# ---- csr_uart_fifo_flat ----
**config.mk**
```make
export PLATFORM = sky130hd
export DESIGN_NAME = csr_uart_fifo_flat
export DESIGN_NICKNAME = d
export VERILOG_FILES = /design/src/rtl/csr_uart_fifo_if.sv /design/src/rtl/csr_uart_fifo.sv /design/src/flat_wrapper.sv
export SDC_FILE = /design/constraint.sdc
export NUM_CORES = 1
export LEC_CHECK = 0
export CELL_PAD_IN_SITES_DETAIL_PLACEMENT = 1
export CELL_PAD_IN_SITES_GLOBAL_PLACEMENT = 1
export CORE_AREA = 2 2 144 286
export CTS_CLUSTER_DIAMETER = 60
export CTS_CLUSTER_SIZE = 40
export DETAILED_ROUTE_END_ITERATION = 8
export DIE_AREA = 0 0 146 288
export GPL_ROUTABILITY_DRIVEN = 0
export GPL_TIMING_DRIVEN = 0
export PLACE_DENSITY = 0.75
export SLEW_MARGIN = 10
export SYNTH_ARGS = -nofsm -noshare
export SYNTH_HDL_FRONTEND = slang
export SYNTH_SLANG_ARGS = --single-unit
```
**constraint.sdc**
```tcl
create_clock -name clk -period 2.3 [get_ports clk]
set_clock_uncertainty 0.1 [all_clocks]
set_input_delay 0.23 -clock clk [delete_from_list [all_inputs] [get_ports clk]]
set_output_delay 0.23 -clock clk [all_outputs]
set_load 0.03 [all_outputs]
```
**src/rtl/csr_uart_fifo_if.sv**
```systemverilog
// CSR bus bundle between the CPU pipeline (master) and a CSR peripheral (slave).
interface csr_uart_fifo_if;
  logic        read;
  logic [2:0]  modify;
  logic [31:0] wdata;
  logic [11:0] addr;
  logic [31:0] rdata;
  logic        valid;

  modport master (output read, modify, wdata, addr, input rdata, valid);
  modport slave  (input read, modify, wdata, addr, output rdata, valid);
endinterface

```
**src/rtl/csr_uart_fifo.sv**
```systemverilog
// Buffered 8N1 UART on the CSR bus with RX/TX byte FIFOs and a sticky RX overflow flag.
// Optional feature macro: CSR_UART_FIFO_IRQ_EN (registered RX-pending interrupt).
module csr_uart_fifo #(
  parameter logic [11:0] BASE_ADDR  = 12'hBC0,
  parameter int          CLOCK_RATE = 200_000_000,
  parameter int          BAUD_RATE  = 115200,
  parameter int          DEPTH_LOG2 = 4
) (
  input  logic           clk,
  input  logic           rstn,
  csr_uart_fifo_if.slave bus,
  input  logic           rx,
  output logic           tx,
  output logic           irq
);
  localparam int DIV   = CLOCK_RATE / BAUD_RATE;
  localparam int CW    = $clog2(DIV);
  localparam int DEPTH = 1 << DEPTH_LOG2;
  localparam int PW    = DEPTH_LOG2 + 1;
  localparam logic [CW-1:0] DIV_LAST  = CW'(DIV - 1);
  localparam logic [CW-1:0] HALF_LAST = CW'(DIV / 2 - 1);

  localparam logic [1:0] ST_IDLE  = 2'd0;
  localparam logic [1:0] ST_START = 2'd1;
  localparam logic [1:0] ST_DATA  = 2'd2;
  localparam logic [1:0] ST_STOP  = 2'd3;

  logic          rx_s1_q, rx_s2_q, rx_prev_q;
  logic [1:0]    rx_state_q, rx_state_d, tx_state_q, tx_state_d;
  logic [CW-1:0] rx_cnt_q, rx_cnt_d, tx_cnt_q, tx_cnt_d;
  logic [2:0]    rx_bit_q, rx_bit_d, tx_bit_q, tx_bit_d;
  logic [7:0]    rx_shift_q, rx_shift_d, tx_shift_q, tx_shift_d;
  logic [PW-1:0] rx_wr_q, rx_wr_d, rx_rd_q, rx_rd_d;
  logic [PW-1:0] tx_wr_q, tx_wr_d, tx_rd_q, tx_rd_d;
  logic [7:0]    rx_mem_q [DEPTH];
  logic [7:0]    rx_mem_d [DEPTH];
  logic [7:0]    tx_mem_q [DEPTH];
  logic [7:0]    tx_mem_d [DEPTH];
  logic          ovf_q, ovf_d, tx_q, tx_d;

  logic       sel, csr_wr, csr_pop;
  logic       rx_empty, rx_full, tx_empty, tx_full, tx_idle;
  logic       rx_push_req, rx_push, ovf_set, tx_push, tx_pop, tx_load;
  logic [7:0] rx_head, tx_head;
  logic       unused_wdata;

  assign sel      = (bus.addr == BASE_ADDR);
  assign rx_empty = (rx_wr_q == rx_rd_q);
  assign rx_full  = (rx_wr_q[PW-1] != rx_rd_q[PW-1]) && (rx_wr_q[PW-2:0] == rx_rd_q[PW-2:0]);
  assign tx_empty = (tx_wr_q == tx_rd_q);
  assign tx_full  = (tx_wr_q[PW-1] != tx_rd_q[PW-1]) && (tx_wr_q[PW-2:0] == tx_rd_q[PW-2:0]);
  assign rx_head  = rx_mem_q[rx_rd_q[PW-2:0]];
  assign tx_head  = tx_mem_q[tx_rd_q[PW-2:0]];
  assign csr_pop  = sel & bus.read & ~rx_empty;
  assign csr_wr   = sel & (bus.modify != 3'b000);
  assign tx_push  = csr_wr & ~tx_full;
  assign tx_idle  = tx_empty & (tx_state_q == ST_IDLE);

  assign bus.valid = sel;
  assign bus.rdata = sel ? {20'h0, tx_idle, tx_full, ovf_q, ~rx_empty, rx_empty ? 8'h00 : rx_head}
                         : 32'h0;
  assign tx = tx_q;
  assign unused_wdata = ^{bus.wdata[31:10], bus.wdata[8]};

  // Receiver: start is confirmed half a bit in, then every bit is sampled mid-cell.
  always_comb begin
    rx_state_d  = rx_state_q;
    rx_cnt_d    = rx_cnt_q + CW'(1);
    rx_bit_d    = rx_bit_q;
    rx_shift_d  = rx_shift_q;
    rx_push_req = 1'b0;
    case (rx_state_q)
      ST_IDLE: begin
        rx_cnt_d = '0;
        if (rx_prev_q && !rx_s2_q) rx_state_d = ST_START;
      end
      ST_START: if (rx_cnt_q == HALF_LAST) begin
        rx_cnt_d   = '0;
        rx_bit_d   = '0;
        rx_state_d = rx_s2_q ? ST_IDLE : ST_DATA;
      end
      ST_DATA: if (rx_cnt_q == DIV_LAST) begin
        rx_cnt_d   = '0;
        rx_shift_d = {rx_s2_q, rx_shift_q[7:1]};
        rx_bit_d   = rx_bit_q + 3'd1;
        if (rx_bit_q == 3'd7) rx_state_d = ST_STOP;
      end
      default: if (rx_cnt_q == DIV_LAST) begin
        rx_cnt_d    = '0;
        rx_state_d  = ST_IDLE;
        rx_push_req = rx_s2_q;
      end
    endcase
  end

  // A pop in the same cycle frees the slot, so a full FIFO still accepts the byte.
  always_comb begin
    rx_push  = rx_push_req & (~rx_full | csr_pop);
    ovf_set  = rx_push_req & rx_full & ~csr_pop;
    rx_wr_d  = rx_wr_q + PW'(rx_push);
    rx_rd_d  = rx_rd_q + PW'(csr_pop);
    tx_wr_d  = tx_wr_q + PW'(tx_push);
    tx_rd_d  = tx_rd_q + PW'(tx_pop);
    rx_mem_d = rx_mem_q;
    tx_mem_d = tx_mem_q;
    if (rx_push) rx_mem_d[rx_wr_q[PW-2:0]] = rx_shift_q;
    if (tx_push) tx_mem_d[tx_wr_q[PW-2:0]] = bus.wdata[7:0];
    ovf_d = ovf_q;
    if (csr_wr && bus.wdata[9]) ovf_d = 1'b0;
    if (ovf_set) ovf_d = 1'b1;
  end

  assign tx_load = ~tx_empty & ((tx_state_q == ST_IDLE) ||
                                ((tx_state_q == ST_STOP) && (tx_cnt_q == DIV_LAST)));

  // Transmitter: loading straight out of STOP keeps back-to-back frames gapless.
  always_comb begin
    tx_state_d = tx_state_q;
    tx_cnt_d   = tx_cnt_q + CW'(1);
    tx_bit_d   = tx_bit_q;
    tx_shift_d = tx_shift_q;
    tx_d       = tx_q;
    tx_pop     = 1'b0;
    if (tx_load) begin
      tx_state_d = ST_START;
      tx_cnt_d   = '0;
      tx_shift_d = tx_head;
      tx_d       = 1'b0;
      tx_pop     = 1'b1;
    end else begin
      case (tx_state_q)
        ST_IDLE: tx_cnt_d = '0;
        ST_START: if (tx_cnt_q == DIV_LAST) begin
          tx_state_d = ST_DATA;
          tx_cnt_d   = '0;
          tx_bit_d   = '0;
          tx_d       = tx_shift_q[0];
        end
        ST_DATA: if (tx_cnt_q == DIV_LAST) begin
          tx_cnt_d   = '0;
          tx_shift_d = {1'b0, tx_shift_q[7:1]};
          tx_bit_d   = tx_bit_q + 3'd1;
          if (tx_bit_q == 3'd7) begin
            tx_state_d = ST_STOP;
            tx_d       = 1'b1;
          end else begin
            tx_d = tx_shift_q[1];
          end
        end
        default: if (tx_cnt_q == DIV_LAST) begin
          tx_state_d = ST_IDLE;
          tx_cnt_d   = '0;
        end
      endcase
    end
  end

  always_ff @(posedge clk or negedge rstn) begin
    if (!rstn) begin
      rx_s1_q    <= 1'b1;
      rx_s2_q    <= 1'b1;
      rx_prev_q  <= 1'b1;
      rx_state_q <= ST_IDLE;
      rx_cnt_q   <= '0;
      rx_bit_q   <= '0;
      rx_shift_q <= '0;
      rx_wr_q    <= '0;
      rx_rd_q    <= '0;
      rx_mem_q   <= '{default: 8'h00};
      tx_state_q <= ST_IDLE;
      tx_cnt_q   <= '0;
      tx_bit_q   <= '0;
      tx_shift_q <= '0;
      tx_wr_q    <= '0;
      tx_rd_q    <= '0;
      tx_mem_q   <= '{default: 8'h00};
      ovf_q      <= 1'b0;
      tx_q       <= 1'b1;
    end else begin
      rx_s1_q    <= rx;
      rx_s2_q    <= rx_s1_q;
      rx_prev_q  <= rx_s2_q;
      rx_state_q <= rx_state_d;
      rx_cnt_q   <= rx_cnt_d;
      rx_bit_q   <= rx_bit_d;
      rx_shift_q <= rx_shift_d;
      rx_wr_q    <= rx_wr_d;
      rx_rd_q    <= rx_rd_d;
      rx_mem_q   <= rx_mem_d;
      tx_state_q <= tx_state_d;
      tx_cnt_q   <= tx_cnt_d;
      tx_bit_q   <= tx_bit_d;
      tx_shift_q <= tx_shift_d;
      tx_wr_q    <= tx_wr_d;
      tx_rd_q    <= tx_rd_d;
      tx_mem_q   <= tx_mem_d;
      ovf_q      <= ovf_d;
      tx_q       <= tx_d;
    end
  end

`ifdef CSR_UART_FIFO_IRQ_EN
  logic irq_q, irq_d;
  assign irq_d = ~rx_empty | ovf_q;
  always_ff @(posedge clk or negedge rstn) begin
    if (!rstn) irq_q <= 1'b0;
    else       irq_q <= irq_d;
  end
  assign irq = irq_q;
`else
  assign irq = 1'b0;
`endif
endmodule

```
**src/flat_wrapper.sv**
```systemverilog
// flat-port wrapper written by rule: the top's interface ports become plain ports
module csr_uart_fifo_flat 
#(
  parameter logic [11:0] BASE_ADDR  = 12'hBC0,
  parameter int          CLOCK_RATE = 200_000_000,
  parameter int          BAUD_RATE  = 115200,
  parameter int          DEPTH_LOG2 = 4
)
  (clk, rstn, rx, tx, irq, bus_read, bus_modify, bus_wdata, bus_addr, bus_rdata, bus_valid);
  csr_uart_fifo_if bus_i ();
  input  logic clk;
  input  logic rstn;
  input  logic rx;
  output logic tx;
  output logic irq;
  input wire logic [$bits(bus_i.read)-1:0] bus_read;
  input wire logic [$bits(bus_i.modify)-1:0] bus_modify;
  input wire logic [$bits(bus_i.wdata)-1:0] bus_wdata;
  input wire logic [$bits(bus_i.addr)-1:0] bus_addr;
  output wire logic [$bits(bus_i.rdata)-1:0] bus_rdata;
  output wire logic [$bits(bus_i.valid)-1:0] bus_valid;
  assign bus_i.read = bus_read;
  assign bus_i.modify = bus_modify;
  assign bus_i.wdata = bus_wdata;
  assign bus_i.addr = bus_addr;
  assign bus_rdata = bus_i.rdata;
  assign bus_valid = bus_i.valid;
  csr_uart_fifo #(.BASE_ADDR(BASE_ADDR), .CLOCK_RATE(CLOCK_RATE), .BAUD_RATE(BAUD_RATE), .DEPTH_LOG2(DEPTH_LOG2)) u_core (.clk(clk), .rstn(rstn), .bus(bus_i), .rx(rx), .tx(tx), .irq(irq));
endmodule
```
**csr_uart_fifo_flat: I/O pins on the die edge**

(2 px per um) Pins as bars across the die edge, other pins in grey.
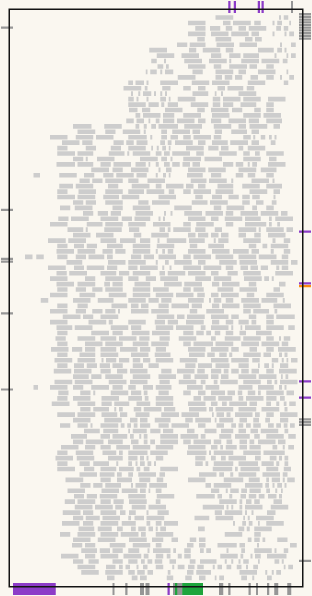
Orange stands for tx, pins 1, direction output, edge right. Purple stands for bus_wdata, pins 32, direction input, edge 24 bottom, 4 right, 4 top. Green stands for bus_addr, pins 12, direction input, edge bottom.
All pins by edge: 56 bottom, 19 right, 6 left, 5 top.

==> results.py <==
# Metrics from the implementation run
metrics = {
    "logic_synthesis": {
        "synth-seq-cells": 329,
        "ff_type": "dfrtp_1",
        "synth.avg_cell_area_um2": 14.7,
        "xor_area_share_pct": 2.29,
        "topCombFamilyByArea": "multiplexers",
        "yosys_warnings": 0,
        "synth_seq_share_pct": 52.5,
        "largest_area_cell": "dfrtp_1",
        "edf_count": 0,
        "synthCells": 1067,
        "ys_async_sr_fraction_pct": 100,
    },
    "run_status": {
        "status": "finished with violations",
        "violations": "setup timing",
    },
    "power": {
        "power.group.top": "registers",
        "power.share.clock_pct": 28.7,
        "seq_cell_power_mw": 6.20,
        "clock_power_mw": 3.67,
    },
    "final_layout": {
        "nFillCells": 3980,
        "utilization_pct": 48.9,
        "clock_cell_area_share_pct": 2.93,
        "seq_area_share_pct": 42.1,
        "stdcell_count": 1751,
        "drive_above_1_share_pct": 48.1,
        "final_cell_area_mm2": 0.0196,
        "comb_area_mm2": 0.00814,
    },
    "detailed_routing": {
        "postRouteAntennaNets": 0,
        "met1Wirelength_um": 14600,
        "drt_iter0_markers": 343,
        "vias_per_cell": 5.38,
        "routed_wl_um": 43200,
        "dr.pass1.iters": 4,
        "wl_met2_um": 26000,
    },
    "final_timing": {
        "timing.hold.ws_ns": 0.0222,
        "setup_viol_count_final": 196,
        "layout_setup_ws_ns": -0.732,
        "worst_slew_pin_slew_ns": 0.804,
        "drv_slew": 0,
        "max_freq_mhz": 330,
    },
    "place": {
        "portBuffers": 41,
        "dp_slack_ns": -1.27,
        "dpl.cell_count": 1661,
        "post-dp-hpwl_um": 28200,
    },
    "min_path": {
        "whs_path_depth": 1,
        "hold_start": "rx",
    },
    "critical_path": {
        "worst-path-max-fanout": 8,
        "cp.required_ns": 1.97,
        "reg2reg_slack_ns": -0.39,
        "slowest_stage": "mux4_2",
        "crit_end": "bus_rdata[3]",
        "critical_path_class": "register to output pin",
        "crit_path_end_kind": "output pin",
        "r2r-start": "u_core.rx_rd_q[0]",
        "path_cells": "buf_12 -> buf_12 -> mux4_2 -> mux4_2 -> nor2b_1 -> buf_4",
    },
    "grt": {
        "grt_util_met2_pct": 41.3,
        "grtUsageMet3_pct": 1.89,
        "grtUsageMet1_pct": 20.1,
    },
    "cts": {
        "clkLatencyLatePin_ns": 0.54,
        "ctsHoldBuffers": 1,
        "cts_resized": 297,
        "clk_pin_slew_worst_paths_ns": 0.13,
        "clockBufferDepth": 3,
    },
    "die": {
        "chip_area_mm2": 0.0420,
        "io_pins": 86,
        "num_rows": 104,
        "die_h_um": 288,
    },
    "run": {
        "max_cap_viol_count": 0,
    },
}
-- cells in the mapped netlist, drive strengths merged (4+ instances only) --
| cell type | instances |
|---|---|
| a21oi | 4 |
| and2 | 7 |
| and3 | 5 |
| buf | 43 |
| clkbuf | 40 |
| dfrtp | 325 |
| dfstp | 4 |
| ha | 22 |
| inv | 17 |
| mux2 | 272 |
| mux2i | 17 |
| mux4 | 72 |
| nand2 | 33 |
| nand3 | 26 |
| nand4 | 22 |
| nor2 | 36 |
| nor2b | 14 |
| o211ai | 8 |
| o21ai | 21 |
| xnor2 | 21 |
| xor2 | 20 |

# ---- ssd_scan_driver ----
--- src/rtl/ssd_scan_driver_pkg.sv ---
// Shared constants and types for the seven-segment scan driver.
// Segment codes are {a,b,c,d,e,f,g}, active-low.
package ssd_scan_driver_pkg;
   localparam int         NUM_DIGITS = 4;
   localparam logic [6:0] SEG_OFF    = 7'h7F;

   // Index 0 is the right-most entry of the concatenation: 0..F.
   localparam logic [15:0][6:0] HEX_SEG = {
      7'h38, 7'h30, 7'h42, 7'h31, 7'h60, 7'h08, 7'h04, 7'h00,
      7'h0F, 7'h20, 7'h24, 7'h4C, 7'h06, 7'h12, 7'h4F, 7'h01
   };

   typedef struct packed {
      logic [NUM_DIGITS-1:0][3:0] digits;
      logic [NUM_DIGITS-1:0]      blank;
      logic [NUM_DIGITS-1:0]      dp;
   } disp_t;
endpackage

--- src/rtl/ssd_hex_decode.sv ---
// Hex nibble to active-low seven-segment code, purely combinational.
module ssd_hex_decode
   import ssd_scan_driver_pkg::*;
(
   input  logic [3:0] nib,
   output logic [6:0] seg
);
   assign seg = HEX_SEG[nib];
endmodule

--- src/rtl/ssd_scan_driver.sv ---
// Four-digit multiplexed display driver with a shadow/active double buffer
// that only swaps on a frame boundary.
module ssd_scan_driver
   import ssd_scan_driver_pkg::*;
#(
   parameter int DIV_WIDTH    = 18,
   parameter int BLANK_CYCLES = 256
) (
   input  logic        clk,
   input  logic        reset_n,
   input  logic [15:0] digits_in,
   input  logic [3:0]  blank_in,
   input  logic [3:0]  dp_in,
   input  logic        load,
   output logic        load_ack,
   output logic        ca,
   output logic        cb,
   output logic        cc,
   output logic        cd,
   output logic        ce,
   output logic        cf,
   output logic        cg,
   output logic        dp,
   output logic [3:0]  an
);
   localparam logic [DIV_WIDTH-1:0] BLANK_TH = DIV_WIDTH'(BLANK_CYCLES);

   logic [DIV_WIDTH-1:0]        div_cnt;
   logic [1:0]                  digit_idx;
   disp_t                       shadow, active, load_val;
   logic                        pending;
   logic [NUM_DIGITS-1:0][6:0]  dig_seg;
   logic                        wrap, frame_end, slot_lit;
   logic [3:0]                  an_nxt;
   logic [6:0]                  seg_nxt, seg_q;
   logic                        dp_nxt;

   for (genvar g = 0; g < NUM_DIGITS; g++) begin : g_dec
      ssd_hex_decode u_dec (.nib(active.digits[g]), .seg(dig_seg[g]));
   end

   assign load_val  = {digits_in, blank_in, dp_in};
   assign wrap      = &div_cnt;
   assign frame_end = wrap && (digit_idx == 2'd3);

   // First BLANK_CYCLES of each slot stay dark so the previous digit cannot ghost.
   always_comb begin
      slot_lit = (div_cnt >= BLANK_TH) && !active.blank[digit_idx];
      an_nxt   = 4'hF;
      seg_nxt  = SEG_OFF;
      dp_nxt   = 1'b1;
      if (slot_lit) begin
         an_nxt  = ~(4'b0001 << digit_idx);
         seg_nxt = dig_seg[digit_idx];
         dp_nxt  = ~active.dp[digit_idx];
      end
   end

   always_ff @(posedge clk) begin
      if (!reset_n) begin
         div_cnt   <= '0;
         digit_idx <= '0;
         shadow    <= '0;
         active    <= '{digits: '0, blank: '1, dp: '0};
         pending   <= 1'b0;
         load_ack  <= 1'b0;
         an        <= 4'hF;
         seg_q     <= SEG_OFF;
         dp        <= 1'b1;
      end else begin
         div_cnt  <= div_cnt + 1'b1;
         if (wrap) digit_idx <= digit_idx + 2'd1;
         load_ack <= frame_end && pending;
         if (frame_end && pending) begin
            active  <= shadow;
            pending <= 1'b0;
         end
         // A load coinciding with the transfer lands after it and waits a frame.
         if (load) begin
            shadow  <= load_val;
            pending <= 1'b1;
         end
         an    <= an_nxt;
         seg_q <= seg_nxt;
         dp    <= dp_nxt;
      end
   end

   assign {ca, cb, cc, cd, ce, cf, cg} = seg_q;
endmodule

--- config.mk ---
export PLATFORM = sky130hd
export DESIGN_NAME = ssd_scan_driver
export DESIGN_NICKNAME = d
export VERILOG_FILES = /design/src/rtl/ssd_scan_driver_pkg.sv /design/src/rtl/ssd_hex_decode.sv /design/src/rtl/ssd_scan_driver.sv
export SDC_FILE = /design/constraint.sdc
export NUM_CORES = 1
export LEC_CHECK = 0
export ABC_AREA = 1
export CORE_MARGIN = 2
export CORE_UTILIZATION = 59
export DETAILED_ROUTE_END_ITERATION = 6
export PLACE_DENSITY = 0.81
export RECOVER_POWER = 25
export SETUP_SLACK_MARGIN = 0.4
export SLEW_MARGIN = 20
export SYNTH_ARGS = -nofsm -noshare
export SYNTH_HDL_FRONTEND = slang
export SYNTH_HIERARCHICAL = 1
export SYNTH_SLANG_ARGS = --single-unit
--- constraint.sdc ---
create_clock -name clk -period 3.1 [get_ports clk]
set_input_delay 0.31 -clock clk [delete_from_list [all_inputs] [get_ports clk]]
set_output_delay 0.31 -clock clk [all_outputs]
set_load 0.005 [all_outputs]
==> results.py <==
# Metrics from the implementation run
metrics = {
    "detailed_routing": {
        "wl_met2_um": 4140,
        "top_layer_used": "met4",
        "wl_met3_um": 515,
        "drc": 0,
        "met1Wirelength_um": 4690,
        "vias_per_cell": 5.14,
        "postRouteAntennaNets": 0,
        "vias": 4063,
    },
    "power": {
        "p_sw_mw": 0.470,
        "peakVddDrop_uv": 368,
        "power.density_mw_per_mm2": 381,
        "p_int_mw": 1.44,
        "p_comb_mw": 0.0913,
        "clock_power_mw": 0.728,
    },
    "cts": {
        "post-cts-setup-buffer-count": 0,
        "cts_tree": "built",
        "clkLatencyLatePin_ns": 0.35,
        "clockBufferDepth": 2,
        "cts_sinks": 82,
        "clockRootBuffer": "clkbuf_8",
        "cts_resized": 0,
    },
    "final_layout": {
        "final_nets": 748,
        "antenna_cells": 0,
        "seq_area_share_pct": 32.7,
        "areaGrowthSynthToFinish_pct": 11.8,
        "buffer_area_share_pct": 7.88,
        "largest_class": "logic gates",
        "ff_latch_area_mm2": 0.00164,
        "utilization_pct": 68.5,
        "n_all_buffers": 40,
    },
    "critical_path": {
        "path_depth": 8,
        "cp_top_family": "simple AND/OR/NAND/NOR gates",
        "reg2reg_slack_ns": 0.89,
        "crit_end": "active[19]",
        "r2r-start": "div_cnt[0]",
        "slowest_stage": "nand4_4",
        "cp.arrival_ns": 2.45,
        "startpoint": "div_cnt[0]",
        "worst-path-max-fanout": 45,
    },
    "place": {
        "dpl.cell_count": 775,
        "gp_congestion": 0.828,
        "post-dp-hpwl_um": 6610,
    },
    "grt": {
        "grt_pass1_vias": 3575,
        "grt_pass1_wl_um": 15900,
        "track_usage_pct": 23.3,
        "antenna_found_initial": 0,
    },
    "run": {
        "tool_warnings": 55,
    },
    "logic_synthesis": {
        "yosys_warnings": 6,
        "synth.area.top_cells": "dfxtp_1, nand2_1, nor2_1",
        "ff_type": "dfxtp_1",
        "edf_count": 0,
        "top_cell": "nand2_1",
        "synthTopCellsByCount": "nand2_1, nor2_1, dfxtp_1",
        "synth_seq_share_pct": 36.6,
        "synthCells": 667,
        "synth-seq-cells": 82,
        "yosys_cells": 667,
        "ys_async_sr_fraction_pct": 0,
    },
    "min_path": {
        "min_to": "div_cnt[0]",
        "hp-class": "register to register",
    },
    "final_timing": {
        "fin_crit_ns": 2.21,
        "post-route-period-util_pct": 71.3,
        "slew_headroom_pct": 29.9,
        "rsz0062_at_grt": "false",
        "hold_viol_final": 0,
        "layout_setup_ws_ns": 0.890,
        "fin_tns_setup_ns": 0,
    },
    "die": {
        "die_width_um": 91.2,
    },
    "run_status": {
        "status": "finished clean",
    },
}
==> cells by family after synthesis <==
kind of cell    synth area share (%)
xor+xnor                       0.390
compound gates                  10.4
flops                           36.6
buf+inv                         10.1
simple gates                    33.1
fa+ha+maj                       9.47
==> metal layers <==
layer / global-route usage [%] / vias up
li1: - / 2137
met1: 33.0 / 1800
met2: 36.8 / 120
met3: 4.07 / 6
met4: 5.81 / 0
met5: 0 / -
==> sequential cells by signal (all words and copies together), names as in the netlist <==
name / count
shadow: 24
load_ack: 1
active: 24
seg_q: 7
pending: 1
dp: 1
an: 4
div_cnt: 18
digit_idx: 2
**ssd_scan_driver: I/O pins on the die edge**

(4 px per um) Pins as bars across the die edge, other pins in grey.
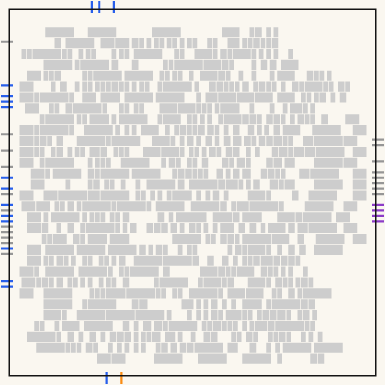
Purple stands for an, pins 4, direction output, edge right. Orange stands for load_ack, pins 1, direction output, edge bottom. Blue stands for digits_in, pins 16, direction input, edge 12 left, 3 top, 1 bottom.

**ssd_scan_driver: cell placement**

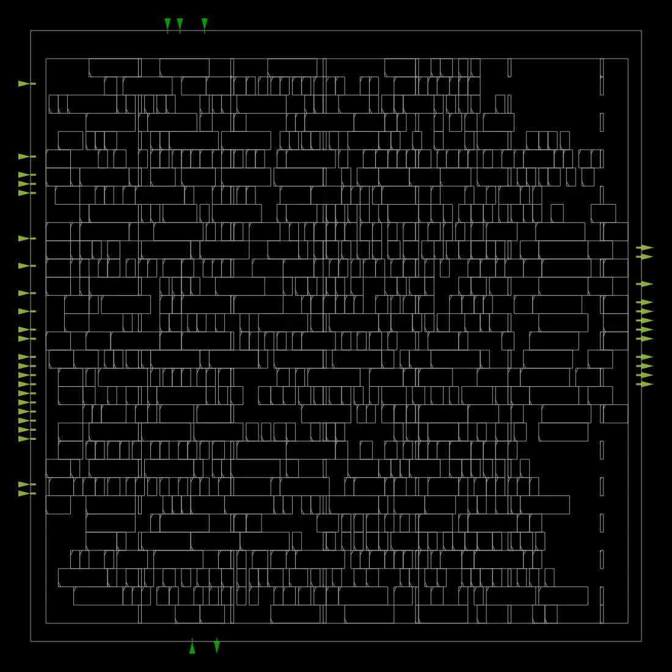
fill count: 660
post-route non-filler standard cell count: 791


# ---- eth_rx_frame_parser ----
**eth_rx_frame_parser: port wiring**

(1 px per um)
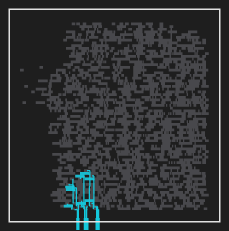
[config.mk]
export PLATFORM = sky130hd
export DESIGN_NAME = eth_rx_frame_parser
export DESIGN_NICKNAME = d
export VERILOG_FILES = /design/src/rtl/eth_rx_frame_parser.sv
export SDC_FILE = /design/constraint.sdc
export NUM_CORES = 1
export LEC_CHECK = 0
export CORE_AREA = 10 10 199 201
export CTS_CLUSTER_DIAMETER = 50
export CTS_CLUSTER_SIZE = 20
export DETAILED_ROUTE_END_ITERATION = 10
export DIE_AREA = 0 0 209 211
export REMOVE_ABC_BUFFERS = 1
export SYNTH_ARGS = -nofsm -noshare
export SYNTH_HDL_FRONTEND = slang
export SYNTH_SLANG_ARGS = --single-unit
[constraint.sdc]
create_clock -name clock -period 14.6 [get_ports clock]
set_input_delay 2.92 -clock clock [delete_from_list [all_inputs] [get_ports clock]]
set_output_delay 2.92 -clock clock [all_outputs]
set_load 0.02 [all_outputs]
[src/rtl/eth_rx_frame_parser.sv]
// Ethernet receive byte parser: strips preamble/SFD, captures the header,
// filters on destination address, forwards payload without FCS, reports CRC/length status.
module eth_rx_frame_parser #(
    parameter logic [47:0] MAC_ADDRESS  = 48'h11_22_33_44_55_66,
    parameter bit          PROMISCUOUS  = 1'b0,
    parameter bit          SWAP_NIBBLES = 1'b1,
    parameter int          MIN_FRAME    = 64,
    parameter int          MAX_FRAME    = 1518
) (
    input  logic        clock,
    input  logic        reset,
    input  logic        in_valid,
    input  logic [7:0]  in_data,
    input  logic        in_last,
    output logic        header_valid,
    output logic [47:0] dest_mac,
    output logic [47:0] src_mac,
    output logic [15:0] ethertype,
    output logic        out_valid,
    output logic [7:0]  out_data,
    output logic        frame_done,
    output logic        frame_ok,
    output logic        crc_error,
    output logic        length_error,
    output logic        addr_match,
    output logic [10:0] frame_length
);

    // state    | meaning
    // S_IDLE     | waiting for first preamble byte
    // S_PREAMBLE | 0x55 run, waiting for SFD
    // S_HEADER   | dest/src/type bytes 0-13
    // S_PAYLOAD  | payload through 4-byte FCS delay line
    // S_DROP     | discarding until in_last
    typedef enum logic [2:0] {S_IDLE, S_PREAMBLE, S_HEADER, S_PAYLOAD, S_DROP} state_t;

    localparam logic [10:0] MIN_LEN = 11'(MIN_FRAME);
    localparam logic [10:0] MAX_LEN = 11'(MAX_FRAME);
    localparam logic [31:0] RESIDUE = 32'hDEBB_20E3;

    state_t      state, state_next;
    logic [7:0]  b;
    logic [31:0] crc, crc_next;
    logic [10:0] count, count_inc;
    logic [47:0] dest_sh, src_sh;
    logic [7:0]  type_hi;
    logic [31:0] line;
    logic [2:0]  fill;
    logic        match_int, match_now;
    logic        start, hdr_fire, done_fire, in_frame;
    logic        crc_bad, len_bad;

    function automatic logic [31:0] crc_byte(input logic [31:0] c, input logic [7:0] d);
        logic [31:0] r;
        r = c ^ {24'd0, d};
        for (int i = 0; i < 8; i++)
            r = r[0] ? ((r >> 1) ^ 32'hEDB8_8320) : (r >> 1);
        return r;
    endfunction

    assign b         = SWAP_NIBBLES ? {in_data[3:0], in_data[7:4]} : in_data;
    assign crc_next  = crc_byte(crc, b);
    assign count_inc = (count == 11'h7FF) ? count : count + 11'd1;
    assign in_frame  = in_valid && (state == S_HEADER || state == S_PAYLOAD);
    assign crc_bad   = (crc_next != RESIDUE);
    assign len_bad   = (count_inc < MIN_LEN) || (count_inc > MAX_LEN);
    // Address decision is made on the sixth header byte, before it lands in dest_sh.
    assign match_now = (state == S_HEADER && count == 11'd5)
                     ? (({dest_sh[39:0], b} == MAC_ADDRESS) ||
                        ({dest_sh[39:0], b} == 48'hFFFF_FFFF_FFFF) || PROMISCUOUS)
                     : match_int;

    always_ff @(posedge clock or posedge reset) begin
        if (reset) state <= S_IDLE;
        else       state <= state_next;
    end

    always_comb begin
        state_next = state;
        start      = 1'b0;
        hdr_fire   = 1'b0;
        done_fire  = 1'b0;
        if (in_valid) begin
            case (state)
                S_IDLE:
                    if (!in_last) state_next = (b == 8'h55) ? S_PREAMBLE : S_DROP;
                S_PREAMBLE:
                    if (in_last)           state_next = S_IDLE;
                    else if (b == 8'hD5) begin
                        state_next = S_HEADER;
                        start      = 1'b1;
                    end
                    else if (b != 8'h55)   state_next = S_DROP;
                S_HEADER:
                    if (in_last) begin
                        done_fire  = 1'b1;
                        state_next = S_IDLE;
                    end else if (count == 11'd13) begin
                        hdr_fire   = 1'b1;
                        state_next = S_PAYLOAD;
                    end
                S_PAYLOAD:
                    if (in_last) begin
                        done_fire  = 1'b1;
                        state_next = S_IDLE;
                    end
                S_DROP:
                    if (in_last) state_next = S_IDLE;
                default: state_next = S_IDLE;
            endcase
        end
    end

    always_ff @(posedge clock or posedge reset) begin
        if (reset) begin
            header_valid <= 1'b0;
            dest_mac     <= '0;
            src_mac      <= '0;
            ethertype    <= '0;
            out_valid    <= 1'b0;
            out_data     <= '0;
            frame_done   <= 1'b0;
            frame_ok     <= 1'b0;
            crc_error    <= 1'b0;
            length_error <= 1'b0;
            addr_match   <= 1'b0;
            frame_length <= '0;
            crc          <= '1;
            count        <= '0;
            dest_sh      <= '0;
            src_sh       <= '0;
            type_hi      <= '0;
            line         <= '0;
            fill         <= '0;
            match_int    <= 1'b0;
        end else begin
            header_valid <= hdr_fire;
            frame_done   <= done_fire;
            out_valid    <= 1'b0;
            if (start) begin
                crc       <= '1;
                count     <= '0;
                fill      <= '0;
                match_int <= 1'b0;
            end
            if (in_frame) begin
                crc   <= crc_next;
                count <= count_inc;
                if (state == S_HEADER) begin
                    match_int <= match_now;
                    if (count < 11'd6)       dest_sh <= {dest_sh[39:0], b};
                    else if (count < 11'd12) src_sh  <= {src_sh[39:0], b};
                    else                     type_hi <= b;
                end else begin
                    line <= {line[23:0], b};
                    if (fill == 3'd4) begin
                        out_valid <= match_int;
                        out_data  <= line[31:24];
                    end else begin
                        fill <= fill + 3'd1;
                    end
                end
            end
            if (hdr_fire) begin
                dest_mac  <= dest_sh;
                src_mac   <= src_sh;
                ethertype <= {type_hi, b};
            end
            if (done_fire) begin
                crc_error    <= crc_bad;
                length_error <= len_bad;
                addr_match   <= match_now;
                frame_ok     <= !crc_bad && !len_bad && match_now;
                frame_length <= count_inc;
            end
        end
    end

endmodule

==> results.py <==
# Metrics from the implementation run
metrics = {
    "final_layout": {
        "final_nets": 1410,
        "stdcell_count": 1879,
        "layout_top_cells": "nand2_1, dfrtp_1, clkdlybuf4s50_1, mux2_2, xnor2_1",
        "drive_above_1_share_pct": 19.0,
    },
    "die": {
        "die_width_um": 209,
        "die_h_um": 211,
        "io_pins": 150,
    },
    "power": {
        "p_comb_mw": 0.0862,
        "power.total_mw": 1.83,
    },
    "critical_path": {
        "cp.arrival_ns": 6.13,
        "crit_end": "frame_ok",
        "crit_path_end_kind": "register",
    },
    "logic_synthesis": {
        "ys_async_sr_fraction_pct": 100,
        "synth_top_area_share_pct": 52.0,
        "synthTopCellsByCount": "nand2_1, dfrtp_1, mux2_2",
        "yosys_cells": 1273,
        "mux_area_share_pct": 12.1,
        "ys_sh_simple_pct": 16.7,
        "netlist_area_mm2": 0.0141,
        "synth.avg_cell_area_um2": 11.0,
    },
    "final_timing": {
        "rsz0062_at_grt": "false",
        "worst_slew_pin_slew_ns": 1.10,
        "post-route-period-util_pct": 38.8,
        "fin_crit_ns": 5.67,
    },
    "grt": {
        "grt_pass1_wl_um": 54100,
        "track_usage_pct": 14.8,
    },
    "run": {
        "tool_warnings": 29,
    },
    "detailed_routing": {
        "dr.pass1.iters": 5,
        "vias_per_cell": 5.06,
        "vias": 9508,
    },
    "cts": {
        "clockBufferDepth": 3,
    },
    "run_status": {
        "status": "finished clean",
    },
    "min_path": {
        "whs_path_depth": 2,
    },
    "place": {
        "placed_cell_area_mm2": 0.0160,
    },
}
About 'port wiring' of eth_rx_frame_parser:
Cyan stands for out_data, direction output, edge bottom, end cells 8, buffers 8, wire 320 um.

worst min-delay path, delay by kind of cell (launching register included):
kind             cells  cell delay, ns
flip-flops           1            0.34
AND/OR/NAND/NOR      2            0.10
layout make-up:
cell class | count | area [um2] | area share [%]
sequential | 324 | 8150 | 47.8
multi-input combinational | 862 | 5580 | 32.7
inverter | 11 | 51.3 | 0.301
clock inverter | 26 | 327 | 1.91
timing repair buffer | 163 | 1600 | 9.36
tap | 461 | 577 | 3.38
clock buffer | 32 | 779 | 4.57

# ---- control_sequencer ----
**control_sequencer: port wiring**

(4 px per um)
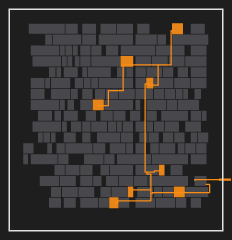
--- src/rtl/control_sequencer.sv ---
// Multicycle main-control FSM for the lb/sb/addi/R-type/beq/j datapath.
// Emits the state code plus ALU selects, memory request and PC/IR enables.
module control_sequencer #(
    parameter int MEM_TIMEOUT     = 0,
    parameter bit HALT_ON_ILLEGAL = 1'b1
) (
    input  logic       clk,
    input  logic       reset,
    input  logic [5:0] op,
    input  logic [5:0] funct,
    input  logic       zero,
    input  logic       mem_ready,
    output logic [3:0] state,
    output logic [2:0] alucont,
    output logic       alusrca,
    output logic [1:0] alusrcb,
    output logic       mem_req,
    output logic       ir_write,
    output logic       pc_en,
    output logic [1:0] pc_src,
    output logic       retire,
    output logic       halted,
    output logic       timeout_err
);

    typedef enum logic [3:0] {
        FETCH   = 4'd0,
        DECODE  = 4'd1,
        MEMADR  = 4'd2,
        LBRD    = 4'd3,
        SBWR    = 4'd4,
        RTYPEEX = 4'd5,
        ADDIEX  = 4'd6,
        BEQEX   = 4'd7,
        JEX     = 4'd8,
        HALT    = 4'd9
    } state_t;

    localparam logic [5:0] OP_RTYPE = 6'b000000;
    localparam logic [5:0] OP_LB    = 6'b100000;
    localparam logic [5:0] OP_SB    = 6'b101000;
    localparam logic [5:0] OP_ADDI  = 6'b001000;
    localparam logic [5:0] OP_BEQ   = 6'b000100;
    localparam logic [5:0] OP_J     = 6'b000010;

    localparam logic [5:0] FN_ADD = 6'b100000;
    localparam logic [5:0] FN_SUB = 6'b100010;
    localparam logic [5:0] FN_AND = 6'b100100;
    localparam logic [5:0] FN_OR  = 6'b100101;
    localparam logic [5:0] FN_SLT = 6'b101010;

    localparam bit          TIMEOUT_ON = (MEM_TIMEOUT > 0);
    localparam logic [15:0] CNT_LAST   = TIMEOUT_ON ? 16'(MEM_TIMEOUT - 1) : 16'd0;

    state_t      state_q;
    logic [15:0] wait_cnt;
    logic [5:0]  op_q;
    logic        illegal;
    logic [2:0]  funct_alucont;
    state_t      decode_next;
    logic        mem_wait;
    logic        to_expire;

    // Instruction classification; only meaningful while state is DECODE.
    always_comb begin
        funct_alucont = 3'b010;
        illegal       = 1'b1;
        decode_next   = HALT_ON_ILLEGAL ? HALT : FETCH;
        case (funct)
            FN_ADD:  funct_alucont = 3'b010;
            FN_SUB:  funct_alucont = 3'b110;
            FN_AND:  funct_alucont = 3'b000;
            FN_OR:   funct_alucont = 3'b001;
            FN_SLT:  funct_alucont = 3'b111;
            default: funct_alucont = 3'b010;
        endcase
        case (op)
            OP_RTYPE: begin
                if (funct inside {FN_ADD, FN_SUB, FN_AND, FN_OR, FN_SLT}) begin
                    illegal     = 1'b0;
                    decode_next = RTYPEEX;
                end
            end
            OP_LB, OP_SB: begin
                illegal     = 1'b0;
                decode_next = MEMADR;
            end
            OP_ADDI: begin
                illegal     = 1'b0;
                decode_next = ADDIEX;
            end
            OP_BEQ: begin
                illegal     = 1'b0;
                decode_next = BEQEX;
            end
            OP_J: begin
                illegal     = 1'b0;
                decode_next = JEX;
            end
            default: ;
        endcase
    end

    // A ready on the last allowed cycle beats the timeout.
    assign mem_wait  = (state_q == FETCH) || (state_q == LBRD) || (state_q == SBWR);
    assign to_expire = TIMEOUT_ON && mem_wait && !mem_ready && (wait_cnt == CNT_LAST);

    always_ff @(posedge clk) begin
        if (reset) begin
            state_q     <= FETCH;
            wait_cnt    <= 16'd0;
            op_q        <= 6'd0;
            timeout_err <= 1'b0;
        end else begin
            wait_cnt <= 16'd0;
            if (to_expire) begin
                state_q     <= HALT;
                timeout_err <= 1'b1;
            end else begin
                case (state_q)
                    FETCH: begin
                        if (mem_ready) state_q <= DECODE;
                        else           wait_cnt <= wait_cnt + 16'd1;
                    end
                    DECODE: begin
                        op_q    <= op;
                        state_q <= decode_next;
                    end
                    MEMADR:  state_q <= (op_q == OP_LB) ? LBRD : SBWR;
                    LBRD, SBWR: begin
                        if (mem_ready) state_q <= FETCH;
                        else           wait_cnt <= wait_cnt + 16'd1;
                    end
                    RTYPEEX, ADDIEX, BEQEX, JEX: state_q <= FETCH;
                    HALT:    state_q <= HALT;
                    default: state_q <= HALT;
                endcase
            end
        end
    end

    assign state = state_q;

    always_comb begin
        alucont  = 3'b010;
        alusrca  = 1'b0;
        alusrcb  = 2'b01;
        mem_req  = 1'b0;
        ir_write = 1'b0;
        pc_en    = 1'b0;
        pc_src   = 2'b00;
        retire   = 1'b0;
        halted   = 1'b0;
        case (state_q)
            FETCH: begin
                mem_req  = 1'b1;
                ir_write = mem_ready;
                pc_en    = mem_ready;
            end
            DECODE:  retire = illegal && !HALT_ON_ILLEGAL;
            MEMADR: begin
                alusrca = 1'b1;
                alusrcb = 2'b10;
            end
            LBRD, SBWR: begin
                alusrca = 1'b1;
                alusrcb = 2'b10;
                mem_req = 1'b1;
                retire  = mem_ready;
            end
            RTYPEEX: begin
                alusrca = 1'b1;
                alusrcb = 2'b00;
                alucont = funct_alucont;
                retire  = 1'b1;
            end
            ADDIEX: begin
                alusrca = 1'b1;
                alusrcb = 2'b10;
                retire  = 1'b1;
            end
            BEQEX: begin
                alusrca = 1'b1;
                alusrcb = 2'b00;
                alucont = 3'b110;
                pc_src  = 2'b01;
                pc_en   = zero;
                retire  = 1'b1;
            end
            JEX: begin
                pc_src = 2'b10;
                pc_en  = 1'b1;
                retire = 1'b1;
            end
            HALT:    halted = 1'b1;
            default: ;
        endcase
    end

endmodule
--- config.mk ---
export PLATFORM = sky130hd
export DESIGN_NAME = control_sequencer
export DESIGN_NICKNAME = d
export VERILOG_FILES = /design/src/rtl/control_sequencer.sv
export SDC_FILE = /design/constraint.sdc
export NUM_CORES = 1
export LEC_CHECK = 0
export CAP_MARGIN = 20
export CORE_AREA = 3 3 50 52
export CTS_CLUSTER_DIAMETER = 100
export DETAILED_ROUTE_END_ITERATION = 16
export DIE_AREA = 0 0 53 55
export GPL_TIMING_DRIVEN = 0
export PLACE_DENSITY = 0.73
export RECOVER_POWER = 25
export SLEW_MARGIN = 25
export SYNTH_ARGS = -nofsm -noshare
export SYNTH_HDL_FRONTEND = slang
export SYNTH_SLANG_ARGS = --single-unit
--- constraint.sdc ---
create_clock -name clk -period 1.44 [get_ports clk]
set_clock_uncertainty 0.15 [all_clocks]
set_input_delay 0.288 -clock clk [delete_from_list [all_inputs] [get_ports clk]]
set_output_delay 0.288 -clock clk [all_outputs]
set_load 0.02 [all_outputs]
==> results.py <==
# Metrics from the implementation run
metrics = {
    "run_status": {
        "status": "finished with violations",
        "violations": "setup timing",
    },
    "power": {
        "power.group.top": "combinational logic",
        "peakVddDrop_uv": 1470,
        "seq_power_share_pct": 17.1,
        "p_comb_mw": 1.78,
        "clock_power_mw": 0.277,
        "seq_cell_power_mw": 0.425,
        "p_sw_share_pct": 42.5,
        "power.total_mw": 2.48,
        "p_comb_share_pct": 71.7,
        "power.share.clock_pct": 11.2,
    },
    "cts": {
        "numCtsBuffers": 3,
        "clockRootBuffer": "clkbuf_4",
        "clkLatencyLatePin_ns": 0.29,
        "clk_pin_slew_worst_paths_ns": 0.08,
    },
    "final_layout": {
        "n_all_buffers": 74,
        "logic_gate_count": 89,
        "sh_comb_area_pct": 42.4,
        "drive_above_1_share_pct": 55.3,
        "final_cell_area_mm2": 0.00177,
        "utilization_pct": 82.6,
        "largest_reg_flops": 6,
        "stdcell_count": 207,
        "seq_area_share_pct": 12.1,
        "inverters": 2,
        "largest_class": "logic gates",
        "buffer_area_share_pct": 40.8,
        "antenna_cells": 0,
        "comb_area_um2": 752,
    },
    "detailed_routing": {
        "wire_per_inst_um": 19.6,
        "vias": 1205,
        "drc": 0,
        "drt_iter0_markers": 50,
        "postRouteAntennaNets": 0,
    },
    "critical_path": {
        "slowest_delay_ns": 0.40,
        "critical_path_class": "register to output pin",
        "path_cells": "clkinvlp_4 -> nor3_4 -> nand2_2 -> o41ai_4 -> buf_4",
    },
    "grt": {
        "track_usage_pct": 23.3,
        "grt_pass1_wl_um": 4890,
        "overflow": 0,
    },
    "die": {
        "taps": 28,
        "io_pins": 34,
        "coreArea_mm2": 0.00215,
    },
    "final_timing": {
        "setup_viol_count_final": 23,
        "max_freq_mhz": 527,
        "layout_setup_ws_ns": -0.457,
        "slew_headroom_pct": 66.4,
        "hold_viol_final": 0,
    },
    "min_path": {
        "hold_start": "op[2]",
        "min_to": "op_q[2]",
        "hp-class": "input port to register",
    },
    "logic_synthesis": {
        "synth_seq_share_pct": 25.7,
        "synth_top_area_share_pct": 25.7,
        "synth.avg_cell_area_um2": 7.09,
        "ys_async_sr_fraction_pct": 0,
        "syn_nets": 126,
        "edf_count": 0,
        "synth-seq-cells": 10,
    },
    "place": {
        "post-dp-hpwl_um": 1890,
        "gp_congestion": 0.868,
    },
}
Notes on 'port wiring' of control_sequencer above:
Orange stands for mem_ready, direction input, edge right, end cells 8, buffers 1, wire 120 um.

==> repair_timing <==
item,in CTS,in global routing
hold buffers,0,0
pin swaps,6,9
resized,99,30
buffers inserted,13,18
endpoints found under the setup margin,27,25
gates cloned,3,0
==> per-layer routing <==
layer  vias up  GRT usage (%)  share of wire, %
met4         0           13.6               5.9
met2        60           42.1                50
li1        540              -                 -
met3        24           4.56               5.2
met1       581           25.2                39
met5         -              0                 0
==> kinds of logic after synthesis <==
group	count (synthesis)	share of synthesized area, %
compound gates	30	25.8
xor+xnor	1	1.12
buf+inv	11	7.06
flops	10	25.7
mux	2	2.73
other cells	1	0.481
simple gates	55	37.1

# ---- digit_serial_add_sub ----
**digit_serial_add_sub: I/O pins on the die edge**

(4 px per um) Pins as bars across the die edge, other pins in grey.
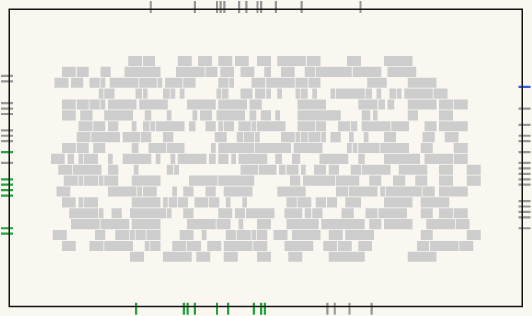
**digit_serial_add_sub: gate families picked out**

(4 px per um)
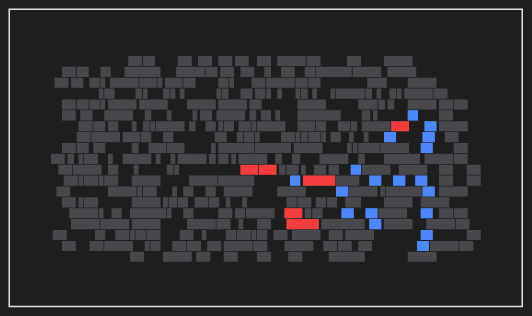
### src/rtl/digit_serial_add_sub.sv
// digit_serial_add_sub: digit-serial add/subtract with start/busy/done handshake; DIGIT_SERIAL_ADD_SUB_SATURATE_EN enables overflow clamping
module digit_serial_add_sub #(
  parameter int WIDTH = 16,
  parameter int DIGIT = 4
) (
  input  logic             clk,
  input  logic             reset,
  input  logic             start,
  input  logic             sub,
  input  logic [0:WIDTH-1] x,
  input  logic [0:WIDTH-1] y,
  input  logic             carry_in,
  output logic             busy,
  output logic             done,
  output logic [0:WIDTH-1] sum,
  output logic             carry_out,
  output logic             overflow
);
  localparam int N = WIDTH / DIGIT;
  localparam int CW = N > 1 ? $clog2(N) : 1;
  typedef enum logic [1:0] {IDLE, RUN, DONE} state_t;
  state_t state;
  logic [CW-1:0] cnt;
  logic [WIDTH-1:0] xd, yd, a_r, b_r, s_r, shifted, res;
  logic [DIGIT-1:0] a_dig, b_dig, ds;
  logic c_r, c_n, msb_c, ov, last;
  for (genvar i = 0; i < WIDTH; i++) begin : g_bit
    assign xd[i] = x[i];
    assign yd[i] = y[i];
    assign sum[i] = s_r[i];
  end
  assign a_dig = a_r[DIGIT-1:0];
  assign b_dig = b_r[DIGIT-1:0];
  assign {c_n, ds} = {1'b0, a_dig} + {1'b0, b_dig} + (DIGIT+1)'(c_r);
  assign msb_c = a_dig[DIGIT-1] ^ b_dig[DIGIT-1] ^ ds[DIGIT-1];
  assign ov = msb_c ^ c_n;
  assign last = cnt == CW'(N - 1);
  assign shifted = (s_r >> DIGIT) | (WIDTH'(ds) << (WIDTH - DIGIT));
`ifdef DIGIT_SERIAL_ADD_SUB_SATURATE_EN
  assign res = ov ? (a_dig[DIGIT-1] ? WIDTH'(1) << (WIDTH - 1) : ~(WIDTH'(1) << (WIDTH - 1))) : shifted;
`else
  assign res = shifted;
`endif
  // accept latches operands, each RUN edge consumes one digit from the bottom, result fills from the top
  always_ff @(posedge clk) begin
    if (reset) begin
      state <= IDLE;
      busy <= 1'b0;
      done <= 1'b0;
      cnt <= '0;
      a_r <= '0;
      b_r <= '0;
      c_r <= 1'b0;
      s_r <= '0;
      carry_out <= 1'b0;
      overflow <= 1'b0;
    end else if (state == RUN) begin
      a_r <= a_r >> DIGIT;
      b_r <= b_r >> DIGIT;
      c_r <= c_n;
      cnt <= cnt + CW'(1);
      s_r <= last ? res : shifted;
      if (last) begin
        state <= DONE;
        busy <= 1'b0;
        done <= 1'b1;
        carry_out <= c_n;
        overflow <= ov;
      end
    end else if (start) begin
      state <= RUN;
      busy <= 1'b1;
      done <= 1'b0;
      cnt <= '0;
      a_r <= xd;
      b_r <= sub ? ~yd : yd;
      c_r <= carry_in ^ sub;
      s_r <= '0;
      carry_out <= 1'b0;
      overflow <= 1'b0;
    end else begin
      state <= IDLE;
      done <= 1'b0;
    end
  end
endmodule

### config.mk
export PLATFORM = sky130hd
export DESIGN_NAME = digit_serial_add_sub
export DESIGN_NICKNAME = d
export VERILOG_FILES = /design/src/rtl/digit_serial_add_sub.sv
export SDC_FILE = /design/constraint.sdc
export NUM_CORES = 1
export LEC_CHECK = 0
export CAP_MARGIN = 20
export CORE_ASPECT_RATIO = 0.5
export CORE_MARGIN = 10
export CORE_UTILIZATION = 45
export CTS_CLUSTER_SIZE = 14
export DETAILED_ROUTE_END_ITERATION = 12
export PLACE_DENSITY_LB_ADDON = 0.08
export SLEW_MARGIN = 20
export SYNTH_ARGS = -nofsm -noshare
export SYNTH_HDL_FRONTEND = slang
export SYNTH_SLANG_ARGS = --single-unit
### constraint.sdc
create_clock -name clk -period 1.8 [get_ports clk]
set_input_delay 0.45 -clock clk [delete_from_list [all_inputs] [get_ports clk]]
set_output_delay 0.45 -clock clk [all_outputs]
set_load 0.01 [all_outputs]
==> results.py <==
# Metrics from the implementation run
metrics = {
    "final_timing": {
        "rsz0062_at_grt": "false",
        "fin_crit_ns": 1.72,
        "max_freq_mhz": 582,
        "hold_viol_final": 0,
    },
    "final_layout": {
        "nFillCells": 497,
        "inverters": 0,
        "clockBufferCount": 11,
        "final_cell_area_mm2": 0.00349,
        "antenna_cells": 0,
        "seq_area_share_pct": 32.7,
        "final_nets": 355,
        "stdcell_count": 390,
        "ff_latch_area_mm2": 0.00114,
    },
    "power": {
        "p_int_mw": 2.80,
        "peakVddDrop_uv": 486,
        "p_sw_mw": 0.843,
    },
    "grt": {
        "grtUsageMet1_pct": 14.4,
    },
    "cts": {
        "cts_tree": "built",
        "ctsHoldBuffers": 0,
        "htree_levels": 3,
        "cts_sinks": 57,
        "clkLatencyLatePin_ns": 0.32,
    },
    "place": {
        "gp_congestion": 0.731,
        "dp_slack_ns": -0.0697,
        "dpl.cell_count": 374,
        "post-dp-hpwl_um": 4020,
    },
    "die": {
        "die_width_um": 128,
        "die_h_um": 73.9,
        "coreArea_mm2": 0.00556,
    },
    "critical_path": {
        "ff2ff_path_depth": 6,
        "worst-path-max-fanout": 3,
        "cp.required_ns": 2.03,
    },
    "logic_synthesis": {
        "syn_nets": 299,
        "synth.avg_cell_area_um2": 10.2,
        "largest_area_cell": "dfxtp_1",
    },
    "run_status": {
        "status": "finished clean",
    },
    "detailed_routing": {
        "postRouteAntennaNets": 0,
    },
}
## Picture notes: 'I/O pins on the die edge' of digit_serial_add_sub
Blue stands for busy, pins 1, direction output, edge right. Green stands for x, pins 16, direction input, edge 9 bottom, 7 left.
All pins by edge: 16 right, 16 left, 13 bottom, 12 top.

## Picture notes: 'gate families picked out' of digit_serial_add_sub
Red stands for adder and majority cells, cells 6, where centre. Blue stands for AND-OR and OR-AND gates, cells 18, where middle right.

registers in the layout, summed over array words and instances (netlist names):
name,flops
overflow,1
b_r,16
carry_out,1
done,1
busy,1
a_r,16
cnt,2
s_r,16
state,2
c_r,1
cells by family after synthesis:
kind of cell | Yosys count | share of synthesized area [%]
AND-OR/OR-AND | 68 | 19.4
AND/OR/NAND/NOR | 67 | 12.2
flip-flops | 57 | 43.6
buffers and inverters | 22 | 8.50
XOR/XNOR | 20 | 6.69
multiplexers | 16 | 6.12
adder cells (fa/ha/maj) | 6 | 3.44

# ---- seq_divider_32x16_flat ----
**seq_divider_32x16_flat: port wiring**

(2 px per um)
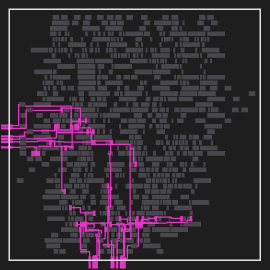
**seq_divider_32x16_flat: gate families picked out**

(4 px per um)
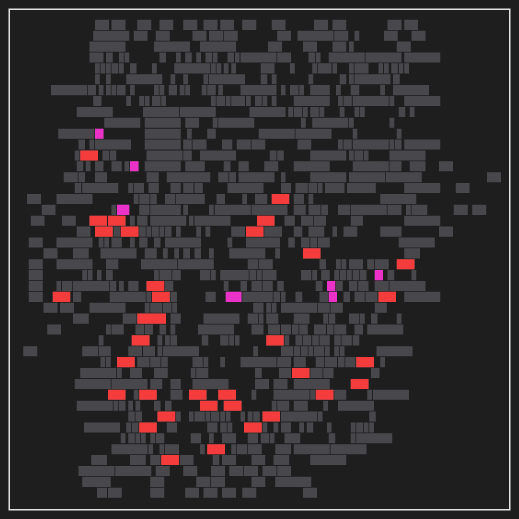
--- src/rtl/seq_divider_32x16_if.sv ---
// Handshake/data bundle for the sequential 32/16 divider.
// master: issues start with dividend/divisor, observes busy/done and results.
// slave : the divider itself.
//   start      request a division (sampled on rising clk)
//   dividend   2*DW-bit unsigned dividend
//   divisor    DW-bit unsigned divisor
//   busy       division in progress
//   done       one-cycle pulse, results valid
//   quotient   DW-bit registered quotient
//   remainder  DW-bit registered remainder
//   ovf        divide-by-zero or quotient too wide, valid with done
interface seq_divider_32x16_if #(
    parameter int DW = 16
);
    logic              start;
    logic [2*DW-1:0]   dividend;
    logic [DW-1:0]     divisor;
    logic              busy;
    logic              done;
    logic [DW-1:0]     quotient;
    logic [DW-1:0]     remainder;
    logic              ovf;

    modport master (
        output start, dividend, divisor,
        input  busy, done, quotient, remainder, ovf
    );

    modport slave (
        input  start, dividend, divisor,
        output busy, done, quotient, remainder, ovf
    );
endinterface

--- src/rtl/seq_divider_32x16.sv ---
// Sequential restoring divider, 2*DW-bit dividend by DW-bit divisor,
// one quotient bit per clock (DW steps). Overflow (zero divisor or a
// quotient wider than DW bits) is detected at acceptance and completes
// on the next cycle without iterating.
// Ports:
//   clk    single clock, rising edge
//   rst_n  asynchronous active-low reset
//   bus    seq_divider_32x16_if slave modport (start/operands in,
//          busy/done/quotient/remainder/ovf out)
//
// state  | meaning
// -------+---------------------------------------------------------
// IDLE   | waiting for start
// CALC   | DW restoring steps in progress, busy high
// DONE   | results valid for one cycle, done high; start accepted here
module seq_divider_32x16 #(
    parameter int DW = 16
) (
    input  logic                 clk,
    input  logic                 rst_n,
    seq_divider_32x16_if.slave   bus
);
    localparam int CW = $clog2(DW);

    typedef enum logic [1:0] {S_IDLE, S_CALC, S_DONE} state_t;

    state_t         state_q, state_d;
    logic [CW-1:0]  cnt_q, cnt_d;
    logic [DW-1:0]  r_q, r_d;
    logic [DW-1:0]  s_q, s_d;
    logic [DW-1:0]  div_q, div_d;
    logic [DW-1:0]  quo_q, quo_d;
    logic [DW-1:0]  rem_q, rem_d;
    logic           ovf_q, ovf_d;

    logic           accept;
    logic           in_ovf;
    logic [DW:0]    t;
    logic [DW-1:0]  t_sub;
    logic           qbit;
    logic [DW-1:0]  r_step;
    logic [DW-1:0]  s_step;

    // Zero divisor is also caught by the high-half compare, but kept explicit.
    assign accept = bus.start && (state_q == S_IDLE || state_q == S_DONE);
    assign in_ovf = (bus.divisor == '0) || (bus.dividend[2*DW-1:DW] >= bus.divisor);

    // 17-bit compare so the shifted partial remainder never wraps; the
    // difference itself always fits in DW bits when it is taken.
    assign t      = {r_q, s_q[DW-1]};
    assign qbit   = (t >= {1'b0, div_q});
    assign t_sub  = t[DW-1:0] - div_q;
    assign r_step = qbit ? t_sub : t[DW-1:0];
    assign s_step = {s_q[DW-2:0], qbit};

    always_ff @(posedge clk or negedge rst_n) begin
        if (!rst_n) begin
            state_q <= S_IDLE;
            cnt_q   <= '0;
            r_q     <= '0;
            s_q     <= '0;
            div_q   <= '0;
            quo_q   <= '0;
            rem_q   <= '0;
            ovf_q   <= 1'b0;
        end else begin
            state_q <= state_d;
            cnt_q   <= cnt_d;
            r_q     <= r_d;
            s_q     <= s_d;
            div_q   <= div_d;
            quo_q   <= quo_d;
            rem_q   <= rem_d;
            ovf_q   <= ovf_d;
        end
    end

    always_comb begin
        state_d = state_q;
        case (state_q)
            S_IDLE:  if (accept) state_d = in_ovf ? S_DONE : S_CALC;
            S_CALC:  if (cnt_q == '0) state_d = S_DONE;
            S_DONE:  begin
                if (accept) state_d = in_ovf ? S_DONE : S_CALC;
                else        state_d = S_IDLE;
            end
            default: state_d = S_IDLE;
        endcase
    end

    // Datapath: results only change at completion so they hold across a new start.
    always_comb begin
        cnt_d = cnt_q;
        r_d   = r_q;
        s_d   = s_q;
        div_d = div_q;
        quo_d = quo_q;
        rem_d = rem_q;
        ovf_d = ovf_q;
        if (accept) begin
            div_d = bus.divisor;
            cnt_d = CW'(DW - 1);
            if (in_ovf) begin
                quo_d = '1;
                rem_d = '0;
                ovf_d = 1'b1;
            end else begin
                r_d = bus.dividend[2*DW-1:DW];
                s_d = bus.dividend[DW-1:0];
            end
        end else if (state_q == S_CALC) begin
            r_d   = r_step;
            s_d   = s_step;
            cnt_d = cnt_q - CW'(1);
            if (cnt_q == '0) begin
                quo_d = s_step;
                rem_d = r_step;
                ovf_d = 1'b0;
            end
        end
    end

    always_comb begin
        bus.busy      = (state_q == S_CALC);
        bus.done      = (state_q == S_DONE);
        bus.quotient  = quo_q;
        bus.remainder = rem_q;
        bus.ovf       = ovf_q;
    end
endmodule

--- src/flat_wrapper.sv ---
// flat-port wrapper written by rule: the top's interface ports become plain ports
module seq_divider_32x16_flat 
#(
    parameter int DW = 16
)
  (clk, rst_n, bus_start, bus_dividend, bus_divisor, bus_busy, bus_done, bus_quotient, bus_remainder, bus_ovf);
  seq_divider_32x16_if #(.DW(DW)) bus_i ();
  input  logic clk;
  input  logic rst_n;
  input wire logic [$bits(bus_i.start)-1:0] bus_start;
  input wire logic [$bits(bus_i.dividend)-1:0] bus_dividend;
  input wire logic [$bits(bus_i.divisor)-1:0] bus_divisor;
  output wire logic [$bits(bus_i.busy)-1:0] bus_busy;
  output wire logic [$bits(bus_i.done)-1:0] bus_done;
  output wire logic [$bits(bus_i.quotient)-1:0] bus_quotient;
  output wire logic [$bits(bus_i.remainder)-1:0] bus_remainder;
  output wire logic [$bits(bus_i.ovf)-1:0] bus_ovf;
  assign bus_i.start = bus_start;
  assign bus_i.dividend = bus_dividend;
  assign bus_i.divisor = bus_divisor;
  assign bus_busy = bus_i.busy;
  assign bus_done = bus_i.done;
  assign bus_quotient = bus_i.quotient;
  assign bus_remainder = bus_i.remainder;
  assign bus_ovf = bus_i.ovf;
  seq_divider_32x16 #(.DW(DW)) u_core (.clk(clk), .rst_n(rst_n), .bus(bus_i));
endmodule
--- config.mk ---
export PLATFORM = sky130hd
export DESIGN_NAME = seq_divider_32x16_flat
export DESIGN_NICKNAME = d
export VERILOG_FILES = /design/src/rtl/seq_divider_32x16_if.sv /design/src/rtl/seq_divider_32x16.sv /design/src/flat_wrapper.sv
export SDC_FILE = /design/constraint.sdc
export NUM_CORES = 1
export LEC_CHECK = 0
export CAP_MARGIN = 25
export CORE_UTILIZATION = 34
export DETAILED_ROUTE_END_ITERATION = 12
export SLEW_MARGIN = 20
export SYNTH_ARGS = -nofsm -noshare
export SYNTH_HDL_FRONTEND = slang
export SYNTH_SLANG_ARGS = --single-unit
--- constraint.sdc ---
create_clock -name clk -period 3.4 [get_ports clk]
set_clock_uncertainty 0.2 [all_clocks]
set_input_delay 0.68 -clock clk [delete_from_list [all_inputs] [get_ports clk]]
set_output_delay 0.68 -clock clk [all_outputs]
set_load 0.01 [all_outputs]
==> results.py <==
# Metrics from the implementation run
metrics = {
    "run_status": {
        "status": "finished with violations",
        "violations": "DRC",
    },
    "grt": {
        "antenna_found_initial": 0,
        "top_usage_layer": "met2",
        "grt_util_met2_pct": 30.8,
    },
    "power": {
        "p_comb_mw": 4.06,
        "seq_cell_power_mw": 1.76,
        "power.share.clock_pct": 15.3,
        "power.group.top": "combinational logic",
    },
    "final_layout": {
        "layout_top_cells": "nand2_1, dfrtp_1, clkdlybuf4s50_1, nor2_1, inv_1",
        "nFlopsAndLatches": 87,
        "clock_cell_area_share_pct": 4.80,
        "areaGrowthSynthToFinish_pct": 28.8,
        "comb_area_mm2": 0.00264,
        "logic_gate_count": 408,
    },
    "cts": {
        "clk_pin_slew_worst_paths_ns": 0.07,
        "clockRootBuffer": "clkbuf_16",
        "numCtsBuffers": 9,
    },
    "critical_path": {
        "crit_path_end_kind": "register",
        "reg2reg_slack_ns": 0.44,
        "worst-path-max-fanout": 33,
        "slowest_stage": "clkdlybuf4s50_1",
    },
    "place": {
        "post-dp-hpwl_um": 10200,
    },
    "detailed_routing": {
        "drt_iter0_markers": 223,
        "drc": 2,
    },
    "die": {
        "coreArea_mm2": 0.0146,
    },
    "final_timing": {
        "fin_crit_ns": 3.09,
    },
    "logic_synthesis": {
        "syn_nets": 653,
        "synthCells": 568,
        "largest_area_cell": "dfrtp_1",
        "synth.distinct_cells": 66,
        "synthTopCellsByCount": "dfrtp_1, nand2_1, nor2_1",
    },
}
## Picture notes: 'port wiring' of seq_divider_32x16_flat
Magenta stands for bus_divisor, direction input, edge 10 bottom, 6 left, end cells 36, buffers 24, wire 859 um.

## Picture notes: 'gate families picked out' of seq_divider_32x16_flat
Red stands for adder and majority cells, cells 34. Magenta stands for AND and OR gates, cells 7.

-- through the flow --
step	hold WS, ns	power [mW]	setup slack, ns	std cells	setup TNS (ns)
after floorplan	0.184	4.71	0.574	568	0
after global placement	0.268	5.73	-0.00450	833	-0.0101
after detailed placement	0.271	5.81	-0.0759	833	-0.490
after CTS	0.192	6.88	0.279	849	0
after global routing	0.217	7.44	0.0861	849	0
final	0.116	6.88	0.313	849	0

# ---- noise_reg_if_flat ----
**src/rtl/noise_reg_if_if.sv**
```systemverilog
// Register bus for the noise channel register file: write/read strobes, address, data, read response.
interface noise_reg_if_if;
  localparam int unsigned ADDR_W = 2;
  localparam int unsigned DATA_W = 8;

  logic              wr_en;
  logic              rd_en;
  logic [ADDR_W-1:0] addr;
  logic [DATA_W-1:0] wdata;
  logic [DATA_W-1:0] rdata;
  logic              rvalid;

  modport master (
    output wr_en, rd_en, addr, wdata,
    input  rdata, rvalid
  );

  modport slave (
    input  wr_en, rd_en, addr, wdata,
    output rdata, rvalid
  );
endinterface

```
**src/rtl/noise_reg_if.sv**
```systemverilog
// NR41-NR44 register file for the noise channel: field decode, length-load/trigger pulses,
// channel-active flag and masked register read-back.
module noise_reg_if (
  input  logic                 clk,
  input  logic                 reset,
  input  logic                 apu_enable,
  noise_reg_if_if.slave        bus,
  input  logic                 len_expired,
  output logic [5:0]           length,
  output logic                 len_load,
  output logic [3:0]           env_init,
  output logic                 env_dir,
  output logic [2:0]           env_period,
  output logic [3:0]           clk_shift,
  output logic                 width_mode,
  output logic [2:0]           divisor,
  output logic                 len_enable,
  output logic                 trigger,
  output logic                 chan_on
);
  localparam int unsigned ADDR_W = 2;
  localparam int unsigned DATA_W = 8;
  localparam int unsigned LEN_W  = 6;

  localparam logic [ADDR_W-1:0] ADDR_NR41 = ADDR_W'(0);
  localparam logic [ADDR_W-1:0] ADDR_NR42 = ADDR_W'(1);
  localparam logic [ADDR_W-1:0] ADDR_NR43 = ADDR_W'(2);
  localparam logic [ADDR_W-1:0] ADDR_NR44 = ADDR_W'(3);

  logic [LEN_W-1:0]  nr41_q;
  logic [DATA_W-1:0] nr42_q;
  logic [DATA_W-1:0] nr43_q;
  logic              nr44_len_q;
  logic [DATA_W-1:0] rdata_q;
  logic              rvalid_q;
  logic              len_load_q;
  logic              trigger_q;
  logic              chan_on_q;

  logic              wr_nr41_c;
  logic              wr_nr42_c;
  logic              wr_nr43_c;
  logic              wr_nr44_c;
  logic              trig_set_c;
  logic              dac_on_c;
  logic              chan_on_d_c;
  logic [DATA_W-1:0] rd_val_c;

  // Write decode, DAC state seen through a same-edge NR42 write, and channel-active next value.
  always_comb begin
    wr_nr41_c   = 1'b0;
    wr_nr42_c   = 1'b0;
    wr_nr43_c   = 1'b0;
    wr_nr44_c   = 1'b0;
    if (bus.wr_en && apu_enable) begin
      wr_nr41_c = (bus.addr == ADDR_NR41);
      wr_nr42_c = (bus.addr == ADDR_NR42);
      wr_nr43_c = (bus.addr == ADDR_NR43);
      wr_nr44_c = (bus.addr == ADDR_NR44);
    end
    trig_set_c  = wr_nr44_c && bus.wdata[7];
    dac_on_c    = wr_nr42_c ? (|bus.wdata[7:3]) : (|nr42_q[7:3]);
    chan_on_d_c = chan_on_q;
    if (trig_set_c) begin
      chan_on_d_c = dac_on_c;
    end else if (len_expired || (wr_nr42_c && !dac_on_c)) begin
      chan_on_d_c = 1'b0;
    end
  end

  // Masked read-back of pre-write contents; a powered-down APU reads as cleared registers.
  always_comb begin
    rd_val_c = DATA_W'(8'hFF);
    case (bus.addr)
      ADDR_NR41: rd_val_c = DATA_W'(8'hFF);
      ADDR_NR42: rd_val_c = apu_enable ? nr42_q : '0;
      ADDR_NR43: rd_val_c = apu_enable ? nr43_q : '0;
      ADDR_NR44: rd_val_c = {1'b1, apu_enable & nr44_len_q, 6'b111111};
      default:   rd_val_c = DATA_W'(8'hFF);
    endcase
  end

  always_ff @(posedge clk) begin
    if (reset) begin
      nr41_q     <= '0;
      nr42_q     <= '0;
      nr43_q     <= '0;
      nr44_len_q <= 1'b0;
      rdata_q    <= '0;
      rvalid_q   <= 1'b0;
      len_load_q <= 1'b0;
      trigger_q  <= 1'b0;
      chan_on_q  <= 1'b0;
    end else begin
      rvalid_q <= bus.rd_en;
      if (bus.rd_en) begin
        rdata_q <= rd_val_c;
      end
      if (!apu_enable) begin
        nr41_q     <= '0;
        nr42_q     <= '0;
        nr43_q     <= '0;
        nr44_len_q <= 1'b0;
        len_load_q <= 1'b0;
        trigger_q  <= 1'b0;
        chan_on_q  <= 1'b0;
      end else begin
        if (wr_nr41_c) nr41_q     <= bus.wdata[LEN_W-1:0];
        if (wr_nr42_c) nr42_q     <= bus.wdata;
        if (wr_nr43_c) nr43_q     <= bus.wdata;
        if (wr_nr44_c) nr44_len_q <= bus.wdata[6];
        len_load_q <= wr_nr41_c;
        trigger_q  <= trig_set_c;
        chan_on_q  <= chan_on_d_c;
      end
    end
  end

  assign bus.rdata  = rdata_q;
  assign bus.rvalid = rvalid_q;
  assign length     = nr41_q;
  assign len_load   = len_load_q;
  assign env_init   = nr42_q[7:4];
  assign env_dir    = nr42_q[3];
  assign env_period = nr42_q[2:0];
  assign clk_shift  = nr43_q[7:4];
  assign width_mode = nr43_q[3];
  assign divisor    = nr43_q[2:0];
  assign len_enable = nr44_len_q;
  assign trigger    = trigger_q;
  assign chan_on    = chan_on_q;
endmodule

```
**src/flat_wrapper.sv**
```systemverilog
// flat-port wrapper written by rule: the top's interface ports become plain ports
module noise_reg_if_flat 
  (clk, reset, apu_enable, len_expired, length, len_load, env_init, env_dir, env_period, clk_shift, width_mode, divisor, len_enable, trigger, chan_on, bus_wr_en, bus_rd_en, bus_addr, bus_wdata, bus_rdata, bus_rvalid);
  noise_reg_if_if bus_i ();
  input  logic clk;
  input  logic reset;
  input  logic apu_enable;
  input  logic len_expired;
  output logic [5:0] length;
  output logic len_load;
  output logic [3:0] env_init;
  output logic env_dir;
  output logic [2:0] env_period;
  output logic [3:0] clk_shift;
  output logic width_mode;
  output logic [2:0] divisor;
  output logic len_enable;
  output logic trigger;
  output logic chan_on;
  input wire logic [$bits(bus_i.wr_en)-1:0] bus_wr_en;
  input wire logic [$bits(bus_i.rd_en)-1:0] bus_rd_en;
  input wire logic [$bits(bus_i.addr)-1:0] bus_addr;
  input wire logic [$bits(bus_i.wdata)-1:0] bus_wdata;
  output wire logic [$bits(bus_i.rdata)-1:0] bus_rdata;
  output wire logic [$bits(bus_i.rvalid)-1:0] bus_rvalid;
  assign bus_i.wr_en = bus_wr_en;
  assign bus_i.rd_en = bus_rd_en;
  assign bus_i.addr = bus_addr;
  assign bus_i.wdata = bus_wdata;
  assign bus_rdata = bus_i.rdata;
  assign bus_rvalid = bus_i.rvalid;
  noise_reg_if u_core (.clk(clk), .reset(reset), .apu_enable(apu_enable), .bus(bus_i), .len_expired(len_expired), .length(length), .len_load(len_load), .env_init(env_init), .env_dir(env_dir), .env_period(env_period), .clk_shift(clk_shift), .width_mode(width_mode), .divisor(divisor), .len_enable(len_enable), .trigger(trigger), .chan_on(chan_on));
endmodule
```
**config.mk**
```make
export PLATFORM = sky130hd
export DESIGN_NAME = noise_reg_if_flat
export DESIGN_NICKNAME = d
export VERILOG_FILES = /design/src/rtl/noise_reg_if_if.sv /design/src/rtl/noise_reg_if.sv /design/src/flat_wrapper.sv
export SDC_FILE = /design/constraint.sdc
export NUM_CORES = 1
export LEC_CHECK = 0
export ABC_AREA = 1
export CAP_MARGIN = 15
export CORE_MARGIN = 8
export CORE_UTILIZATION = 40
export DETAILED_ROUTE_END_ITERATION = 10
export PLACE_DENSITY = 0.71
export RECOVER_POWER = 25
export SETUP_SLACK_MARGIN = 0.5
export SYNTH_ARGS = -nofsm -noshare
export SYNTH_HDL_FRONTEND = slang
export SYNTH_SLANG_ARGS = --single-unit
```
**constraint.sdc**
```tcl
create_clock -name clk -period 1 [get_ports clk]
set_input_delay 0.15 -clock clk [delete_from_list [all_inputs] [get_ports clk]]
set_output_delay 0.15 -clock clk [all_outputs]
set_load 0.01 [all_outputs]
```
**noise_reg_if_flat: cell placement**

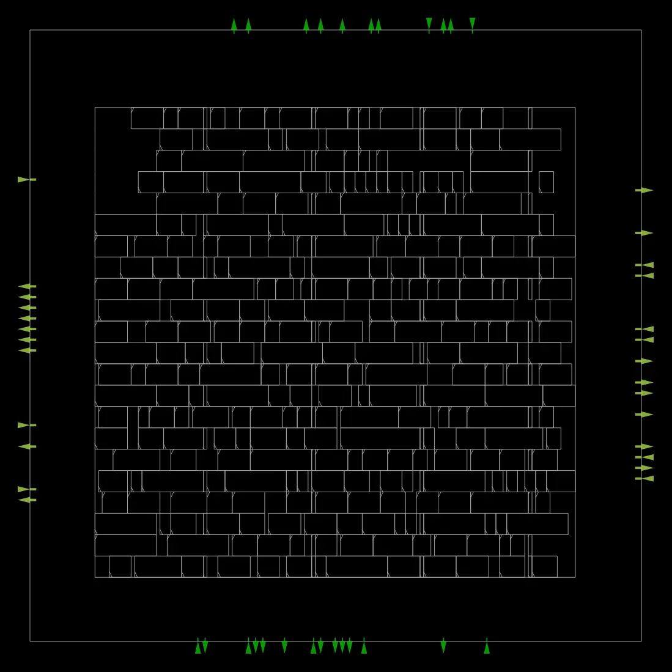
post-route non-filler standard cell count: 342
Seq/total area: 23.9%
Placeable Area: 0.00366 mm2

==> results.py <==
# Metrics from the implementation run
metrics = {
    "die": {
        "io_pins": 51,
        "fp-utilization_pct": 41.8,
        "chip_area_mm2": 0.00606,
        "num_rows": 22,
    },
    "logic_synthesis": {
        "mux_area_share_pct": 0,
        "synth_top_area_share_pct": 45.8,
        "synth_chip_area_mm2": 0.00153,
        "synth.avg_cell_area_um2": 8.32,
        "synth-seq-cells": 35,
        "syn_nets": 200,
        "yosys_cells": 184,
        "ys_async_sr_fraction_pct": 0,
        "synthAoiAreaFrac_pct": 24.2,
        "ys_sh_simple_pct": 20.7,
        "ys_sh_adder_pct": 0,
        "xor_area_share_pct": 0,
        "largest_area_cell": "dfxtp_1",
    },
    "run": {
        "max_cap_viol_count": 0,
    },
    "power": {
        "peakVddDrop_uv": 932,
        "power.density_mw_per_mm2": 1040,
        "power.total_mw": 3.23,
        "p_comb_share_pct": 21.7,
        "seq_power_share_pct": 45.6,
        "p_comb_mw": 0.701,
        "p_int_mw": 2.26,
    },
    "critical_path": {
        "path_depth": 7,
        "ff2ff_path_depth": 7,
        "r2r-start": "u_core.nr42_q[5]",
        "path_cells": "buf_6 -> nor2_4 -> nand3_2 -> nor2_2 -> nand2_1 -> nand2_1 -> nor2_1",
        "cp.required_ns": 1.19,
        "cp-start-kind": "register",
        "worst-path-buf-inv": 1,
        "reg2reg_to": "u_core.chan_on",
        "crit_end": "u_core.chan_on",
        "critPathMostFrequentCell": "nand2_1",
    },
    "run_status": {
        "violations": "setup timing",
        "status": "finished with violations",
    },
    "detailed_routing": {
        "wl_met3_um": 501,
        "vias_per_cell": 5.42,
        "drt_iter0_markers": 152,
        "routed_wl_um": 7070,
    },
    "final_timing": {
        "layout_setup_ws_ns": -0.0276,
        "post-route-period-util_pct": 103,
        "slew_headroom_pct": 65.4,
        "setup_viol_count_final": 3,
        "max_freq_mhz": 973,
    },
    "cts": {
        "clockRootBuffer": "clkbuf_8",
        "cts_tree": "built",
        "cts_sinks": 35,
        "numCtsBuffers": 5,
    },
    "min_path": {
        "hold_start": "reset",
        "hp-class": "input port to register",
    },
    "place": {
        "portBuffers": 50,
        "dp_slack_ns": -0.483,
    },
    "grt": {
        "antenna_found_initial": 0,
        "track_usage_pct": 19.1,
    },
    "final_layout": {
        "lay_top_count": "buf_6",
    },
}
==> per-layer routing <==
metal | vias up | global-route usage [%]
met4 | 0 | 6.98
met3 | 22 | 6.11
li1 | 847 | -
met5 | - | 0
met2 | 94 | 33.6
met1 | 889 | 20.8
==> layout make-up <==
cell class              count  area, um2
fillers                   190        564
repair buffers            108       1120
multi-input cells         123       1000
clock inverters             1       5.00
flip-flops and latches     35        739
well taps                  48       60.1
inverters                  20       92.6
clock buffers               7       76.3

# ---- ifetch_prefetch_unit ----
`src/rtl/ifetch_prefetch_unit.sv`:
```
// Instruction-fetch front end: owns the PC, fetches whole lines over Wishbone classic and
// queues {pc, instr} pairs. Define IFETCH_STATS_EN to add saturating line/flush/stall counters.
module ifetch_prefetch_unit #(
   parameter int                ADDR_W   = 16,
   parameter int                LINE_W   = 128,
   parameter int                DEPTH    = 4,
   parameter logic [ADDR_W-1:0] RESET_PC = 16'h0000
) (
   input  logic                                 clk,
   input  logic                                 rst,
   output logic                                 wb_cyc,
   output logic                                 wb_stb,
   output logic                                 wb_we,
   output logic [LINE_W/8-1:0]                  wb_sel,
   output logic [ADDR_W-$clog2(LINE_W/8)-1:0]   wb_adr,
   input  logic [LINE_W-1:0]                    wb_dat_i,
   input  logic                                 wb_ack,
   input  logic                                 wb_rty,
   input  logic                                 redirect_valid,
   input  logic [ADDR_W-1:0]                    redirect_pc,
   output logic                                 instr_valid,
   input  logic                                 instr_ready,
   output logic [15:0]                          instr,
   output logic [ADDR_W-1:0]                    instr_pc
`ifdef IFETCH_STATS_EN
   ,
   output logic [31:0]                          stat_lines,
   output logic [31:0]                          stat_flushes,
   output logic [31:0]                          stat_stall
`endif
);

   // state  | meaning
   // IDLE   | just out of reset, request issued next cycle
   // REQ    | bus cycle live (gap=0) or one-cycle pause before re-request (gap=1)
   // UNPACK | pushing words of the latched line into the queue
   typedef enum logic [1:0] {S_IDLE, S_REQ, S_UNPACK} state_t;

   localparam int OFF   = $clog2(LINE_W/8);
   localparam int IDX_W = OFF - 1;
   localparam int ADW   = ADDR_W - OFF;
   localparam int W     = LINE_W / 16;
   localparam int PTR_W = $clog2(DEPTH);
   localparam int CNT_W = PTR_W + 1;

   state_t              state, state_n;
   logic                gap, gap_n;
   logic                kill, kill_n;
   logic [ADDR_W-1:0]   fetch_pc, fetch_pc_n;
   logic [ADW-1:0]      adr_q, adr_n;
   logic [LINE_W-1:0]   line_q;
   logic                line_load;
   logic                push, pop, full, live;
   logic [IDX_W-1:0]    idx;
   logic [15:0]         line_words [W];
   logic [15:0]         word;

   logic [PTR_W-1:0]    wr_ptr, rd_ptr;
   logic [CNT_W-1:0]    count;
   logic [ADDR_W-1:0]   q_pc    [DEPTH];
   logic [15:0]         q_instr [DEPTH];

   for (genvar g = 0; g < W; g++) begin : g_words
      assign line_words[g] = line_q[g*16 +: 16];
   end

   assign idx  = fetch_pc[OFF-1:1];
   assign word = line_words[idx];
   assign full = (count == CNT_W'(DEPTH));
   assign live = (state == S_REQ) && !gap;

   assign wb_cyc = live;
   assign wb_stb = live;
   assign wb_we  = 1'b0;
   assign wb_sel = '1;
   assign wb_adr = adr_q;

   always_comb begin
      state_n    = state;
      gap_n      = gap;
      kill_n     = kill;
      fetch_pc_n = fetch_pc;
      line_load  = 1'b0;
      push       = 1'b0;
      case (state)
         S_IDLE: state_n = S_REQ;
         S_REQ: begin
            if (gap) begin
               gap_n = 1'b0;
            end else if (wb_ack) begin
               kill_n = 1'b0;
               if (!kill && !redirect_valid) begin
                  line_load = 1'b1;
                  state_n   = S_UNPACK;
               end else begin
                  gap_n = 1'b1;
               end
            end else if (wb_rty) begin
               // the retried cycle carries no data, so nothing stale is left to discard
               gap_n  = 1'b1;
               kill_n = 1'b0;
            end else if (redirect_valid) begin
               kill_n = 1'b1;
            end
         end
         S_UNPACK: begin
            if (redirect_valid) begin
               state_n = S_REQ;
            end else if (!full) begin
               push       = 1'b1;
               fetch_pc_n = fetch_pc + ADDR_W'(2);
               if (&idx) state_n = S_REQ;
            end
         end
         default: state_n = S_IDLE;
      endcase
      if (redirect_valid) fetch_pc_n = redirect_pc & ~ADDR_W'(1);
      // address stays frozen for the whole live cycle even if fetch_pc is redirected
      adr_n = (live && !wb_ack && !wb_rty) ? adr_q : fetch_pc_n[ADDR_W-1:OFF];
   end

   always_ff @(posedge clk or posedge rst) begin
      if (rst) begin
         state    <= S_IDLE;
         gap      <= 1'b0;
         kill     <= 1'b0;
         fetch_pc <= RESET_PC & ~ADDR_W'(1);
         adr_q    <= '0;
         line_q   <= '0;
      end else begin
         state    <= state_n;
         gap      <= gap_n;
         kill     <= kill_n;
         fetch_pc <= fetch_pc_n;
         adr_q    <= adr_n;
         if (line_load) line_q <= wb_dat_i;
      end
   end

   assign instr_valid = (count != '0);
   assign pop         = instr_valid && instr_ready && !redirect_valid;
   assign instr       = instr_valid ? q_instr[rd_ptr] : 16'h0000;
   assign instr_pc    = instr_valid ? q_pc[rd_ptr]    : '0;

   always_ff @(posedge clk or posedge rst) begin
      if (rst) begin
         wr_ptr <= '0;
         rd_ptr <= '0;
         count  <= '0;
      end else if (redirect_valid) begin
         wr_ptr <= '0;
         rd_ptr <= '0;
         count  <= '0;
      end else begin
         if (push) wr_ptr <= wr_ptr + PTR_W'(1);
         if (pop)  rd_ptr <= rd_ptr + PTR_W'(1);
         count <= count + CNT_W'(push) - CNT_W'(pop);
      end
   end

   always_ff @(posedge clk) begin
      if (push) begin
         q_pc[wr_ptr]    <= fetch_pc;
         q_instr[wr_ptr] <= word;
      end
   end

`ifdef IFETCH_STATS_EN
   always_ff @(posedge clk or posedge rst) begin
      if (rst) begin
         stat_lines   <= '0;
         stat_flushes <= '0;
         stat_stall   <= '0;
      end else begin
         if (line_load && (stat_lines != '1))     stat_lines   <= stat_lines + 32'd1;
         if (redirect_valid && (stat_flushes != '1)) stat_flushes <= stat_flushes + 32'd1;
         if (instr_ready && !instr_valid && (stat_stall != '1)) stat_stall <= stat_stall + 32'd1;
      end
   end
`else
   // statistics counters are not built in this configuration
`endif

endmodule

```
`config.mk`:
```
export PLATFORM = sky130hd
export DESIGN_NAME = ifetch_prefetch_unit
export DESIGN_NICKNAME = d
export VERILOG_FILES = /design/src/rtl/ifetch_prefetch_unit.sv
export SDC_FILE = /design/constraint.sdc
export NUM_CORES = 1
export LEC_CHECK = 0
export CAP_MARGIN = 0
export CORE_AREA = 8 8 168 170
export CTS_CLUSTER_DIAMETER = 120
export DETAILED_ROUTE_END_ITERATION = 8
export DIE_AREA = 0 0 176 178
export HOLD_SLACK_MARGIN = 0.02
export PLACE_DENSITY_LB_ADDON = 0.1
export RECOVER_POWER = 25
export SYNTH_ARGS = -nofsm -noshare
export SYNTH_HDL_FRONTEND = slang
export SYNTH_SLANG_ARGS = --single-unit
```
`constraint.sdc`:
```
create_clock -name clk -period 19.39 [get_ports clk]
set_input_delay 5.817 -clock clk [delete_from_list [all_inputs] [get_ports clk]]
set_output_delay 5.817 -clock clk [all_outputs]
set_load 0.03 [all_outputs]
```
==> results.py <==
# Metrics from the implementation run
metrics = {
    "final_timing": {
        "hold_viol_final": 0,
        "setup_viol_count_final": 0,
        "drv_slew": 257,
        "fin_crit_ns": 9.55,
        "worst_slew_pin_slew_ns": 4.72,
        "layout_setup_ws_ns": 9.84,
        "fin_tns_setup_ns": 0,
        "max_freq_mhz": 105,
    },
    "critical_path": {
        "critical_path_class": "input port to register",
        "path_cells": "dlygate4sd3_1 -> clkbuf_1 -> nor3b_1 -> nand2_4 -> buf_4 -> mux2_2",
        "slowest_stage": "clkbuf_1",
        "ff2ff_path_depth": 3,
        "path_depth": 6,
    },
    "final_layout": {
        "antenna_cells": 2,
        "clockBufferCount": 35,
        "largest_class": "flip-flops and latches",
        "inverters": 10,
        "comb_area_mm2": 0.00433,
        "drive_above_1_share_pct": 26.4,
        "buffer_area_share_pct": 13.0,
        "layout_top_cells": "clkdlybuf4s50_1, dfrtp_1, mux2_2, edfxtp_1, mux4_2",
    },
    "logic_synthesis": {
        "synth_top_area_share_pct": 33.2,
        "synthCells": 757,
        "mux_area_share_pct": 25.0,
        "top_cell": "dfrtp_1",
        "ys_async_sr_fraction_pct": 57.2,
        "synth-seq-cells": 290,
        "largest_area_cell": "dfrtp_1",
        "synth_chip_area_mm2": 0.0125,
        "yosys_warnings": 0,
        "ff_type": "dfrtp_1",
        "synth.distinct_cells": 46,
        "xor_area_share_pct": 0.840,
        "topCombFamilyByArea": "multiplexers",
    },
    "power": {
        "power_leakage_nw": 5.91,
        "p_sw_share_pct": 29.5,
        "clock_power_mw": 0.539,
    },
    "grt": {
        "grtUsageMet1_pct": 21.1,
        "grt_pass1_vias": 7874,
        "grtUsageMet3_pct": 4.15,
    },
    "cts": {
        "clockRootBuffer": "clkbuf_16",
        "clkLatencyLatePin_ns": 0.54,
        "cts_tree": "built",
        "cts_sinks": 290,
    },
    "detailed_routing": {
        "postRouteAntennaNets": 0,
        "wl_met3_um": 1690,
        "routed_wl_um": 28000,
    },
    "die": {
        "die_width_um": 176,
    },
    "place": {
        "dp_slack_ns": 10.48,
        "gp_congestion": 0.792,
    },
    "run_status": {
        "violations": "capacitance limit, slew limit",
        "status": "finished with violations",
    },
    "min_path": {
        "hold_start": "wb_adr[4]",
    },
    "run": {
        "max_cap_viol_count": 5,
    },
}
==> state kept, by name, indices dropped and copies added (netlist names), 2 cells and up <==
name      flops
fetch_pc     15
state         2
wr_ptr        2
wb_adr       12
q_instr      64
q_pc         60
line_q      128
rd_ptr        2
count         3
==> per-stage QoR <==
stage          hold WS, ns  std cells  power, mW
4_1_cts              0.500       1308       2.18
5_1_grt              0.512       1310       2.26
2_1_floorplan        0.461        773       1.39
6_report             0.496       1310       2.15
3_3_place_gp         0.475       1254       1.60
3_5_place_dp         0.484       1254       1.64
**ifetch_prefetch_unit: I/O pins on the die edge**

(3 px per um) Pins as bars across the die edge, other pins in grey.
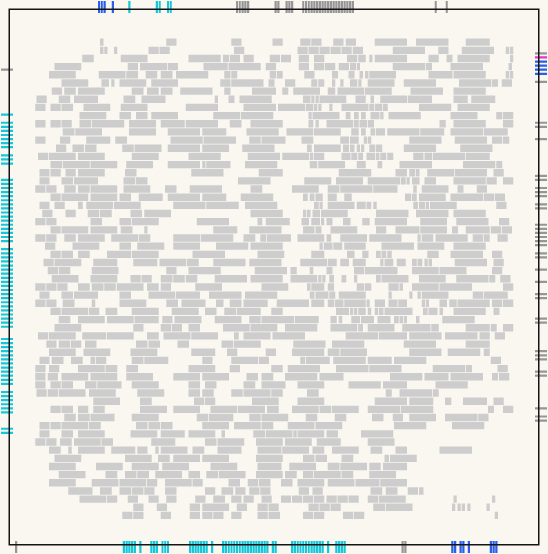
Cyan stands for wb_dat_i, pins 128, direction input, edge 67 left, 56 bottom, 5 top. Blue stands for wb_sel, pins 16, direction output, edge 8 bottom, 4 right, 4 top. Magenta stands for wb_we, pins 1, direction output, edge right.
All pins by edge: 68 left, 67 bottom, 40 top, 39 right.

**ifetch_prefetch_unit: cell placement**

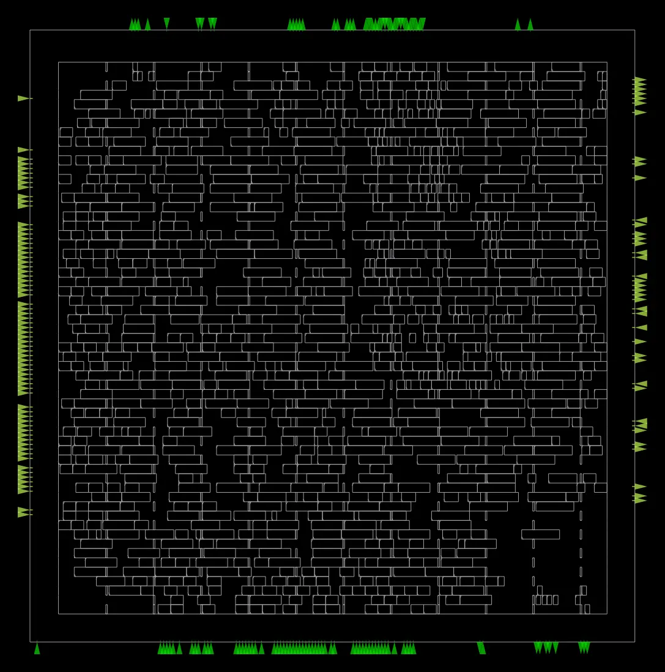
flip-flops: 290
Tapcells: 335
Seq/total area: 50.4%
post-route non-filler standard cell count: 1310


# ---- wb_sram_arbiter_flat ----
**wb_sram_arbiter_flat: I/O pins on the die edge**

(4 px per um) Pins as bars across the die edge, other pins in grey.
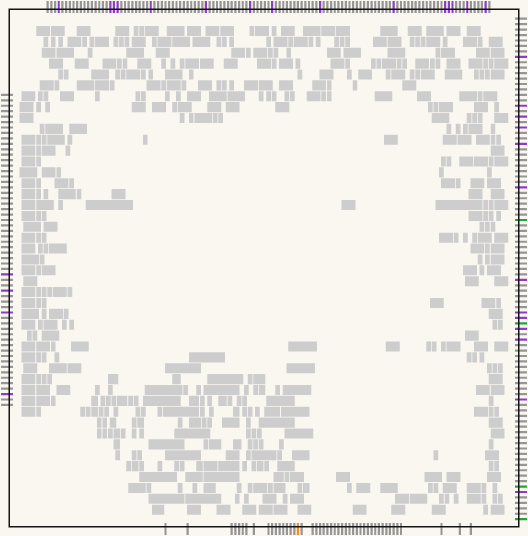
**wb_sram_arbiter_flat: cell sizes after repair**

(4 px per um)
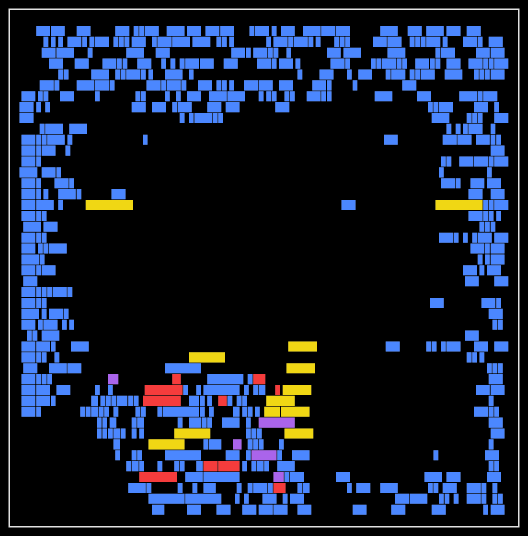
**wb_sram_arbiter_flat: cell placement**

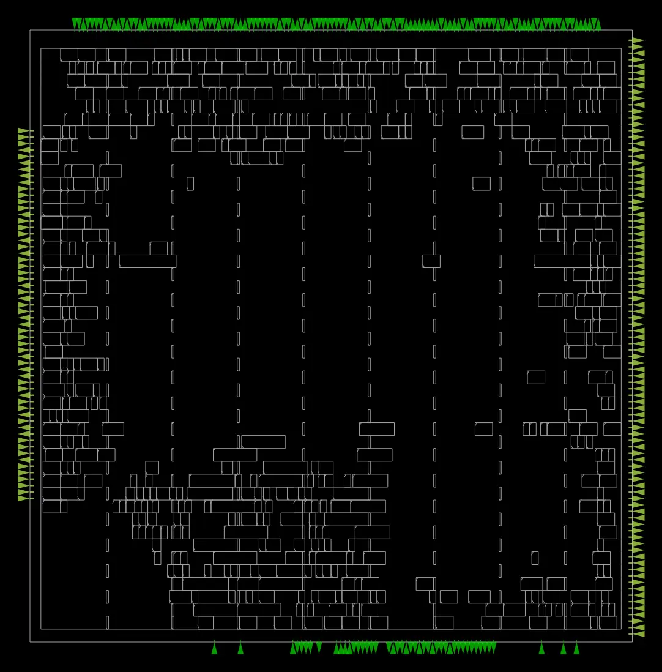
`config.mk`:
```
export PLATFORM = sky130hd
export DESIGN_NAME = wb_sram_arbiter_flat
export DESIGN_NICKNAME = d
export VERILOG_FILES = /design/src/rtl/wb_sram_arbiter_if.sv /design/src/rtl/wb_sram_arbiter.sv /design/src/flat_wrapper.sv
export SDC_FILE = /design/constraint.sdc
export NUM_CORES = 1
export LEC_CHECK = 0
export ABC_AREA = 1
export ABC_CLOCK_PERIOD_IN_PS = 3390
export CAP_MARGIN = 15
export CORE_AREA = 2 2 125 127
export CTS_CLUSTER_DIAMETER = 120
export DETAILED_ROUTE_END_ITERATION = 10
export DIE_AREA = 0 0 127 129
export HOLD_SLACK_MARGIN = 0.08
export SETUP_SLACK_MARGIN = 0.5
export SYNTH_ARGS = -nofsm -noshare
export SYNTH_HDL_FRONTEND = slang
export SYNTH_SLANG_ARGS = --single-unit
```
`constraint.sdc`:
```
create_clock -name clk -period 3.39 [get_ports clk]
set_clock_uncertainty 0.1 [all_clocks]
set_input_delay 0.678 -clock clk [delete_from_list [all_inputs] [get_ports clk]]
set_output_delay 0.678 -clock clk [all_outputs]
set_load 0.01 [all_outputs]
```
`src/rtl/wb_sram_arbiter_if.sv`:
```
// Wishbone bus bundle shared by the arbiter's two upstream masters and its
// downstream SRAM slave port.
//   adr   32  address              (master -> slave)
//   wdat  32  write data           (master -> slave)
//   sel    4  byte selects         (master -> slave)
//   we     1  write enable         (master -> slave)
//   cyc    1  bus cycle / request  (master -> slave)
//   stb    1  transfer strobe      (master -> slave)
//   rdat  32  read data            (slave -> master)
//   ack    1  transfer acknowledge (slave -> master)
//   err    1  abort / error        (slave -> master)
// The SRAM slave has no error output, so the master modport leaves err out.
// The arbiter's own err is delivered on the slave modport toward each master.
interface wb_sram_arbiter_if;
  logic [31:0] adr;
  logic [31:0] wdat;
  logic [31:0] rdat;
  logic [3:0]  sel;
  logic        we;
  logic        cyc;
  logic        stb;
  logic        ack;
  logic        err;

  modport master (
    output adr, wdat, sel, we, cyc, stb,
    input  rdat, ack
  );

  modport slave (
    input  adr, wdat, sel, we, cyc, stb,
    output rdat, ack, err
  );
endinterface

```
`src/rtl/wb_sram_arbiter.sv`:
```
// Two-master Wishbone arbiter in front of the 16-bit SRAM slave.
// Whole bus cycles are granted round-robin and never preempted, so
// multi-beat and read-modify-write sequences stay atomic. An ack watchdog
// terminates strobes that the slave leaves unanswered for TIMEOUT cycles.
//   clk      system clock, rising edge
//   reset_n  asynchronous active-low reset
//   m0, m1   master-facing ports (m0 = CPU data path, m1 = DMA/fetch engine)
//   s        slave-facing port toward wb_sram16
//   gnt_o    one-hot grant, bit0 = m0, bit1 = m1, 2'b00 when idle
// Parameters:
//   TIMEOUT  un-acked strobe cycles before abort, 0 disables the watchdog
//   CNT_W    watchdog counter width, TIMEOUT < 2**CNT_W
module wb_sram_arbiter #(
  parameter int TIMEOUT = 255,
  parameter int CNT_W   = 8
) (
  input  logic                   clk,
  input  logic                   reset_n,
  wb_sram_arbiter_if.slave       m0,
  wb_sram_arbiter_if.slave       m1,
  wb_sram_arbiter_if.master      s,
  output logic [1:0]             gnt_o
);

  typedef enum logic [1:0] {
    IDLE = 2'd0,
    GNT0 = 2'd1,
    GNT1 = 2'd2
  } state_t;

  localparam logic [CNT_W-1:0] TIMEOUT_CNT = CNT_W'(TIMEOUT);
  localparam logic             WDOG_ON     = (TIMEOUT != 0);

  state_t           state;
  logic             last;      // last-served master: 0 = m0, 1 = m1
  logic [1:0]       gnt_reg;
  logic [CNT_W-1:0] cnt;
  logic             stb_sel;
  logic             abort;

  // Arbitration FSM. gnt_reg is registered alongside state so the grant
  // vector is a clean flop output.
  always_ff @(posedge clk or negedge reset_n) begin
    if (!reset_n) begin
      state   <= IDLE;
      last    <= 1'b1;         // m0 wins the first contention
      gnt_reg <= 2'b00;
    end else begin
      case (state)
        IDLE: begin
          // On contention serve whichever master was not served last.
          if (m0.cyc && (!m1.cyc || last)) begin
            state   <= GNT0;
            last    <= 1'b0;
            gnt_reg <= 2'b01;
          end else if (m1.cyc) begin
            state   <= GNT1;
            last    <= 1'b1;
            gnt_reg <= 2'b10;
          end
        end
        GNT0: begin
          if (!m0.cyc) begin
            if (m1.cyc) begin
              // Direct handover, no idle bubble.
              state   <= GNT1;
              last    <= 1'b1;
              gnt_reg <= 2'b10;
            end else begin
              state   <= IDLE;
              gnt_reg <= 2'b00;
            end
          end
        end
        GNT1: begin
          if (!m1.cyc) begin
            if (m0.cyc) begin
              state   <= GNT0;
              last    <= 1'b0;
              gnt_reg <= 2'b01;
            end else begin
              state   <= IDLE;
              gnt_reg <= 2'b00;
            end
          end
        end
        default: begin
          state   <= IDLE;
          gnt_reg <= 2'b00;
        end
      endcase
    end
  end

  // Slave-side mux. When idle the address/data/sel path follows m0 so the
  // slave sees stable values, but no cycle, strobe or write is issued.
  always_comb begin
    s.adr   = m0.adr;
    s.wdat  = m0.wdat;
    s.sel   = m0.sel;
    s.we    = 1'b0;
    s.cyc   = 1'b0;
    stb_sel = 1'b0;
    case (state)
      GNT0: begin
        s.we    = m0.we;
        s.cyc   = m0.cyc;
        stb_sel = m0.stb;
      end
      GNT1: begin
        s.adr   = m1.adr;
        s.wdat  = m1.wdat;
        s.sel   = m1.sel;
        s.we    = m1.we;
        s.cyc   = m1.cyc;
        stb_sel = m1.stb;
      end
      default: ;
    endcase
  end

  // A same-cycle ack always beats the abort.
  assign abort = (cnt == TIMEOUT_CNT) && WDOG_ON && !s.ack;
  assign s.stb = stb_sel & ~abort;

  // Watchdog: counts consecutive un-acked strobe cycles, saturating at
  // TIMEOUT. Clearing on abort restarts the window if stb stays high.
  always_ff @(posedge clk or negedge reset_n) begin
    if (!reset_n) begin
      cnt <= '0;
    end else if (!s.stb || s.ack || abort) begin
      cnt <= '0;
    end else if (cnt != TIMEOUT_CNT) begin
      cnt <= cnt + 1'b1;
    end
  end

  assign m0.rdat = s.rdat;
  assign m1.rdat = s.rdat;
  assign m0.ack  = s.ack & gnt_reg[0];
  assign m1.ack  = s.ack & gnt_reg[1];
  assign m0.err  = abort & gnt_reg[0];
  assign m1.err  = abort & gnt_reg[1];
  assign gnt_o   = gnt_reg;

endmodule

```
`src/flat_wrapper.sv`:
```
// flat-port wrapper written by rule: the top's interface ports become plain ports
module wb_sram_arbiter_flat 
#(
  parameter int TIMEOUT = 255,
  parameter int CNT_W   = 8
)
  (clk, reset_n, gnt_o, m0_adr, m0_wdat, m0_sel, m0_we, m0_cyc, m0_stb, m0_rdat, m0_ack, m0_err, m1_adr, m1_wdat, m1_sel, m1_we, m1_cyc, m1_stb, m1_rdat, m1_ack, m1_err, s_adr, s_wdat, s_sel, s_we, s_cyc, s_stb, s_rdat, s_ack);
  wb_sram_arbiter_if m0_i ();
  wb_sram_arbiter_if m1_i ();
  wb_sram_arbiter_if s_i ();
  input  logic clk;
  input  logic reset_n;
  output logic [1:0] gnt_o;
  input wire logic [$bits(m0_i.adr)-1:0] m0_adr;
  input wire logic [$bits(m0_i.wdat)-1:0] m0_wdat;
  input wire logic [$bits(m0_i.sel)-1:0] m0_sel;
  input wire logic [$bits(m0_i.we)-1:0] m0_we;
  input wire logic [$bits(m0_i.cyc)-1:0] m0_cyc;
  input wire logic [$bits(m0_i.stb)-1:0] m0_stb;
  output wire logic [$bits(m0_i.rdat)-1:0] m0_rdat;
  output wire logic [$bits(m0_i.ack)-1:0] m0_ack;
  output wire logic [$bits(m0_i.err)-1:0] m0_err;
  input wire logic [$bits(m1_i.adr)-1:0] m1_adr;
  input wire logic [$bits(m1_i.wdat)-1:0] m1_wdat;
  input wire logic [$bits(m1_i.sel)-1:0] m1_sel;
  input wire logic [$bits(m1_i.we)-1:0] m1_we;
  input wire logic [$bits(m1_i.cyc)-1:0] m1_cyc;
  input wire logic [$bits(m1_i.stb)-1:0] m1_stb;
  output wire logic [$bits(m1_i.rdat)-1:0] m1_rdat;
  output wire logic [$bits(m1_i.ack)-1:0] m1_ack;
  output wire logic [$bits(m1_i.err)-1:0] m1_err;
  output wire logic [$bits(s_i.adr)-1:0] s_adr;
  output wire logic [$bits(s_i.wdat)-1:0] s_wdat;
  output wire logic [$bits(s_i.sel)-1:0] s_sel;
  output wire logic [$bits(s_i.we)-1:0] s_we;
  output wire logic [$bits(s_i.cyc)-1:0] s_cyc;
  output wire logic [$bits(s_i.stb)-1:0] s_stb;
  input wire logic [$bits(s_i.rdat)-1:0] s_rdat;
  input wire logic [$bits(s_i.ack)-1:0] s_ack;
  assign m0_i.adr = m0_adr;
  assign m0_i.wdat = m0_wdat;
  assign m0_i.sel = m0_sel;
  assign m0_i.we = m0_we;
  assign m0_i.cyc = m0_cyc;
  assign m0_i.stb = m0_stb;
  assign m0_rdat = m0_i.rdat;
  assign m0_ack = m0_i.ack;
  assign m0_err = m0_i.err;
  assign m1_i.adr = m1_adr;
  assign m1_i.wdat = m1_wdat;
  assign m1_i.sel = m1_sel;
  assign m1_i.we = m1_we;
  assign m1_i.cyc = m1_cyc;
  assign m1_i.stb = m1_stb;
  assign m1_rdat = m1_i.rdat;
  assign m1_ack = m1_i.ack;
  assign m1_err = m1_i.err;
  assign s_adr = s_i.adr;
  assign s_wdat = s_i.wdat;
  assign s_sel = s_i.sel;
  assign s_we = s_i.we;
  assign s_cyc = s_i.cyc;
  assign s_stb = s_i.stb;
  assign s_i.rdat = s_rdat;
  assign s_i.ack = s_ack;
  wb_sram_arbiter #(.TIMEOUT(TIMEOUT), .CNT_W(CNT_W)) u_core (.clk(clk), .reset_n(reset_n), .m0(m0_i), .m1(m1_i), .s(s_i), .gnt_o(gnt_o));
endmodule
```
==> results.py <==
# Metrics from the implementation run
metrics = {
    "final_timing": {
        "worst_slew_pin_slew_ns": 0.487,
        "slew_headroom_pct": 67.4,
    },
    "logic_synthesis": {
        "synth.area.top_cells": "nand2_1, buf_4, dfrtp_1",
        "edf_count": 0,
        "ys_async_sr_fraction_pct": 100,
        "yosys_warnings": 0,
        "synthTopCellsByCount": "nand2_1, buf_4, inv_1",
        "xor_area_share_pct": 1.24,
    },
    "die": {
        "io_pins": 318,
    },
    "final_layout": {
        "drive_above_1_share_pct": 4.86,
        "layout_top_cells": "nand2_1, clkdlybuf4s50_1, dlymetal6s2s_1, inv_1, nor2_1",
    },
    "run_status": {
        "status": "finished clean",
    },
    "cts": {
        "clk_pin_slew_worst_paths_ns": 0.04,
        "htree_levels": 1,
        "ctsHoldBuffers": 0,
    },
    "power": {
        "power.group.top": "combinational logic",
    },
    "critical_path": {
        "cp-start-kind": "register",
        "cp.arrival_ns": 2.06,
    },
    "grt": {
        "grt_max_degree": 40,
    },
}
About 'I/O pins on the die edge' of wb_sram_arbiter_flat:
Green stands for m0_sel, pins 4, direction input, edge right. Purple stands for m1_wdat, pins 32, direction input, edge 15 top, 13 right, 4 left. Orange stands for s_stb, pins 1, direction output, edge bottom.
All pins by edge: 121 top, 93 right, 58 left, 46 bottom.

About 'cell sizes after repair' of wb_sram_arbiter_flat:
Blue stands for drive 1 or less, cells 529, share 95%. Purple stands for drive 3 to 4, cells 5, share 0.90%. Red stands for drive 2, cells 10, share 1.8%. Yellow stands for drive 6 and up, cells 12, share 2.2%.

About 'cell placement' of wb_sram_arbiter_flat:
fill count: 1617
flip-flops: 11
Placeable Area: 0.0150 mm2
Layout Utilization: 29.4%
Tapcells: 188

==> registers in the layout (all words and copies together) (netlist names) <==
signal        flops
u_core.last       1
u_core.cnt        8
u_core.state      2
==> stage by stage <==
step	hold slack, ns	util [%]	worst slack [ns]	power [mW]	area, um2
after floorplan	0.282	-	1.23	1.12	2120
after global placement	0.354	27.1	0.461	2.14	4060
after detailed placement	0.361	27.1	0.462	2.13	4060
after CTS	0.365	28.7	0.509	2.60	4300
after global routing	0.403	29.4	0.476	2.71	4400
final	0.365	29.4	0.550	2.52	4400

# ---- hazard_scheduler ----
**src/rtl/hazard_scheduler_pkg.sv**
```systemverilog
// Shared encodings and helpers for the pipeline hazard scheduler:
// Tuse/Tnew codes, forward-source selects and mult/div latency defaults.
package hazard_scheduler_pkg;

  localparam logic [1:0] TUSE_ID   = 2'd0;
  localparam logic [1:0] TUSE_EX   = 2'd1;
  localparam logic [1:0] TUSE_MEM  = 2'd2;
  localparam logic [1:0] TUSE_NONE = 2'd3;

  localparam logic [1:0] TNEW_LINK = 2'd0;
  localparam logic [1:0] TNEW_ALU  = 2'd1;
  localparam logic [1:0] TNEW_LOAD = 2'd2;

  localparam logic [1:0] FWD_RF    = 2'd0;
  localparam logic [1:0] FWD_EXMEM = 2'd1;
  localparam logic [1:0] FWD_MEMWB = 2'd2;

  localparam int unsigned MULT_CYCLES_DEF = 5;
  localparam int unsigned DIV_CYCLES_DEF  = 10;
  localparam int unsigned MD_CNT_W        = 4;

  typedef struct packed {
    logic [4:0] dst;
    logic [1:0] tnew;
  } shadow_t;

  function automatic logic [1:0] sat_dec(input logic [1:0] v);
    logic [1:0] r;
    if (v == TNEW_LINK) r = TNEW_LINK;
    else                r = v - 2'd1;
    return r;
  endfunction

  // A producer blocks the operand while its result is further away than the consumer's need.
  function automatic logic operand_hazard(input logic [4:0] src, input logic [1:0] tuse,
                                          input shadow_t ex, input shadow_t mem);
    logic hz;
    if (src != 5'd0 && tuse != TUSE_NONE)
      hz = ((ex.dst == src) && (ex.tnew > tuse)) || ((mem.dst == src) && (mem.tnew > tuse));
    else
      hz = 1'b0;
    return hz;
  endfunction

  function automatic logic [1:0] fwd_sel(input logic [4:0] src, input shadow_t mem,
                                         input logic [4:0] wb_dst);
    logic [1:0] sel;
    if (src == 5'd0)                                  sel = FWD_RF;
    else if (mem.dst == src && mem.tnew == TNEW_LINK) sel = FWD_EXMEM;
    else if (wb_dst == src)                           sel = FWD_MEMWB;
    else                                              sel = FWD_RF;
    return sel;
  endfunction

endpackage

```
**src/rtl/hazard_scheduler_md_busy_counter.sv**
```systemverilog
// Busy counter for the multi-cycle mult/div unit; loads its latency when
// an MD instruction sits in EX and counts down to idle.
module md_busy_counter
  import hazard_scheduler_pkg::*;
#(
  parameter int unsigned MULT_CYCLES = MULT_CYCLES_DEF,
  parameter int unsigned DIV_CYCLES  = DIV_CYCLES_DEF
) (
  input  logic clk,
  input  logic reset,
  input  logic load_i,
  input  logic is_div_i,
  output logic busy_o
);

  localparam logic [MD_CNT_W-1:0] MULT_LOAD = MD_CNT_W'(MULT_CYCLES);
  localparam logic [MD_CNT_W-1:0] DIV_LOAD  = MD_CNT_W'(DIV_CYCLES);

  logic [MD_CNT_W-1:0] cnt_q, cnt_d;

  // Next count: load on launch, else count down to zero and hold.
  always_comb begin
    cnt_d = cnt_q;
    if (load_i)                       cnt_d = is_div_i ? DIV_LOAD : MULT_LOAD;
    else if (cnt_q != {MD_CNT_W{1'b0}}) cnt_d = cnt_q - {{(MD_CNT_W-1){1'b0}}, 1'b1};
    else                              cnt_d = cnt_q;
  end

  // Counter register.
  always_ff @(posedge clk) begin
    if (reset) cnt_q <= {MD_CNT_W{1'b0}};
    else       cnt_q <= cnt_d;
  end

  assign busy_o = (cnt_q != {MD_CNT_W{1'b0}});

endmodule

```
**src/rtl/hazard_scheduler.sv**
```systemverilog
// Stall/flush/forward controller: shadow scoreboard of EX/MEM/WB destinations
// and Tnew, checked against the Tuse of the instruction in ID, plus mult/div gating.
module hazard_scheduler
  import hazard_scheduler_pkg::*;
#(
  parameter int unsigned MULT_CYCLES = MULT_CYCLES_DEF,
  parameter int unsigned DIV_CYCLES  = DIV_CYCLES_DEF
) (
  input  logic       clk,
  input  logic       reset,
  input  logic [4:0] id_rs,
  input  logic [4:0] id_rt,
  input  logic [1:0] id_tuse_rs,
  input  logic [1:0] id_tuse_rt,
  input  logic [4:0] id_dst,
  input  logic [1:0] id_tnew,
  input  logic       id_md_start,
  input  logic       id_md_is_div,
  input  logic       id_md_access,
  output logic       stall_front,
  output logic       clr_id_ex,
  output logic [1:0] fwd_rs_id,
  output logic [1:0] fwd_rt_id,
  output logic       md_start_ex,
  output logic       md_busy
);

  shadow_t    ex_q, ex_d, mem_q, mem_d;
  logic [4:0] wb_dst_q, wb_dst_d;
  logic       ex_md_q, ex_md_d, ex_is_div_q, ex_is_div_d;

  logic hz_rs_s, hz_rt_s, hz_md_s, stall_s, md_busy_s;

  md_busy_counter #(
    .MULT_CYCLES(MULT_CYCLES),
    .DIV_CYCLES (DIV_CYCLES)
  ) u_md_busy_counter (
    .clk     (clk),
    .reset   (reset),
    .load_i  (ex_md_q),
    .is_div_i(ex_is_div_q),
    .busy_o  (md_busy_s)
  );

  assign hz_rs_s = operand_hazard(id_rs, id_tuse_rs, ex_q, mem_q);
  assign hz_rt_s = operand_hazard(id_rt, id_tuse_rt, ex_q, mem_q);
  // An MD instruction still in EX has not loaded the counter yet, so it blocks too.
  assign hz_md_s = id_md_access & (md_busy_s | ex_md_q);
  assign stall_s = hz_rs_s | hz_rt_s | hz_md_s;

  assign stall_front = stall_s;
  assign clr_id_ex   = stall_s;
  assign fwd_rs_id   = fwd_sel(id_rs, mem_q, wb_dst_q);
  assign fwd_rt_id   = fwd_sel(id_rt, mem_q, wb_dst_q);
  assign md_start_ex = ex_md_q;
  assign md_busy     = md_busy_s;

  // Shadow next state: a stalled ID enters EX as a bubble.
  always_comb begin
    ex_d        = '0;
    ex_md_d     = 1'b0;
    ex_is_div_d = 1'b0;
    if (!stall_s) begin
      ex_d.dst    = id_dst;
      ex_d.tnew   = id_tnew;
      ex_md_d     = id_md_start;
      ex_is_div_d = id_md_start & id_md_is_div;
    end else begin
      ex_d        = '0;
      ex_md_d     = 1'b0;
      ex_is_div_d = 1'b0;
    end
    mem_d.dst  = ex_q.dst;
    mem_d.tnew = sat_dec(ex_q.tnew);
    wb_dst_d   = mem_q.dst;
  end

  // Shadow scoreboard registers.
  always_ff @(posedge clk) begin
    if (reset) begin
      ex_q        <= '0;
      mem_q       <= '0;
      wb_dst_q    <= 5'd0;
      ex_md_q     <= 1'b0;
      ex_is_div_q <= 1'b0;
    end else begin
      ex_q        <= ex_d;
      mem_q       <= mem_d;
      wb_dst_q    <= wb_dst_d;
      ex_md_q     <= ex_md_d;
      ex_is_div_q <= ex_is_div_d;
    end
  end

endmodule

```
**config.mk**
```make
export PLATFORM = sky130hd
export DESIGN_NAME = hazard_scheduler
export DESIGN_NICKNAME = d
export VERILOG_FILES = /design/src/rtl/hazard_scheduler_pkg.sv /design/src/rtl/hazard_scheduler_md_busy_counter.sv /design/src/rtl/hazard_scheduler.sv
export SDC_FILE = /design/constraint.sdc
export NUM_CORES = 1
export LEC_CHECK = 0
export CAP_MARGIN = 5
export CORE_UTILIZATION = 45
export CTS_CLUSTER_DIAMETER = 120
export CTS_CLUSTER_SIZE = 14
export DETAILED_ROUTE_END_ITERATION = 12
export PLACE_DENSITY = 0.73
export SYNTH_ARGS = -nofsm -noshare
export SYNTH_HDL_FRONTEND = slang
export SYNTH_SLANG_ARGS = --single-unit
```
**constraint.sdc**
```tcl
create_clock -name clk -period 5.1 [get_ports clk]
set_input_delay 0.51 -clock clk [delete_from_list [all_inputs] [get_ports clk]]
set_output_delay 0.51 -clock clk [all_outputs]
set_load 0.1 [all_outputs]
```
**hazard_scheduler: port wiring**

(4 px per um)
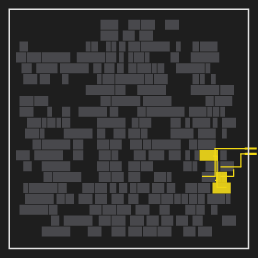
Yellow stands for id_tuse_rs, direction input, edge right, end cells 4, buffers 2, wire 44.0 um.

==> results.py <==
# Metrics from the implementation run
metrics = {
    "cts": {
        "cts_sinks": 25,
        "htree_levels": 1,
        "clkLatencyLatePin_ns": 0.32,
    },
    "min_path": {
        "hp-class": "register to register",
    },
    "final_timing": {
        "setup_viol_count_final": 0,
        "rsz0062_at_grt": "false",
        "drv_slew": 0,
    },
    "power": {
        "peakVddDrop_uv": 306,
        "power.density_mw_per_mm2": 384,
        "seq_power_share_pct": 36.0,
    },
    "critical_path": {
        "cp.required_ns": 4.59,
        "ff2ff_path_depth": 6,
        "slowest_delay_ns": 1.19,
        "worst-path-buf-inv": 2,
        "crit_end": "fwd_rs_id[1]",
        "path_depth": 6,
    },
    "final_layout": {
        "antenna_cells": 0,
        "layout_top_cells": "clkdlybuf4s50_1, dfxtp_1, xor2_1, inv_1, xnor2_1",
        "n_all_buffers": 33,
    },
    "logic_synthesis": {
        "synthCells": 164,
        "synth_top_area_share_pct": 33.7,
        "ys_sh_simple_pct": 23.8,
        "syn_nets": 201,
    },
    "die": {
        "coreArea_mm2": 0.00310,
        "chip_area_mm2": 0.00353,
        "die_h_um": 59.5,
        "die_width_um": 59.5,
    },
    "run_status": {
        "status": "finished clean",
    },
    "grt": {
        "grt_pass1_vias": 1210,
        "overflow": 0,
        "track_usage_pct": 20.1,
        "grt_pass1_wl_um": 5280,
    },
    "place": {
        "dp_slack_ns": 1.31,
    },
    "detailed_routing": {
        "wire_per_inst_um": 13.0,
    },
}
**hazard_scheduler: cell placement**

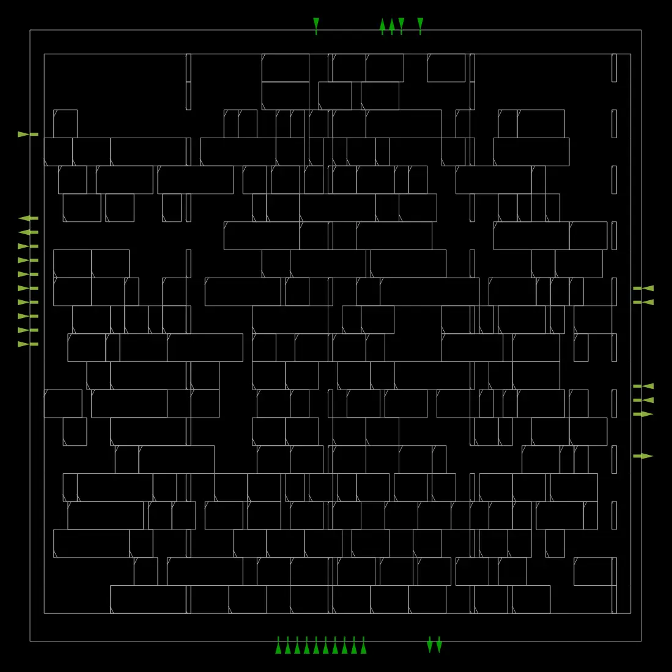
Tapcells: 44
Layout Utilization: 60.5%
flip-flops: 25
Seq/total area: 26.7%
Site Rows: 20

## state kept, by name, summed over array words and instances (netlist names)
register and flops:
u_md_busy_counter.cnt_q 4, wb_dst_q 5, wb_dst_d 5, mem_q 2
ex_is_div_q 1, ex_q 7, md_start_ex 1
## metal layers
metal  part of all wire (%)  vias to the layer above  GRT usage [%]
met2                     49                       19           35.3
met3                    2.6                        4           3.06
met4                   0.64                        0           5.10
met1                     47                      563           25.3
li1                       -                      626              -
met5                      0                        -              0

# ---- if_fetch_sequencer ----
$ cat src/rtl/if_fetch_sequencer_pkg.sv
// if_fetch_sequencer_pkg: shared FSM encoding, constants and helpers for the IF fetch sequencer
package if_fetch_sequencer_pkg;

   typedef enum logic [2:0] {
      S_IDLE,
      S_FETCH,
      S_WAIT,
      S_HOLD,
      S_DISCARD
   } fetch_state_t;

   localparam logic [31:0] NOP_INSTR    = 32'h0000_0000;
   localparam logic [31:0] RESET_PC_DEF = 32'h0000_0000;
   localparam logic [31:0] PC_STEP_DEF  = 32'd4;

   // Redirect targets are forced onto a word boundary.
   function automatic logic [31:0] word_align(input logic [31:0] a);
      return a & ~32'h3;
   endfunction

endpackage

$ cat src/rtl/if_next_pc_sel.sv
// if_next_pc_sel: priority next-PC select (branch over jump over sequential) with target alignment
module if_next_pc_sel
   import if_fetch_sequencer_pkg::*;
#(
   parameter logic [31:0] PC_STEP = PC_STEP_DEF
) (
   input  logic [31:0] fetch_pc,
   input  logic        pcsrc,
   input  logic [31:0] branch_dest,
   input  logic        jump,
   input  logic [31:0] jump_dest,
   output logic        redirect,
   output logic        branch,
   output logic [31:0] next_pc
);

   // The branch in MEM is older than the jump in ID, so it wins.
   always_comb begin
      redirect = pcsrc | jump;
      branch   = pcsrc;
      next_pc  = pcsrc ? word_align(branch_dest) : jump ? word_align(jump_dest) : fetch_pc + PC_STEP;
   end

endmodule

$ cat src/rtl/if_fetch_sequencer.sv
// if_fetch_sequencer: fetch PC owner, single-outstanding imem handshake and IF/ID instruction buffer
module if_fetch_sequencer
   import if_fetch_sequencer_pkg::*;
#(
   parameter logic [31:0] RESET_PC = RESET_PC_DEF,
   parameter logic [31:0] PC_STEP  = PC_STEP_DEF
) (
   input  logic        clk,
   input  logic        reset,
   input  logic        Stall_IF,
   input  logic        Jump_Control_ID,
   input  logic [31:0] Jump_Dest_ID,
   input  logic        PCSrc_MEM,
   input  logic [31:0] Branch_Dest_MEM,
   output logic        imem_req,
   output logic [31:0] imem_addr,
   input  logic        imem_gnt,
   input  logic        imem_rvalid,
   input  logic [31:0] imem_rdata,
   output logic [31:0] Instr_IF,
   output logic        Instr_Valid_IF,
   output logic [31:0] PC_IF,
   output logic [31:0] PC_Plus_4_IF,
   output logic        Flush_IFID,
   output logic        Flush_IDEX
);

   fetch_state_t state;
   logic [31:0]  fetch_pc;
   logic [31:0]  hold_word;
   logic [31:0]  next_pc;
   logic         redirect;
   logic         branch;
   logic         consume;
   logic         buf_free;
   logic         drain;

   if_next_pc_sel #(.PC_STEP(PC_STEP)) u_next_pc_sel (
      .fetch_pc    (fetch_pc),
      .pcsrc       (PCSrc_MEM),
      .branch_dest (Branch_Dest_MEM),
      .jump        (Jump_Control_ID),
      .jump_dest   (Jump_Dest_ID),
      .redirect    (redirect),
      .branch      (branch),
      .next_pc     (next_pc)
   );

   assign imem_addr    = fetch_pc;
   assign PC_Plus_4_IF = PC_IF + PC_STEP;

   // Buffer hand-off and whether a redirect still leaves a response in flight to drop.
   always_comb begin
      consume  = Instr_Valid_IF & ~Stall_IF;
      buf_free = ~Instr_Valid_IF | ~Stall_IF;
      drain    = (state == S_FETCH & imem_gnt) |
                 ((state == S_WAIT | state == S_DISCARD) & ~imem_rvalid);
   end

   // Fetch FSM with PC, instruction buffer, hold register and flush pulses.
   always_ff @(posedge clk) begin
      if (reset) begin
         state          <= S_IDLE;
         fetch_pc       <= RESET_PC;
         PC_IF          <= RESET_PC;
         Instr_IF       <= NOP_INSTR;
         Instr_Valid_IF <= 1'b0;
         hold_word      <= NOP_INSTR;
         imem_req       <= 1'b0;
         Flush_IFID     <= 1'b0;
         Flush_IDEX     <= 1'b0;
      end else begin
         Flush_IFID <= redirect;
         Flush_IDEX <= redirect & branch;
         if (consume) Instr_Valid_IF <= 1'b0;
         if (redirect) begin
            fetch_pc       <= next_pc;
            Instr_Valid_IF <= 1'b0;
            state          <= drain ? S_DISCARD : S_FETCH;
            imem_req       <= ~drain;
         end else begin
            case (state)
               S_IDLE: begin
                  state    <= S_FETCH;
                  imem_req <= 1'b1;
               end
               S_FETCH: begin
                  if (imem_gnt) begin
                     state    <= S_WAIT;
                     imem_req <= 1'b0;
                  end
               end
               S_WAIT: begin
                  if (imem_rvalid && buf_free) begin
                     Instr_IF       <= imem_rdata;
                     PC_IF          <= fetch_pc;
                     Instr_Valid_IF <= 1'b1;
                     fetch_pc       <= next_pc;
                     state          <= S_FETCH;
                     imem_req       <= 1'b1;
                  end else if (imem_rvalid) begin
                     hold_word <= imem_rdata;
                     state     <= S_HOLD;
                  end
               end
               S_HOLD: begin
                  if (consume) begin
                     Instr_IF       <= hold_word;
                     PC_IF          <= fetch_pc;
                     Instr_Valid_IF <= 1'b1;
                     fetch_pc       <= next_pc;
                     state          <= S_FETCH;
                     imem_req       <= 1'b1;
                  end
               end
               S_DISCARD: begin
                  if (imem_rvalid) begin
                     state    <= S_FETCH;
                     imem_req <= 1'b1;
                  end
               end
               default: begin
                  state    <= S_IDLE;
                  imem_req <= 1'b0;
               end
            endcase
         end
      end
   end

endmodule

$ cat config.mk
export PLATFORM = sky130hd
export DESIGN_NAME = if_fetch_sequencer
export DESIGN_NICKNAME = d
export VERILOG_FILES = /design/src/rtl/if_fetch_sequencer_pkg.sv /design/src/rtl/if_next_pc_sel.sv /design/src/rtl/if_fetch_sequencer.sv
export SDC_FILE = /design/constraint.sdc
export NUM_CORES = 1
export LEC_CHECK = 0
export CAP_MARGIN = 20
export CORE_MARGIN = 4
export CORE_UTILIZATION = 70
export CTS_BUF_LIST = sky130_fd_sc_hd__clkbuf_8
export DETAILED_ROUTE_END_ITERATION = 8
export DONT_BUFFER_PORTS = 1
export GPL_ROUTABILITY_DRIVEN = 0
export GPL_TIMING_DRIVEN = 0
export PLACE_DENSITY_LB_ADDON = 0.15
export SYNTH_ARGS = -nofsm -noshare
export SYNTH_HDL_FRONTEND = slang
export SYNTH_SLANG_ARGS = --single-unit
$ cat constraint.sdc
create_clock -name clk -period 4.12 [get_ports clk]
set_input_delay 0.824 -clock clk [delete_from_list [all_inputs] [get_ports clk]]
set_output_delay 0.824 -clock clk [all_outputs]
set_load 0.005 [all_outputs]
==> results.py <==
# Metrics from the implementation run
metrics = {
    "run_status": {
        "status": "finished clean",
    },
    "logic_synthesis": {
        "yosys_warnings": 0,
        "ys_sh_simple_pct": 27.1,
        "synth-seq-cells": 131,
    },
    "grt": {
        "grt_pass1_wl_um": 34000,
        "track_usage_pct": 38.1,
    },
    "critical_path": {
        "reg2reg_slack_ns": 1.66,
        "slowest_stage": "or4_4",
        "cp-start-kind": "register",
    },
    "final_timing": {
        "drv_slew": 0,
        "slew_headroom_pct": 56.1,
        "setup_viol_count_final": 0,
        "worst_slew_pin_slew_ns": 0.658,
    },
    "final_layout": {
        "nFlopsAndLatches": 131,
        "ff_latch_area_mm2": 0.00262,
    },
    "min_path": {
        "min_to": "hold_word[5]",
    },
    "die": {
        "io_pins": 235,
        "num_rows": 35,
    },
    "cts": {
        "clockRootBuffer": "clkbuf_8",
    },
    "run": {
        "max_cap_viol_count": 0,
    },
    "power": {
        "p_comb_share_pct": 9.2,
    },
}
worst min-delay path, cell delays in order, from the launching register on:
cell and delay [ns]:
dfxtp_1 0.32, nand2_1 0.05, a21oi_1 0.05
state kept, by name, summed over array words and instances (netlist names):
signal / count
Instr_IF: 32
PC_IF: 30
imem_addr: 30
Flush_IFID: 1
hold_word: 32
state: 3
imem_req: 1
Instr_Valid_IF: 1
Flush_IDEX: 1
**if_fetch_sequencer: cell placement**

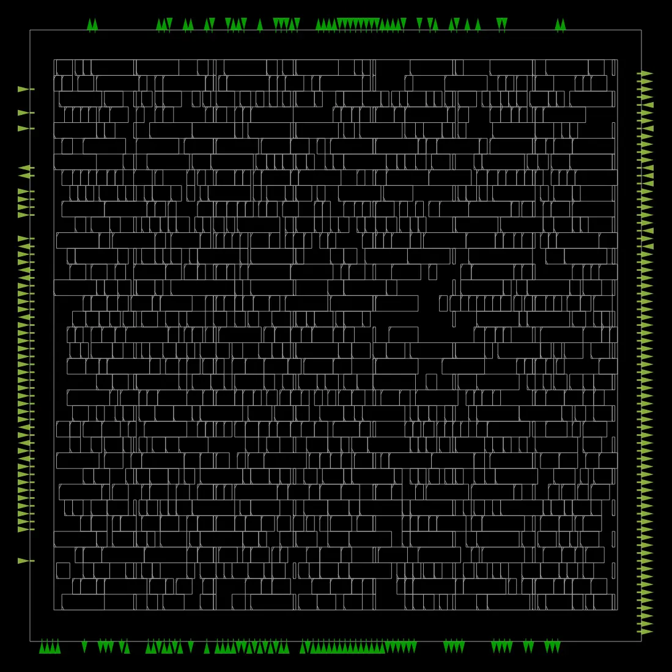
Placeable Area: 0.00928 mm2
Layout Utilization: 78.4%
fill count: 675
post-route non-filler standard cell count: 1045
Tapcells: 129

**if_fetch_sequencer: port wiring**

(2 px per um)
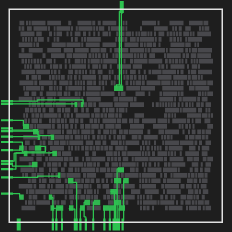
Green stands for Jump_Dest_ID, direction input, edge 17 bottom, 13 left, 2 top, end cells 31, buffers 0, wire 514 um.


# ---- vec_reg_bank ----
**vec_reg_bank: I/O pins on the die edge**

(2 px per um) Pins as bars across the die edge, other pins in grey.
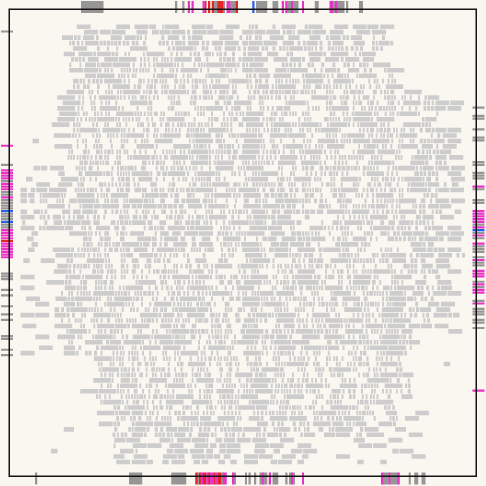
**vec_reg_bank: gate families picked out**

(2 px per um)
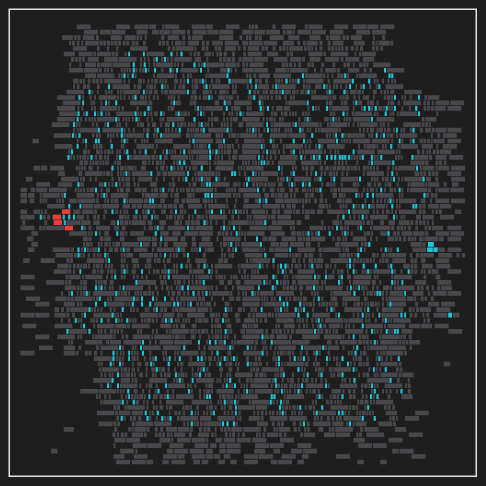
**vec_reg_bank: cell sizes after repair**

(2 px per um)
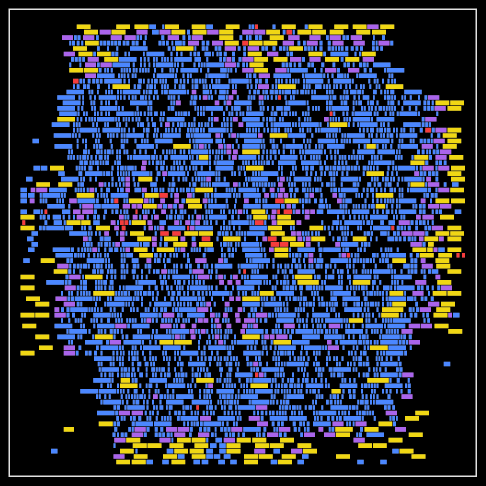
[src/rtl/vec_pkg.sv]
// vec_pkg
// Shared definitions for the vector register bank slice.
//  - Default geometry: VEC_WIDTH bits per element, VEC_LANES elements per
//    register, VEC_NREGS registers.
//  - Streaming-load FSM state encoding (plain constants so that older tools
//    and the legacy register datapath can share them).
//  - laneLsb: bit offset of a lane inside a packed vector.
package vec_pkg;

  localparam int VEC_WIDTH = 16;
  localparam int VEC_LANES = 4;
  localparam int VEC_NREGS = 4;

  localparam logic [1:0] ST_IDLE = 2'd0;
  localparam logic [1:0] ST_LOAD = 2'd1;
  localparam logic [1:0] ST_DONE = 2'd2;

  // Lane i of a packed vector occupies bits [i*width +: width].
  function automatic int laneLsb(input int lane, input int width);
    return lane * width;
  endfunction

endpackage

[src/rtl/vec_ld_fsm.sv]
// vec_ld_fsm
// Control for the lane-serial streaming load engine. Holds the state, the
// lane counter and the latched target register, and produces the handshake
// outputs plus the per-cycle stream write strobe for the storage array.
// Ports:
//   i_clk, i_rst_n         clock, asynchronous active-low reset
//   i_ld_start, i_ld_addr  start a load into register i_ld_addr (IDLE only)
//   i_ld_abort             abandon the load in progress
//   i_ld_valid             streamed element is valid
//   o_ld_ready/busy/done   handshake and status outputs
//   o_ld_we                write ld_data into lane o_cnt of register o_tgt
//   o_tgt, o_cnt           current target register and lane
module vec_ld_fsm
  import vec_pkg::*;
#(
  parameter int LANES = VEC_LANES,
  parameter int NREGS = VEC_NREGS,
  parameter int AW    = $clog2(NREGS),
  parameter int CW    = $clog2(LANES)
) (
  input  logic          i_clk,
  input  logic          i_rst_n,
  input  logic          i_ld_start,
  input  logic [AW-1:0] i_ld_addr,
  input  logic          i_ld_abort,
  input  logic          i_ld_valid,
  output logic          o_ld_ready,
  output logic          o_ld_busy,
  output logic          o_ld_done,
  output logic          o_ld_we,
  output logic [AW-1:0] o_tgt,
  output logic [CW-1:0] o_cnt
);

  localparam logic [CW-1:0] LAST_LANE = CW'(LANES - 1);

  logic [1:0]    r_state;
  logic [CW-1:0] r_cnt;
  logic [AW-1:0] r_tgt;

  // The counter is left at the last lane on the final handshake rather than
  // incremented, so it never wraps inside a load; ld_start clears it anyway.
  always_ff @(posedge i_clk or negedge i_rst_n) begin
    if (!i_rst_n) begin
      r_state <= ST_IDLE;
      r_cnt   <= '0;
      r_tgt   <= '0;
    end else begin
      case (r_state)
        ST_IDLE: begin
          if (i_ld_start) begin
            r_tgt   <= i_ld_addr;
            r_cnt   <= '0;
            r_state <= ST_LOAD;
          end
        end
        ST_LOAD: begin
          if (i_ld_abort) begin
            r_state <= ST_IDLE;
          end else if (i_ld_valid) begin
            if (r_cnt == LAST_LANE) begin
              r_state <= ST_DONE;
            end else begin
              r_cnt <= r_cnt + CW'(1);
            end
          end
        end
        ST_DONE: r_state <= ST_IDLE;
        default: r_state <= ST_IDLE;
      endcase
    end
  end

  assign o_ld_busy  = (r_state == ST_LOAD);
  assign o_ld_ready = (r_state == ST_LOAD);
  assign o_ld_done  = (r_state == ST_DONE);
  // Abort wins over a simultaneous handshake: nothing is written that cycle.
  assign o_ld_we    = o_ld_busy && i_ld_valid && !i_ld_abort;
  assign o_tgt      = r_tgt;
  assign o_cnt      = r_cnt;

endmodule

[src/rtl/vec_reg_bank.sv]
// vec_reg_bank
// Bank of NREGS vector registers, LANES elements of WIDTH bits each.
// Ports:
//   clk, rst                  clock, asynchronous active-low reset
//   wea, waddr, wmask, datain parallel masked write of a whole vector
//   ld_start, ld_addr,        lane-serial streaming load with valid/ready
//   ld_abort, ld_data,        handshake; ld_busy while loading, ld_done
//   ld_valid, ld_ready,       pulses one cycle when a load completes
//   ld_busy, ld_done
//   raddr_a/dataout_a,        two combinational read ports, no bypass
//   raddr_b/dataout_b
module vec_reg_bank
  import vec_pkg::*;
#(
  parameter int WIDTH = VEC_WIDTH,
  parameter int LANES = VEC_LANES,
  parameter int NREGS = VEC_NREGS,
  parameter int AW    = $clog2(NREGS),
  parameter int CW    = $clog2(LANES)
) (
  input  logic                   clk,
  input  logic                   rst,
  input  logic                   wea,
  input  logic [AW-1:0]          waddr,
  input  logic [LANES-1:0]       wmask,
  input  logic [LANES*WIDTH-1:0] datain,
  input  logic                   ld_start,
  input  logic [AW-1:0]          ld_addr,
  input  logic                   ld_abort,
  input  logic [WIDTH-1:0]       ld_data,
  input  logic                   ld_valid,
  output logic                   ld_ready,
  output logic                   ld_busy,
  output logic                   ld_done,
  input  logic [AW-1:0]          raddr_a,
  output logic [LANES*WIDTH-1:0] dataout_a,
  input  logic [AW-1:0]          raddr_b,
  output logic [LANES*WIDTH-1:0] dataout_b
);

  logic [LANES*WIDTH-1:0] r_bank [NREGS];

  logic          w_ldWe;
  logic [AW-1:0] w_tgt;
  logic [CW-1:0] w_cnt;
  logic          w_parWe;

  vec_ld_fsm #(
    .LANES (LANES),
    .NREGS (NREGS),
    .AW    (AW),
    .CW    (CW)
  ) u_ld_fsm (
    .i_clk      (clk),
    .i_rst_n    (rst),
    .i_ld_start (ld_start),
    .i_ld_addr  (ld_addr),
    .i_ld_abort (ld_abort),
    .i_ld_valid (ld_valid),
    .o_ld_ready (ld_ready),
    .o_ld_busy  (ld_busy),
    .o_ld_done  (ld_done),
    .o_ld_we    (w_ldWe),
    .o_tgt      (w_tgt),
    .o_cnt      (w_cnt)
  );

  // While a load is running the stream owns its target register: a parallel
  // write aimed there is dropped entirely, even on lanes the stream has not
  // reached yet. Writes to other registers go ahead alongside the stream.
  assign w_parWe = wea && !(ld_busy && (waddr == w_tgt));

  always_ff @(posedge clk or negedge rst) begin
    if (!rst) begin
      for (int r = 0; r < NREGS; r++) begin
        r_bank[r] <= '0;
      end
    end else begin
      for (int l = 0; l < LANES; l++) begin
        if (w_parWe && wmask[l]) begin
          r_bank[waddr][laneLsb(l, WIDTH) +: WIDTH] <= datain[laneLsb(l, WIDTH) +: WIDTH];
        end
        if (w_ldWe && (w_cnt == CW'(l))) begin
          r_bank[w_tgt][laneLsb(l, WIDTH) +: WIDTH] <= ld_data;
        end
      end
    end
  end

  assign dataout_a = r_bank[raddr_a];
  assign dataout_b = r_bank[raddr_b];

endmodule

[config.mk]
export PLATFORM = sky130hd
export DESIGN_NAME = vec_reg_bank
export DESIGN_NICKNAME = d
export VERILOG_FILES = /design/src/rtl/vec_pkg.sv /design/src/rtl/vec_ld_fsm.sv /design/src/rtl/vec_reg_bank.sv
export SDC_FILE = /design/constraint.sdc
export NUM_CORES = 1
export LEC_CHECK = 0
export ABC_AREA = 1
export CAP_MARGIN = 20
export CORE_MARGIN = 5
export CORE_UTILIZATION = 42
export DETAILED_ROUTE_END_ITERATION = 10
export HOLD_SLACK_MARGIN = 0.1
export PLACE_DENSITY_LB_ADDON = 0.3
export SYNTH_ARGS = -nofsm -noshare
export SYNTH_HDL_FRONTEND = slang
export SYNTH_SLANG_ARGS = --single-unit
[constraint.sdc]
create_clock -name clk -period 2.2 [get_ports clk]
set_input_delay 0.33 -clock clk [delete_from_list [all_inputs] [get_ports clk]]
set_output_delay 0.33 -clock clk [all_outputs]
set_load 0.1 [all_outputs]
==> results.py <==
# Metrics from the implementation run
metrics = {
    "place": {
        "gp_congestion": 0.999,
    },
    "critical_path": {
        "cp-start-kind": "input port",
        "worst-path-max-fanout": 50,
        "path_cells": "clkdlybuf4s50_1 -> inv_4 -> buf_12 -> o21ai_0 -> a21oi_1 -> a21oi_4 -> buf_12",
        "slowest_stage": "clkdlybuf4s50_1",
    },
    "final_layout": {
        "lay_top_count": "nand2_1",
        "clock_cell_area_share_pct": 3.59,
    },
    "logic_synthesis": {
        "synthTopCellsByCount": "nand2_1, inv_1, a21oi_1",
        "synth_top_area_share_pct": 31.5,
        "synth-seq-cells": 262,
        "synthCells": 3650,
        "ys_sh_adder_pct": 0.240,
    },
    "die": {
        "io_pins": 229,
        "die_h_um": 233,
    },
    "power": {
        "power.density_mw_per_mm2": 1110,
        "p_comb_share_pct": 56.1,
        "p_sw_share_pct": 49.7,
    },
    "run": {
        "max_cap_viol_count": 0,
    },
    "run_status": {
        "status": "finished clean",
    },
}
Notes on 'I/O pins on the die edge' of vec_reg_bank above:
Magenta stands for datain, pins 64, direction input, edge 19 left, 18 right, 15 bottom, 12 top. Blue stands for wmask, pins 4, direction input, edge 2 left, 1 top, 1 right. Red stands for ld_data, pins 16, direction input, edge 8 bottom, 7 top, 1 left.

Notes on 'gate families picked out' of vec_reg_bank above:
Cyan stands for inverters, cells 547. Red stands for adder and majority cells, cells 4, where middle left.

Notes on 'cell sizes after repair' of vec_reg_bank above:
Purple stands for drive 3 to 4, cells 291, share 7.5%. Blue stands for drive 1 or less, cells 3326, share 86%. Red stands for drive 2, cells 33, share 0.85%. Yellow stands for drive 6 and up, cells 223, share 5.8%.

-- repair_timing --
| action | in CTS | in global routing |
|---|---|---|
| hold buffers | 1 | 0 |
| hold endpoints to repair | 90 | 0 |
| endpoints found under the setup margin | 0 | 33 |
| buffers inserted | 0 | 5 |
| resized | 0 | 3 |
-- layer usage --
layer | routed length, um | share of wire (%) | GRT usage (%) | vias to the layer above
met2 | 37500 | 43 | 46.9 | 1374
met3 | 10600 | 12 | 9.16 | 222
met4 | 4000 | 4.6 | 12.3 | 8
met5 | 50 | 0.057 | 0 | -
li1 | - | - | - | 11730
met1 | 35000 | 40 | 42.2 | 11330

# ---- txwregif_wrarb_flat ----
**txwregif_wrarb_flat: I/O pins on the die edge**

(6 px per um) Pins as bars across the die edge, other pins in grey.
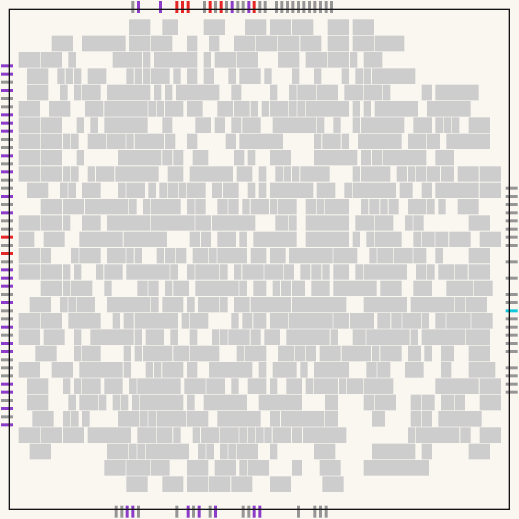
<file path="config.mk">
export PLATFORM = sky130hd
export DESIGN_NAME = txwregif_wrarb_flat
export DESIGN_NICKNAME = d
export VERILOG_FILES = /design/src/rtl/txwregif_wrarb_if.sv /design/src/rtl/txwregif_wrarb.sv /design/src/flat_wrapper.sv
export SDC_FILE = /design/constraint.sdc
export NUM_CORES = 1
export LEC_CHECK = 0
export CAP_MARGIN = 10
export CORE_UTILIZATION = 46
export CTS_BUF_LIST = sky130_fd_sc_hd__clkbuf_8
export DETAILED_ROUTE_END_ITERATION = 8
export GPL_TIMING_DRIVEN = 0
export PLACE_DENSITY = 0.83
export SETUP_SLACK_MARGIN = 0.15
export SLEW_MARGIN = 40
export SYNTH_ARGS = -nofsm -noshare
export SYNTH_HDL_FRONTEND = slang
export SYNTH_SLANG_ARGS = --single-unit
</file>
<file path="constraint.sdc">
create_clock -name clk -period 2.2 [get_ports clk]
set_input_delay 0.22 -clock clk [delete_from_list [all_inputs] [get_ports clk]]
set_output_delay 0.22 -clock clk [all_outputs]
set_load 0.03 [all_outputs]
</file>
<file path="src/rtl/txwregif_wrarb_if.sv">
// ----------------------------------------------------------------------------
// txwregif_wrarb_if
// Bundles the two register-write requester ports and the FIFO write side
// of txwregif_wrarb.
//   req0/addr0/data0 -> ack0 : requester 0 (transfer when req0 & ack0)
//   req1/addr1/data1 -> ack1 : requester 1
//   wrfull -> wren/datain    : FIFO write side
//   busy, gnt_id, frame_cnt, dbg : status
// Modports: master = requesters + FIFO model side, slave = the arbiter.
// ----------------------------------------------------------------------------
interface txwregif_wrarb_if #(
    parameter int WIDTH = 8,
    parameter int CNTW  = 16
);
    logic             req0;
    logic [7:0]       addr0;
    logic [31:0]      data0;
    logic             ack0;
    logic             req1;
    logic [7:0]       addr1;
    logic [31:0]      data1;
    logic             ack1;
    logic             wrfull;
    logic             wren;
    logic [WIDTH-1:0] datain;
    logic             busy;
    logic             gnt_id;
    logic [CNTW-1:0]  frame_cnt;
    logic             dbg;

    modport master (
        output req0, addr0, data0, req1, addr1, data1, wrfull,
        input  ack0, ack1, wren, datain, busy, gnt_id, frame_cnt, dbg
    );

    modport slave (
        input  req0, addr0, data0, req1, addr1, data1, wrfull,
        output ack0, ack1, wren, datain, busy, gnt_id, frame_cnt, dbg
    );
endinterface

</file>
<file path="src/rtl/txwregif_wrarb.sv">
// ----------------------------------------------------------------------------
// txwregif_wrarb
// Round-robin arbiter between two register-write requesters. Each accepted
// write is serialised into a byte frame on a FIFO write port:
//   addr, data[7:0], data[15:8], data[23:16], data[31:24] (+ XOR checksum)
// Ports:
//   clk    : single clock
//   reset  : synchronous, active-high
//   bus    : txwregif_wrarb_if.slave (requesters, FIFO write side, status)
// Parameters: WIDTH (FIFO byte width, only 8 supported), CNTW (frame counter).
// Optional feature: define TXWREGIF_WRARB_CSUM_EN to append a checksum byte
// (XOR of the five preceding bytes) to every frame.
// ----------------------------------------------------------------------------
module txwregif_wrarb #(
    parameter int WIDTH = 8,
    parameter int CNTW  = 16
) (
    input  logic             clk,
    input  logic             reset,
    txwregif_wrarb_if.slave  bus
);

`ifdef TXWREGIF_WRARB_CSUM_EN
    typedef enum logic [2:0] {IDLE, ADDR, D0, D1, D2, D3, CSUM} state_t;
`else
    typedef enum logic [2:0] {IDLE, ADDR, D0, D1, D2, D3} state_t;
`endif

    state_t          state_q;
    logic            rst_dly_q;
    logic            last_gnt_q;
    logic            gnt_id_q;
    logic [CNTW-1:0] frame_cnt_q;
    logic [7:0]      addr_q;
    logic [31:0]     data_q;

    logic            blk_d;
    logic            idle_d;
    logic            grant0_d;
    logic            grant1_d;
    logic            ack0_d;
    logic            ack1_d;
    logic            busy_d;
    logic            wren_d;
    logic            last_byte_d;
    logic [7:0]      byte_d;

    always_comb begin
        // Acceptance is held off during reset and the cycle that follows it.
        blk_d    = reset | rst_dly_q;
        idle_d   = (state_q == IDLE);
        // last_gnt_q names the requester served last; the other wins a tie.
        grant0_d = bus.req0 & (~bus.req1 | last_gnt_q);
        grant1_d = bus.req1 & (~bus.req0 | ~last_gnt_q);
        ack0_d   = idle_d & ~blk_d & grant0_d;
        ack1_d   = idle_d & ~blk_d & grant1_d;
        // Outputs are forced quiet while reset is asserted, even mid-frame.
        busy_d   = ~idle_d & ~reset;
        wren_d   = busy_d & ~bus.wrfull;

        byte_d      = '0;
        last_byte_d = 1'b0;
        unique case (state_q)
            ADDR:    byte_d = addr_q;
            D0:      byte_d = data_q[7:0];
            D1:      byte_d = data_q[15:8];
            D2:      byte_d = data_q[23:16];
`ifdef TXWREGIF_WRARB_CSUM_EN
            D3:      byte_d = data_q[31:24];
            CSUM: begin
                byte_d      = addr_q ^ data_q[7:0] ^ data_q[15:8]
                            ^ data_q[23:16] ^ data_q[31:24];
                last_byte_d = 1'b1;
            end
`else
            D3: begin
                byte_d      = data_q[31:24];
                last_byte_d = 1'b1;
            end
`endif
            default: byte_d = '0;
        endcase
    end

    assign bus.ack0      = ack0_d;
    assign bus.ack1      = ack1_d;
    assign bus.busy      = busy_d;
    assign bus.wren      = wren_d;
    assign bus.dbg       = busy_d & bus.wrfull;
    assign bus.datain    = busy_d ? WIDTH'(byte_d) : '0;
    assign bus.gnt_id    = gnt_id_q;
    assign bus.frame_cnt = frame_cnt_q;

    always_ff @(posedge clk) begin
        rst_dly_q <= reset;
        if (reset) begin
            state_q     <= IDLE;
            last_gnt_q  <= 1'b1;
            gnt_id_q    <= 1'b0;
            frame_cnt_q <= '0;
            addr_q      <= '0;
            data_q      <= '0;
        end else begin
            unique case (state_q)
                IDLE: begin
                    if (ack0_d | ack1_d) begin
                        addr_q     <= ack1_d ? bus.addr1 : bus.addr0;
                        data_q     <= ack1_d ? bus.data1 : bus.data0;
                        last_gnt_q <= ack1_d;
                        gnt_id_q   <= ack1_d;
                        state_q    <= ADDR;
                    end
                end
                default: begin
                    // Each state advances only on a cycle where its byte is written.
                    if (wren_d) begin
                        if (last_byte_d) begin
                            state_q     <= IDLE;
                            frame_cnt_q <= frame_cnt_q + CNTW'(1);
                        end else begin
                            unique case (state_q)
                                ADDR:    state_q <= D0;
                                D0:      state_q <= D1;
                                D1:      state_q <= D2;
                                D2:      state_q <= D3;
`ifdef TXWREGIF_WRARB_CSUM_EN
                                D3:      state_q <= CSUM;
`endif
                                default: state_q <= IDLE;
                            endcase
                        end
                    end
                end
            endcase
        end
    end

endmodule

</file>
<file path="src/flat_wrapper.sv">
// flat-port wrapper written by rule: the top's interface ports become plain ports
module txwregif_wrarb_flat 
#(
    parameter int WIDTH = 8,
    parameter int CNTW  = 16
)
  (clk, reset, bus_req0, bus_addr0, bus_data0, bus_req1, bus_addr1, bus_data1, bus_wrfull, bus_ack0, bus_ack1, bus_wren, bus_datain, bus_busy, bus_gnt_id, bus_frame_cnt, bus_dbg);
  txwregif_wrarb_if #(.WIDTH(WIDTH), .CNTW(CNTW)) bus_i ();
  input  logic clk;
  input  logic reset;
  input wire logic [$bits(bus_i.req0)-1:0] bus_req0;
  input wire logic [$bits(bus_i.addr0)-1:0] bus_addr0;
  input wire logic [$bits(bus_i.data0)-1:0] bus_data0;
  input wire logic [$bits(bus_i.req1)-1:0] bus_req1;
  input wire logic [$bits(bus_i.addr1)-1:0] bus_addr1;
  input wire logic [$bits(bus_i.data1)-1:0] bus_data1;
  input wire logic [$bits(bus_i.wrfull)-1:0] bus_wrfull;
  output wire logic [$bits(bus_i.ack0)-1:0] bus_ack0;
  output wire logic [$bits(bus_i.ack1)-1:0] bus_ack1;
  output wire logic [$bits(bus_i.wren)-1:0] bus_wren;
  output wire logic [$bits(bus_i.datain)-1:0] bus_datain;
  output wire logic [$bits(bus_i.busy)-1:0] bus_busy;
  output wire logic [$bits(bus_i.gnt_id)-1:0] bus_gnt_id;
  output wire logic [$bits(bus_i.frame_cnt)-1:0] bus_frame_cnt;
  output wire logic [$bits(bus_i.dbg)-1:0] bus_dbg;
  assign bus_i.req0 = bus_req0;
  assign bus_i.addr0 = bus_addr0;
  assign bus_i.data0 = bus_data0;
  assign bus_i.req1 = bus_req1;
  assign bus_i.addr1 = bus_addr1;
  assign bus_i.data1 = bus_data1;
  assign bus_i.wrfull = bus_wrfull;
  assign bus_ack0 = bus_i.ack0;
  assign bus_ack1 = bus_i.ack1;
  assign bus_wren = bus_i.wren;
  assign bus_datain = bus_i.datain;
  assign bus_busy = bus_i.busy;
  assign bus_gnt_id = bus_i.gnt_id;
  assign bus_frame_cnt = bus_i.frame_cnt;
  assign bus_dbg = bus_i.dbg;
  txwregif_wrarb #(.WIDTH(WIDTH), .CNTW(CNTW)) u_core (.clk(clk), .reset(reset), .bus(bus_i));
endmodule
</file>
==> results.py <==
# Metrics from the implementation run
metrics = {
    "detailed_routing": {
        "vias_per_cell": 5.49,
        "routed_wl_um": 8840,
        "dr.pass1.iters": 5,
        "drt_iter0_markers": 219,
    },
    "cts": {
        "clk_pin_slew_worst_paths_ns": 0.07,
        "cts_sinks": 62,
        "htree_levels": 3,
        "clockRootBuffer": "clkbuf_8",
    },
    "logic_synthesis": {
        "edf_count": 0,
        "xor_area_share_pct": 2.61,
        "netlist_area_mm2": 0.00303,
        "ys_sh_simple_pct": 27.1,
        "topCombFamilyByArea": "simple AND/OR/NAND/NOR gates",
        "synthCells": 394,
        "synth.distinct_cells": 35,
        "yosys_cells": 394,
        "syn_nets": 480,
        "largest_area_cell": "dfxtp_1",
        "top_cell": "nand2_1",
        "ys_sh_adder_pct": 0.414,
        "synthAoiAreaFrac_pct": 19.9,
    },
    "final_layout": {
        "sh_comb_area_pct": 36.3,
        "buffer_area_share_pct": 29.7,
        "final_nets": 611,
        "inverters": 5,
        "nFlopsAndLatches": 62,
        "drive_above_1_share_pct": 12.1,
        "largest_class": "logic gates",
        "comb_area_mm2": 0.00166,
        "areaGrowthSynthToFinish_pct": 51.3,
        "seq_area_share_pct": 27.1,
        "layout_top_cells": "clkdlybuf4s50_1, nand2_1, nor2_1, dfxtp_1, a311oi_1",
        "logic_gate_count": 294,
        "n_all_buffers": 153,
        "antenna_cells": 0,
    },
    "die": {
        "die_h_um": 83.1,
        "chip_area_mm2": 0.00691,
        "die_width_um": 83.1,
    },
    "min_path": {
        "hold_start": "reset",
        "whs_path_depth": 1,
        "min_to": "u_core.rst_dly_q",
        "hp-class": "input port to register",
    },
    "run_status": {
        "status": "finished clean",
    },
    "critical_path": {
        "r2r-start": "u_core.state_q[1]",
        "slowest_stage": "dfxtp_1",
        "ff2ff_path_depth": 9,
        "reg2reg_slack_ns": 0.29,
        "crit_end": "bus_datain[7]",
        "critical_path_class": "register to output pin",
        "startpoint": "u_core.state_q[0]",
        "slowest_delay_ns": 0.30,
    },
    "final_timing": {
        "timing.hold.ws_ns": 0.167,
        "fin_crit_ns": 1.95,
        "final.setup_skew_ns": 0.00607,
        "post-route-period-util_pct": 88.7,
        "fin_tns_setup_ns": 0,
    },
    "grt": {
        "track_usage_pct": 25.5,
        "overflow": 0,
        "grt_pass1_vias": 3075,
    },
    "place": {
        "post-dp-hpwl_um": 6410,
        "dpl.cell_count": 584,
    },
    "power": {
        "power.total_mw": 2.75,
    },
}
## Picture notes: 'I/O pins on the die edge' of txwregif_wrarb_flat
Purple stands for bus_data0, pins 32, direction input, edge 21 left, 7 bottom, 4 top. Red stands for bus_datain, pins 8, direction output, edge 6 top, 2 left. Cyan stands for bus_dbg, pins 1, direction output, edge right.

flip-flops by register name (all words and copies together) (netlist names):
name and cells:
u_core.state_q 3, u_core.last_gnt_q 1, u_core.addr_q 8, u_core.bus.frame_cnt 16, u_core.rst_dly_q 1, u_core.data_q 32
u_core.bus.gnt_id 1
routing by layer:
metal  track usage, %  vias to the layer above  share of wire (%)
met5                0                        -                  0
li1                 -                     1647                  -
met2             42.7                      153                 48
met4             9.40                        0                2.4
met1             32.4                     1508                 42
met3             5.47                       24                7.3
where the power goes:
part           internal, mW  switching, mW
clock                 0.575          0.428
sequential             1.19         0.0412
combinational         0.278          0.240

# ---- one_in_conditioner ----
**one_in_conditioner: cell sizes after repair**

(10 px per um)
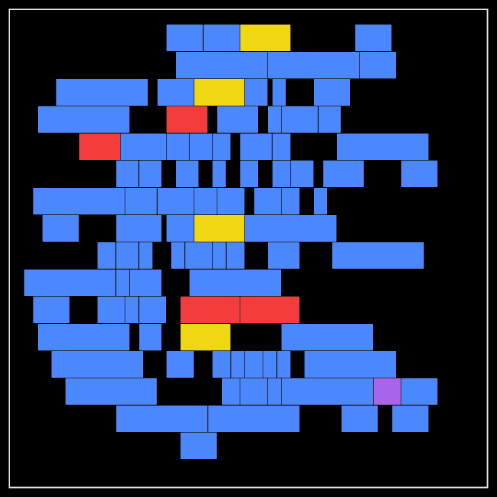
**one_in_conditioner: gate families picked out**

(10 px per um)
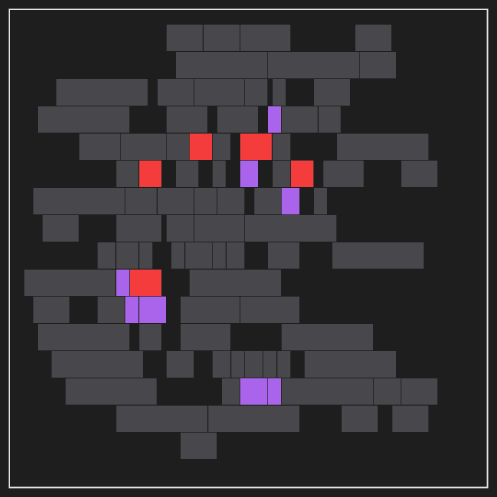
$ cat src/rtl/one_in_conditioner.sv
// rtl/one_in_conditioner.sv - raw input synchroniser, debouncer and edge-strobe generator
//
// Purpose: brings an asynchronous raw line into clk, debounces it with a
// four-state FSM and drives a clean registered level plus edge strobes.
// Ports:
//   clk        rising-edge clock
//   rst_n      asynchronous active-low reset
//   raw_in     raw asynchronous input line
//   one_in     debounced level (registered)
//   rise_pulse one-clk strobe on the edge one_in goes 0->1
//   fall_pulse one-clk strobe on the edge one_in goes 1->0
//   busy       high while a transition is being qualified
//   glitch_cnt saturating count of aborted transitions
module one_in_conditioner #(
    parameter int SYNC_STAGES     = 2,
    parameter int DEBOUNCE_CYCLES = 4,
    parameter int CNT_W           = 3
) (
    input  logic       clk,
    input  logic       rst_n,
    input  logic       raw_in,
    output logic       one_in,
    output logic       rise_pulse,
    output logic       fall_pulse,
    output logic       busy,
    output logic [7:0] glitch_cnt
);

    typedef enum logic [1:0] {
        STABLE_LOW  = 2'd0,
        CHK_HIGH    = 2'd1,
        STABLE_HIGH = 2'd2,
        CHK_LOW     = 2'd3
    } state_t;

    localparam logic [CNT_W-1:0] CNT_LAST = CNT_W'(DEBOUNCE_CYCLES - 1);
    localparam logic [CNT_W-1:0] CNT_ONE  = CNT_W'(1);

    logic [SYNC_STAGES-1:0] sync_q;
    logic                   s;
    state_t                 state;
    logic [CNT_W-1:0]       cnt;

    // Bit 0 is the metastability-exposed stage; only the last stage is used.
    always_ff @(posedge clk or negedge rst_n) begin
        if (!rst_n) begin
            sync_q <= '0;
        end else begin
            sync_q <= {sync_q[SYNC_STAGES-2:0], raw_in};
        end
    end

    assign s = sync_q[SYNC_STAGES-1];

    always_ff @(posedge clk or negedge rst_n) begin
        if (!rst_n) begin
            state      <= STABLE_LOW;
            cnt        <= '0;
            one_in     <= 1'b0;
            rise_pulse <= 1'b0;
            fall_pulse <= 1'b0;
            glitch_cnt <= 8'd0;
        end else begin
            // Strobes default low so each lasts exactly one clock.
            rise_pulse <= 1'b0;
            fall_pulse <= 1'b0;
            case (state)
                STABLE_LOW: begin
                    if (s) begin
                        state <= CHK_HIGH;
                        cnt   <= CNT_ONE;
                    end
                end
                CHK_HIGH: begin
                    if (!s) begin
                        state <= STABLE_LOW;
                        cnt   <= '0;
                        if (glitch_cnt != 8'hFF) glitch_cnt <= glitch_cnt + 8'd1;
                    end else if (cnt == CNT_LAST) begin
                        state      <= STABLE_HIGH;
                        cnt        <= '0;
                        one_in     <= 1'b1;
                        rise_pulse <= 1'b1;
                    end else begin
                        cnt <= cnt + CNT_ONE;
                    end
                end
                STABLE_HIGH: begin
                    if (!s) begin
                        state <= CHK_LOW;
                        cnt   <= CNT_ONE;
                    end
                end
                CHK_LOW: begin
                    if (s) begin
                        state <= STABLE_HIGH;
                        cnt   <= '0;
                        if (glitch_cnt != 8'hFF) glitch_cnt <= glitch_cnt + 8'd1;
                    end else if (cnt == CNT_LAST) begin
                        state      <= STABLE_LOW;
                        cnt        <= '0;
                        one_in     <= 1'b0;
                        fall_pulse <= 1'b1;
                    end else begin
                        cnt <= cnt + CNT_ONE;
                    end
                end
                default: begin
                    state <= STABLE_LOW;
                    cnt   <= '0;
                end
            endcase
        end
    end

    assign busy = (state == CHK_HIGH) || (state == CHK_LOW);

endmodule

$ cat config.mk
export PLATFORM = sky130hd
export DESIGN_NAME = one_in_conditioner
export DESIGN_NICKNAME = d
export VERILOG_FILES = /design/src/rtl/one_in_conditioner.sv
export SDC_FILE = /design/constraint.sdc
export NUM_CORES = 1
export LEC_CHECK = 0
export CAP_MARGIN = 10
export CORE_UTILIZATION = 40
export CTS_BUF_LIST = sky130_fd_sc_hd__clkbuf_8
export DETAILED_ROUTE_END_ITERATION = 6
export PLACE_DENSITY = 0.75
export SLEW_MARGIN = 20
export SYNTH_ARGS = -nofsm -noshare
export SYNTH_HDL_FRONTEND = slang
export SYNTH_SLANG_ARGS = --single-unit
$ cat constraint.sdc
create_clock -name clk -period 2 [get_ports clk]
set_input_delay 0.4 -clock clk [delete_from_list [all_inputs] [get_ports clk]]
set_output_delay 0.4 -clock clk [all_outputs]
set_load 0.02 [all_outputs]
==> results.py <==
# Metrics from the implementation run
metrics = {
    "logic_synthesis": {
        "edf_count": 0,
        "topCombFamilyByArea": "simple AND/OR/NAND/NOR gates",
        "ys_sh_adder_pct": 3.00,
        "synth-seq-cells": 18,
        "synth_seq_share_pct": 54.0,
        "synth.distinct_cells": 30,
        "synth.area.top_cells": "dfrtp_1, nand2_1, ha_1",
        "largest_area_cell": "dfrtp_1",
        "ff_type": "dfrtp_1",
        "ys_sh_simple_pct": 19.6,
        "yosys_cells": 75,
    },
    "critical_path": {
        "cp_top_family": "buffers and inverters",
        "path_cells": "clkdlybuf4s50_1",
        "crit_path_end_kind": "output pin",
        "slowest_delay_ns": 0.67,
        "r2r-start": "glitch_cnt[0]",
        "ff2ff_path_depth": 4,
        "cp.required_ns": 1.60,
        "critical_path_class": "register to output pin",
        "path_depth": 1,
        "slowest_stage": "clkdlybuf4s50_1",
        "worst-path-buf-inv": 1,
        "reg2reg_to": "glitch_cnt[1]",
    },
    "final_layout": {
        "antenna_cells": 0,
        "utilization_pct": 54.1,
        "areaGrowthSynthToFinish_pct": 27.3,
        "ff_latch_area_um2": 450,
        "layout_top_cells": "dfrtp_1, clkdlybuf4s50_1, nand2_1",
        "stdcell_count": 119,
        "final_nets": 98,
        "drive_above_1_share_pct": 9.78,
    },
    "cts": {
        "post-cts-setup-buffer-count": 0,
        "numCtsBuffers": 3,
        "ctsHoldBuffers": 0,
        "clockRootBuffer": "clkbuf_8",
        "clkLatencyLatePin_ns": 0.25,
        "cts_tree": "built",
    },
    "die": {
        "io_pins": 15,
        "num_rows": 16,
        "die_h_um": 47.7,
        "fp-utilization_pct": 42.5,
    },
    "power": {
        "p_comb_mw": 0.564,
        "p_comb_share_pct": 38.1,
        "p_int_mw": 0.915,
        "seq_cell_power_mw": 0.623,
        "power.total_mw": 1.48,
        "seq_power_share_pct": 42.0,
        "p_sw_share_pct": 38.2,
    },
    "detailed_routing": {
        "wire_per_inst_um": 13.0,
        "vias_per_cell": 5.31,
        "routed_wl_um": 1540,
        "drc": 0,
    },
    "final_timing": {
        "max_freq_mhz": 532,
        "fin_tns_setup_ns": 0,
        "post-route-period-util_pct": 93.9,
        "timing.hold.ws_ns": 0.353,
        "fin_crit_ns": 1.88,
        "worst_slew_pin_slew_ns": 0.416,
    },
    "run": {
        "max_cap_viol_count": 0,
    },
    "grt": {
        "overflow": 0,
        "grt_max_degree": 19,
        "track_usage_pct": 16.1,
        "antenna_found_initial": 0,
    },
    "run_status": {
        "status": "finished clean",
    },
}
About 'cell sizes after repair' of one_in_conditioner:
Blue stands for drive 1 or less, cells 83, share 90%. Purple stands for drive 3 to 4, cells 1, share 1.1%. Yellow stands for drive 6 and up, cells 4, share 4.3%. Red stands for drive 2, cells 4, share 4.3%.

About 'gate families picked out' of one_in_conditioner:
Red stands for AND and OR gates, cells 5. Purple stands for NOR gates, cells 8.

[metal layers]
metal	global-route usage, %	part of all wire (%)
met2	18.6	43
met5	0	0
met1	26.9	48
met3	3.40	6.0
met4	8.33	2.2
[cell type report]
type	count	area share [%]
Clock buffer	4	5.18
Inverter	2	0.707
Multi-Input combinational cell	53	34.6
Sequential cell	18	42.4
Tap cell	27	3.18
Timing Repair Buffer	15	13.9
[state kept, by name (all words and copies together), names as in the netlist, named ones only]
signal and cells:
one_in 1, state 1, fall_pulse 1, rise_pulse 1, glitch_cnt 8, cnt 3
sync_q 2

# ---- transmitter ----
**transmitter: cell sizes after repair**

(2 px per um)
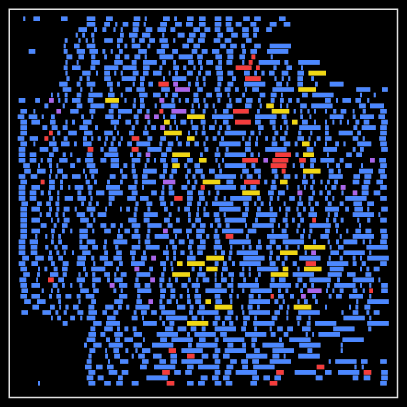
**transmitter: cell placement**

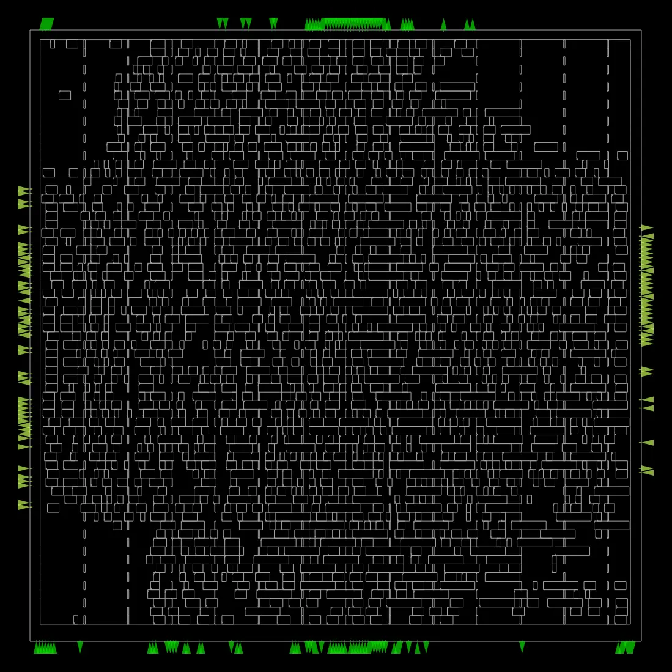
**transmitter: I/O pins on the die edge**

(2 px per um) Pins as bars across the die edge, other pins in grey.
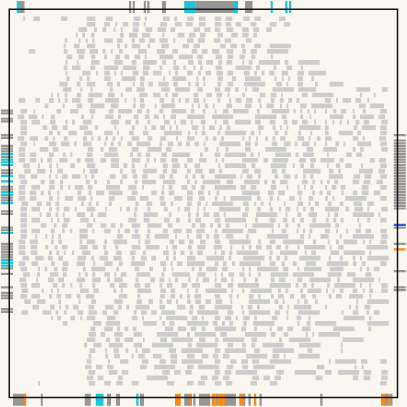
<file path="src/rtl/ethpipe_pkg.sv">
// ethpipe_pkg: shared ethpipe codes (TX states, master command words, PHY tags).
package ethpipe_pkg;
    typedef enum logic [3:0] {
        TX_IDLE, TX_HREQ0, TX_HREQ1, TX_HREQ2, TX_HDR,
        TX_DREQ0, TX_DREQ1, TX_DREQ2, TX_DATA, TX_FIN
    } tx_state_t;
    localparam logic [15:0] CMD_HDR = 16'h02ff;
    localparam logic [15:0] CMD_DATA = 16'h10ff;
    localparam logic [1:0] CMD_FLAG = 2'b10;
    localparam logic [1:0] TAG_TWO = 2'b11;
    localparam logic [1:0] TAG_ONE = 2'b10;
    // A one-byte word carries its byte in [15:8], matching the byte order of full words.
    function automatic logic [17:0] phy_word(input logic one, input logic [15:0] d);
        return one ? {TAG_ONE, d[15:8], 8'h00} : {TAG_TWO, d};
    endfunction
endpackage

</file>
<file path="src/rtl/tx_req_gen.sv">
// tx_req_gen: emits one word of the command/address read request selected by idx.
module tx_req_gen
    import ethpipe_pkg::*;
(
    input  logic        en,
    input  logic [1:0]  idx,
    input  logic [15:0] cmd,
    input  logic [29:0] addr,
    input  logic        full,
    output logic [17:0] din,
    output logic        wr_en
);
    assign din = idx == 2'd0 ? {CMD_FLAG, cmd} :
                 idx == 2'd1 ? {2'b00, addr[29:14]} : {2'b00, addr[13:0], 2'b00};
    assign wr_en = en && !full;
endmodule

</file>
<file path="src/rtl/transmitter.sv">
// transmitter: DMA ring consumer that fetches frames over the master port and feeds the TX FIFO.
module transmitter
    import ethpipe_pkg::*;
#(
    parameter logic [11:0] MAX_LEN = 12'd1518,
    parameter logic [7:0] BURST_HW = 8'd32
) (
    input  logic        sys_clk,
    input  logic        sys_rst,
    output logic        sys_intr,
    output logic [17:0] phy_din,
    input  logic        phy_full,
    output logic        phy_wr_en,
    output logic [7:0]  phy_tx_count,
    output logic [17:0] mst_din,
    input  logic        mst_full,
    output logic        mst_wr_en,
    input  logic [17:0] mst_dout,
    input  logic        mst_empty,
    output logic        mst_rd_en,
    input  logic [7:0]  dma_status,
    input  logic [19:0] dma_length,
    input  logic [29:0] dma_addr_start,
    input  logic [29:0] dma_addr_wr,
    output logic [29:0] dma_addr_cur
);
    tx_state_t state;
    logic [11:0] len, rem;
    logic [29:0] baddr, ring_end, step, sum, nxt;
    logic [12:0] len7;
    logic [2:0] hpop, hdat;
    logic [7:0] bcnt;
    logic [15:0] hd;
    logic hq, dq, keep_q, last_q, hv, ht, bdone, valid;
    logic hdr_pop, dat_pop, in_ring, req_hdr, req_en, len_ok;
    logic [1:0] req_idx;
    logic unused;

    assign ring_end = dma_addr_start + {10'd0, dma_length};
    assign in_ring = dma_addr_cur >= dma_addr_start && dma_addr_cur < ring_end;
    assign len_ok = len != 12'd0 && len <= MAX_LEN;
    assign len7 = {1'b0, len} + 13'd7;
    assign step = valid ? {19'd0, len7[12:3], 1'b0} : 30'd0;
    assign sum = dma_addr_cur + 30'd2 + step;
    assign nxt = sum >= ring_end ? dma_addr_start : sum;
    assign hdr_pop = state == TX_HDR && !mst_empty && hpop != 3'd4;
    // Bytes past the frame end are drained regardless of PHY backpressure; hv holds a word caught by phy_full.
    assign dat_pop = state == TX_DATA && !mst_empty && !hv && !bdone && bcnt < BURST_HW &&
                     (rem == 12'd0 || !phy_full);
    assign mst_rd_en = hdr_pop || dat_pop;
    assign phy_wr_en = !phy_full && (hv || (dq && keep_q));
    assign phy_din = hv ? phy_word(ht, hd) : phy_word(last_q, mst_dout[15:0]);
    assign req_hdr = state inside {TX_HREQ0, TX_HREQ1, TX_HREQ2};
    assign req_en = req_hdr || state inside {TX_DREQ0, TX_DREQ1, TX_DREQ2};
    assign req_idx = state inside {TX_HREQ0, TX_DREQ0} ? 2'd0 :
                     state inside {TX_HREQ1, TX_DREQ1} ? 2'd1 : 2'd2;
    assign unused = ^{mst_dout[17], dma_status[7:2]};

    tx_req_gen u_req (
        .en(req_en),
        .idx(req_idx),
        .cmd(req_hdr ? CMD_HDR : CMD_DATA),
        .addr(req_hdr ? dma_addr_cur : baddr),
        .full(mst_full),
        .din(mst_din),
        .wr_en(mst_wr_en)
    );

    always_ff @(posedge sys_clk) begin
        if (sys_rst) begin
            state <= TX_IDLE;
            dma_addr_cur <= '0;
            phy_tx_count <= '0;
            sys_intr <= 1'b0;
            hq <= 1'b0;
            dq <= 1'b0;
            keep_q <= 1'b0;
            hv <= 1'b0;
        end else begin
            sys_intr <= 1'b0;
            hq <= hdr_pop;
            dq <= dat_pop;
            keep_q <= dat_pop && rem != 12'd0;
            last_q <= rem == 12'd1;
            if (dq && keep_q && phy_full) begin
                hv <= 1'b1;
                hd <= mst_dout[15:0];
                ht <= last_q;
            end else if (hv && !phy_full) hv <= 1'b0;
            case (state)
                TX_IDLE: begin
                    hpop <= '0;
                    hdat <= '0;
                    if (!in_ring) dma_addr_cur <= dma_addr_start;
                    else if (dma_status[0] && dma_addr_cur != dma_addr_wr) state <= TX_HREQ0;
                end
                TX_HREQ0: if (!mst_full) state <= TX_HREQ1;
                TX_HREQ1: if (!mst_full) state <= TX_HREQ2;
                TX_HREQ2: if (!mst_full) state <= TX_HDR;
                TX_HDR: begin
                    hpop <= hpop + {2'b00, hdr_pop};
                    if (hq) begin
                        hdat <= hdat + 3'd1;
                        if (hdat == 3'd0) len <= {mst_dout[3:0], mst_dout[15:8]};
                        if (hdat == 3'd3) begin
                            valid <= len_ok;
                            rem <= len;
                            baddr <= dma_addr_cur + 30'd2;
                            state <= len_ok ? TX_DREQ0 : TX_FIN;
                        end
                    end
                end
                TX_DREQ0: if (!mst_full) state <= TX_DREQ1;
                TX_DREQ1: if (!mst_full) state <= TX_DREQ2;
                TX_DREQ2: if (!mst_full) begin
                    state <= TX_DATA;
                    bcnt <= '0;
                    bdone <= 1'b0;
                end
                TX_DATA: begin
                    if (dat_pop) begin
                        bcnt <= bcnt + 8'd1;
                        rem <= rem > 12'd1 ? rem - 12'd2 : 12'd0;
                    end
                    if (dq && mst_dout[16]) bdone <= 1'b1;
                    if (bdone && !hv) begin
                        state <= rem != 12'd0 ? TX_DREQ0 : TX_FIN;
                        if (rem != 12'd0) baddr <= baddr + 30'd16;
                    end
                end
                TX_FIN: begin
                    dma_addr_cur <= nxt;
                    if (valid) begin
                        phy_tx_count <= phy_tx_count + 8'd1;
                        sys_intr <= dma_status[1];
                    end
                    state <= TX_IDLE;
                end
                default: state <= TX_IDLE;
            endcase
        end
    end
endmodule

</file>
<file path="config.mk">
export PLATFORM = sky130hd
export DESIGN_NAME = transmitter
export DESIGN_NICKNAME = d
export VERILOG_FILES = /design/src/rtl/ethpipe_pkg.sv /design/src/rtl/tx_req_gen.sv /design/src/rtl/transmitter.sv
export SDC_FILE = /design/constraint.sdc
export NUM_CORES = 1
export LEC_CHECK = 0
export CAP_MARGIN = 10
export CELL_PAD_IN_SITES_DETAIL_PLACEMENT = 2
export CELL_PAD_IN_SITES_GLOBAL_PLACEMENT = 2
export CORE_MARGIN = 3
export CORE_UTILIZATION = 34
export DETAILED_ROUTE_END_ITERATION = 6
export HOLD_SLACK_MARGIN = 0.08
export PLACE_DENSITY = 0.81
export SETUP_SLACK_MARGIN = 0.2
export SLEW_MARGIN = 5
export SYNTH_ARGS = -nofsm -noshare
export SYNTH_HDL_FRONTEND = slang
export SYNTH_SLANG_ARGS = --single-unit
</file>
<file path="constraint.sdc">
create_clock -name sys_clk -period 7.5 [get_ports sys_clk]
set_input_delay 1.125 -clock sys_clk [delete_from_list [all_inputs] [get_ports sys_clk]]
set_output_delay 1.125 -clock sys_clk [all_outputs]
set_load 0.03 [all_outputs]
</file>
==> results.py <==
# Metrics from the implementation run
metrics = {
    "power": {
        "seq_cell_power_mw": 1.32,
        "power.density_mw_per_mm2": 365,
        "p_int_mw": 2.73,
        "power.group.top": "combinational logic",
        "p_comb_mw": 3.19,
        "p_sw_share_pct": 49.7,
        "power.total_mw": 5.43,
    },
    "cts": {
        "cts_tree": "built",
        "numCtsBuffers": 17,
        "htree_levels": 4,
        "clockBufferDepth": 2,
        "clockRootBuffer": "clkbuf_16",
    },
    "critical_path": {
        "cp_top_family": "simple AND/OR/NAND/NOR gates",
        "startpoint": "dma_addr_cur[1]",
        "cp.required_ns": 7.83,
        "ff2ff_path_depth": 22,
        "r2r-start": "dma_addr_cur[1]",
        "worst-path-max-fanout": 23,
        "path_depth": 22,
        "crit_end": "dma_addr_cur[1]",
        "critPathMostFrequentCell": "nand2_1",
        "slowest_delay_ns": 0.76,
        "cp.arrival_ns": 7.11,
        "cp-start-kind": "register",
        "reg2reg_to": "dma_addr_cur[1]",
        "crit_path_end_kind": "register",
    },
    "detailed_routing": {
        "met1Wirelength_um": 21400,
        "wire_per_inst_um": 24.3,
        "vias_per_cell": 5.80,
        "wl_met3_um": 1490,
    },
    "logic_synthesis": {
        "synthAoiAreaFrac_pct": 17.9,
        "ff_type": "edfxtp_1",
        "topCombFamilyByArea": "simple AND/OR/NAND/NOR gates",
        "mux_area_share_pct": 3.72,
        "ys_sh_simple_pct": 19.1,
        "synthCells": 1351,
        "synth.distinct_cells": 78,
        "edf_count": 88,
        "synth_chip_area_mm2": 0.0119,
        "synth_seq_share_pct": 30.0,
        "syn_nets": 1593,
        "synth-seq-cells": 135,
        "synth.area.top_cells": "edfxtp_1, ha_1, dfxtp_1",
    },
    "grt": {
        "grt_pass1_vias": 12448,
        "grt_pass1_wl_um": 75100,
        "grt_util_met2_pct": 44.7,
        "track_usage_pct": 25.3,
    },
    "die": {
        "num_rows": 68,
        "fp-utilization_pct": 34.6,
    },
    "final_timing": {
        "timing.hold.ws_ns": 0.513,
        "layout_setup_ws_ns": 0.712,
        "rsz0062_at_grt": "false",
        "worst_slew_pin_slew_ns": 1.24,
        "hold_viol_final": 0,
        "slew_headroom_pct": 17.2,
        "fin_crit_ns": 6.79,
    },
    "run_status": {
        "status": "finished clean",
    },
    "final_layout": {
        "inverters": 61,
        "utilization_pct": 43.1,
        "antenna_cells": 0,
        "n_all_buffers": 202,
        "largest_class": "logic gates",
        "areaGrowthSynthToFinish_pct": 24.7,
        "logic_gate_count": 1097,
        "nFillCells": 3817,
        "lay_top_count": "clkdlybuf4s50_1",
        "nFlopsAndLatches": 135,
    },
    "place": {
        "post-dp-hpwl_um": 37300,
        "gp_congestion": 0.876,
    },
}
## Picture notes: 'cell sizes after repair' of transmitter
Blue stands for drive 1 or less, cells 1431, share 94%. Purple stands for drive 3 to 4, cells 25, share 1.6%. Red stands for drive 2, cells 38, share 2.5%. Yellow stands for drive 6 and up, cells 33, share 2.2%.

## Picture notes: 'cell placement' of transmitter
Tapcells: 455
post-route non-filler standard cell count: 1982
Placeable Area: 0.0345 mm2

## Picture notes: 'I/O pins on the die edge' of transmitter
Cyan stands for dma_addr_cur, pins 30, direction output, edge 13 left, 12 top, 5 bottom. Blue stands for mst_wr_en, pins 1, direction output, edge right. Orange stands for mst_dout, pins 18, direction input, edge 17 bottom, 1 right.

[cells in the mapped netlist, types with 17 or more instances]
cell type	count
xnor2_1	89
dfxtp_1	47
nand4_1	31
o21ai_0	55
nor4_1	22
edfxtp_1	88
nand2_1	93
nor3_1	34
a21oi_1	108
nand3_1	48
o221ai_1	18
and3_1	17
a21o_1	18
ha_1	129
clkbuf_1	37
xor2_1	66
and2_1	27
nor2_1	121
inv_1	60
[what timing repair did]
item	CTS	global route
hold buffers	0	0
endpoints found under the hold margin	0	0
gates resized	0	1
endpoints found under the setup margin	0	2

# ---- fft4_stream ----
**fft4_stream: cell sizes after repair**

(1.5 px per um)
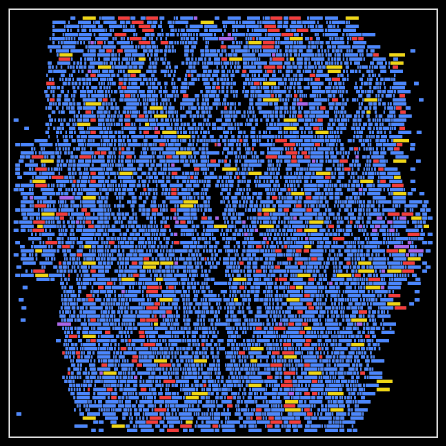
**fft4_stream: I/O pins on the die edge**

(1.5 px per um) Pins as bars across the die edge, other pins in grey.
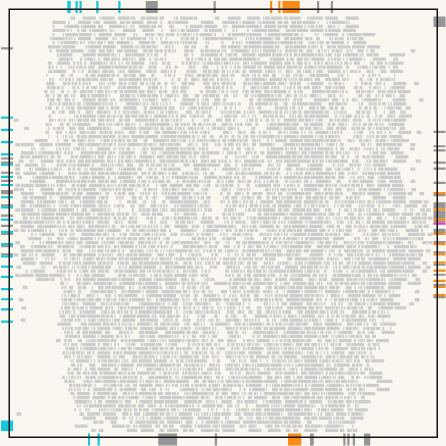
`src/rtl/fft4_stream.sv`:
```
// Streaming 4-point complex DFT: loads four samples, computes both radix-4
// butterfly stages in one cycle, then drains X0..X3 over a valid/ready port.
module fft4_stream #(
  parameter int WIDTH = 32
) (
  input  logic                    clk,
  input  logic                    rst,
  input  logic                    in_valid,
  output logic                    in_ready,
  input  logic signed [WIDTH-1:0] in_re,
  input  logic signed [WIDTH-1:0] in_im,
  input  logic                    inverse,
  output logic                    out_valid,
  input  logic                    out_ready,
  output logic signed [WIDTH+1:0] out_re,
  output logic signed [WIDTH+1:0] out_im,
  output logic [1:0]              out_idx,
  output logic                    out_last
);

  localparam int OW = WIDTH + 2;

  typedef enum logic [1:0] {
    S_LOAD = 2'd0,
    S_CALC = 2'd1,
    S_OUT  = 2'd2
  } state_e;

  state_e                 state_q;
  logic [1:0]             cnt_q;
  logic [1:0]             idx_q;
  logic                   inv_q;
  logic signed [WIDTH-1:0] smp_re_q [4];
  logic signed [WIDTH-1:0] smp_im_q [4];
  logic signed [OW-1:0]   bin_re_q [4];
  logic signed [OW-1:0]   bin_im_q [4];

  logic signed [OW-1:0]   s0_re_d, s0_im_d, s1_re_d, s1_im_d;
  logic signed [OW-1:0]   d0_re_d, d0_im_d, d1_re_d, d1_im_d;
  logic signed [OW-1:0]   xm_re_d, xm_im_d, xp_re_d, xp_im_d;
  logic signed [OW-1:0]   x_re_d [4];
  logic signed [OW-1:0]   x_im_d [4];

  function automatic logic signed [OW-1:0] sx(input logic signed [WIDTH-1:0] v);
    return {{2{v[WIDTH-1]}}, v};
  endfunction

  // Butterfly network; xm = D0 - j*D1, xp = D0 + j*D1.
  always_comb begin
    s0_re_d = sx(smp_re_q[0]) + sx(smp_re_q[2]);
    s0_im_d = sx(smp_im_q[0]) + sx(smp_im_q[2]);
    s1_re_d = sx(smp_re_q[1]) + sx(smp_re_q[3]);
    s1_im_d = sx(smp_im_q[1]) + sx(smp_im_q[3]);
    d0_re_d = sx(smp_re_q[0]) - sx(smp_re_q[2]);
    d0_im_d = sx(smp_im_q[0]) - sx(smp_im_q[2]);
    d1_re_d = sx(smp_re_q[1]) - sx(smp_re_q[3]);
    d1_im_d = sx(smp_im_q[1]) - sx(smp_im_q[3]);
    xm_re_d = d0_re_d + d1_im_d;
    xm_im_d = d0_im_d - d1_re_d;
    xp_re_d = d0_re_d - d1_im_d;
    xp_im_d = d0_im_d + d1_re_d;
    x_re_d[0] = s0_re_d + s1_re_d;
    x_im_d[0] = s0_im_d + s1_im_d;
    x_re_d[2] = s0_re_d - s1_re_d;
    x_im_d[2] = s0_im_d - s1_im_d;
    if (inv_q) begin
      x_re_d[1] = xp_re_d;
      x_im_d[1] = xp_im_d;
      x_re_d[3] = xm_re_d;
      x_im_d[3] = xm_im_d;
    end else begin
      x_re_d[1] = xm_re_d;
      x_im_d[1] = xm_im_d;
      x_re_d[3] = xp_re_d;
      x_im_d[3] = xp_im_d;
    end
  end

  // Frame controller: load four samples, compute, drain four bins.
  always_ff @(posedge clk or posedge rst) begin
    if (rst) begin
      state_q <= S_LOAD;
      cnt_q   <= 2'd0;
      idx_q   <= 2'd0;
      inv_q   <= 1'b0;
      for (int i = 0; i < 4; i++) begin
        smp_re_q[i] <= '0;
        smp_im_q[i] <= '0;
        bin_re_q[i] <= '0;
        bin_im_q[i] <= '0;
      end
    end else begin
      case (state_q)
        S_LOAD: begin
          if (in_valid) begin
            smp_re_q[cnt_q] <= in_re;
            smp_im_q[cnt_q] <= in_im;
            if (cnt_q == 2'd0) begin
              inv_q <= inverse;
            end
            cnt_q <= cnt_q + 2'd1;
            if (cnt_q == 2'd3) begin
              state_q <= S_CALC;
            end
          end
        end
        S_CALC: begin
          for (int i = 0; i < 4; i++) begin
            bin_re_q[i] <= x_re_d[i];
            bin_im_q[i] <= x_im_d[i];
          end
          idx_q   <= 2'd0;
          state_q <= S_OUT;
        end
        S_OUT: begin
          if (out_ready) begin
            idx_q <= idx_q + 2'd1;
            if (idx_q == 2'd3) begin
              cnt_q   <= 2'd0;
              state_q <= S_LOAD;
            end
          end
        end
        default: begin
          state_q <= S_LOAD;
          cnt_q   <= 2'd0;
          idx_q   <= 2'd0;
        end
      endcase
    end
  end

  // Reset gates in_ready directly so it is low for the whole reset pulse.
  assign in_ready  = (state_q == S_LOAD) && !rst;
  assign out_valid = (state_q == S_OUT);
  assign out_idx   = idx_q;
  assign out_last  = out_valid && (idx_q == 2'd3);
  assign out_re    = bin_re_q[idx_q];
  assign out_im    = bin_im_q[idx_q];

endmodule

```
`config.mk`:
```
export PLATFORM = sky130hd
export DESIGN_NAME = fft4_stream
export DESIGN_NICKNAME = d
export VERILOG_FILES = /design/src/rtl/fft4_stream.sv
export SDC_FILE = /design/constraint.sdc
export NUM_CORES = 2
export LEC_CHECK = 0
export ABC_CLOCK_PERIOD_IN_PS = 23600
export CAP_MARGIN = 40
export CORE_MARGIN = 2
export CORE_UTILIZATION = 61
export CTS_BUF_LIST = sky130_fd_sc_hd__clkbuf_4 sky130_fd_sc_hd__clkbuf_8 sky130_fd_sc_hd__clkbuf_16
export DETAILED_ROUTE_END_ITERATION = 6
export PLACE_DENSITY = 0.87
export SLEW_MARGIN = 5
export SYNTH_ARGS = -nofsm -noshare
export SYNTH_HDL_FRONTEND = slang
export SYNTH_SLANG_ARGS = --single-unit
```
`constraint.sdc`:
```
create_clock -name clk -period 23.6 [get_ports clk]
set_input_delay 4.72 -clock clk [delete_from_list [all_inputs] [get_ports clk]]
set_output_delay 4.72 -clock clk [all_outputs]
set_load 0.005 [all_outputs]
```
==> results.py <==
# Metrics from the implementation run
metrics = {
    "critical_path": {
        "slowest_stage": "clkdlybuf4s50_1",
        "worst-path-max-fanout": 2,
        "reg2reg_to": "bin_re_q[132]",
        "slowest_delay_ns": 0.54,
        "critPathMostFrequentCell": "clkdlybuf4s50_1",
        "path_cells": "clkdlybuf4s50_1 -> nor3_1 -> clkdlybuf4s50_1",
        "critical_path_class": "input port to output pin",
        "r2r-start": "smp_re_q[1]",
    },
    "final_timing": {
        "post-route-period-util_pct": 45.3,
        "rsz0062_at_grt": "false",
        "fin_crit_ns": 10.70,
        "worst_slew_pin_slew_ns": 0.937,
        "fin_tns_setup_ns": 0,
        "setup_viol_count_final": 0,
        "layout_setup_ws_ns": 12.90,
    },
    "logic_synthesis": {
        "xor_area_share_pct": 8.70,
        "synthCells": 5742,
        "syn_nets": 6352,
        "synth.area.top_cells": "dfrtp_1, ha_1, xnor2_1",
        "synth_seq_share_pct": 27.7,
        "netlist_area_mm2": 0.0479,
        "synth.avg_cell_area_um2": 8.35,
        "synth-seq-cells": 531,
        "synthAoiAreaFrac_pct": 22.0,
        "ys_async_sr_fraction_pct": 100,
        "synth.distinct_cells": 105,
        "ff_type": "dfrtp_1",
        "edf_count": 0,
    },
    "cts": {
        "clockRootBuffer": "clkbuf_16",
        "clockBufferDepth": 3,
        "clkLatencyLatePin_ns": 0.67,
        "numCtsBuffers": 60,
        "cts_sinks": 531,
    },
    "final_layout": {
        "lay_top_count": "nand2_1",
        "comb_area_mm2": 0.0316,
        "stdcell_count": 6753,
        "buffer_area_share_pct": 3.50,
        "inverters": 486,
        "seq_area_share_pct": 25.5,
        "antenna_cells": 3,
    },
    "grt": {
        "grt_max_degree": 113,
        "grt_pass1_vias": 40784,
        "overflow": 0,
    },
    "run_status": {
        "status": "finished clean",
    },
    "detailed_routing": {
        "dr.pass1.iters": 7,
        "postRouteAntennaNets": 0,
    },
    "place": {
        "placed_cell_area_mm2": 0.0499,
        "post-dp-hpwl_um": 105000,
        "dp_slack_ns": 12.89,
    },
    "die": {
        "chip_area_mm2": 0.0808,
        "coreArea_mm2": 0.0776,
        "num_rows": 102,
        "taps": 1040,
    },
    "run": {
        "max_cap_viol_count": 0,
        "tool_warnings": 296,
    },
}
## Picture notes: 'cell sizes after repair' of fft4_stream
Blue stands for drive 1 or less, cells 5288, share 93%. Purple stands for drive 3 to 4, cells 49, share 0.86%. Yellow stands for drive 6 and up, cells 102, share 1.8%. Red stands for drive 2, cells 271, share 4.7%.

## Picture notes: 'I/O pins on the die edge' of fft4_stream
Magenta stands for in_ready, pins 1, direction output, edge right. Orange stands for out_im, pins 34, direction output, edge 14 top, 11 right, 9 bottom. Cyan stands for in_re, pins 32, direction input, edge 24 left, 6 top, 2 bottom.
All pins by edge: 40 right, 37 left, 34 bottom, 31 top.

-- tightest hold or removal path, cell delays in order (launching register included) --
cell	delay, ns
dfrtp_1	0.34
nand2_1	0.05
nand2_1	0.06
-- routing by layer --
metal / track usage [%] / wire length, um / share of wire (%)
met2: 53.4 / 62300 / 45
met5: 0 / 57 / 0.041
met1: 47.1 / 59700 / 43
met3: 5.16 / 12900 / 9.2
met4: 11.3 / 4810 / 3.4

# ---- row_histogram_gen ----
**row_histogram_gen: gate families picked out**

(2 px per um)
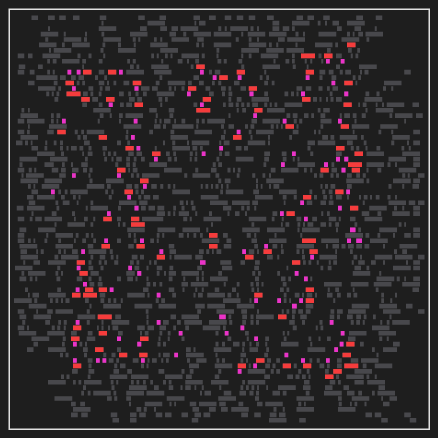
**row_histogram_gen: I/O pins on the die edge**

(2 px per um) Pins as bars across the die edge, other pins in grey.
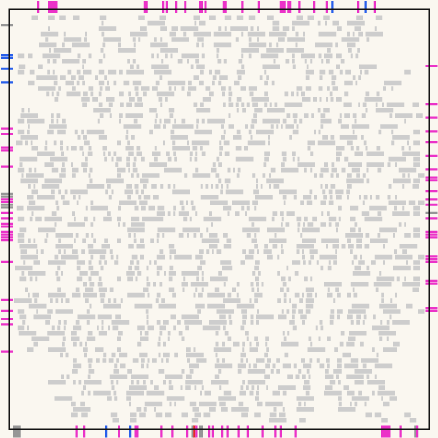
## src/rtl/hog_pkg.sv

```systemverilog
// Shared HOG pipeline constants and the histogram bin-slice offset helper.
package hog_pkg;

    localparam int HOG_NUM_BINS   = 9;
    localparam int HOG_DATA_WIDTH = 8;
    localparam int HOG_BIN_WIDTH  = 11;
    localparam int HOG_CELL_W     = 8;

    // Bit offset of bin k inside a flat histogram bus of bw-bit bins.
    function automatic int unsigned bin_offset(input int unsigned k, input int unsigned bw);
        return k * bw;
    endfunction

endpackage

```

## src/rtl/hist_bin_update.sv

```systemverilog
// Combinational histogram vote: adds one pixel's magnitude to its bin(s) with
// per-bin saturation. Build macro ROW_HIST_INTERP_EN enables bilinear vote
// splitting between bin_index and (bin_index+1) mod NUM_BINS.
module hist_bin_update
    import hog_pkg::*;
#(
    parameter int DATA_WIDTH = HOG_DATA_WIDTH,
    parameter int BIN_WIDTH  = HOG_BIN_WIDTH,
    parameter int NUM_BINS   = HOG_NUM_BINS,
    parameter int FRAC_WIDTH = 4,
    parameter int IDX_WIDTH  = 4
) (
    input  logic [NUM_BINS*BIN_WIDTH-1:0] i_acc,
    input  logic [IDX_WIDTH-1:0]          i_bin_index,
    input  logic [DATA_WIDTH-1:0]         i_magnitude,
    input  logic [FRAC_WIDTH-1:0]         i_frac,
    output logic [NUM_BINS*BIN_WIDTH-1:0] o_acc_next,
    output logic                          o_sat
);

    localparam int SUM_W = ((BIN_WIDTH > DATA_WIDTH) ? BIN_WIDTH : DATA_WIDTH) + 1;
    localparam logic [SUM_W-1:0] BIN_MAX = SUM_W'({BIN_WIDTH{1'b1}});

    logic [DATA_WIDTH-1:0] w_lo;
    logic [SUM_W-1:0]      w_add;
    logic [SUM_W-1:0]      w_sum;

`ifdef ROW_HIST_INTERP_EN
    localparam int PROD_W = DATA_WIDTH + FRAC_WIDTH + 1;

    logic [PROD_W-1:0]     w_prod;
    logic [DATA_WIDTH-1:0] w_hi;
    logic [IDX_WIDTH-1:0]  w_hi_idx;
    logic                  w_in_range;

    // Split magnitude into the primary-bin share and the remainder for the next bin
    always_comb begin
        w_prod     = PROD_W'(i_magnitude) * ((PROD_W'(1) << FRAC_WIDTH) - PROD_W'(i_frac));
        w_lo       = DATA_WIDTH'(w_prod >> FRAC_WIDTH);
        w_hi       = i_magnitude - w_lo;
        w_in_range = ({1'b0, i_bin_index} < (IDX_WIDTH+1)'(NUM_BINS));
        w_hi_idx   = (i_bin_index == IDX_WIDTH'(NUM_BINS-1)) ? '0 : i_bin_index + 1'b1;
    end
`else
    logic w_unused_frac;

    // Whole magnitude votes into the primary bin; frac has no effect
    always_comb begin
        w_lo          = i_magnitude;
        w_unused_frac = ^i_frac;
    end
`endif

    // Per-bin saturating add; an out-of-range bin_index matches no bin
    always_comb begin
        o_acc_next = i_acc;
        o_sat      = 1'b0;
        w_add      = '0;
        w_sum      = '0;
        for (int unsigned k = 0; k < NUM_BINS; k++) begin
            w_add = '0;
            if (i_bin_index == IDX_WIDTH'(k))
                w_add = SUM_W'(w_lo);
`ifdef ROW_HIST_INTERP_EN
            if (w_in_range && (w_hi_idx == IDX_WIDTH'(k)))
                w_add = w_add + SUM_W'(w_hi);
`endif
            w_sum = SUM_W'(i_acc[bin_offset(k, BIN_WIDTH) +: BIN_WIDTH]) + w_add;
            if (w_sum > BIN_MAX) begin
                o_acc_next[bin_offset(k, BIN_WIDTH) +: BIN_WIDTH] = '1;
                o_sat = 1'b1;
            end else begin
                o_acc_next[bin_offset(k, BIN_WIDTH) +: BIN_WIDTH] = BIN_WIDTH'(w_sum);
            end
        end
    end

endmodule

```

## src/rtl/row_histogram_gen.sv

```systemverilog
// Per cell-row orientation histogram accumulator with double-buffered
// accumulator/output registers and valid/ready handshakes on both sides.
// Build macro ROW_HIST_INTERP_EN enables bilinear bin interpolation.
module row_histogram_gen
    import hog_pkg::*;
#(
    parameter int DATA_WIDTH      = HOG_DATA_WIDTH,
    parameter int BIN_WIDTH       = HOG_BIN_WIDTH,
    parameter int NUM_BINS        = HOG_NUM_BINS,
    parameter int CELL_W          = HOG_CELL_W,
    parameter int FRAC_WIDTH      = 4,
    parameter int IDX_WIDTH       = 4,
    parameter int HISTOGRAM_WIDTH = BIN_WIDTH * NUM_BINS
) (
    input  logic                       clk,
    input  logic                       rst,
    input  logic                       in_valid,
    output logic                       in_ready,
    input  logic [DATA_WIDTH-1:0]      magnitude,
    input  logic [IDX_WIDTH-1:0]       bin_index,
    input  logic [FRAC_WIDTH-1:0]      frac,
    output logic                       out_valid,
    input  logic                       out_ready,
    output logic [HISTOGRAM_WIDTH-1:0] row_histogram,
    output logic                       out_sat
);

    localparam int CNT_W = (CELL_W > 1) ? $clog2(CELL_W) : 1;

    logic [HISTOGRAM_WIDTH-1:0] r_acc;
    logic [CNT_W-1:0]           r_cnt;
    logic                       r_acc_sat;
    logic [HISTOGRAM_WIDTH-1:0] r_out;
    logic                       r_out_sat;
    logic                       r_out_full;
    logic                       r_hold;

    logic [HISTOGRAM_WIDTH-1:0] w_acc_next;
    logic                       w_sat;
    logic                       w_accept;
    logic                       w_last;
    logic                       w_drain;
    logic                       w_xfer_last;
    logic                       w_xfer_hold;

    hist_bin_update #(
        .DATA_WIDTH (DATA_WIDTH),
        .BIN_WIDTH  (BIN_WIDTH),
        .NUM_BINS   (NUM_BINS),
        .FRAC_WIDTH (FRAC_WIDTH),
        .IDX_WIDTH  (IDX_WIDTH)
    ) u_update (
        .i_acc       (r_acc),
        .i_bin_index (bin_index),
        .i_magnitude (magnitude),
        .i_frac      (frac),
        .o_acc_next  (w_acc_next),
        .o_sat       (w_sat)
    );

    // Handshake decode: accept, row completion, drain and the two transfer paths
    always_comb begin
        w_accept    = in_valid && !r_hold;
        w_last      = w_accept && (r_cnt == CNT_W'(CELL_W-1));
        w_drain     = out_ready && r_out_full;
        w_xfer_last = w_last && (!r_out_full || out_ready);
        w_xfer_hold = r_hold && w_drain;
    end

    // Accumulator, pixel counter and sticky saturation for the row in progress
    always_ff @(posedge clk or posedge rst) begin
        if (rst) begin
            r_acc     <= '0;
            r_cnt     <= '0;
            r_acc_sat <= 1'b0;
        end else if (w_xfer_last || w_xfer_hold) begin
            r_acc     <= '0;
            r_cnt     <= '0;
            r_acc_sat <= 1'b0;
        end else if (w_accept) begin
            r_acc     <= w_acc_next;
            r_acc_sat <= r_acc_sat | w_sat;
            r_cnt     <= w_last ? '0 : r_cnt + 1'b1;
        end
    end

    // Hold: a completed row is parked in the accumulator until the output frees up
    always_ff @(posedge clk or posedge rst) begin
        if (rst)
            r_hold <= 1'b0;
        else if (w_last && !w_xfer_last)
            r_hold <= 1'b1;
        else if (w_xfer_hold)
            r_hold <= 1'b0;
    end

    // Output register: loads on either transfer path, empties on a plain drain
    always_ff @(posedge clk or posedge rst) begin
        if (rst) begin
            r_out      <= '0;
            r_out_sat  <= 1'b0;
            r_out_full <= 1'b0;
        end else if (w_xfer_last) begin
            r_out      <= w_acc_next;
            r_out_sat  <= r_acc_sat | w_sat;
            r_out_full <= 1'b1;
        end else if (w_xfer_hold) begin
            r_out      <= r_acc;
            r_out_sat  <= r_acc_sat;
            r_out_full <= 1'b1;
        end else if (w_drain) begin
            r_out_full <= 1'b0;
        end
    end

    assign in_ready      = !r_hold;
    assign out_valid     = r_out_full;
    assign row_histogram = r_out;
    assign out_sat       = r_out_sat;

endmodule

```

## config.mk

```make
export PLATFORM = sky130hd
export DESIGN_NAME = row_histogram_gen
export DESIGN_NICKNAME = d
export VERILOG_FILES = /design/src/rtl/hog_pkg.sv /design/src/rtl/hist_bin_update.sv /design/src/rtl/row_histogram_gen.sv
export SDC_FILE = /design/constraint.sdc
export NUM_CORES = 1
export LEC_CHECK = 0
export CELL_PAD_IN_SITES_DETAIL_PLACEMENT = 1
export CELL_PAD_IN_SITES_GLOBAL_PLACEMENT = 2
export CORE_UTILIZATION = 30
export CTS_CLUSTER_DIAMETER = 80
export CTS_CLUSTER_SIZE = 14
export DETAILED_ROUTE_END_ITERATION = 10
export PLACE_DENSITY_LB_ADDON = 0.1
export SYNTH_ARGS = -nofsm -noshare
export SYNTH_HDL_FRONTEND = slang
export SYNTH_SLANG_ARGS = --single-unit
```

## constraint.sdc

```tcl
create_clock -name clk -period 8.3 [get_ports clk]
set_input_delay 1.66 -clock clk [delete_from_list [all_inputs] [get_ports clk]]
set_output_delay 1.66 -clock clk [all_outputs]
set_load 0.005 [all_outputs]
```

==> results.py <==
# Metrics from the implementation run
metrics = {
    "min_path": {
        "min_to": "row_histogram[69]",
        "hp-class": "register to register",
        "whs_path_depth": 2,
    },
    "logic_synthesis": {
        "largest_area_cell": "dfrtp_1",
        "synth.area.top_cells": "dfrtp_1, ha_1, o21ai_0",
        "synth_seq_share_pct": 39.8,
        "synth.avg_cell_area_um2": 8.78,
        "synth_chip_area_mm2": 0.0129,
        "yosys_cells": 1468,
        "ff_type": "dfrtp_1",
        "netlist_area_mm2": 0.0129,
        "edf_count": 0,
        "synthAoiAreaFrac_pct": 25.1,
        "ys_sh_adder_pct": 8.59,
    },
    "grt": {
        "grtUsageMet1_pct": 28.2,
        "top_usage_layer": "met2",
        "grt_pass1_wl_um": 68700,
        "overflow": 0,
        "grt_util_met2_pct": 31.9,
    },
    "place": {
        "placed_cell_area_mm2": 0.0146,
        "dpl.cell_count": 2062,
        "gp_congestion": 0.764,
        "dp_slack_ns": 2.17,
    },
    "power": {
        "power.total_mw": 2.08,
        "power.share.clock_pct": 48.4,
        "seq_cell_power_mw": 0.998,
        "p_sw_mw": 0.483,
        "p_comb_share_pct": 3.5,
        "p_comb_mw": 0.0735,
        "seq_power_share_pct": 48.1,
    },
    "final_layout": {
        "lay_top_count": "dfrtp_1",
        "antenna_cells": 3,
        "buffer_area_share_pct": 8.79,
        "logic_gate_count": 1156,
        "nFillCells": 4869,
        "final_nets": 1648,
        "sh_comb_area_pct": 48.0,
        "utilization_pct": 36.2,
        "largest_class": "logic gates",
    },
    "final_timing": {
        "post-route-period-util_pct": 65.9,
        "timing.hold.ws_ns": 0.480,
        "slew_headroom_pct": 29.7,
        "max_freq_mhz": 183,
        "setup_viol_count_final": 0,
        "rsz0062_at_grt": "false",
        "drv_slew": 0,
    },
    "detailed_routing": {
        "drc": 0,
        "met1Wirelength_um": 21000,
        "wl_met3_um": 1570,
        "vias_per_cell": 5.44,
        "wire_per_inst_um": 20.6,
        "vias": 11420,
        "drt_iter0_markers": 498,
    },
    "critical_path": {
        "crit_path_end_kind": "register",
        "reg2reg_to": "row_histogram[52]",
        "startpoint": "bin_index[0]",
        "r2r-start": "r_cnt[0]",
        "path_cells": "clkdlybuf4s50_1 -> nand2_1 -> nor3_1 -> and2_1 -> ha_1 -> a211oi_1 -> o21ai_0 -> a31o_2 -> nand4_1 -> nand2_2 -> o22ai_1 -> o21ai_0",
    },
    "die": {
        "die_width_um": 209,
        "num_rows": 75,
        "fp-utilization_pct": 30.6,
        "io_pins": 122,
        "chip_area_mm2": 0.0438,
        "taps": 539,
    },
    "run_status": {
        "status": "finished clean",
    },
    "cts": {
        "clockBufferDepth": 3,
        "clkLatencyLatePin_ns": 0.53,
        "cts_tree": "built",
        "cts_resized": 0,
    },
}
## Picture notes: 'gate families picked out' of row_histogram_gen
Magenta stands for AND and OR gates, cells 95, where all over the die. Red stands for adder and majority cells, cells 83, where all over the die.

## Picture notes: 'I/O pins on the die edge' of row_histogram_gen
Blue stands for magnitude, pins 8, direction input, edge 4 left, 2 top, 2 bottom. Red stands for in_ready, pins 1, direction output, edge bottom. Magenta stands for row_histogram, pins 99, direction output, edge 29 top, 26 bottom, 23 right, 21 left.
All pins by edge: 37 bottom, 31 top, 30 left, 24 right.

==> worst min-delay path, stage by stage (launching register included) <==
cell and delay (ns):
dfrtp_1 0.34, nand2_1 0.04, o21ai_0 0.06
==> synthesized netlist by cell type (10+ instances only) <==
cell type,instances
nor2b_1,13
xor2_1,17
clkbuf_1,41
nand3_1,29
dfrtp_1,205
a21o_1,30
mux2i_1,11
nand2_1,143
nand2b_1,23
inv_1,24
nor3_1,46
nor2_1,106
o22ai_1,70
xnor2_1,38
a21oi_1,119
a211oi_1,14
ha_1,74
o21ai_0,177
a31oi_1,25
buf_2,33
o21bai_1,10
and2_1,76

# ---- uart_tx_sequencer_flat ----
**uart_tx_sequencer_flat: cell sizes after repair**

(6 px per um)
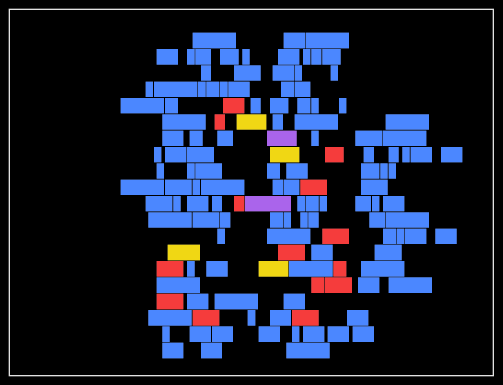
[config.mk]
export PLATFORM = sky130hd
export DESIGN_NAME = uart_tx_sequencer_flat
export DESIGN_NICKNAME = d
export VERILOG_FILES = /design/src/rtl/uart_tx_sequencer_if.sv /design/src/rtl/uart_tx_sequencer.sv /design/src/flat_wrapper.sv
export SDC_FILE = /design/constraint.sdc
export NUM_CORES = 1
export LEC_CHECK = 0
export CAP_MARGIN = 20
export CORE_ASPECT_RATIO = 0.75
export CORE_UTILIZATION = 25
export DETAILED_ROUTE_END_ITERATION = 7
export GPL_TIMING_DRIVEN = 0
export MAX_ROUTING_LAYER = met4
export PLACE_DENSITY = 0.5
export SLEW_MARGIN = 20
export SYNTH_ARGS = -nofsm -noshare
export SYNTH_HDL_FRONTEND = slang
export SYNTH_SLANG_ARGS = --single-unit
[constraint.sdc]
create_clock -name clk_i -period 2.1 [get_ports clk_i]
set_clock_uncertainty 0.05 [all_clocks]
set_input_delay 0.42 -clock clk_i [delete_from_list [all_inputs] [get_ports clk_i]]
set_output_delay 0.42 -clock clk_i [all_outputs]
set_load 0.02 [all_outputs]
[src/rtl/uart_tx_sequencer_if.sv]
// AXI-stream byte channel feeding the UART transmit sequencer.
interface uart_tx_sequencer_if;
  logic [7:0] s_axis_tdata;
  logic       s_axis_tvalid;
  logic       s_axis_tready;

  modport master (output s_axis_tdata, output s_axis_tvalid, input s_axis_tready);
  modport slave  (input s_axis_tdata, input s_axis_tvalid, output s_axis_tready);
endinterface

[src/rtl/uart_tx_sequencer.sv]
// UART frame sequencer: start bit, LSB-first data, stop bit(s), paced by an
// oversampled baud strobe. All outputs are registered.
module uart_tx_sequencer #(
  parameter int OVERSAMPLE = 16,
  parameter int DATA_BITS  = 8,
  parameter int STOP_BITS  = 1
) (
  input  logic                 clk_i,
  input  logic                 rst_n_i,
  input  logic                 baud_tick_i,
  uart_tx_sequencer_if.slave   s_axis,
  output logic                 tx_o,
  output logic                 busy_o
);
  localparam int CNT_W = $clog2(OVERSAMPLE);
  localparam logic [CNT_W-1:0] CNT_MAX = CNT_W'(OVERSAMPLE - 1);
  localparam logic [2:0] DATA_LAST = 3'(DATA_BITS - 1);
  localparam logic [2:0] STOP_LAST = 3'(STOP_BITS - 1);

  localparam logic [1:0] IDLE  = 2'd0;
  localparam logic [1:0] START = 2'd1;
  localparam logic [1:0] DATA  = 2'd2;
  localparam logic [1:0] STOP  = 2'd3;

  logic [1:0]           state_q, state_d;
  logic [CNT_W-1:0]     cnt_q, cnt_d;
  logic [2:0]           bitc_q, bitc_d;
  logic [DATA_BITS-1:0] sh_q, sh_d;
  logic                 tx_q, tx_d;
  logic                 busy_q, busy_d;
  logic                 tready_q, tready_d;

  logic accept, bit_end;

  // ready is only ever set in IDLE, so this is the handshake
  assign accept  = s_axis.s_axis_tvalid & tready_q;
  // ticks are ignored in IDLE, which also drops a tick in the accept cycle
  assign bit_end = (state_q != IDLE) && baud_tick_i && (cnt_q == CNT_MAX);

  assign s_axis.s_axis_tready = tready_q;
  assign tx_o   = tx_q;
  assign busy_o = busy_q;

  // next-state: tx/busy/ready are computed alongside the state so they
  // switch on the same edge as the state register
  always_comb begin
    state_d  = state_q;
    cnt_d    = cnt_q;
    bitc_d   = bitc_q;
    sh_d     = sh_q;
    tx_d     = tx_q;
    busy_d   = busy_q;
    tready_d = tready_q;

    if (state_q != IDLE && baud_tick_i)
      cnt_d = bit_end ? '0 : cnt_q + CNT_W'(1);

    case (state_q)
      IDLE: begin
        tready_d = 1'b1;
        tx_d     = 1'b1;
        busy_d   = 1'b0;
        if (accept) begin
          sh_d     = s_axis.s_axis_tdata[DATA_BITS-1:0];
          cnt_d    = '0;
          bitc_d   = '0;
          state_d  = START;
          tx_d     = 1'b0;
          busy_d   = 1'b1;
          tready_d = 1'b0;
        end
      end
      START: begin
        if (bit_end) begin
          state_d = DATA;
          bitc_d  = '0;
          tx_d    = sh_q[0];
        end
      end
      DATA: begin
        if (bit_end) begin
          sh_d = sh_q >> 1;
          if (bitc_q == DATA_LAST) begin
            state_d = STOP;
            bitc_d  = '0;
            tx_d    = 1'b1;
          end else begin
            bitc_d = bitc_q + 3'd1;
            tx_d   = sh_q[1];
          end
        end
      end
      STOP: begin
        if (bit_end) begin
          if (bitc_q == STOP_LAST) begin
            state_d  = IDLE;
            bitc_d   = '0;
            tx_d     = 1'b1;
            busy_d   = 1'b0;
            tready_d = 1'b1;
          end else begin
            bitc_d = bitc_q + 3'd1;
          end
        end
      end
      default: begin
        state_d  = IDLE;
        tx_d     = 1'b1;
        busy_d   = 1'b0;
        tready_d = 1'b0;
      end
    endcase
  end

  // state registers; reset aborts any frame and holds ready low until release
  always_ff @(posedge clk_i) begin
    if (!rst_n_i) begin
      state_q  <= IDLE;
      cnt_q    <= '0;
      bitc_q   <= '0;
      sh_q     <= '0;
      tx_q     <= 1'b1;
      busy_q   <= 1'b0;
      tready_q <= 1'b0;
    end else begin
      state_q  <= state_d;
      cnt_q    <= cnt_d;
      bitc_q   <= bitc_d;
      sh_q     <= sh_d;
      tx_q     <= tx_d;
      busy_q   <= busy_d;
      tready_q <= tready_d;
    end
  end
endmodule

[src/flat_wrapper.sv]
// flat-port wrapper written by rule: the top's interface ports become plain ports
module uart_tx_sequencer_flat 
#(
  parameter int OVERSAMPLE = 16,
  parameter int DATA_BITS  = 8,
  parameter int STOP_BITS  = 1
)
  (clk_i, rst_n_i, baud_tick_i, tx_o, busy_o, s_axis_s_axis_tdata, s_axis_s_axis_tvalid, s_axis_s_axis_tready);
  uart_tx_sequencer_if s_axis_i ();
  input  logic clk_i;
  input  logic rst_n_i;
  input  logic baud_tick_i;
  output logic tx_o;
  output logic busy_o;
  input wire logic [$bits(s_axis_i.s_axis_tdata)-1:0] s_axis_s_axis_tdata;
  input wire logic [$bits(s_axis_i.s_axis_tvalid)-1:0] s_axis_s_axis_tvalid;
  output wire logic [$bits(s_axis_i.s_axis_tready)-1:0] s_axis_s_axis_tready;
  assign s_axis_i.s_axis_tdata = s_axis_s_axis_tdata;
  assign s_axis_i.s_axis_tvalid = s_axis_s_axis_tvalid;
  assign s_axis_s_axis_tready = s_axis_i.s_axis_tready;
  uart_tx_sequencer #(.OVERSAMPLE(OVERSAMPLE), .DATA_BITS(DATA_BITS), .STOP_BITS(STOP_BITS)) u_core (.clk_i(clk_i), .rst_n_i(rst_n_i), .baud_tick_i(baud_tick_i), .s_axis(s_axis_i), .tx_o(tx_o), .busy_o(busy_o));
endmodule
==> results.py <==
# Metrics from the implementation run
metrics = {
    "final_layout": {
        "largest_reg_flops": 8,
        "top_regs": "u_core.sh_q x8, u_core.cnt_q x4, u_core.bitc_q x3",
    },
    "critical_path": {
        "reg2reg_slack_ns": 0.23,
        "path_cells": "clkdlybuf4s50_1 -> and3b_2 -> a31oi_1 -> a211oi_2 -> mux2i_1",
        "cp_top_family": "buffers and inverters",
    },
    "logic_synthesis": {
        "synth_seq_share_pct": 34.7,
        "ys_sh_simple_pct": 14.6,
        "synth_top_area_share_pct": 34.7,
        "netlist_area_mm2": 0.00115,
    },
    "cts": {
        "htree_levels": 1,
        "cts_resized": 0,
    },
    "power": {
        "p_int_mw": 0.919,
        "p_sw_mw": 0.565,
        "power.density_mw_per_mm2": 1060,
        "power.group.top": "combinational logic",
    },
    "run_status": {
        "status": "finished clean",
    },
    "die": {
        "coreArea_mm2": 0.00423,
    },
    "final_timing": {
        "worst_slew_pin_slew_ns": 0.669,
        "slew_headroom_pct": 55.4,
        "post-route-period-util_pct": 89.0,
    },
    "grt": {
        "grtUsageMet3_pct": 2.26,
        "grtUsageMet1_pct": 14.7,
        "top_usage_layer": "met2",
        "antenna_found_initial": 0,
    },
    "run": {
        "max_cap_viol_count": 0,
    },
    "place": {
        "dp_slack_ns": -0.0385,
    },
    "detailed_routing": {
        "wl_met2_um": 1150,
        "top_layer_used": "met4",
    },
}
## Picture notes: 'cell sizes after repair' of uart_tx_sequencer_flat
Blue stands for drive 1 or less, cells 117, share 85%. Red stands for drive 2, cells 14, share 10%. Purple stands for drive 3 to 4, cells 2, share 1.5%. Yellow stands for drive 6 and up, cells 4, share 2.9%.

-- layout make-up --
cell class                      count  area (um2)
Timing Repair Buffer               14         140
Clock buffer                        3        41.3
Buffer                              5        32.5
Fill cell                         435        2830
Tap cell                           55        68.8
Sequential cell                    20         400
Inverter                            8        30.0
Multi-Input combinational cell     87         691
-- worst min-delay path, stage by stage, from the launching register on --
cell	delay, ns
dfxtp_1	0.31
nand2_1	0.05
o22ai_1	0.05

# ---- labft_error_responder ----
**labft_error_responder: I/O pins on the die edge**

(8 px per um) Pins as bars across the die edge, other pins in grey.
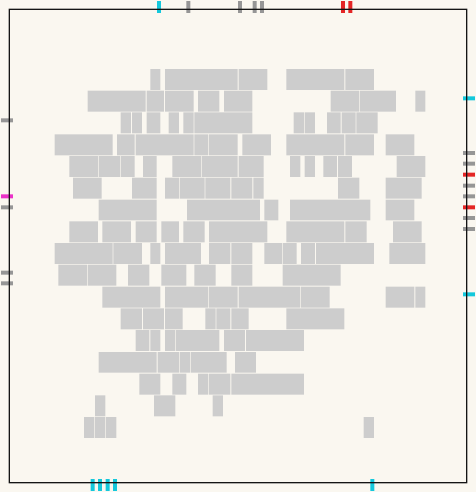
**labft_error_responder: cell placement**

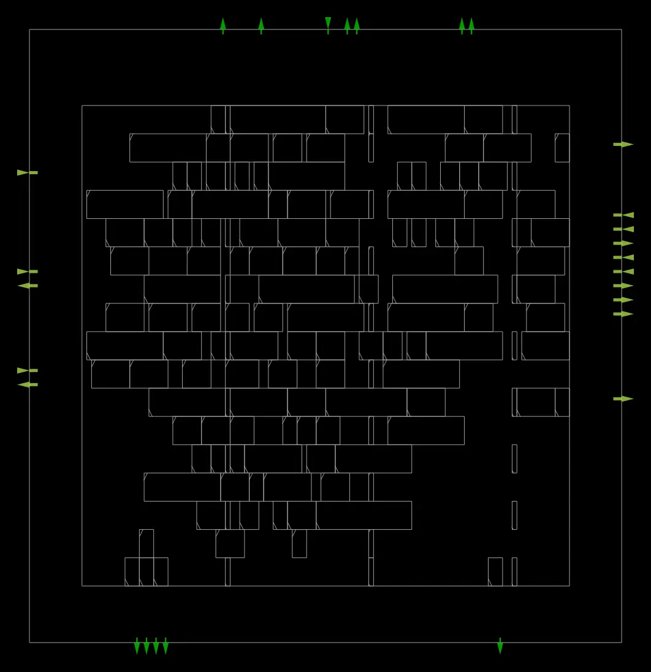
**src/rtl/labft_error_responder.sv**
```systemverilog
// -----------------------------------------------------------------------------
// labft_error_responder
//
// Reaction side of the LABFT checksum path. After every accumulated tile it
// waits for the detector's error flags to settle, classifies the tile as clean
// or corrupted, and answers the detector with an `interrupt`. Corrupted tiles
// are re-run through bounded `recompute` requests to the array sequencer. Once
// the retry budget for a tile is spent, a sticky `fault` is raised and held
// until the host acknowledges it.
//
// Optional feature macro: LABFT_ERR_LOG_EN
//   defined     -> `err_count` is a saturating count of corrupted-tile events
//   not defined -> no counter register; `err_count` is tied to 0
//
// Parameters
//   checkLatency  cycles from tile_done to a valid error sample (1..15)
//   maxRetries    recompute attempts allowed per tile (1..15)
//   retryWidth    width of retry_count
//   errCountWidth width of err_count
//
// Ports
//   clk          rising-edge clock
//   rst          synchronous active-low reset
//   tile_done    single-cycle pulse, accumulator finished a tile
//   error        {w,x,y,z} checksum mismatch flags from the detector
//   host_ack     host acknowledges a fault (only acted on in FAULT)
//   interrupt    clears the detector; held high while in FAULT
//   recompute    single-cycle pulse, re-run the current tile
//   tile_ok      single-cycle pulse, tile passed its checksum check
//   fault        sticky flag, retries exhausted
//   syndrome     OR of error samples since last clean tile / host_ack
//   retry_count  recompute attempts issued for the current tile
//   overrun      single-cycle pulse, tile_done arrived outside IDLE
//   err_count    saturating count of corrupted-tile events
// -----------------------------------------------------------------------------
module labft_error_responder #(
    parameter int checkLatency  = 2,
    parameter int maxRetries    = 3,
    parameter int retryWidth    = $clog2(maxRetries + 1),
    parameter int errCountWidth = 8
) (
    input  logic                     clk,
    input  logic                     rst,
    input  logic                     tile_done,
    input  logic [3:0]               error,
    input  logic                     host_ack,
    output logic                     interrupt,
    output logic                     recompute,
    output logic                     tile_ok,
    output logic                     fault,
    output logic [3:0]               syndrome,
    output logic [retryWidth-1:0]    retry_count,
    output logic                     overrun,
    output logic [errCountWidth-1:0] err_count
);

    // checkLatency is at most 15, so a 4-bit down-counter always suffices.
    localparam int CntWidth = 4;
    localparam logic [CntWidth-1:0]   CntLoad  = CntWidth'(checkLatency - 1);
    localparam logic [retryWidth-1:0] RetryMax = retryWidth'(maxRetries);

    typedef enum logic [1:0] {
        S_IDLE,
        S_WAIT,
        S_RESP,
        S_FAULT
    } state_e;

    state_e                  state_q;
    logic [CntWidth-1:0]     cnt_q;
    logic [retryWidth-1:0]   retry_q;
    logic [3:0]              syndrome_q;
    logic                    interrupt_q;
    logic                    recompute_q;
    logic                    tile_ok_q;
    logic                    fault_q;
    logic                    overrun_q;

    // The error sample is taken on the edge that ends the last WAIT cycle.
    logic                    sample_now;
    logic                    sample_bad;
    logic [3:0]              syndrome_d;
    logic [retryWidth-1:0]   retry_d;

    assign sample_now = (state_q == S_WAIT) && (cnt_q == '0);
    assign sample_bad = (error != 4'b0000);
    assign syndrome_d = syndrome_q | error;
    assign retry_d    = retry_q + 1'b1;

    // Single FSM block; every output is a register updated alongside the state.
    always_ff @(posedge clk) begin
        if (!rst) begin
            // NOTE: reset is sampled on the clock edge only; a tile in flight is
            // simply dropped, no interrupt is emitted for it.
            state_q     <= S_IDLE;
            cnt_q       <= '0;
            retry_q     <= '0;
            syndrome_q  <= '0;
            interrupt_q <= 1'b0;
            recompute_q <= 1'b0;
            tile_ok_q   <= 1'b0;
            fault_q     <= 1'b0;
            overrun_q   <= 1'b0;
        end else begin
            // NOTE: non-blocking assignments throughout; the defaults below are
            // overridden by later assignments in the same block, which is how the
            // single-cycle pulses fall back to 0 without extra logic.
            interrupt_q <= 1'b0;
            recompute_q <= 1'b0;
            tile_ok_q   <= 1'b0;
            overrun_q   <= tile_done && (state_q != S_IDLE);

            case (state_q)
                S_IDLE: begin
                    if (tile_done) begin
                        cnt_q   <= CntLoad;
                        state_q <= S_WAIT;
                    end
                end

                S_WAIT: begin
                    if (sample_now) begin
                        interrupt_q <= 1'b1;
                        state_q     <= S_RESP;
                        if (!sample_bad) begin
                            tile_ok_q  <= 1'b1;
                            retry_q    <= '0;
                            syndrome_q <= '0;
                        end else if (retry_q < RetryMax) begin
                            recompute_q <= 1'b1;
                            retry_q     <= retry_d;
                            syndrome_q  <= syndrome_d;
                        end else begin
                            // Budget spent: the retry count stays at its max.
                            syndrome_q <= syndrome_d;
                            fault_q    <= 1'b1;
                            state_q    <= S_FAULT;
                        end
                    end else begin
                        cnt_q <= cnt_q - 1'b1;
                    end
                end

                // One cycle in which the response pulses are visible.
                S_RESP: begin
                    state_q <= S_IDLE;
                end

                S_FAULT: begin
                    if (host_ack) begin
                        fault_q    <= 1'b0;
                        retry_q    <= '0;
                        syndrome_q <= '0;
                        state_q    <= S_IDLE;
                    end else begin
                        interrupt_q <= 1'b1;
                    end
                end

                default: begin
                    state_q <= S_IDLE;
                end
            endcase
        end
    end

    assign interrupt   = interrupt_q;
    assign recompute   = recompute_q;
    assign tile_ok     = tile_ok_q;
    assign fault       = fault_q;
    assign syndrome    = syndrome_q;
    assign retry_count = retry_q;
    assign overrun     = overrun_q;

`ifdef LABFT_ERR_LOG_EN
    // Every corrupted sample counts, whether it leads to a retry or a fault.
    logic                     err_event;
    logic [errCountWidth-1:0] err_count_q;

    assign err_event = sample_now && sample_bad;

    always_ff @(posedge clk) begin
        if (!rst) begin
            err_count_q <= '0;
        end else if (err_event && (err_count_q != '1)) begin
            err_count_q <= err_count_q + 1'b1;
        end
    end

    assign err_count = err_count_q;
`else
    assign err_count = '0;
`endif

endmodule

```
**config.mk**
```make
export PLATFORM = sky130hd
export DESIGN_NAME = labft_error_responder
export DESIGN_NICKNAME = d
export VERILOG_FILES = /design/src/rtl/labft_error_responder.sv
export SDC_FILE = /design/constraint.sdc
export NUM_CORES = 1
export LEC_CHECK = 0
export ABC_CLOCK_PERIOD_IN_PS = 1500
export CAP_MARGIN = 10
export CORE_AREA = 5 5 52 54
export CTS_BUF_LIST = sky130_fd_sc_hd__clkbuf_16
export DETAILED_ROUTE_END_ITERATION = 10
export DIE_AREA = 0 0 57 59
export MAX_ROUTING_LAYER = met4
export PLACE_DENSITY = 0.71
export SLEW_MARGIN = 20
export SYNTH_ARGS = -nofsm -noshare
export SYNTH_HDL_FRONTEND = slang
export SYNTH_SLANG_ARGS = --single-unit
export TNS_END_PERCENT = 100
```
**constraint.sdc**
```tcl
create_clock -name clk -period 1.5 [get_ports clk]
set_input_delay 0.3 -clock clk [delete_from_list [all_inputs] [get_ports clk]]
set_output_delay 0.3 -clock clk [all_outputs]
set_load 0.005 [all_outputs]
```
==> results.py <==
# Metrics from the implementation run
metrics = {
    "logic_synthesis": {
        "synth_top_area_share_pct": 40.2,
        "synthTopCellsByCount": "dfxtp_1, nor2_1, buf_4",
        "mux_area_share_pct": 2.37,
        "synth_chip_area_um2": 846,
        "netlist_area_um2": 846,
        "largest_area_cell": "dfxtp_1",
        "ys_async_sr_fraction_pct": 0,
        "ff_type": "dfxtp_1",
        "synthAoiAreaFrac_pct": 21.2,
        "topCombFamilyByArea": "simple AND/OR/NAND/NOR gates",
        "xor_area_share_pct": 0,
        "synthCells": 92,
        "ys_sh_adder_pct": 4.44,
    },
    "final_timing": {
        "drv_slew": 0,
        "timing.hold.ws_ns": 0.446,
        "layout_setup_ws_ns": 0.0157,
        "fin_crit_ns": 1.48,
    },
    "cts": {
        "ctsHoldBuffers": 0,
        "post-cts-setup-buffer-count": 0,
        "clkLatencyLatePin_ns": 0.25,
        "cts_resized": 2,
    },
    "die": {
        "chip_area_mm2": 0.00336,
        "fp-utilization_pct": 39.0,
        "die_width_um": 57,
    },
    "detailed_routing": {
        "wire_per_inst_um": 12.7,
        "wl_met3_um": 80,
        "dr.pass1.iters": 4,
        "vias_per_cell": 4.96,
    },
    "grt": {
        "antenna_found_initial": 0,
        "overflow": 0,
        "track_usage_pct": 12.3,
        "grtUsageMet1_pct": 13.3,
        "grt_max_degree": 12,
    },
    "critical_path": {
        "slowest_delay_ns": 0.33,
        "cp.required_ns": 1.68,
        "crit_end": "cnt_q[1]",
        "ff2ff_path_depth": 6,
        "critical_path_class": "register to register",
        "reg2reg_to": "cnt_q[1]",
    },
    "final_layout": {
        "layout_top_cells": "dfxtp_1, clkdlybuf4s50_1, buf_4, nor2_1, conb_1",
        "stdcell_count": 151,
        "antenna_cells": 0,
        "drive_above_1_share_pct": 22.8,
        "areaGrowthSynthToFinish_pct": 44.1,
        "final_cell_area_mm2": 0.00122,
    },
    "run": {
        "tool_warnings": 29,
        "max_cap_viol_count": 0,
    },
    "place": {
        "post-dp-hpwl_um": 1490,
        "placed_cell_area_mm2": 0.00111,
        "dpl.cell_count": 147,
    },
    "power": {
        "peakVddDrop_uv": 600,
        "power.density_mw_per_mm2": 1170,
    },
    "min_path": {
        "hold_start": "error[2]",
        "min_to": "syndrome[2]",
    },
    "run_status": {
        "status": "finished clean",
    },
}
Notes on 'I/O pins on the die edge' of labft_error_responder above:
Cyan stands for err_count, pins 8, direction output, edge 5 bottom, 2 right, 1 top. Magenta stands for host_ack, pins 1, direction input, edge left. Red stands for syndrome, pins 4, direction output, edge 2 right, 2 top.
All pins by edge: 10 right, 7 top, 5 left, 5 bottom.

Notes on 'cell placement' of labft_error_responder above:
Tapcells: 28
Site Rows: 17
Layout Utilization: 56.2%
flip-flops: 17
fill count: 213

[layout make-up]
| cell class | count | area, um2 |
|---|---|---|
| Inverter | 2 | 7.51 |
| Clock buffer | 3 | 75.1 |
| Timing Repair Buffer | 31 | 283 |
| Tap cell | 28 | 35.0 |
| Multi-Input combinational cell | 69 | 472 |
| Clock inverter | 1 | 5.00 |
| Sequential cell | 17 | 342 |
| Fill cell | 213 | 951 |
[report_power, final]
part	leakage (nW)	total, mW	switching (mW)	internal [mW]
combinational	0.363	0.357	0.161	0.197
clock	0.0409	0.534	0.177	0.357
sequential	0.139	0.538	0.0396	0.498

# ---- alu_sequencer_flat ----
**src/rtl/alu_pkg.sv**
```systemverilog
// Shared definitions for the ALU sequencer: opcode encodings, instruction field
// positions and the sequencer FSM state type.
package alu_pkg;

   localparam int INSTR_W = 8;
   localparam int OP_MSB  = 7;
   localparam int OP_LSB  = 5;
   localparam int RS_MSB  = 4;
   localparam int RS_LSB  = 3;
   localparam int RT_MSB  = 2;
   localparam int RT_LSB  = 1;

   typedef logic [2:0] opcode_t;

   localparam opcode_t OP_ADD  = 3'b000;
   localparam opcode_t OP_SUB  = 3'b001;
   localparam opcode_t OP_AND  = 3'b010;
   localparam opcode_t OP_OR   = 3'b011;
   localparam opcode_t OP_XOR  = 3'b100;
   localparam opcode_t OP_SET  = 3'b101;
   localparam opcode_t OP_SHL  = 3'b110;
   localparam opcode_t OP_ZERO = 3'b111;

   typedef enum logic [1:0] {
      ST_IDLE = 2'd0,
      ST_EXEC = 2'd1,
      ST_WB   = 2'd2
   } state_t;

   // Flag-only opcodes leave the register file untouched.
   function automatic logic op_writes_reg(input opcode_t op);
      return !((op == OP_SET) || (op == OP_ZERO));
   endfunction

endpackage

```
**src/rtl/alu_sequencer_if.sv**
```systemverilog
// Instruction handshake between a host (master) and the sequencer (slave).
interface alu_sequencer_if;
   import alu_pkg::*;

   logic                 instr_valid_i;
   logic [INSTR_W-1:0]   instr_i;
   logic                 instr_ready_o;

   modport master (output instr_valid_i, output instr_i, input instr_ready_o);
   modport slave  (input instr_valid_i, input instr_i, output instr_ready_o);

endinterface

```
**src/rtl/alu_regfile.sv**
```systemverilog
// General register file: one synchronous write port, three combinational read
// ports, asynchronous active-low clear.
module alu_regfile #(
   parameter int REGS = 4,
   parameter int W    = 8
) (
   input  logic                    clk_i,
   input  logic                    rst_n_i,
   input  logic                    we_i,
   input  logic [$clog2(REGS)-1:0] waddr_i,
   input  logic [W-1:0]            wdata_i,
   input  logic [$clog2(REGS)-1:0] ra0_i,
   output logic [W-1:0]            rd0_o,
   input  logic [$clog2(REGS)-1:0] ra1_i,
   output logic [W-1:0]            rd1_o,
   input  logic [$clog2(REGS)-1:0] ra2_i,
   output logic [W-1:0]            rd2_o
);

   logic [W-1:0] mem_q [REGS];

   always_ff @(posedge clk_i or negedge rst_n_i) begin
      if (!rst_n_i) begin
         for (int i = 0; i < REGS; i++) begin
            mem_q[i] <= '0;
         end
      end else if (we_i) begin
         mem_q[waddr_i] <= wdata_i;
      end
   end

   assign rd0_o = mem_q[ra0_i];
   assign rd1_o = mem_q[ra1_i];
   assign rd2_o = mem_q[ra2_i];

endmodule

```
**src/rtl/alu_sequencer.sv**
```systemverilog
// Three-state instruction sequencer driving an external ALU: fetches operands,
// captures the ALU response and writes back the result or updates a flag.
module alu_sequencer
   import alu_pkg::*;
#(
   parameter int REGS = 4,
   parameter int W    = 8
) (
   input  logic                    clk_i,
   input  logic                    rst_n_i,
   alu_sequencer_if.slave          instr_if,
   input  logic                    ld_en_i,
   input  logic [$clog2(REGS)-1:0] ld_addr_i,
   input  logic [W-1:0]            ld_data_i,
   input  logic [$clog2(REGS)-1:0] rd_addr_i,
   output logic [W-1:0]            rd_data_o,
   output logic [W-1:0]            alu_rs_o,
   output logic [W-1:0]            alu_rt_o,
   output logic [2:0]              alu_op_o,
   input  logic [W-1:0]            alu_result_i,
   input  logic                    alu_set_i,
   input  logic                    alu_zero_i,
   output logic                    set_flag_o,
   output logic                    zero_flag_o,
   output logic                    done_o
);

   localparam int AW = $clog2(REGS);

   state_t         state_q, state_d;
   logic           accept;
   logic           ld_take;
   logic           wb_write;
   logic           wr_en;
   logic [AW-1:0]  rs_addr, rt_addr, rs_q, wr_addr;
   logic [W-1:0]   rf_rs, rf_rt, wr_data;
   logic [W-1:0]   alu_rs_d, alu_rt_d, alu_rs_q, alu_rt_q, res_q;
   opcode_t        alu_op_q;
   logic           set_cap_q, zero_cap_q, set_flag_q, zero_flag_q;

   assign rs_addr = AW'(instr_if.instr_i[RS_MSB:RS_LSB]);
   assign rt_addr = AW'(instr_if.instr_i[RT_MSB:RT_LSB]);

   assign instr_if.instr_ready_o = (state_q == ST_IDLE);
   assign accept   = instr_if.instr_valid_i && (state_q == ST_IDLE);
   assign ld_take  = ld_en_i && (state_q == ST_IDLE);
   assign wb_write = (state_q == ST_WB) && op_writes_reg(alu_op_q);
   assign wr_en    = ld_take || wb_write;
   assign wr_addr  = wb_write ? rs_q  : ld_addr_i;
   assign wr_data  = wb_write ? res_q : ld_data_i;

   alu_regfile #(.REGS(REGS), .W(W)) u_regfile (
      .clk_i   (clk_i),
      .rst_n_i (rst_n_i),
      .we_i    (wr_en),
      .waddr_i (wr_addr),
      .wdata_i (wr_data),
      .ra0_i   (rs_addr),
      .rd0_o   (rf_rs),
      .ra1_i   (rt_addr),
      .rd1_o   (rf_rt),
      .ra2_i   (rd_addr_i),
      .rd2_o   (rd_data_o)
   );

   // A host load landing on the same edge as the accept is forwarded so the
   // instruction sees the freshly loaded value.
   assign alu_rs_d = (ld_take && (ld_addr_i == rs_addr)) ? ld_data_i : rf_rs;
   assign alu_rt_d = (ld_take && (ld_addr_i == rt_addr)) ? ld_data_i : rf_rt;

   always_ff @(posedge clk_i or negedge rst_n_i) begin
      if (!rst_n_i) begin
         state_q <= ST_IDLE;
      end else begin
         state_q <= state_d;
      end
   end

   always_comb begin
      state_d = state_q;
      unique case (state_q)
         ST_IDLE: if (accept) state_d = ST_EXEC;
         ST_EXEC: state_d = ST_WB;
         ST_WB:   state_d = ST_IDLE;
         default: state_d = ST_IDLE;
      endcase
   end

   always_ff @(posedge clk_i or negedge rst_n_i) begin
      if (!rst_n_i) begin
         alu_op_q    <= '0;
         rs_q        <= '0;
         alu_rs_q    <= '0;
         alu_rt_q    <= '0;
         res_q       <= '0;
         set_cap_q   <= 1'b0;
         zero_cap_q  <= 1'b0;
         set_flag_q  <= 1'b0;
         zero_flag_q <= 1'b0;
      end else begin
         if (accept) begin
            alu_op_q <= opcode_t'(instr_if.instr_i[OP_MSB:OP_LSB]);
            rs_q     <= rs_addr;
            alu_rs_q <= alu_rs_d;
            alu_rt_q <= alu_rt_d;
         end
         if (state_q == ST_EXEC) begin
            res_q      <= alu_result_i;
            set_cap_q  <= alu_set_i;
            zero_cap_q <= alu_zero_i;
         end
         if (state_q == ST_WB) begin
            if (alu_op_q == OP_SET)  set_flag_q  <= set_cap_q;
            if (alu_op_q == OP_ZERO) zero_flag_q <= zero_cap_q;
         end
      end
   end

   assign alu_op_o    = alu_op_q;
   assign alu_rs_o    = alu_rs_q;
   assign alu_rt_o    = alu_rt_q;
   assign set_flag_o  = set_flag_q;
   assign zero_flag_o = zero_flag_q;
   assign done_o      = (state_q == ST_WB);

endmodule

```
**src/flat_wrapper.sv**
```systemverilog
// flat-port wrapper written by rule: the top's interface ports become plain ports
module alu_sequencer_flat import alu_pkg::*;
#(
   parameter int REGS = 4,
   parameter int W    = 8
)
  (clk_i, rst_n_i, ld_en_i, ld_addr_i, ld_data_i, rd_addr_i, rd_data_o, alu_rs_o, alu_rt_o, alu_op_o, alu_result_i, alu_set_i, alu_zero_i, set_flag_o, zero_flag_o, done_o, instr_if_instr_valid_i, instr_if_instr_i, instr_if_instr_ready_o);
  alu_sequencer_if instr_if_i ();
  input  logic clk_i;
  input  logic rst_n_i;
  input  logic ld_en_i;
  input  logic [$clog2(REGS)-1:0] ld_addr_i;
  input  logic [W-1:0] ld_data_i;
  input  logic [$clog2(REGS)-1:0] rd_addr_i;
  output logic [W-1:0] rd_data_o;
  output logic [W-1:0] alu_rs_o;
  output logic [W-1:0] alu_rt_o;
  output logic [2:0] alu_op_o;
  input  logic [W-1:0] alu_result_i;
  input  logic alu_set_i;
  input  logic alu_zero_i;
  output logic set_flag_o;
  output logic zero_flag_o;
  output logic done_o;
  input wire logic [$bits(instr_if_i.instr_valid_i)-1:0] instr_if_instr_valid_i;
  input wire logic [$bits(instr_if_i.instr_i)-1:0] instr_if_instr_i;
  output wire logic [$bits(instr_if_i.instr_ready_o)-1:0] instr_if_instr_ready_o;
  assign instr_if_i.instr_valid_i = instr_if_instr_valid_i;
  assign instr_if_i.instr_i = instr_if_instr_i;
  assign instr_if_instr_ready_o = instr_if_i.instr_ready_o;
  alu_sequencer #(.REGS(REGS), .W(W)) u_core (.clk_i(clk_i), .rst_n_i(rst_n_i), .instr_if(instr_if_i), .ld_en_i(ld_en_i), .ld_addr_i(ld_addr_i), .ld_data_i(ld_data_i), .rd_addr_i(rd_addr_i), .rd_data_o(rd_data_o), .alu_rs_o(alu_rs_o), .alu_rt_o(alu_rt_o), .alu_op_o(alu_op_o), .alu_result_i(alu_result_i), .alu_set_i(alu_set_i), .alu_zero_i(alu_zero_i), .set_flag_o(set_flag_o), .zero_flag_o(zero_flag_o), .done_o(done_o));
endmodule
```
**config.mk**
```make
export PLATFORM = sky130hd
export DESIGN_NAME = alu_sequencer_flat
export DESIGN_NICKNAME = d
export VERILOG_FILES = /design/src/rtl/alu_pkg.sv /design/src/rtl/alu_sequencer_if.sv /design/src/rtl/alu_regfile.sv /design/src/rtl/alu_sequencer.sv /design/src/flat_wrapper.sv
export SDC_FILE = /design/constraint.sdc
export NUM_CORES = 1
export LEC_CHECK = 0
export CAP_MARGIN = 20
export CORE_MARGIN = 2
export CORE_UTILIZATION = 40
export CTS_CLUSTER_SIZE = 40
export DETAILED_ROUTE_END_ITERATION = 7
export SETUP_SLACK_MARGIN = 0.1
export SYNTH_ARGS = -nofsm -noshare
export SYNTH_HDL_FRONTEND = slang
export SYNTH_SLANG_ARGS = --single-unit
```
**constraint.sdc**
```tcl
create_clock -name clk_i -period 2.1 [get_ports clk_i]
set_input_delay 0.42 -clock clk_i [delete_from_list [all_inputs] [get_ports clk_i]]
set_output_delay 0.42 -clock clk_i [all_outputs]
set_load 0.005 [all_outputs]
```
==> results.py <==
# Metrics from the implementation run
metrics = {
    "run_status": {
        "status": "finished clean",
    },
    "die": {
        "taps": 105,
        "fp-utilization_pct": 41.6,
    },
    "detailed_routing": {
        "met1Wirelength_um": 3690,
        "vias_per_cell": 5.33,
        "drc": 0,
        "wl_met3_um": 286,
    },
    "power": {
        "seq_power_share_pct": 41.9,
        "power_leakage_nw": 1.98,
        "p_sw_mw": 1.58,
    },
    "cts": {
        "clockRootBuffer": "clkbuf_8",
        "cts_tree": "built",
        "cts_sinks": 67,
        "cts_resized": 23,
    },
    "logic_synthesis": {
        "ff_type": "dfrtp_1",
        "synth_chip_area_mm2": 0.00343,
        "edf_count": 0,
        "largest_area_cell": "dfrtp_1",
        "xor_area_share_pct": 1.02,
        "ys_async_sr_fraction_pct": 100,
        "synth.distinct_cells": 25,
        "top_cell": "dfrtp_1",
    },
    "critical_path": {
        "path_depth": 2,
        "cp-start-kind": "register",
        "crit_end": "done_o",
        "r2r-start": "u_core.state_q[1]",
        "cp.required_ns": 1.68,
    },
    "final_layout": {
        "stdcell_count": 439,
        "nFillCells": 715,
        "comb_area_mm2": 0.00167,
        "largest_reg_flops": 32,
        "inverters": 3,
        "drive_above_1_share_pct": 41.9,
    },
    "grt": {
        "grt_util_met2_pct": 30.9,
        "overflow": 0,
        "grtUsageMet1_pct": 25.6,
        "grtUsageMet3_pct": 3.47,
    },
    "final_timing": {
        "worst_slew_pin_slew_ns": 0.358,
        "rsz0062_at_grt": "false",
        "hold_viol_final": 0,
    },
    "place": {
        "dpl.cell_count": 419,
    },
}
==> through the flow <==
step,TNS (ns),cell area [um2],setup slack [ns]
CTS,0,4670,0.101
detailed placement,-3.07,4420,-0.382
floorplan,0,3430,0.399
global placement,-3.06,4420,-0.386
finish,0,4640,0.158
global route,0,4640,0.119
==> power by group through the flow <==
stage | clock, mW | combinational, mW | sequential (mW)
floorplan | 0 | 1.23 | 2.22
global placement | 0 | 2.13 | 2.30
detailed placement | 0 | 2.15 | 2.32
CTS | 1.15 | 2.12 | 2.29
global route | 1.22 | 2.23 | 2.40
finish | 1.13 | 2.05 | 2.30
**alu_sequencer_flat: gate families picked out**

(4 px per um)
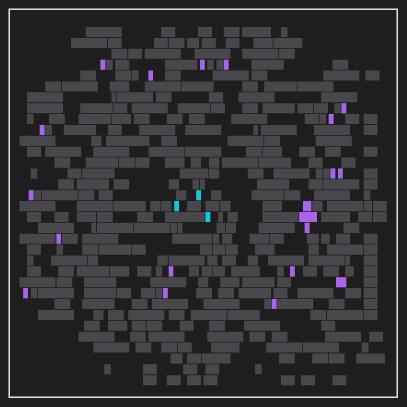
Cyan stands for inverters, cells 3. Purple stands for NOR gates, cells 20.

**alu_sequencer_flat: cell sizes after repair**

(4 px per um)
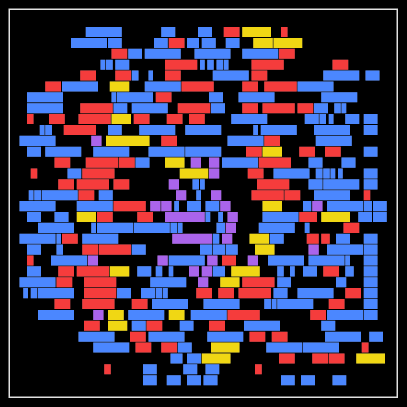
Purple stands for drive 3 to 4, cells 25, share 7.5%. Blue stands for drive 1 or less, cells 194, share 58%. Red stands for drive 2, cells 92, share 28%. Yellow stands for drive 6 and up, cells 23, share 6.9%.

**alu_sequencer_flat: I/O pins on the die edge**

(4 px per um) Pins as bars across the die edge, other pins in grey.
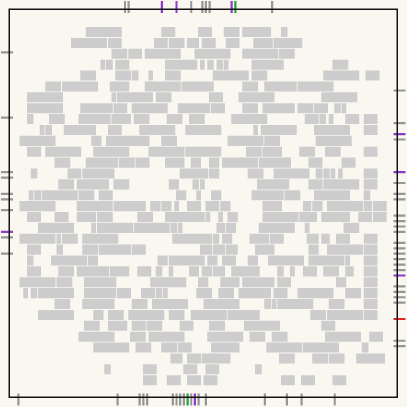
Green stands for rd_addr_i, pins 2, direction input, edge 1 top, 1 bottom. Purple stands for alu_rt_o, pins 8, direction output, edge 3 right, 3 top, 1 left, 1 bottom. Red stands for alu_zero_i, pins 1, direction input, edge right.
All pins by edge: 26 right, 18 bottom, 11 top, 10 left.


# ---- load_store_issue_arbiter ----
**load_store_issue_arbiter: gate families picked out**

(8 px per um)
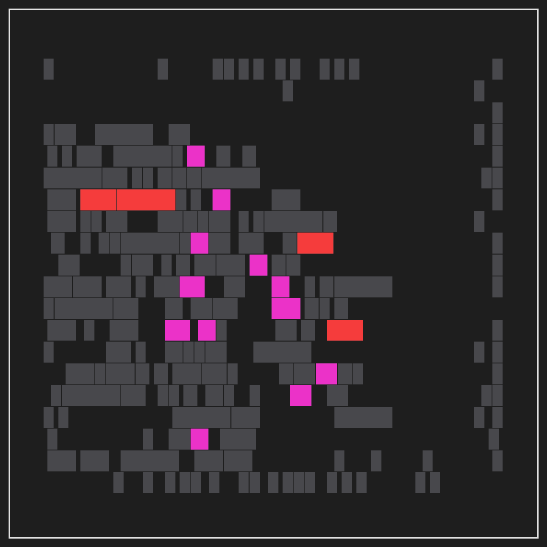
[config.mk]
export PLATFORM = sky130hd
export DESIGN_NAME = load_store_issue_arbiter
export DESIGN_NICKNAME = d
export VERILOG_FILES = /design/src/rtl/load_store_issue_arbiter_pkg.sv /design/src/rtl/lsq_arb_perf_counters.sv /design/src/rtl/load_store_issue_arbiter.sv
export SDC_FILE = /design/constraint.sdc
export NUM_CORES = 1
export LEC_CHECK = 0
export CORE_MARGIN = 4
export CORE_UTILIZATION = 40
export CTS_CLUSTER_SIZE = 30
export DETAILED_ROUTE_END_ITERATION = 8
export PLACE_DENSITY = 0.86
export RECOVER_POWER = 100
export SYNTH_ARGS = -nofsm -noshare
export SYNTH_HDL_FRONTEND = slang
export SYNTH_HIERARCHICAL = 1
export SYNTH_SLANG_ARGS = --single-unit
[constraint.sdc]
create_clock -name clk -period 4.9 [get_ports clk]
set_clock_uncertainty 0.2 [all_clocks]
set_input_delay 1.47 -clock clk [delete_from_list [all_inputs] [get_ports clk]]
set_output_delay 1.47 -clock clk [all_outputs]
set_load 0.03 [all_outputs]
[src/rtl/load_store_issue_arbiter_pkg.sv]
// Shared types and default configuration for the load/store issue arbiter.
//   lsq_arb_state_t : arbiter FSM state encoding
//   DEFAULT_*       : default depth / starvation / outstanding-store limits
package load_store_issue_arbiter_pkg;

  typedef enum logic [1:0] {
    NORMAL        = 2'd0,
    CONFLICT_WAIT = 2'd1,
    FENCE_DRAIN   = 2'd2
  } lsq_arb_state_t;

  localparam int unsigned DEFAULT_SQ_DEPTH               = 4;
  localparam int unsigned DEFAULT_STARVE_LIMIT           = 8;
  localparam int unsigned DEFAULT_MAX_OUTSTANDING_STORES = 4;

endpackage

[src/rtl/lsq_arb_perf_counters.sv]
// Performance counters for the load/store issue arbiter.
// Only built when LSQ_ARB_PERF_EN is defined; otherwise the arbiter ties its
// perf outputs to zero and this module does not exist.
//   clk, rst        : clock, synchronous active-high reset
//   conflict_stall  : arbiter spent this cycle waiting on a store conflict
//   forced_store    : a store was popped because loads had starved it
//   conflict_stalls : 32-bit wrapping count of conflict_stall cycles
//   forced_stores   : 32-bit wrapping count of forced_store events
`ifdef LSQ_ARB_PERF_EN
module lsq_arb_perf_counters (
  input  logic        clk,
  input  logic        rst,
  input  logic        conflict_stall,
  input  logic        forced_store,
  output logic [31:0] conflict_stalls,
  output logic [31:0] forced_stores
);

  logic [31:0] stalls_q, stalls_d;
  logic [31:0] forced_q, forced_d;

  always_comb begin
    stalls_d = stalls_q;
    forced_d = forced_q;
    if (conflict_stall) stalls_d = stalls_q + 32'd1;
    if (forced_store)   forced_d = forced_q + 32'd1;
  end

  always_ff @(posedge clk) begin
    if (rst) begin
      stalls_q <= '0;
      forced_q <= '0;
    end else begin
      stalls_q <= stalls_d;
      forced_q <= forced_d;
    end
  end

  assign conflict_stalls = stalls_q;
  assign forced_stores   = forced_q;

endmodule
`endif

[src/rtl/load_store_issue_arbiter.sv]
// Load/store issue arbiter: shares the single memory-subunit issue port between
// the load path and the store-queue head.
//  - Loads flagged as conflicting wait until the store they depend on reaches
//    the head of the store queue (or the queue empties).
//  - A ready store that keeps losing to loads is forced after STARVE_LIMIT losses.
//  - A fence drains all stores (issued and acknowledged) and pulses fence_done.
// Optional feature: define LSQ_ARB_PERF_EN to build the perf counters; otherwise
// perf_conflict_stalls / perf_forced_stores read as zero.
// Ports:
//   clk, rst                  : clock, synchronous active-high reset
//   load_valid/_conflict/_sq_index, load_ready : load request and acceptance
//   sq_valid, sq_empty, sq_oldest, sq_pop     : store-queue head interface
//   mem_valid, mem_is_store, mem_ready        : memory-subunit request
//   mem_store_ack             : one previously issued store completed
//   fence_req, fence_done     : fence level request / one-cycle completion pulse
//   perf_conflict_stalls, perf_forced_stores  : performance counters
module load_store_issue_arbiter
  import load_store_issue_arbiter_pkg::*;
#(
  parameter int unsigned SQ_DEPTH               = DEFAULT_SQ_DEPTH,
  parameter int unsigned STARVE_LIMIT           = DEFAULT_STARVE_LIMIT,
  parameter int unsigned MAX_OUTSTANDING_STORES = DEFAULT_MAX_OUTSTANDING_STORES,
  localparam int unsigned LOG2_SQ_DEPTH = (SQ_DEPTH > 1) ? $clog2(SQ_DEPTH) : 1
) (
  input  logic                     clk,
  input  logic                     rst,
  input  logic                     load_valid,
  input  logic                     load_conflict,
  input  logic [LOG2_SQ_DEPTH-1:0] load_sq_index,
  output logic                     load_ready,
  input  logic                     sq_valid,
  input  logic                     sq_empty,
  input  logic [LOG2_SQ_DEPTH-1:0] sq_oldest,
  output logic                     sq_pop,
  output logic                     mem_valid,
  output logic                     mem_is_store,
  input  logic                     mem_ready,
  input  logic                     mem_store_ack,
  input  logic                     fence_req,
  output logic                     fence_done,
  output logic [31:0]              perf_conflict_stalls,
  output logic [31:0]              perf_forced_stores
);

  localparam int unsigned OUT_W    = $clog2(MAX_OUTSTANDING_STORES + 1);
  localparam int unsigned STARVE_W = $clog2(STARVE_LIMIT + 1);
  localparam logic [OUT_W-1:0]    MAX_OUT    = OUT_W'(MAX_OUTSTANDING_STORES);
  localparam logic [STARVE_W-1:0] STARVE_MAX = STARVE_W'(STARVE_LIMIT);

  lsq_arb_state_t             state_q, state_d;
  logic [LOG2_SQ_DEPTH-1:0]   wait_index_q, wait_index_d;
  logic [STARVE_W-1:0]        starve_q, starve_d;
  logic [OUT_W-1:0]           outstanding_q, outstanding_d;
  // A request left pending by mem_ready=0 is re-presented unchanged next cycle.
  logic                       lock_q, lock_d;
  logic                       lock_store_q, lock_store_d;

  logic load_grant, store_grant;
  logic store_ok, conflict_clear;

  assign store_ok       = sq_valid && (outstanding_q < MAX_OUT);
  assign conflict_clear = sq_empty || (sq_oldest == wait_index_q);

  always_comb begin
    load_grant   = 1'b0;
    store_grant  = 1'b0;
    fence_done   = 1'b0;
    state_d      = state_q;
    wait_index_d = wait_index_q;

    if (lock_q) begin
      load_grant  = !lock_store_q && load_valid;
      store_grant = lock_store_q && sq_valid;
    end

    case (state_q)
      NORMAL: begin
        // While a request is locked, arbitration and state changes wait for it.
        if (!lock_q) begin
          if (load_valid && load_conflict) begin
            // Never pop the store the load waits on, or the wait could not clear.
            store_grant  = store_ok && (sq_oldest != load_sq_index);
            state_d      = CONFLICT_WAIT;
            wait_index_d = load_sq_index;
          end else if (fence_req) begin
            store_grant = store_ok;
            state_d     = FENCE_DRAIN;
          end else if (store_ok && (starve_q == STARVE_MAX)) begin
            store_grant = 1'b1;
          end else if (load_valid) begin
            load_grant = 1'b1;
          end else begin
            store_grant = store_ok;
          end
        end
      end
      CONFLICT_WAIT: begin
        if (!lock_q) begin
          if (conflict_clear) begin
            load_grant = load_valid;
          end else begin
            store_grant = store_ok && (sq_oldest != wait_index_q);
          end
        end
        if (load_grant && mem_ready) state_d = NORMAL;
      end
      FENCE_DRAIN: begin
        if (!lock_q) store_grant = store_ok;
        if (sq_empty && (outstanding_q == '0) && !mem_store_ack && !store_grant) begin
          fence_done = 1'b1;
          state_d    = NORMAL;
        end
      end
      default: state_d = NORMAL;
    endcase
  end

  assign mem_valid    = load_grant || store_grant;
  assign mem_is_store = store_grant;
  assign sq_pop       = store_grant && mem_ready;
  assign load_ready   = load_grant && mem_ready;

  assign lock_d       = mem_valid && !mem_ready;
  assign lock_store_d = store_grant;

  always_comb begin
    outstanding_d = outstanding_q;
    case ({sq_pop, mem_store_ack})
      2'b10:   outstanding_d = outstanding_q + OUT_W'(1);
      2'b01:   outstanding_d = outstanding_q - OUT_W'(1);
      default: outstanding_d = outstanding_q;
    endcase
  end

  // Counts loads that won while a store was eligible; saturates at STARVE_LIMIT.
  always_comb begin
    starve_d = starve_q;
    if (sq_pop || !sq_valid) begin
      starve_d = '0;
    end else if (store_ok && load_ready && (starve_q != STARVE_MAX)) begin
      starve_d = starve_q + STARVE_W'(1);
    end
  end

  always_ff @(posedge clk) begin
    if (rst) begin
      state_q       <= NORMAL;
      wait_index_q  <= '0;
      starve_q      <= '0;
      outstanding_q <= '0;
      lock_q        <= 1'b0;
      lock_store_q  <= 1'b0;
    end else begin
      state_q       <= state_d;
      wait_index_q  <= wait_index_d;
      starve_q      <= starve_d;
      outstanding_q <= outstanding_d;
      lock_q        <= lock_d;
      lock_store_q  <= lock_store_d;
    end
  end

`ifdef LSQ_ARB_PERF_EN
  lsq_arb_perf_counters u_perf (
    .clk             (clk),
    .rst             (rst),
    .conflict_stall  (state_q == CONFLICT_WAIT),
    .forced_store    (sq_pop && (starve_q == STARVE_MAX)),
    .conflict_stalls (perf_conflict_stalls),
    .forced_stores   (perf_forced_stores)
  );
`else
  assign perf_conflict_stalls = '0;
  assign perf_forced_stores   = '0;
`endif

  a_ack_underflow : assert property (@(posedge clk) disable iff (rst)
    mem_store_ack |-> (outstanding_q != '0));

  a_pop_needs_valid : assert property (@(posedge clk) disable iff (rst)
    sq_pop |-> sq_valid);

  a_load_held : assert property (@(posedge clk) disable iff (rst)
    (load_valid && !load_ready) |=> load_valid);

endmodule

==> results.py <==
# Metrics from the implementation run
metrics = {
    "run_status": {
        "status": "finished clean",
    },
    "logic_synthesis": {
        "yosys_warnings": 6,
        "ys_sh_simple_pct": 17.2,
        "synthTopCellsByCount": "buf_4, nor2_1, dfxtp_1",
        "ff_type": "dfxtp_1",
        "synth.area.top_cells": "buf_4, dfxtp_1, nor2_1",
        "top_cell": "buf_4",
    },
    "final_timing": {
        "rsz0062_at_grt": "false",
        "layout_setup_ws_ns": 0.121,
        "post-route-period-util_pct": 97.5,
        "fin_tns_setup_ns": 0,
        "slew_headroom_pct": 45.1,
        "setup_viol_count_final": 0,
    },
    "min_path": {
        "min_to": "starve_q[3]",
        "hp-class": "register to register",
    },
    "final_layout": {
        "inverters": 12,
        "antenna_cells": 0,
        "n_all_buffers": 18,
        "lay_top_count": "conb_1",
        "top_regs": "starve_q x4, outstanding_q x3",
        "seq_area_share_pct": 19.6,
        "comb_area_um2": 782,
    },
    "grt": {
        "overflow": 0,
        "grt_pass1_vias": 792,
        "top_usage_layer": "met2",
        "grtUsageMet3_pct": 2.38,
        "grt_max_degree": 11,
    },
    "die": {
        "num_rows": 20,
        "chip_area_mm2": 0.00434,
        "taps": 44,
    },
    "detailed_routing": {
        "drt_iter0_markers": 16,
        "vias_per_cell": 4.15,
        "wl_met2_um": 1240,
        "wl_met3_um": 282,
        "drc": 0,
        "vias": 980,
    },
    "power": {
        "p_sw_share_pct": 47.2,
        "power.share.clock_pct": 20.0,
        "seq_cell_power_mw": 0.126,
        "p_sw_mw": 0.172,
        "power_leakage_nw": 0.612,
        "p_comb_mw": 0.166,
        "seq_power_share_pct": 34.4,
    },
    "cts": {
        "cts_resized": 0,
        "clockRootBuffer": "clkbuf_4",
        "ctsHoldBuffers": 0,
        "clockBufferDepth": 2,
    },
    "critical_path": {
        "cp_top_family": "buffers and inverters",
        "crit_path_end_kind": "output pin",
        "r2r-start": "starve_q[0]",
    },
    "run": {
        "max_cap_viol_count": 0,
    },
}
## Picture notes: 'gate families picked out' of load_store_issue_arbiter
Magenta stands for AND and OR gates, cells 12, where centre. Red stands for adder and majority cells, cells 4.

-- how the worst max path moves through the flow --
stage                              from         end  slack, ns  cells after the start
final                        load_valid   mem_valid       0.12                      7
after global routing         load_valid   mem_valid      0.002                      7
after CTS                      sq_empty  fence_done       0.06                      5
after detailed placement       sq_empty  fence_done       0.07                      5
after global placement         sq_empty  fence_done       0.05                      5
after floorplan           load_conflict      sq_pop       0.61                      5
-- logic make-up after synthesis --
kind of cell,count (synthesis)
xor gates and xnor gates,6
and+or+nand+nor,41
muxes,2
other,1
buffers and inverters,77
adders and majority gates,4
AOI/OAI and AO/OA,28
DFF,13

# ---- regfile_read_arbiter ----
$ cat config.mk
export PLATFORM = sky130hd
export DESIGN_NAME = regfile_read_arbiter
export DESIGN_NICKNAME = d
export VERILOG_FILES = /design/src/rtl/regfile_arb_pkg.sv /design/src/rtl/rr_priority_picker.sv /design/src/rtl/regfile_read_arbiter.sv
export SDC_FILE = /design/constraint.sdc
export NUM_CORES = 1
export LEC_CHECK = 0
export ABC_CLOCK_PERIOD_IN_PS = 3300
export CAP_MARGIN = 20
export CORE_UTILIZATION = 30
export DETAILED_ROUTE_END_ITERATION = 8
export MAX_ROUTING_LAYER = met4
export PLACE_DENSITY = 0.67
export SYNTH_ARGS = -nofsm -noshare
export SYNTH_HDL_FRONTEND = slang
export SYNTH_SLANG_ARGS = --single-unit
$ cat constraint.sdc
create_clock -name clk -period 3.3 [get_ports clk]
set_input_delay 0.66 -clock clk [delete_from_list [all_inputs] [get_ports clk]]
set_output_delay 0.66 -clock clk [all_outputs]
set_load 0.02 [all_outputs]
$ cat src/rtl/regfile_arb_pkg.sv
// Shared widths, types and helpers for the register-file read arbiter.
package regfile_arb_pkg;

    localparam int unsigned NREQ      = 4;
    localparam int unsigned REQ_IDX_W = 2;
    localparam int unsigned RADDR_W   = 4;
    localparam int unsigned DATA_W    = 32;

    typedef logic [REQ_IDX_W-1:0] req_idx_t;
    typedef logic [RADDR_W-1:0]   raddr_t;
    typedef logic [DATA_W-1:0]    data_t;

    // Extract the register address presented by requester i.
    function automatic raddr_t addr_of(input logic [NREQ*RADDR_W-1:0] addr_bus,
                                       input req_idx_t                i);
        return addr_bus[i*RADDR_W +: RADDR_W];
    endfunction

endpackage

$ cat src/rtl/rr_priority_picker.sv
// Combinational round-robin picker: first requester at or after rr wins.
module rr_priority_picker
    import regfile_arb_pkg::*;
(
    input  logic [NREQ-1:0] req,
    input  req_idx_t        rr,
    output logic [NREQ-1:0] gnt,
    output req_idx_t        win,
    output logic            any
);

    // Search rr, rr+1, rr+2, rr+3 (wrapping) and take the first active request.
    always_comb begin
        req_idx_t idx;
        gnt = '0;
        win = '0;
        any = 1'b0;
        idx = '0;
        for (int unsigned k = 0; k < NREQ; k++) begin
            idx = rr + req_idx_t'(k);
            if (!any && req[idx]) begin
                any      = 1'b1;
                win      = idx;
                gnt[idx] = 1'b1;
            end
        end
    end

endmodule

$ cat src/rtl/regfile_read_arbiter.sv
// Round-robin arbiter for four readers sharing one external 16:1 register
// read mux; two-edge latency from acceptance to registered read data.
module regfile_read_arbiter
    import regfile_arb_pkg::*;
(
    input  logic                    clk,
    input  logic                    reset_n,
    input  logic [NREQ-1:0]         req,
    input  logic [NREQ*RADDR_W-1:0] addr,
    input  logic                    stall,
    output logic [NREQ-1:0]         gnt,
    output raddr_t                  mux_sel,
    input  data_t                   mux_y,
    output logic                    rd_valid,
    output req_idx_t                rd_id,
    output data_t                   rd_data
);

    req_idx_t        rr;
    logic [NREQ-1:0] pick_gnt;
    req_idx_t        pick_win;
    logic            pick_any;
    logic            accept;
    logic            inflight;
    req_idx_t        inflight_id;

    rr_priority_picker u_picker (
        .req (req),
        .rr  (rr),
        .gnt (pick_gnt),
        .win (pick_win),
        .any (pick_any)
    );

    // Grant is suppressed during reset and stall; any grant is an acceptance
    // because the picker only selects requesters whose req bit is high.
    always_comb begin
        gnt    = '0;
        accept = 1'b0;
        if (reset_n && !stall && pick_any) begin
            gnt    = pick_gnt;
            accept = 1'b1;
        end
    end

    // Acceptance loads mux_sel and the rotation pointer; the following edge
    // captures the mux output for the in-flight read.
    always_ff @(posedge clk) begin
        if (!reset_n) begin
            rr          <= '0;
            mux_sel     <= '0;
            inflight    <= 1'b0;
            inflight_id <= '0;
            rd_valid    <= 1'b0;
            rd_id       <= '0;
            rd_data     <= '0;
        end else begin
            if (accept) begin
                rr          <= pick_win + req_idx_t'(1);
                mux_sel     <= addr_of(addr, pick_win);
                inflight_id <= pick_win;
            end
            inflight <= accept;
            rd_valid <= inflight;
            if (inflight) begin
                rd_data <= mux_y;
                rd_id   <= inflight_id;
            end
        end
    end

endmodule

==> results.py <==
# Metrics from the implementation run
metrics = {
    "run_status": {
        "status": "finished clean",
    },
    "critical_path": {
        "crit_path_end_kind": "output pin",
        "ff2ff_path_depth": 10,
        "reg2reg_to": "mux_sel[0]",
        "r2r-start": "rr[1]",
        "cp.required_ns": 2.64,
        "cp-start-kind": "input port",
    },
    "grt": {
        "grt_max_degree": 44,
        "track_usage_pct": 14.5,
        "antenna_found_initial": 0,
        "top_usage_layer": "met2",
    },
    "final_timing": {
        "setup_viol_count_final": 0,
        "final.setup_skew_ns": 0.00642,
        "max_freq_mhz": 317,
        "hold_viol_final": 0,
    },
    "logic_synthesis": {
        "edf_count": 0,
        "yosys_cells": 219,
        "mux_area_share_pct": 23.5,
        "synth_chip_area_mm2": 0.00221,
        "ys_async_sr_fraction_pct": 0,
        "synthAoiAreaFrac_pct": 9.84,
        "top_cell": "mux2i_1",
        "synth-seq-cells": 44,
        "ys_sh_simple_pct": 17.9,
        "synth_seq_share_pct": 39.8,
        "ys_sh_adder_pct": 4.52,
        "netlist_area_mm2": 0.00221,
    },
    "power": {
        "seq_power_share_pct": 37.9,
        "p_sw_share_pct": 32.9,
        "p_sw_mw": 0.521,
        "power_leakage_nw": 1.32,
        "power.density_mw_per_mm2": 460,
    },
    "place": {
        "post-dp-hpwl_um": 4010,
    },
    "final_layout": {
        "nFillCells": 649,
        "top_register": "rd_data",
        "layout_top_cells": "clkdlybuf4s50_1, mux2i_1, dfxtp_1, nor2b_1, buf_4",
    },
    "detailed_routing": {
        "wl_met2_um": 2680,
        "wire_per_inst_um": 13.1,
        "vias_per_cell": 4.57,
        "drt_iter0_markers": 77,
        "routed_wl_um": 5520,
    },
    "min_path": {
        "hold_start": "inflight_id[0]",
        "whs_path_depth": 2,
        "hp-class": "register to register",
    },
    "cts": {
        "clkLatencyLatePin_ns": 0.28,
        "htree_levels": 2,
        "numCtsBuffers": 5,
        "clockRootBuffer": "clkbuf_8",
    },
    "run": {
        "max_cap_viol_count": 0,
    },
    "die": {
        "num_rows": 30,
        "io_pins": 98,
    },
}
## cell type report
class / count / share of cell area (%)
inverter: 4 / 0.436
tap: 96 / 3.49
clock inverter: 1 / 0.145
sequential: 44 / 25.6
clock buffer: 6 / 2.11
timing repair buffer: 115 / 31.7
multi-input combinational: 156 / 36.5
## critical path: stages
cell and delay (ns):
clkdlybuf4s50_1 0.48, mux4_2 0.52, nor2b_4 0.17, a22oi_1 0.17
nor2_1 0.06, a221oi_1 0.21, nor2_1 0.07, clkbuf_2 0.16
**regfile_read_arbiter: cell placement**

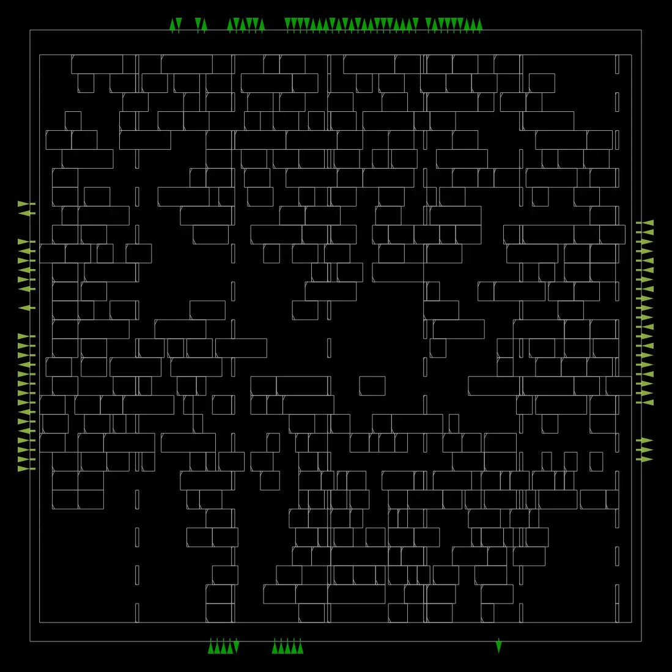
Layout Utilization: 49.6%
post-route non-filler standard cell count: 422
Placeable Area: 0.00694 mm2

**regfile_read_arbiter: gate families picked out**

(6 px per um)
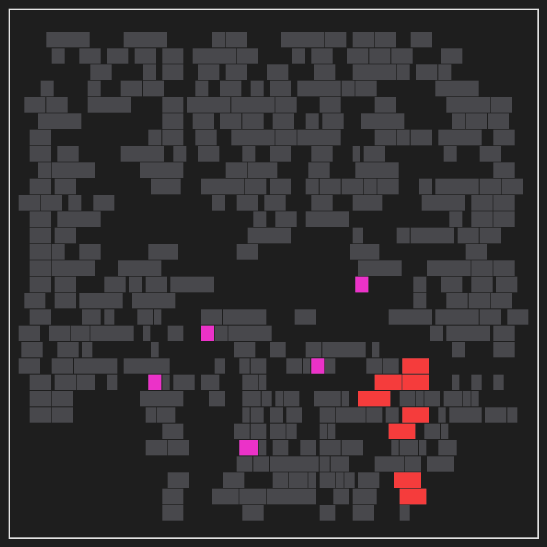
Magenta stands for AND and OR gates, cells 5. Red stands for adder and majority cells, cells 8, where lower right.



==> notes/layouts.md <==
Pictures saved along the way, in no particular order.

Cell sizes after repair.
Plate I
(8 px per um)
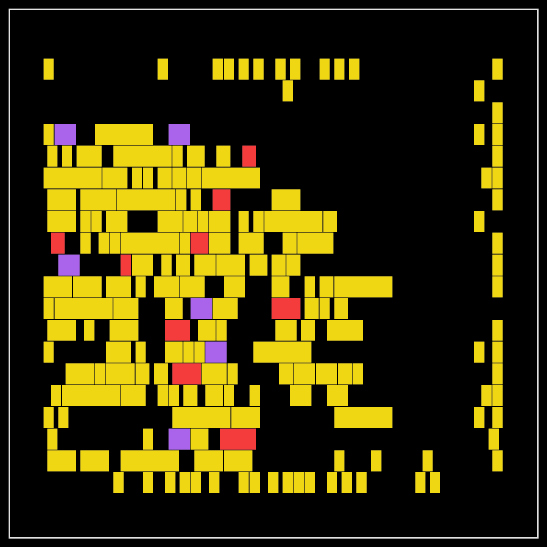
Plate II
(8 px per um)
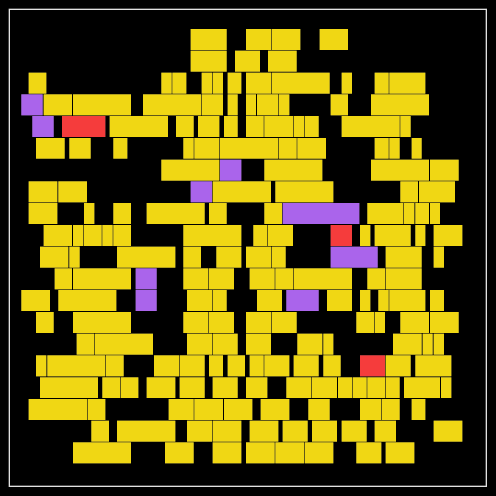
Plate III
(6 px per um)
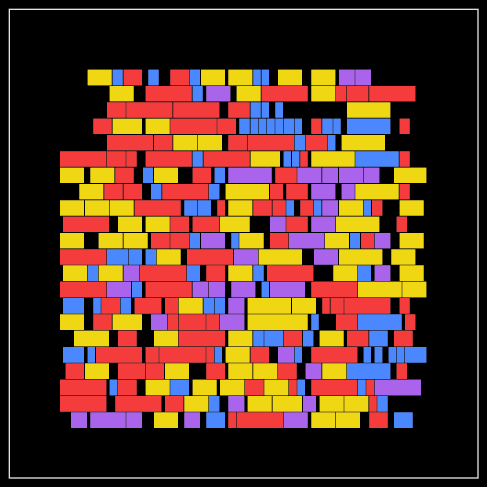
Plate IV
(2 px per um)
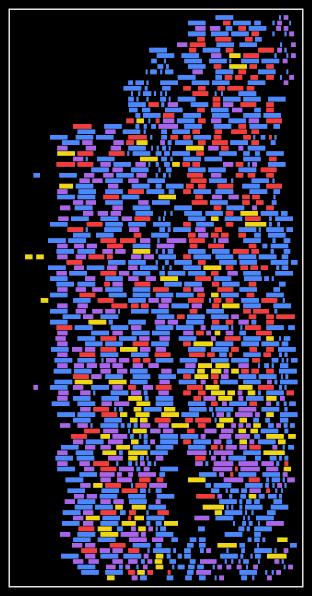
Plate V
(8 px per um)
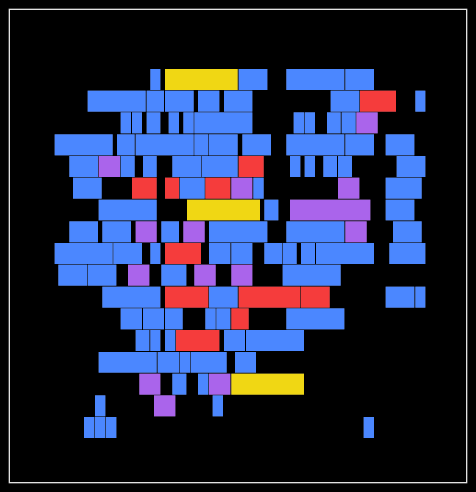
Plate VI
(6 px per um)
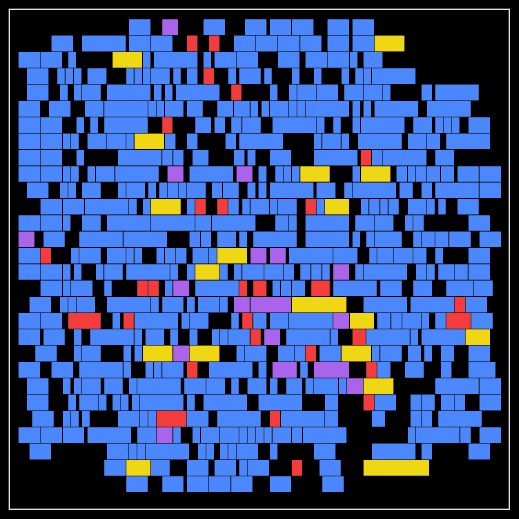
Plate II -> hazard_scheduler
Plate I -> load_store_issue_arbiter
Plate V -> labft_error_responder
Plate VI -> txwregif_wrarb_flat
Plate IV -> csr_uart_fifo_flat
Plate III -> noise_reg_if_flat
The one with the largest die is Plate IV.
The one with the fewest cells is Plate V.

Key to Plate IV:
Yellow stands for drive 6 and up, cells 93, share 7.6%. Blue stands for drive 1 or less, cells 634, share 52%. Purple stands for drive 3 to 4, cells 271, share 22%. Red stands for drive 2, cells 223, share 18%.


==> screenshots <==
I/O pins on the die edge.
panel A
(6 px per um) Pins as bars across the die edge, other pins in grey.
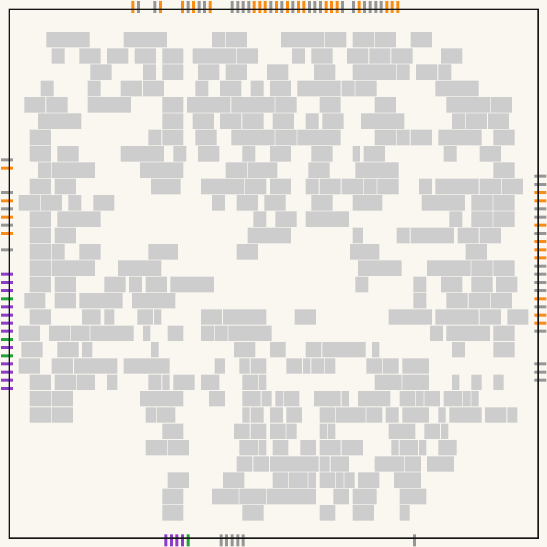
panel B
(8 px per um) Pins as bars across the die edge, other pins in grey.
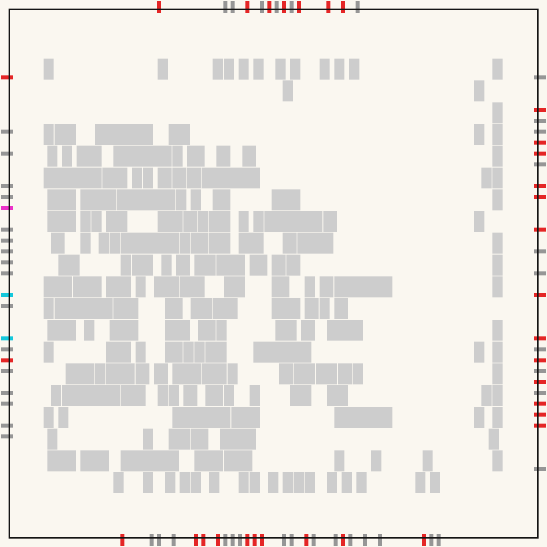
panel C
(2 px per um) Pins as bars across the die edge, other pins in grey.
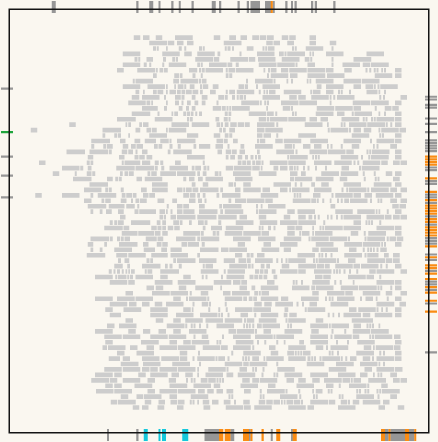
panel D
(10 px per um) Pins as bars across the die edge, other pins in grey.
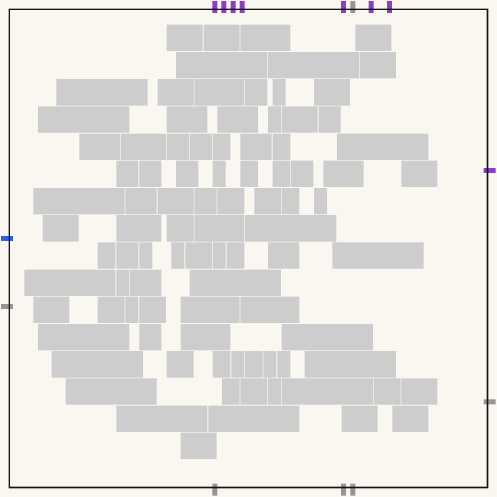
panel E
(8 px per um) Pins as bars across the die edge, other pins in grey.
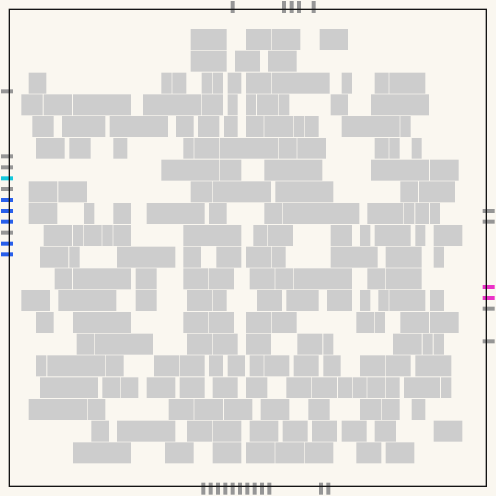
panel F
(4 px per um) Pins as bars across the die edge, other pins in grey.
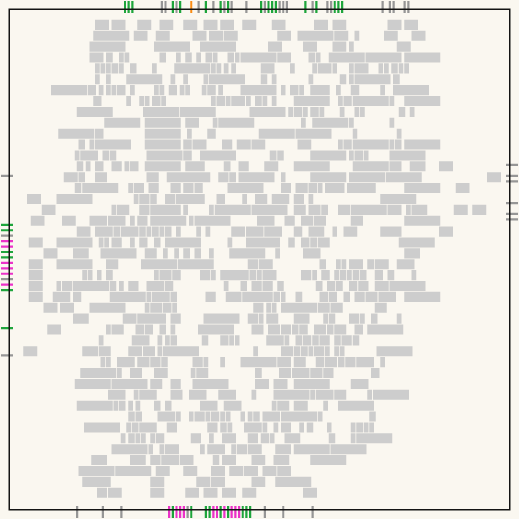
- most pins: panel C
Panel E comes from hazard_scheduler.
Panel A comes from regfile_read_arbiter.
Panel B comes from load_store_issue_arbiter.
Panel F comes from seq_divider_32x16_flat.
Panel C comes from eth_rx_frame_parser.
Panel D comes from one_in_conditioner.

Key to panel C:
Cyan stands for out_data, pins 8, direction output, edge bottom. Green stands for frame_ok, pins 1, direction output, edge left. Orange stands for dest_mac, pins 48, direction output, edge 27 right, 20 bottom, 1 top.
All pins by edge: 59 right, 56 bottom, 30 top, 5 left.

Power figures rest on the tool's default switching activity, not on a simulated workload.
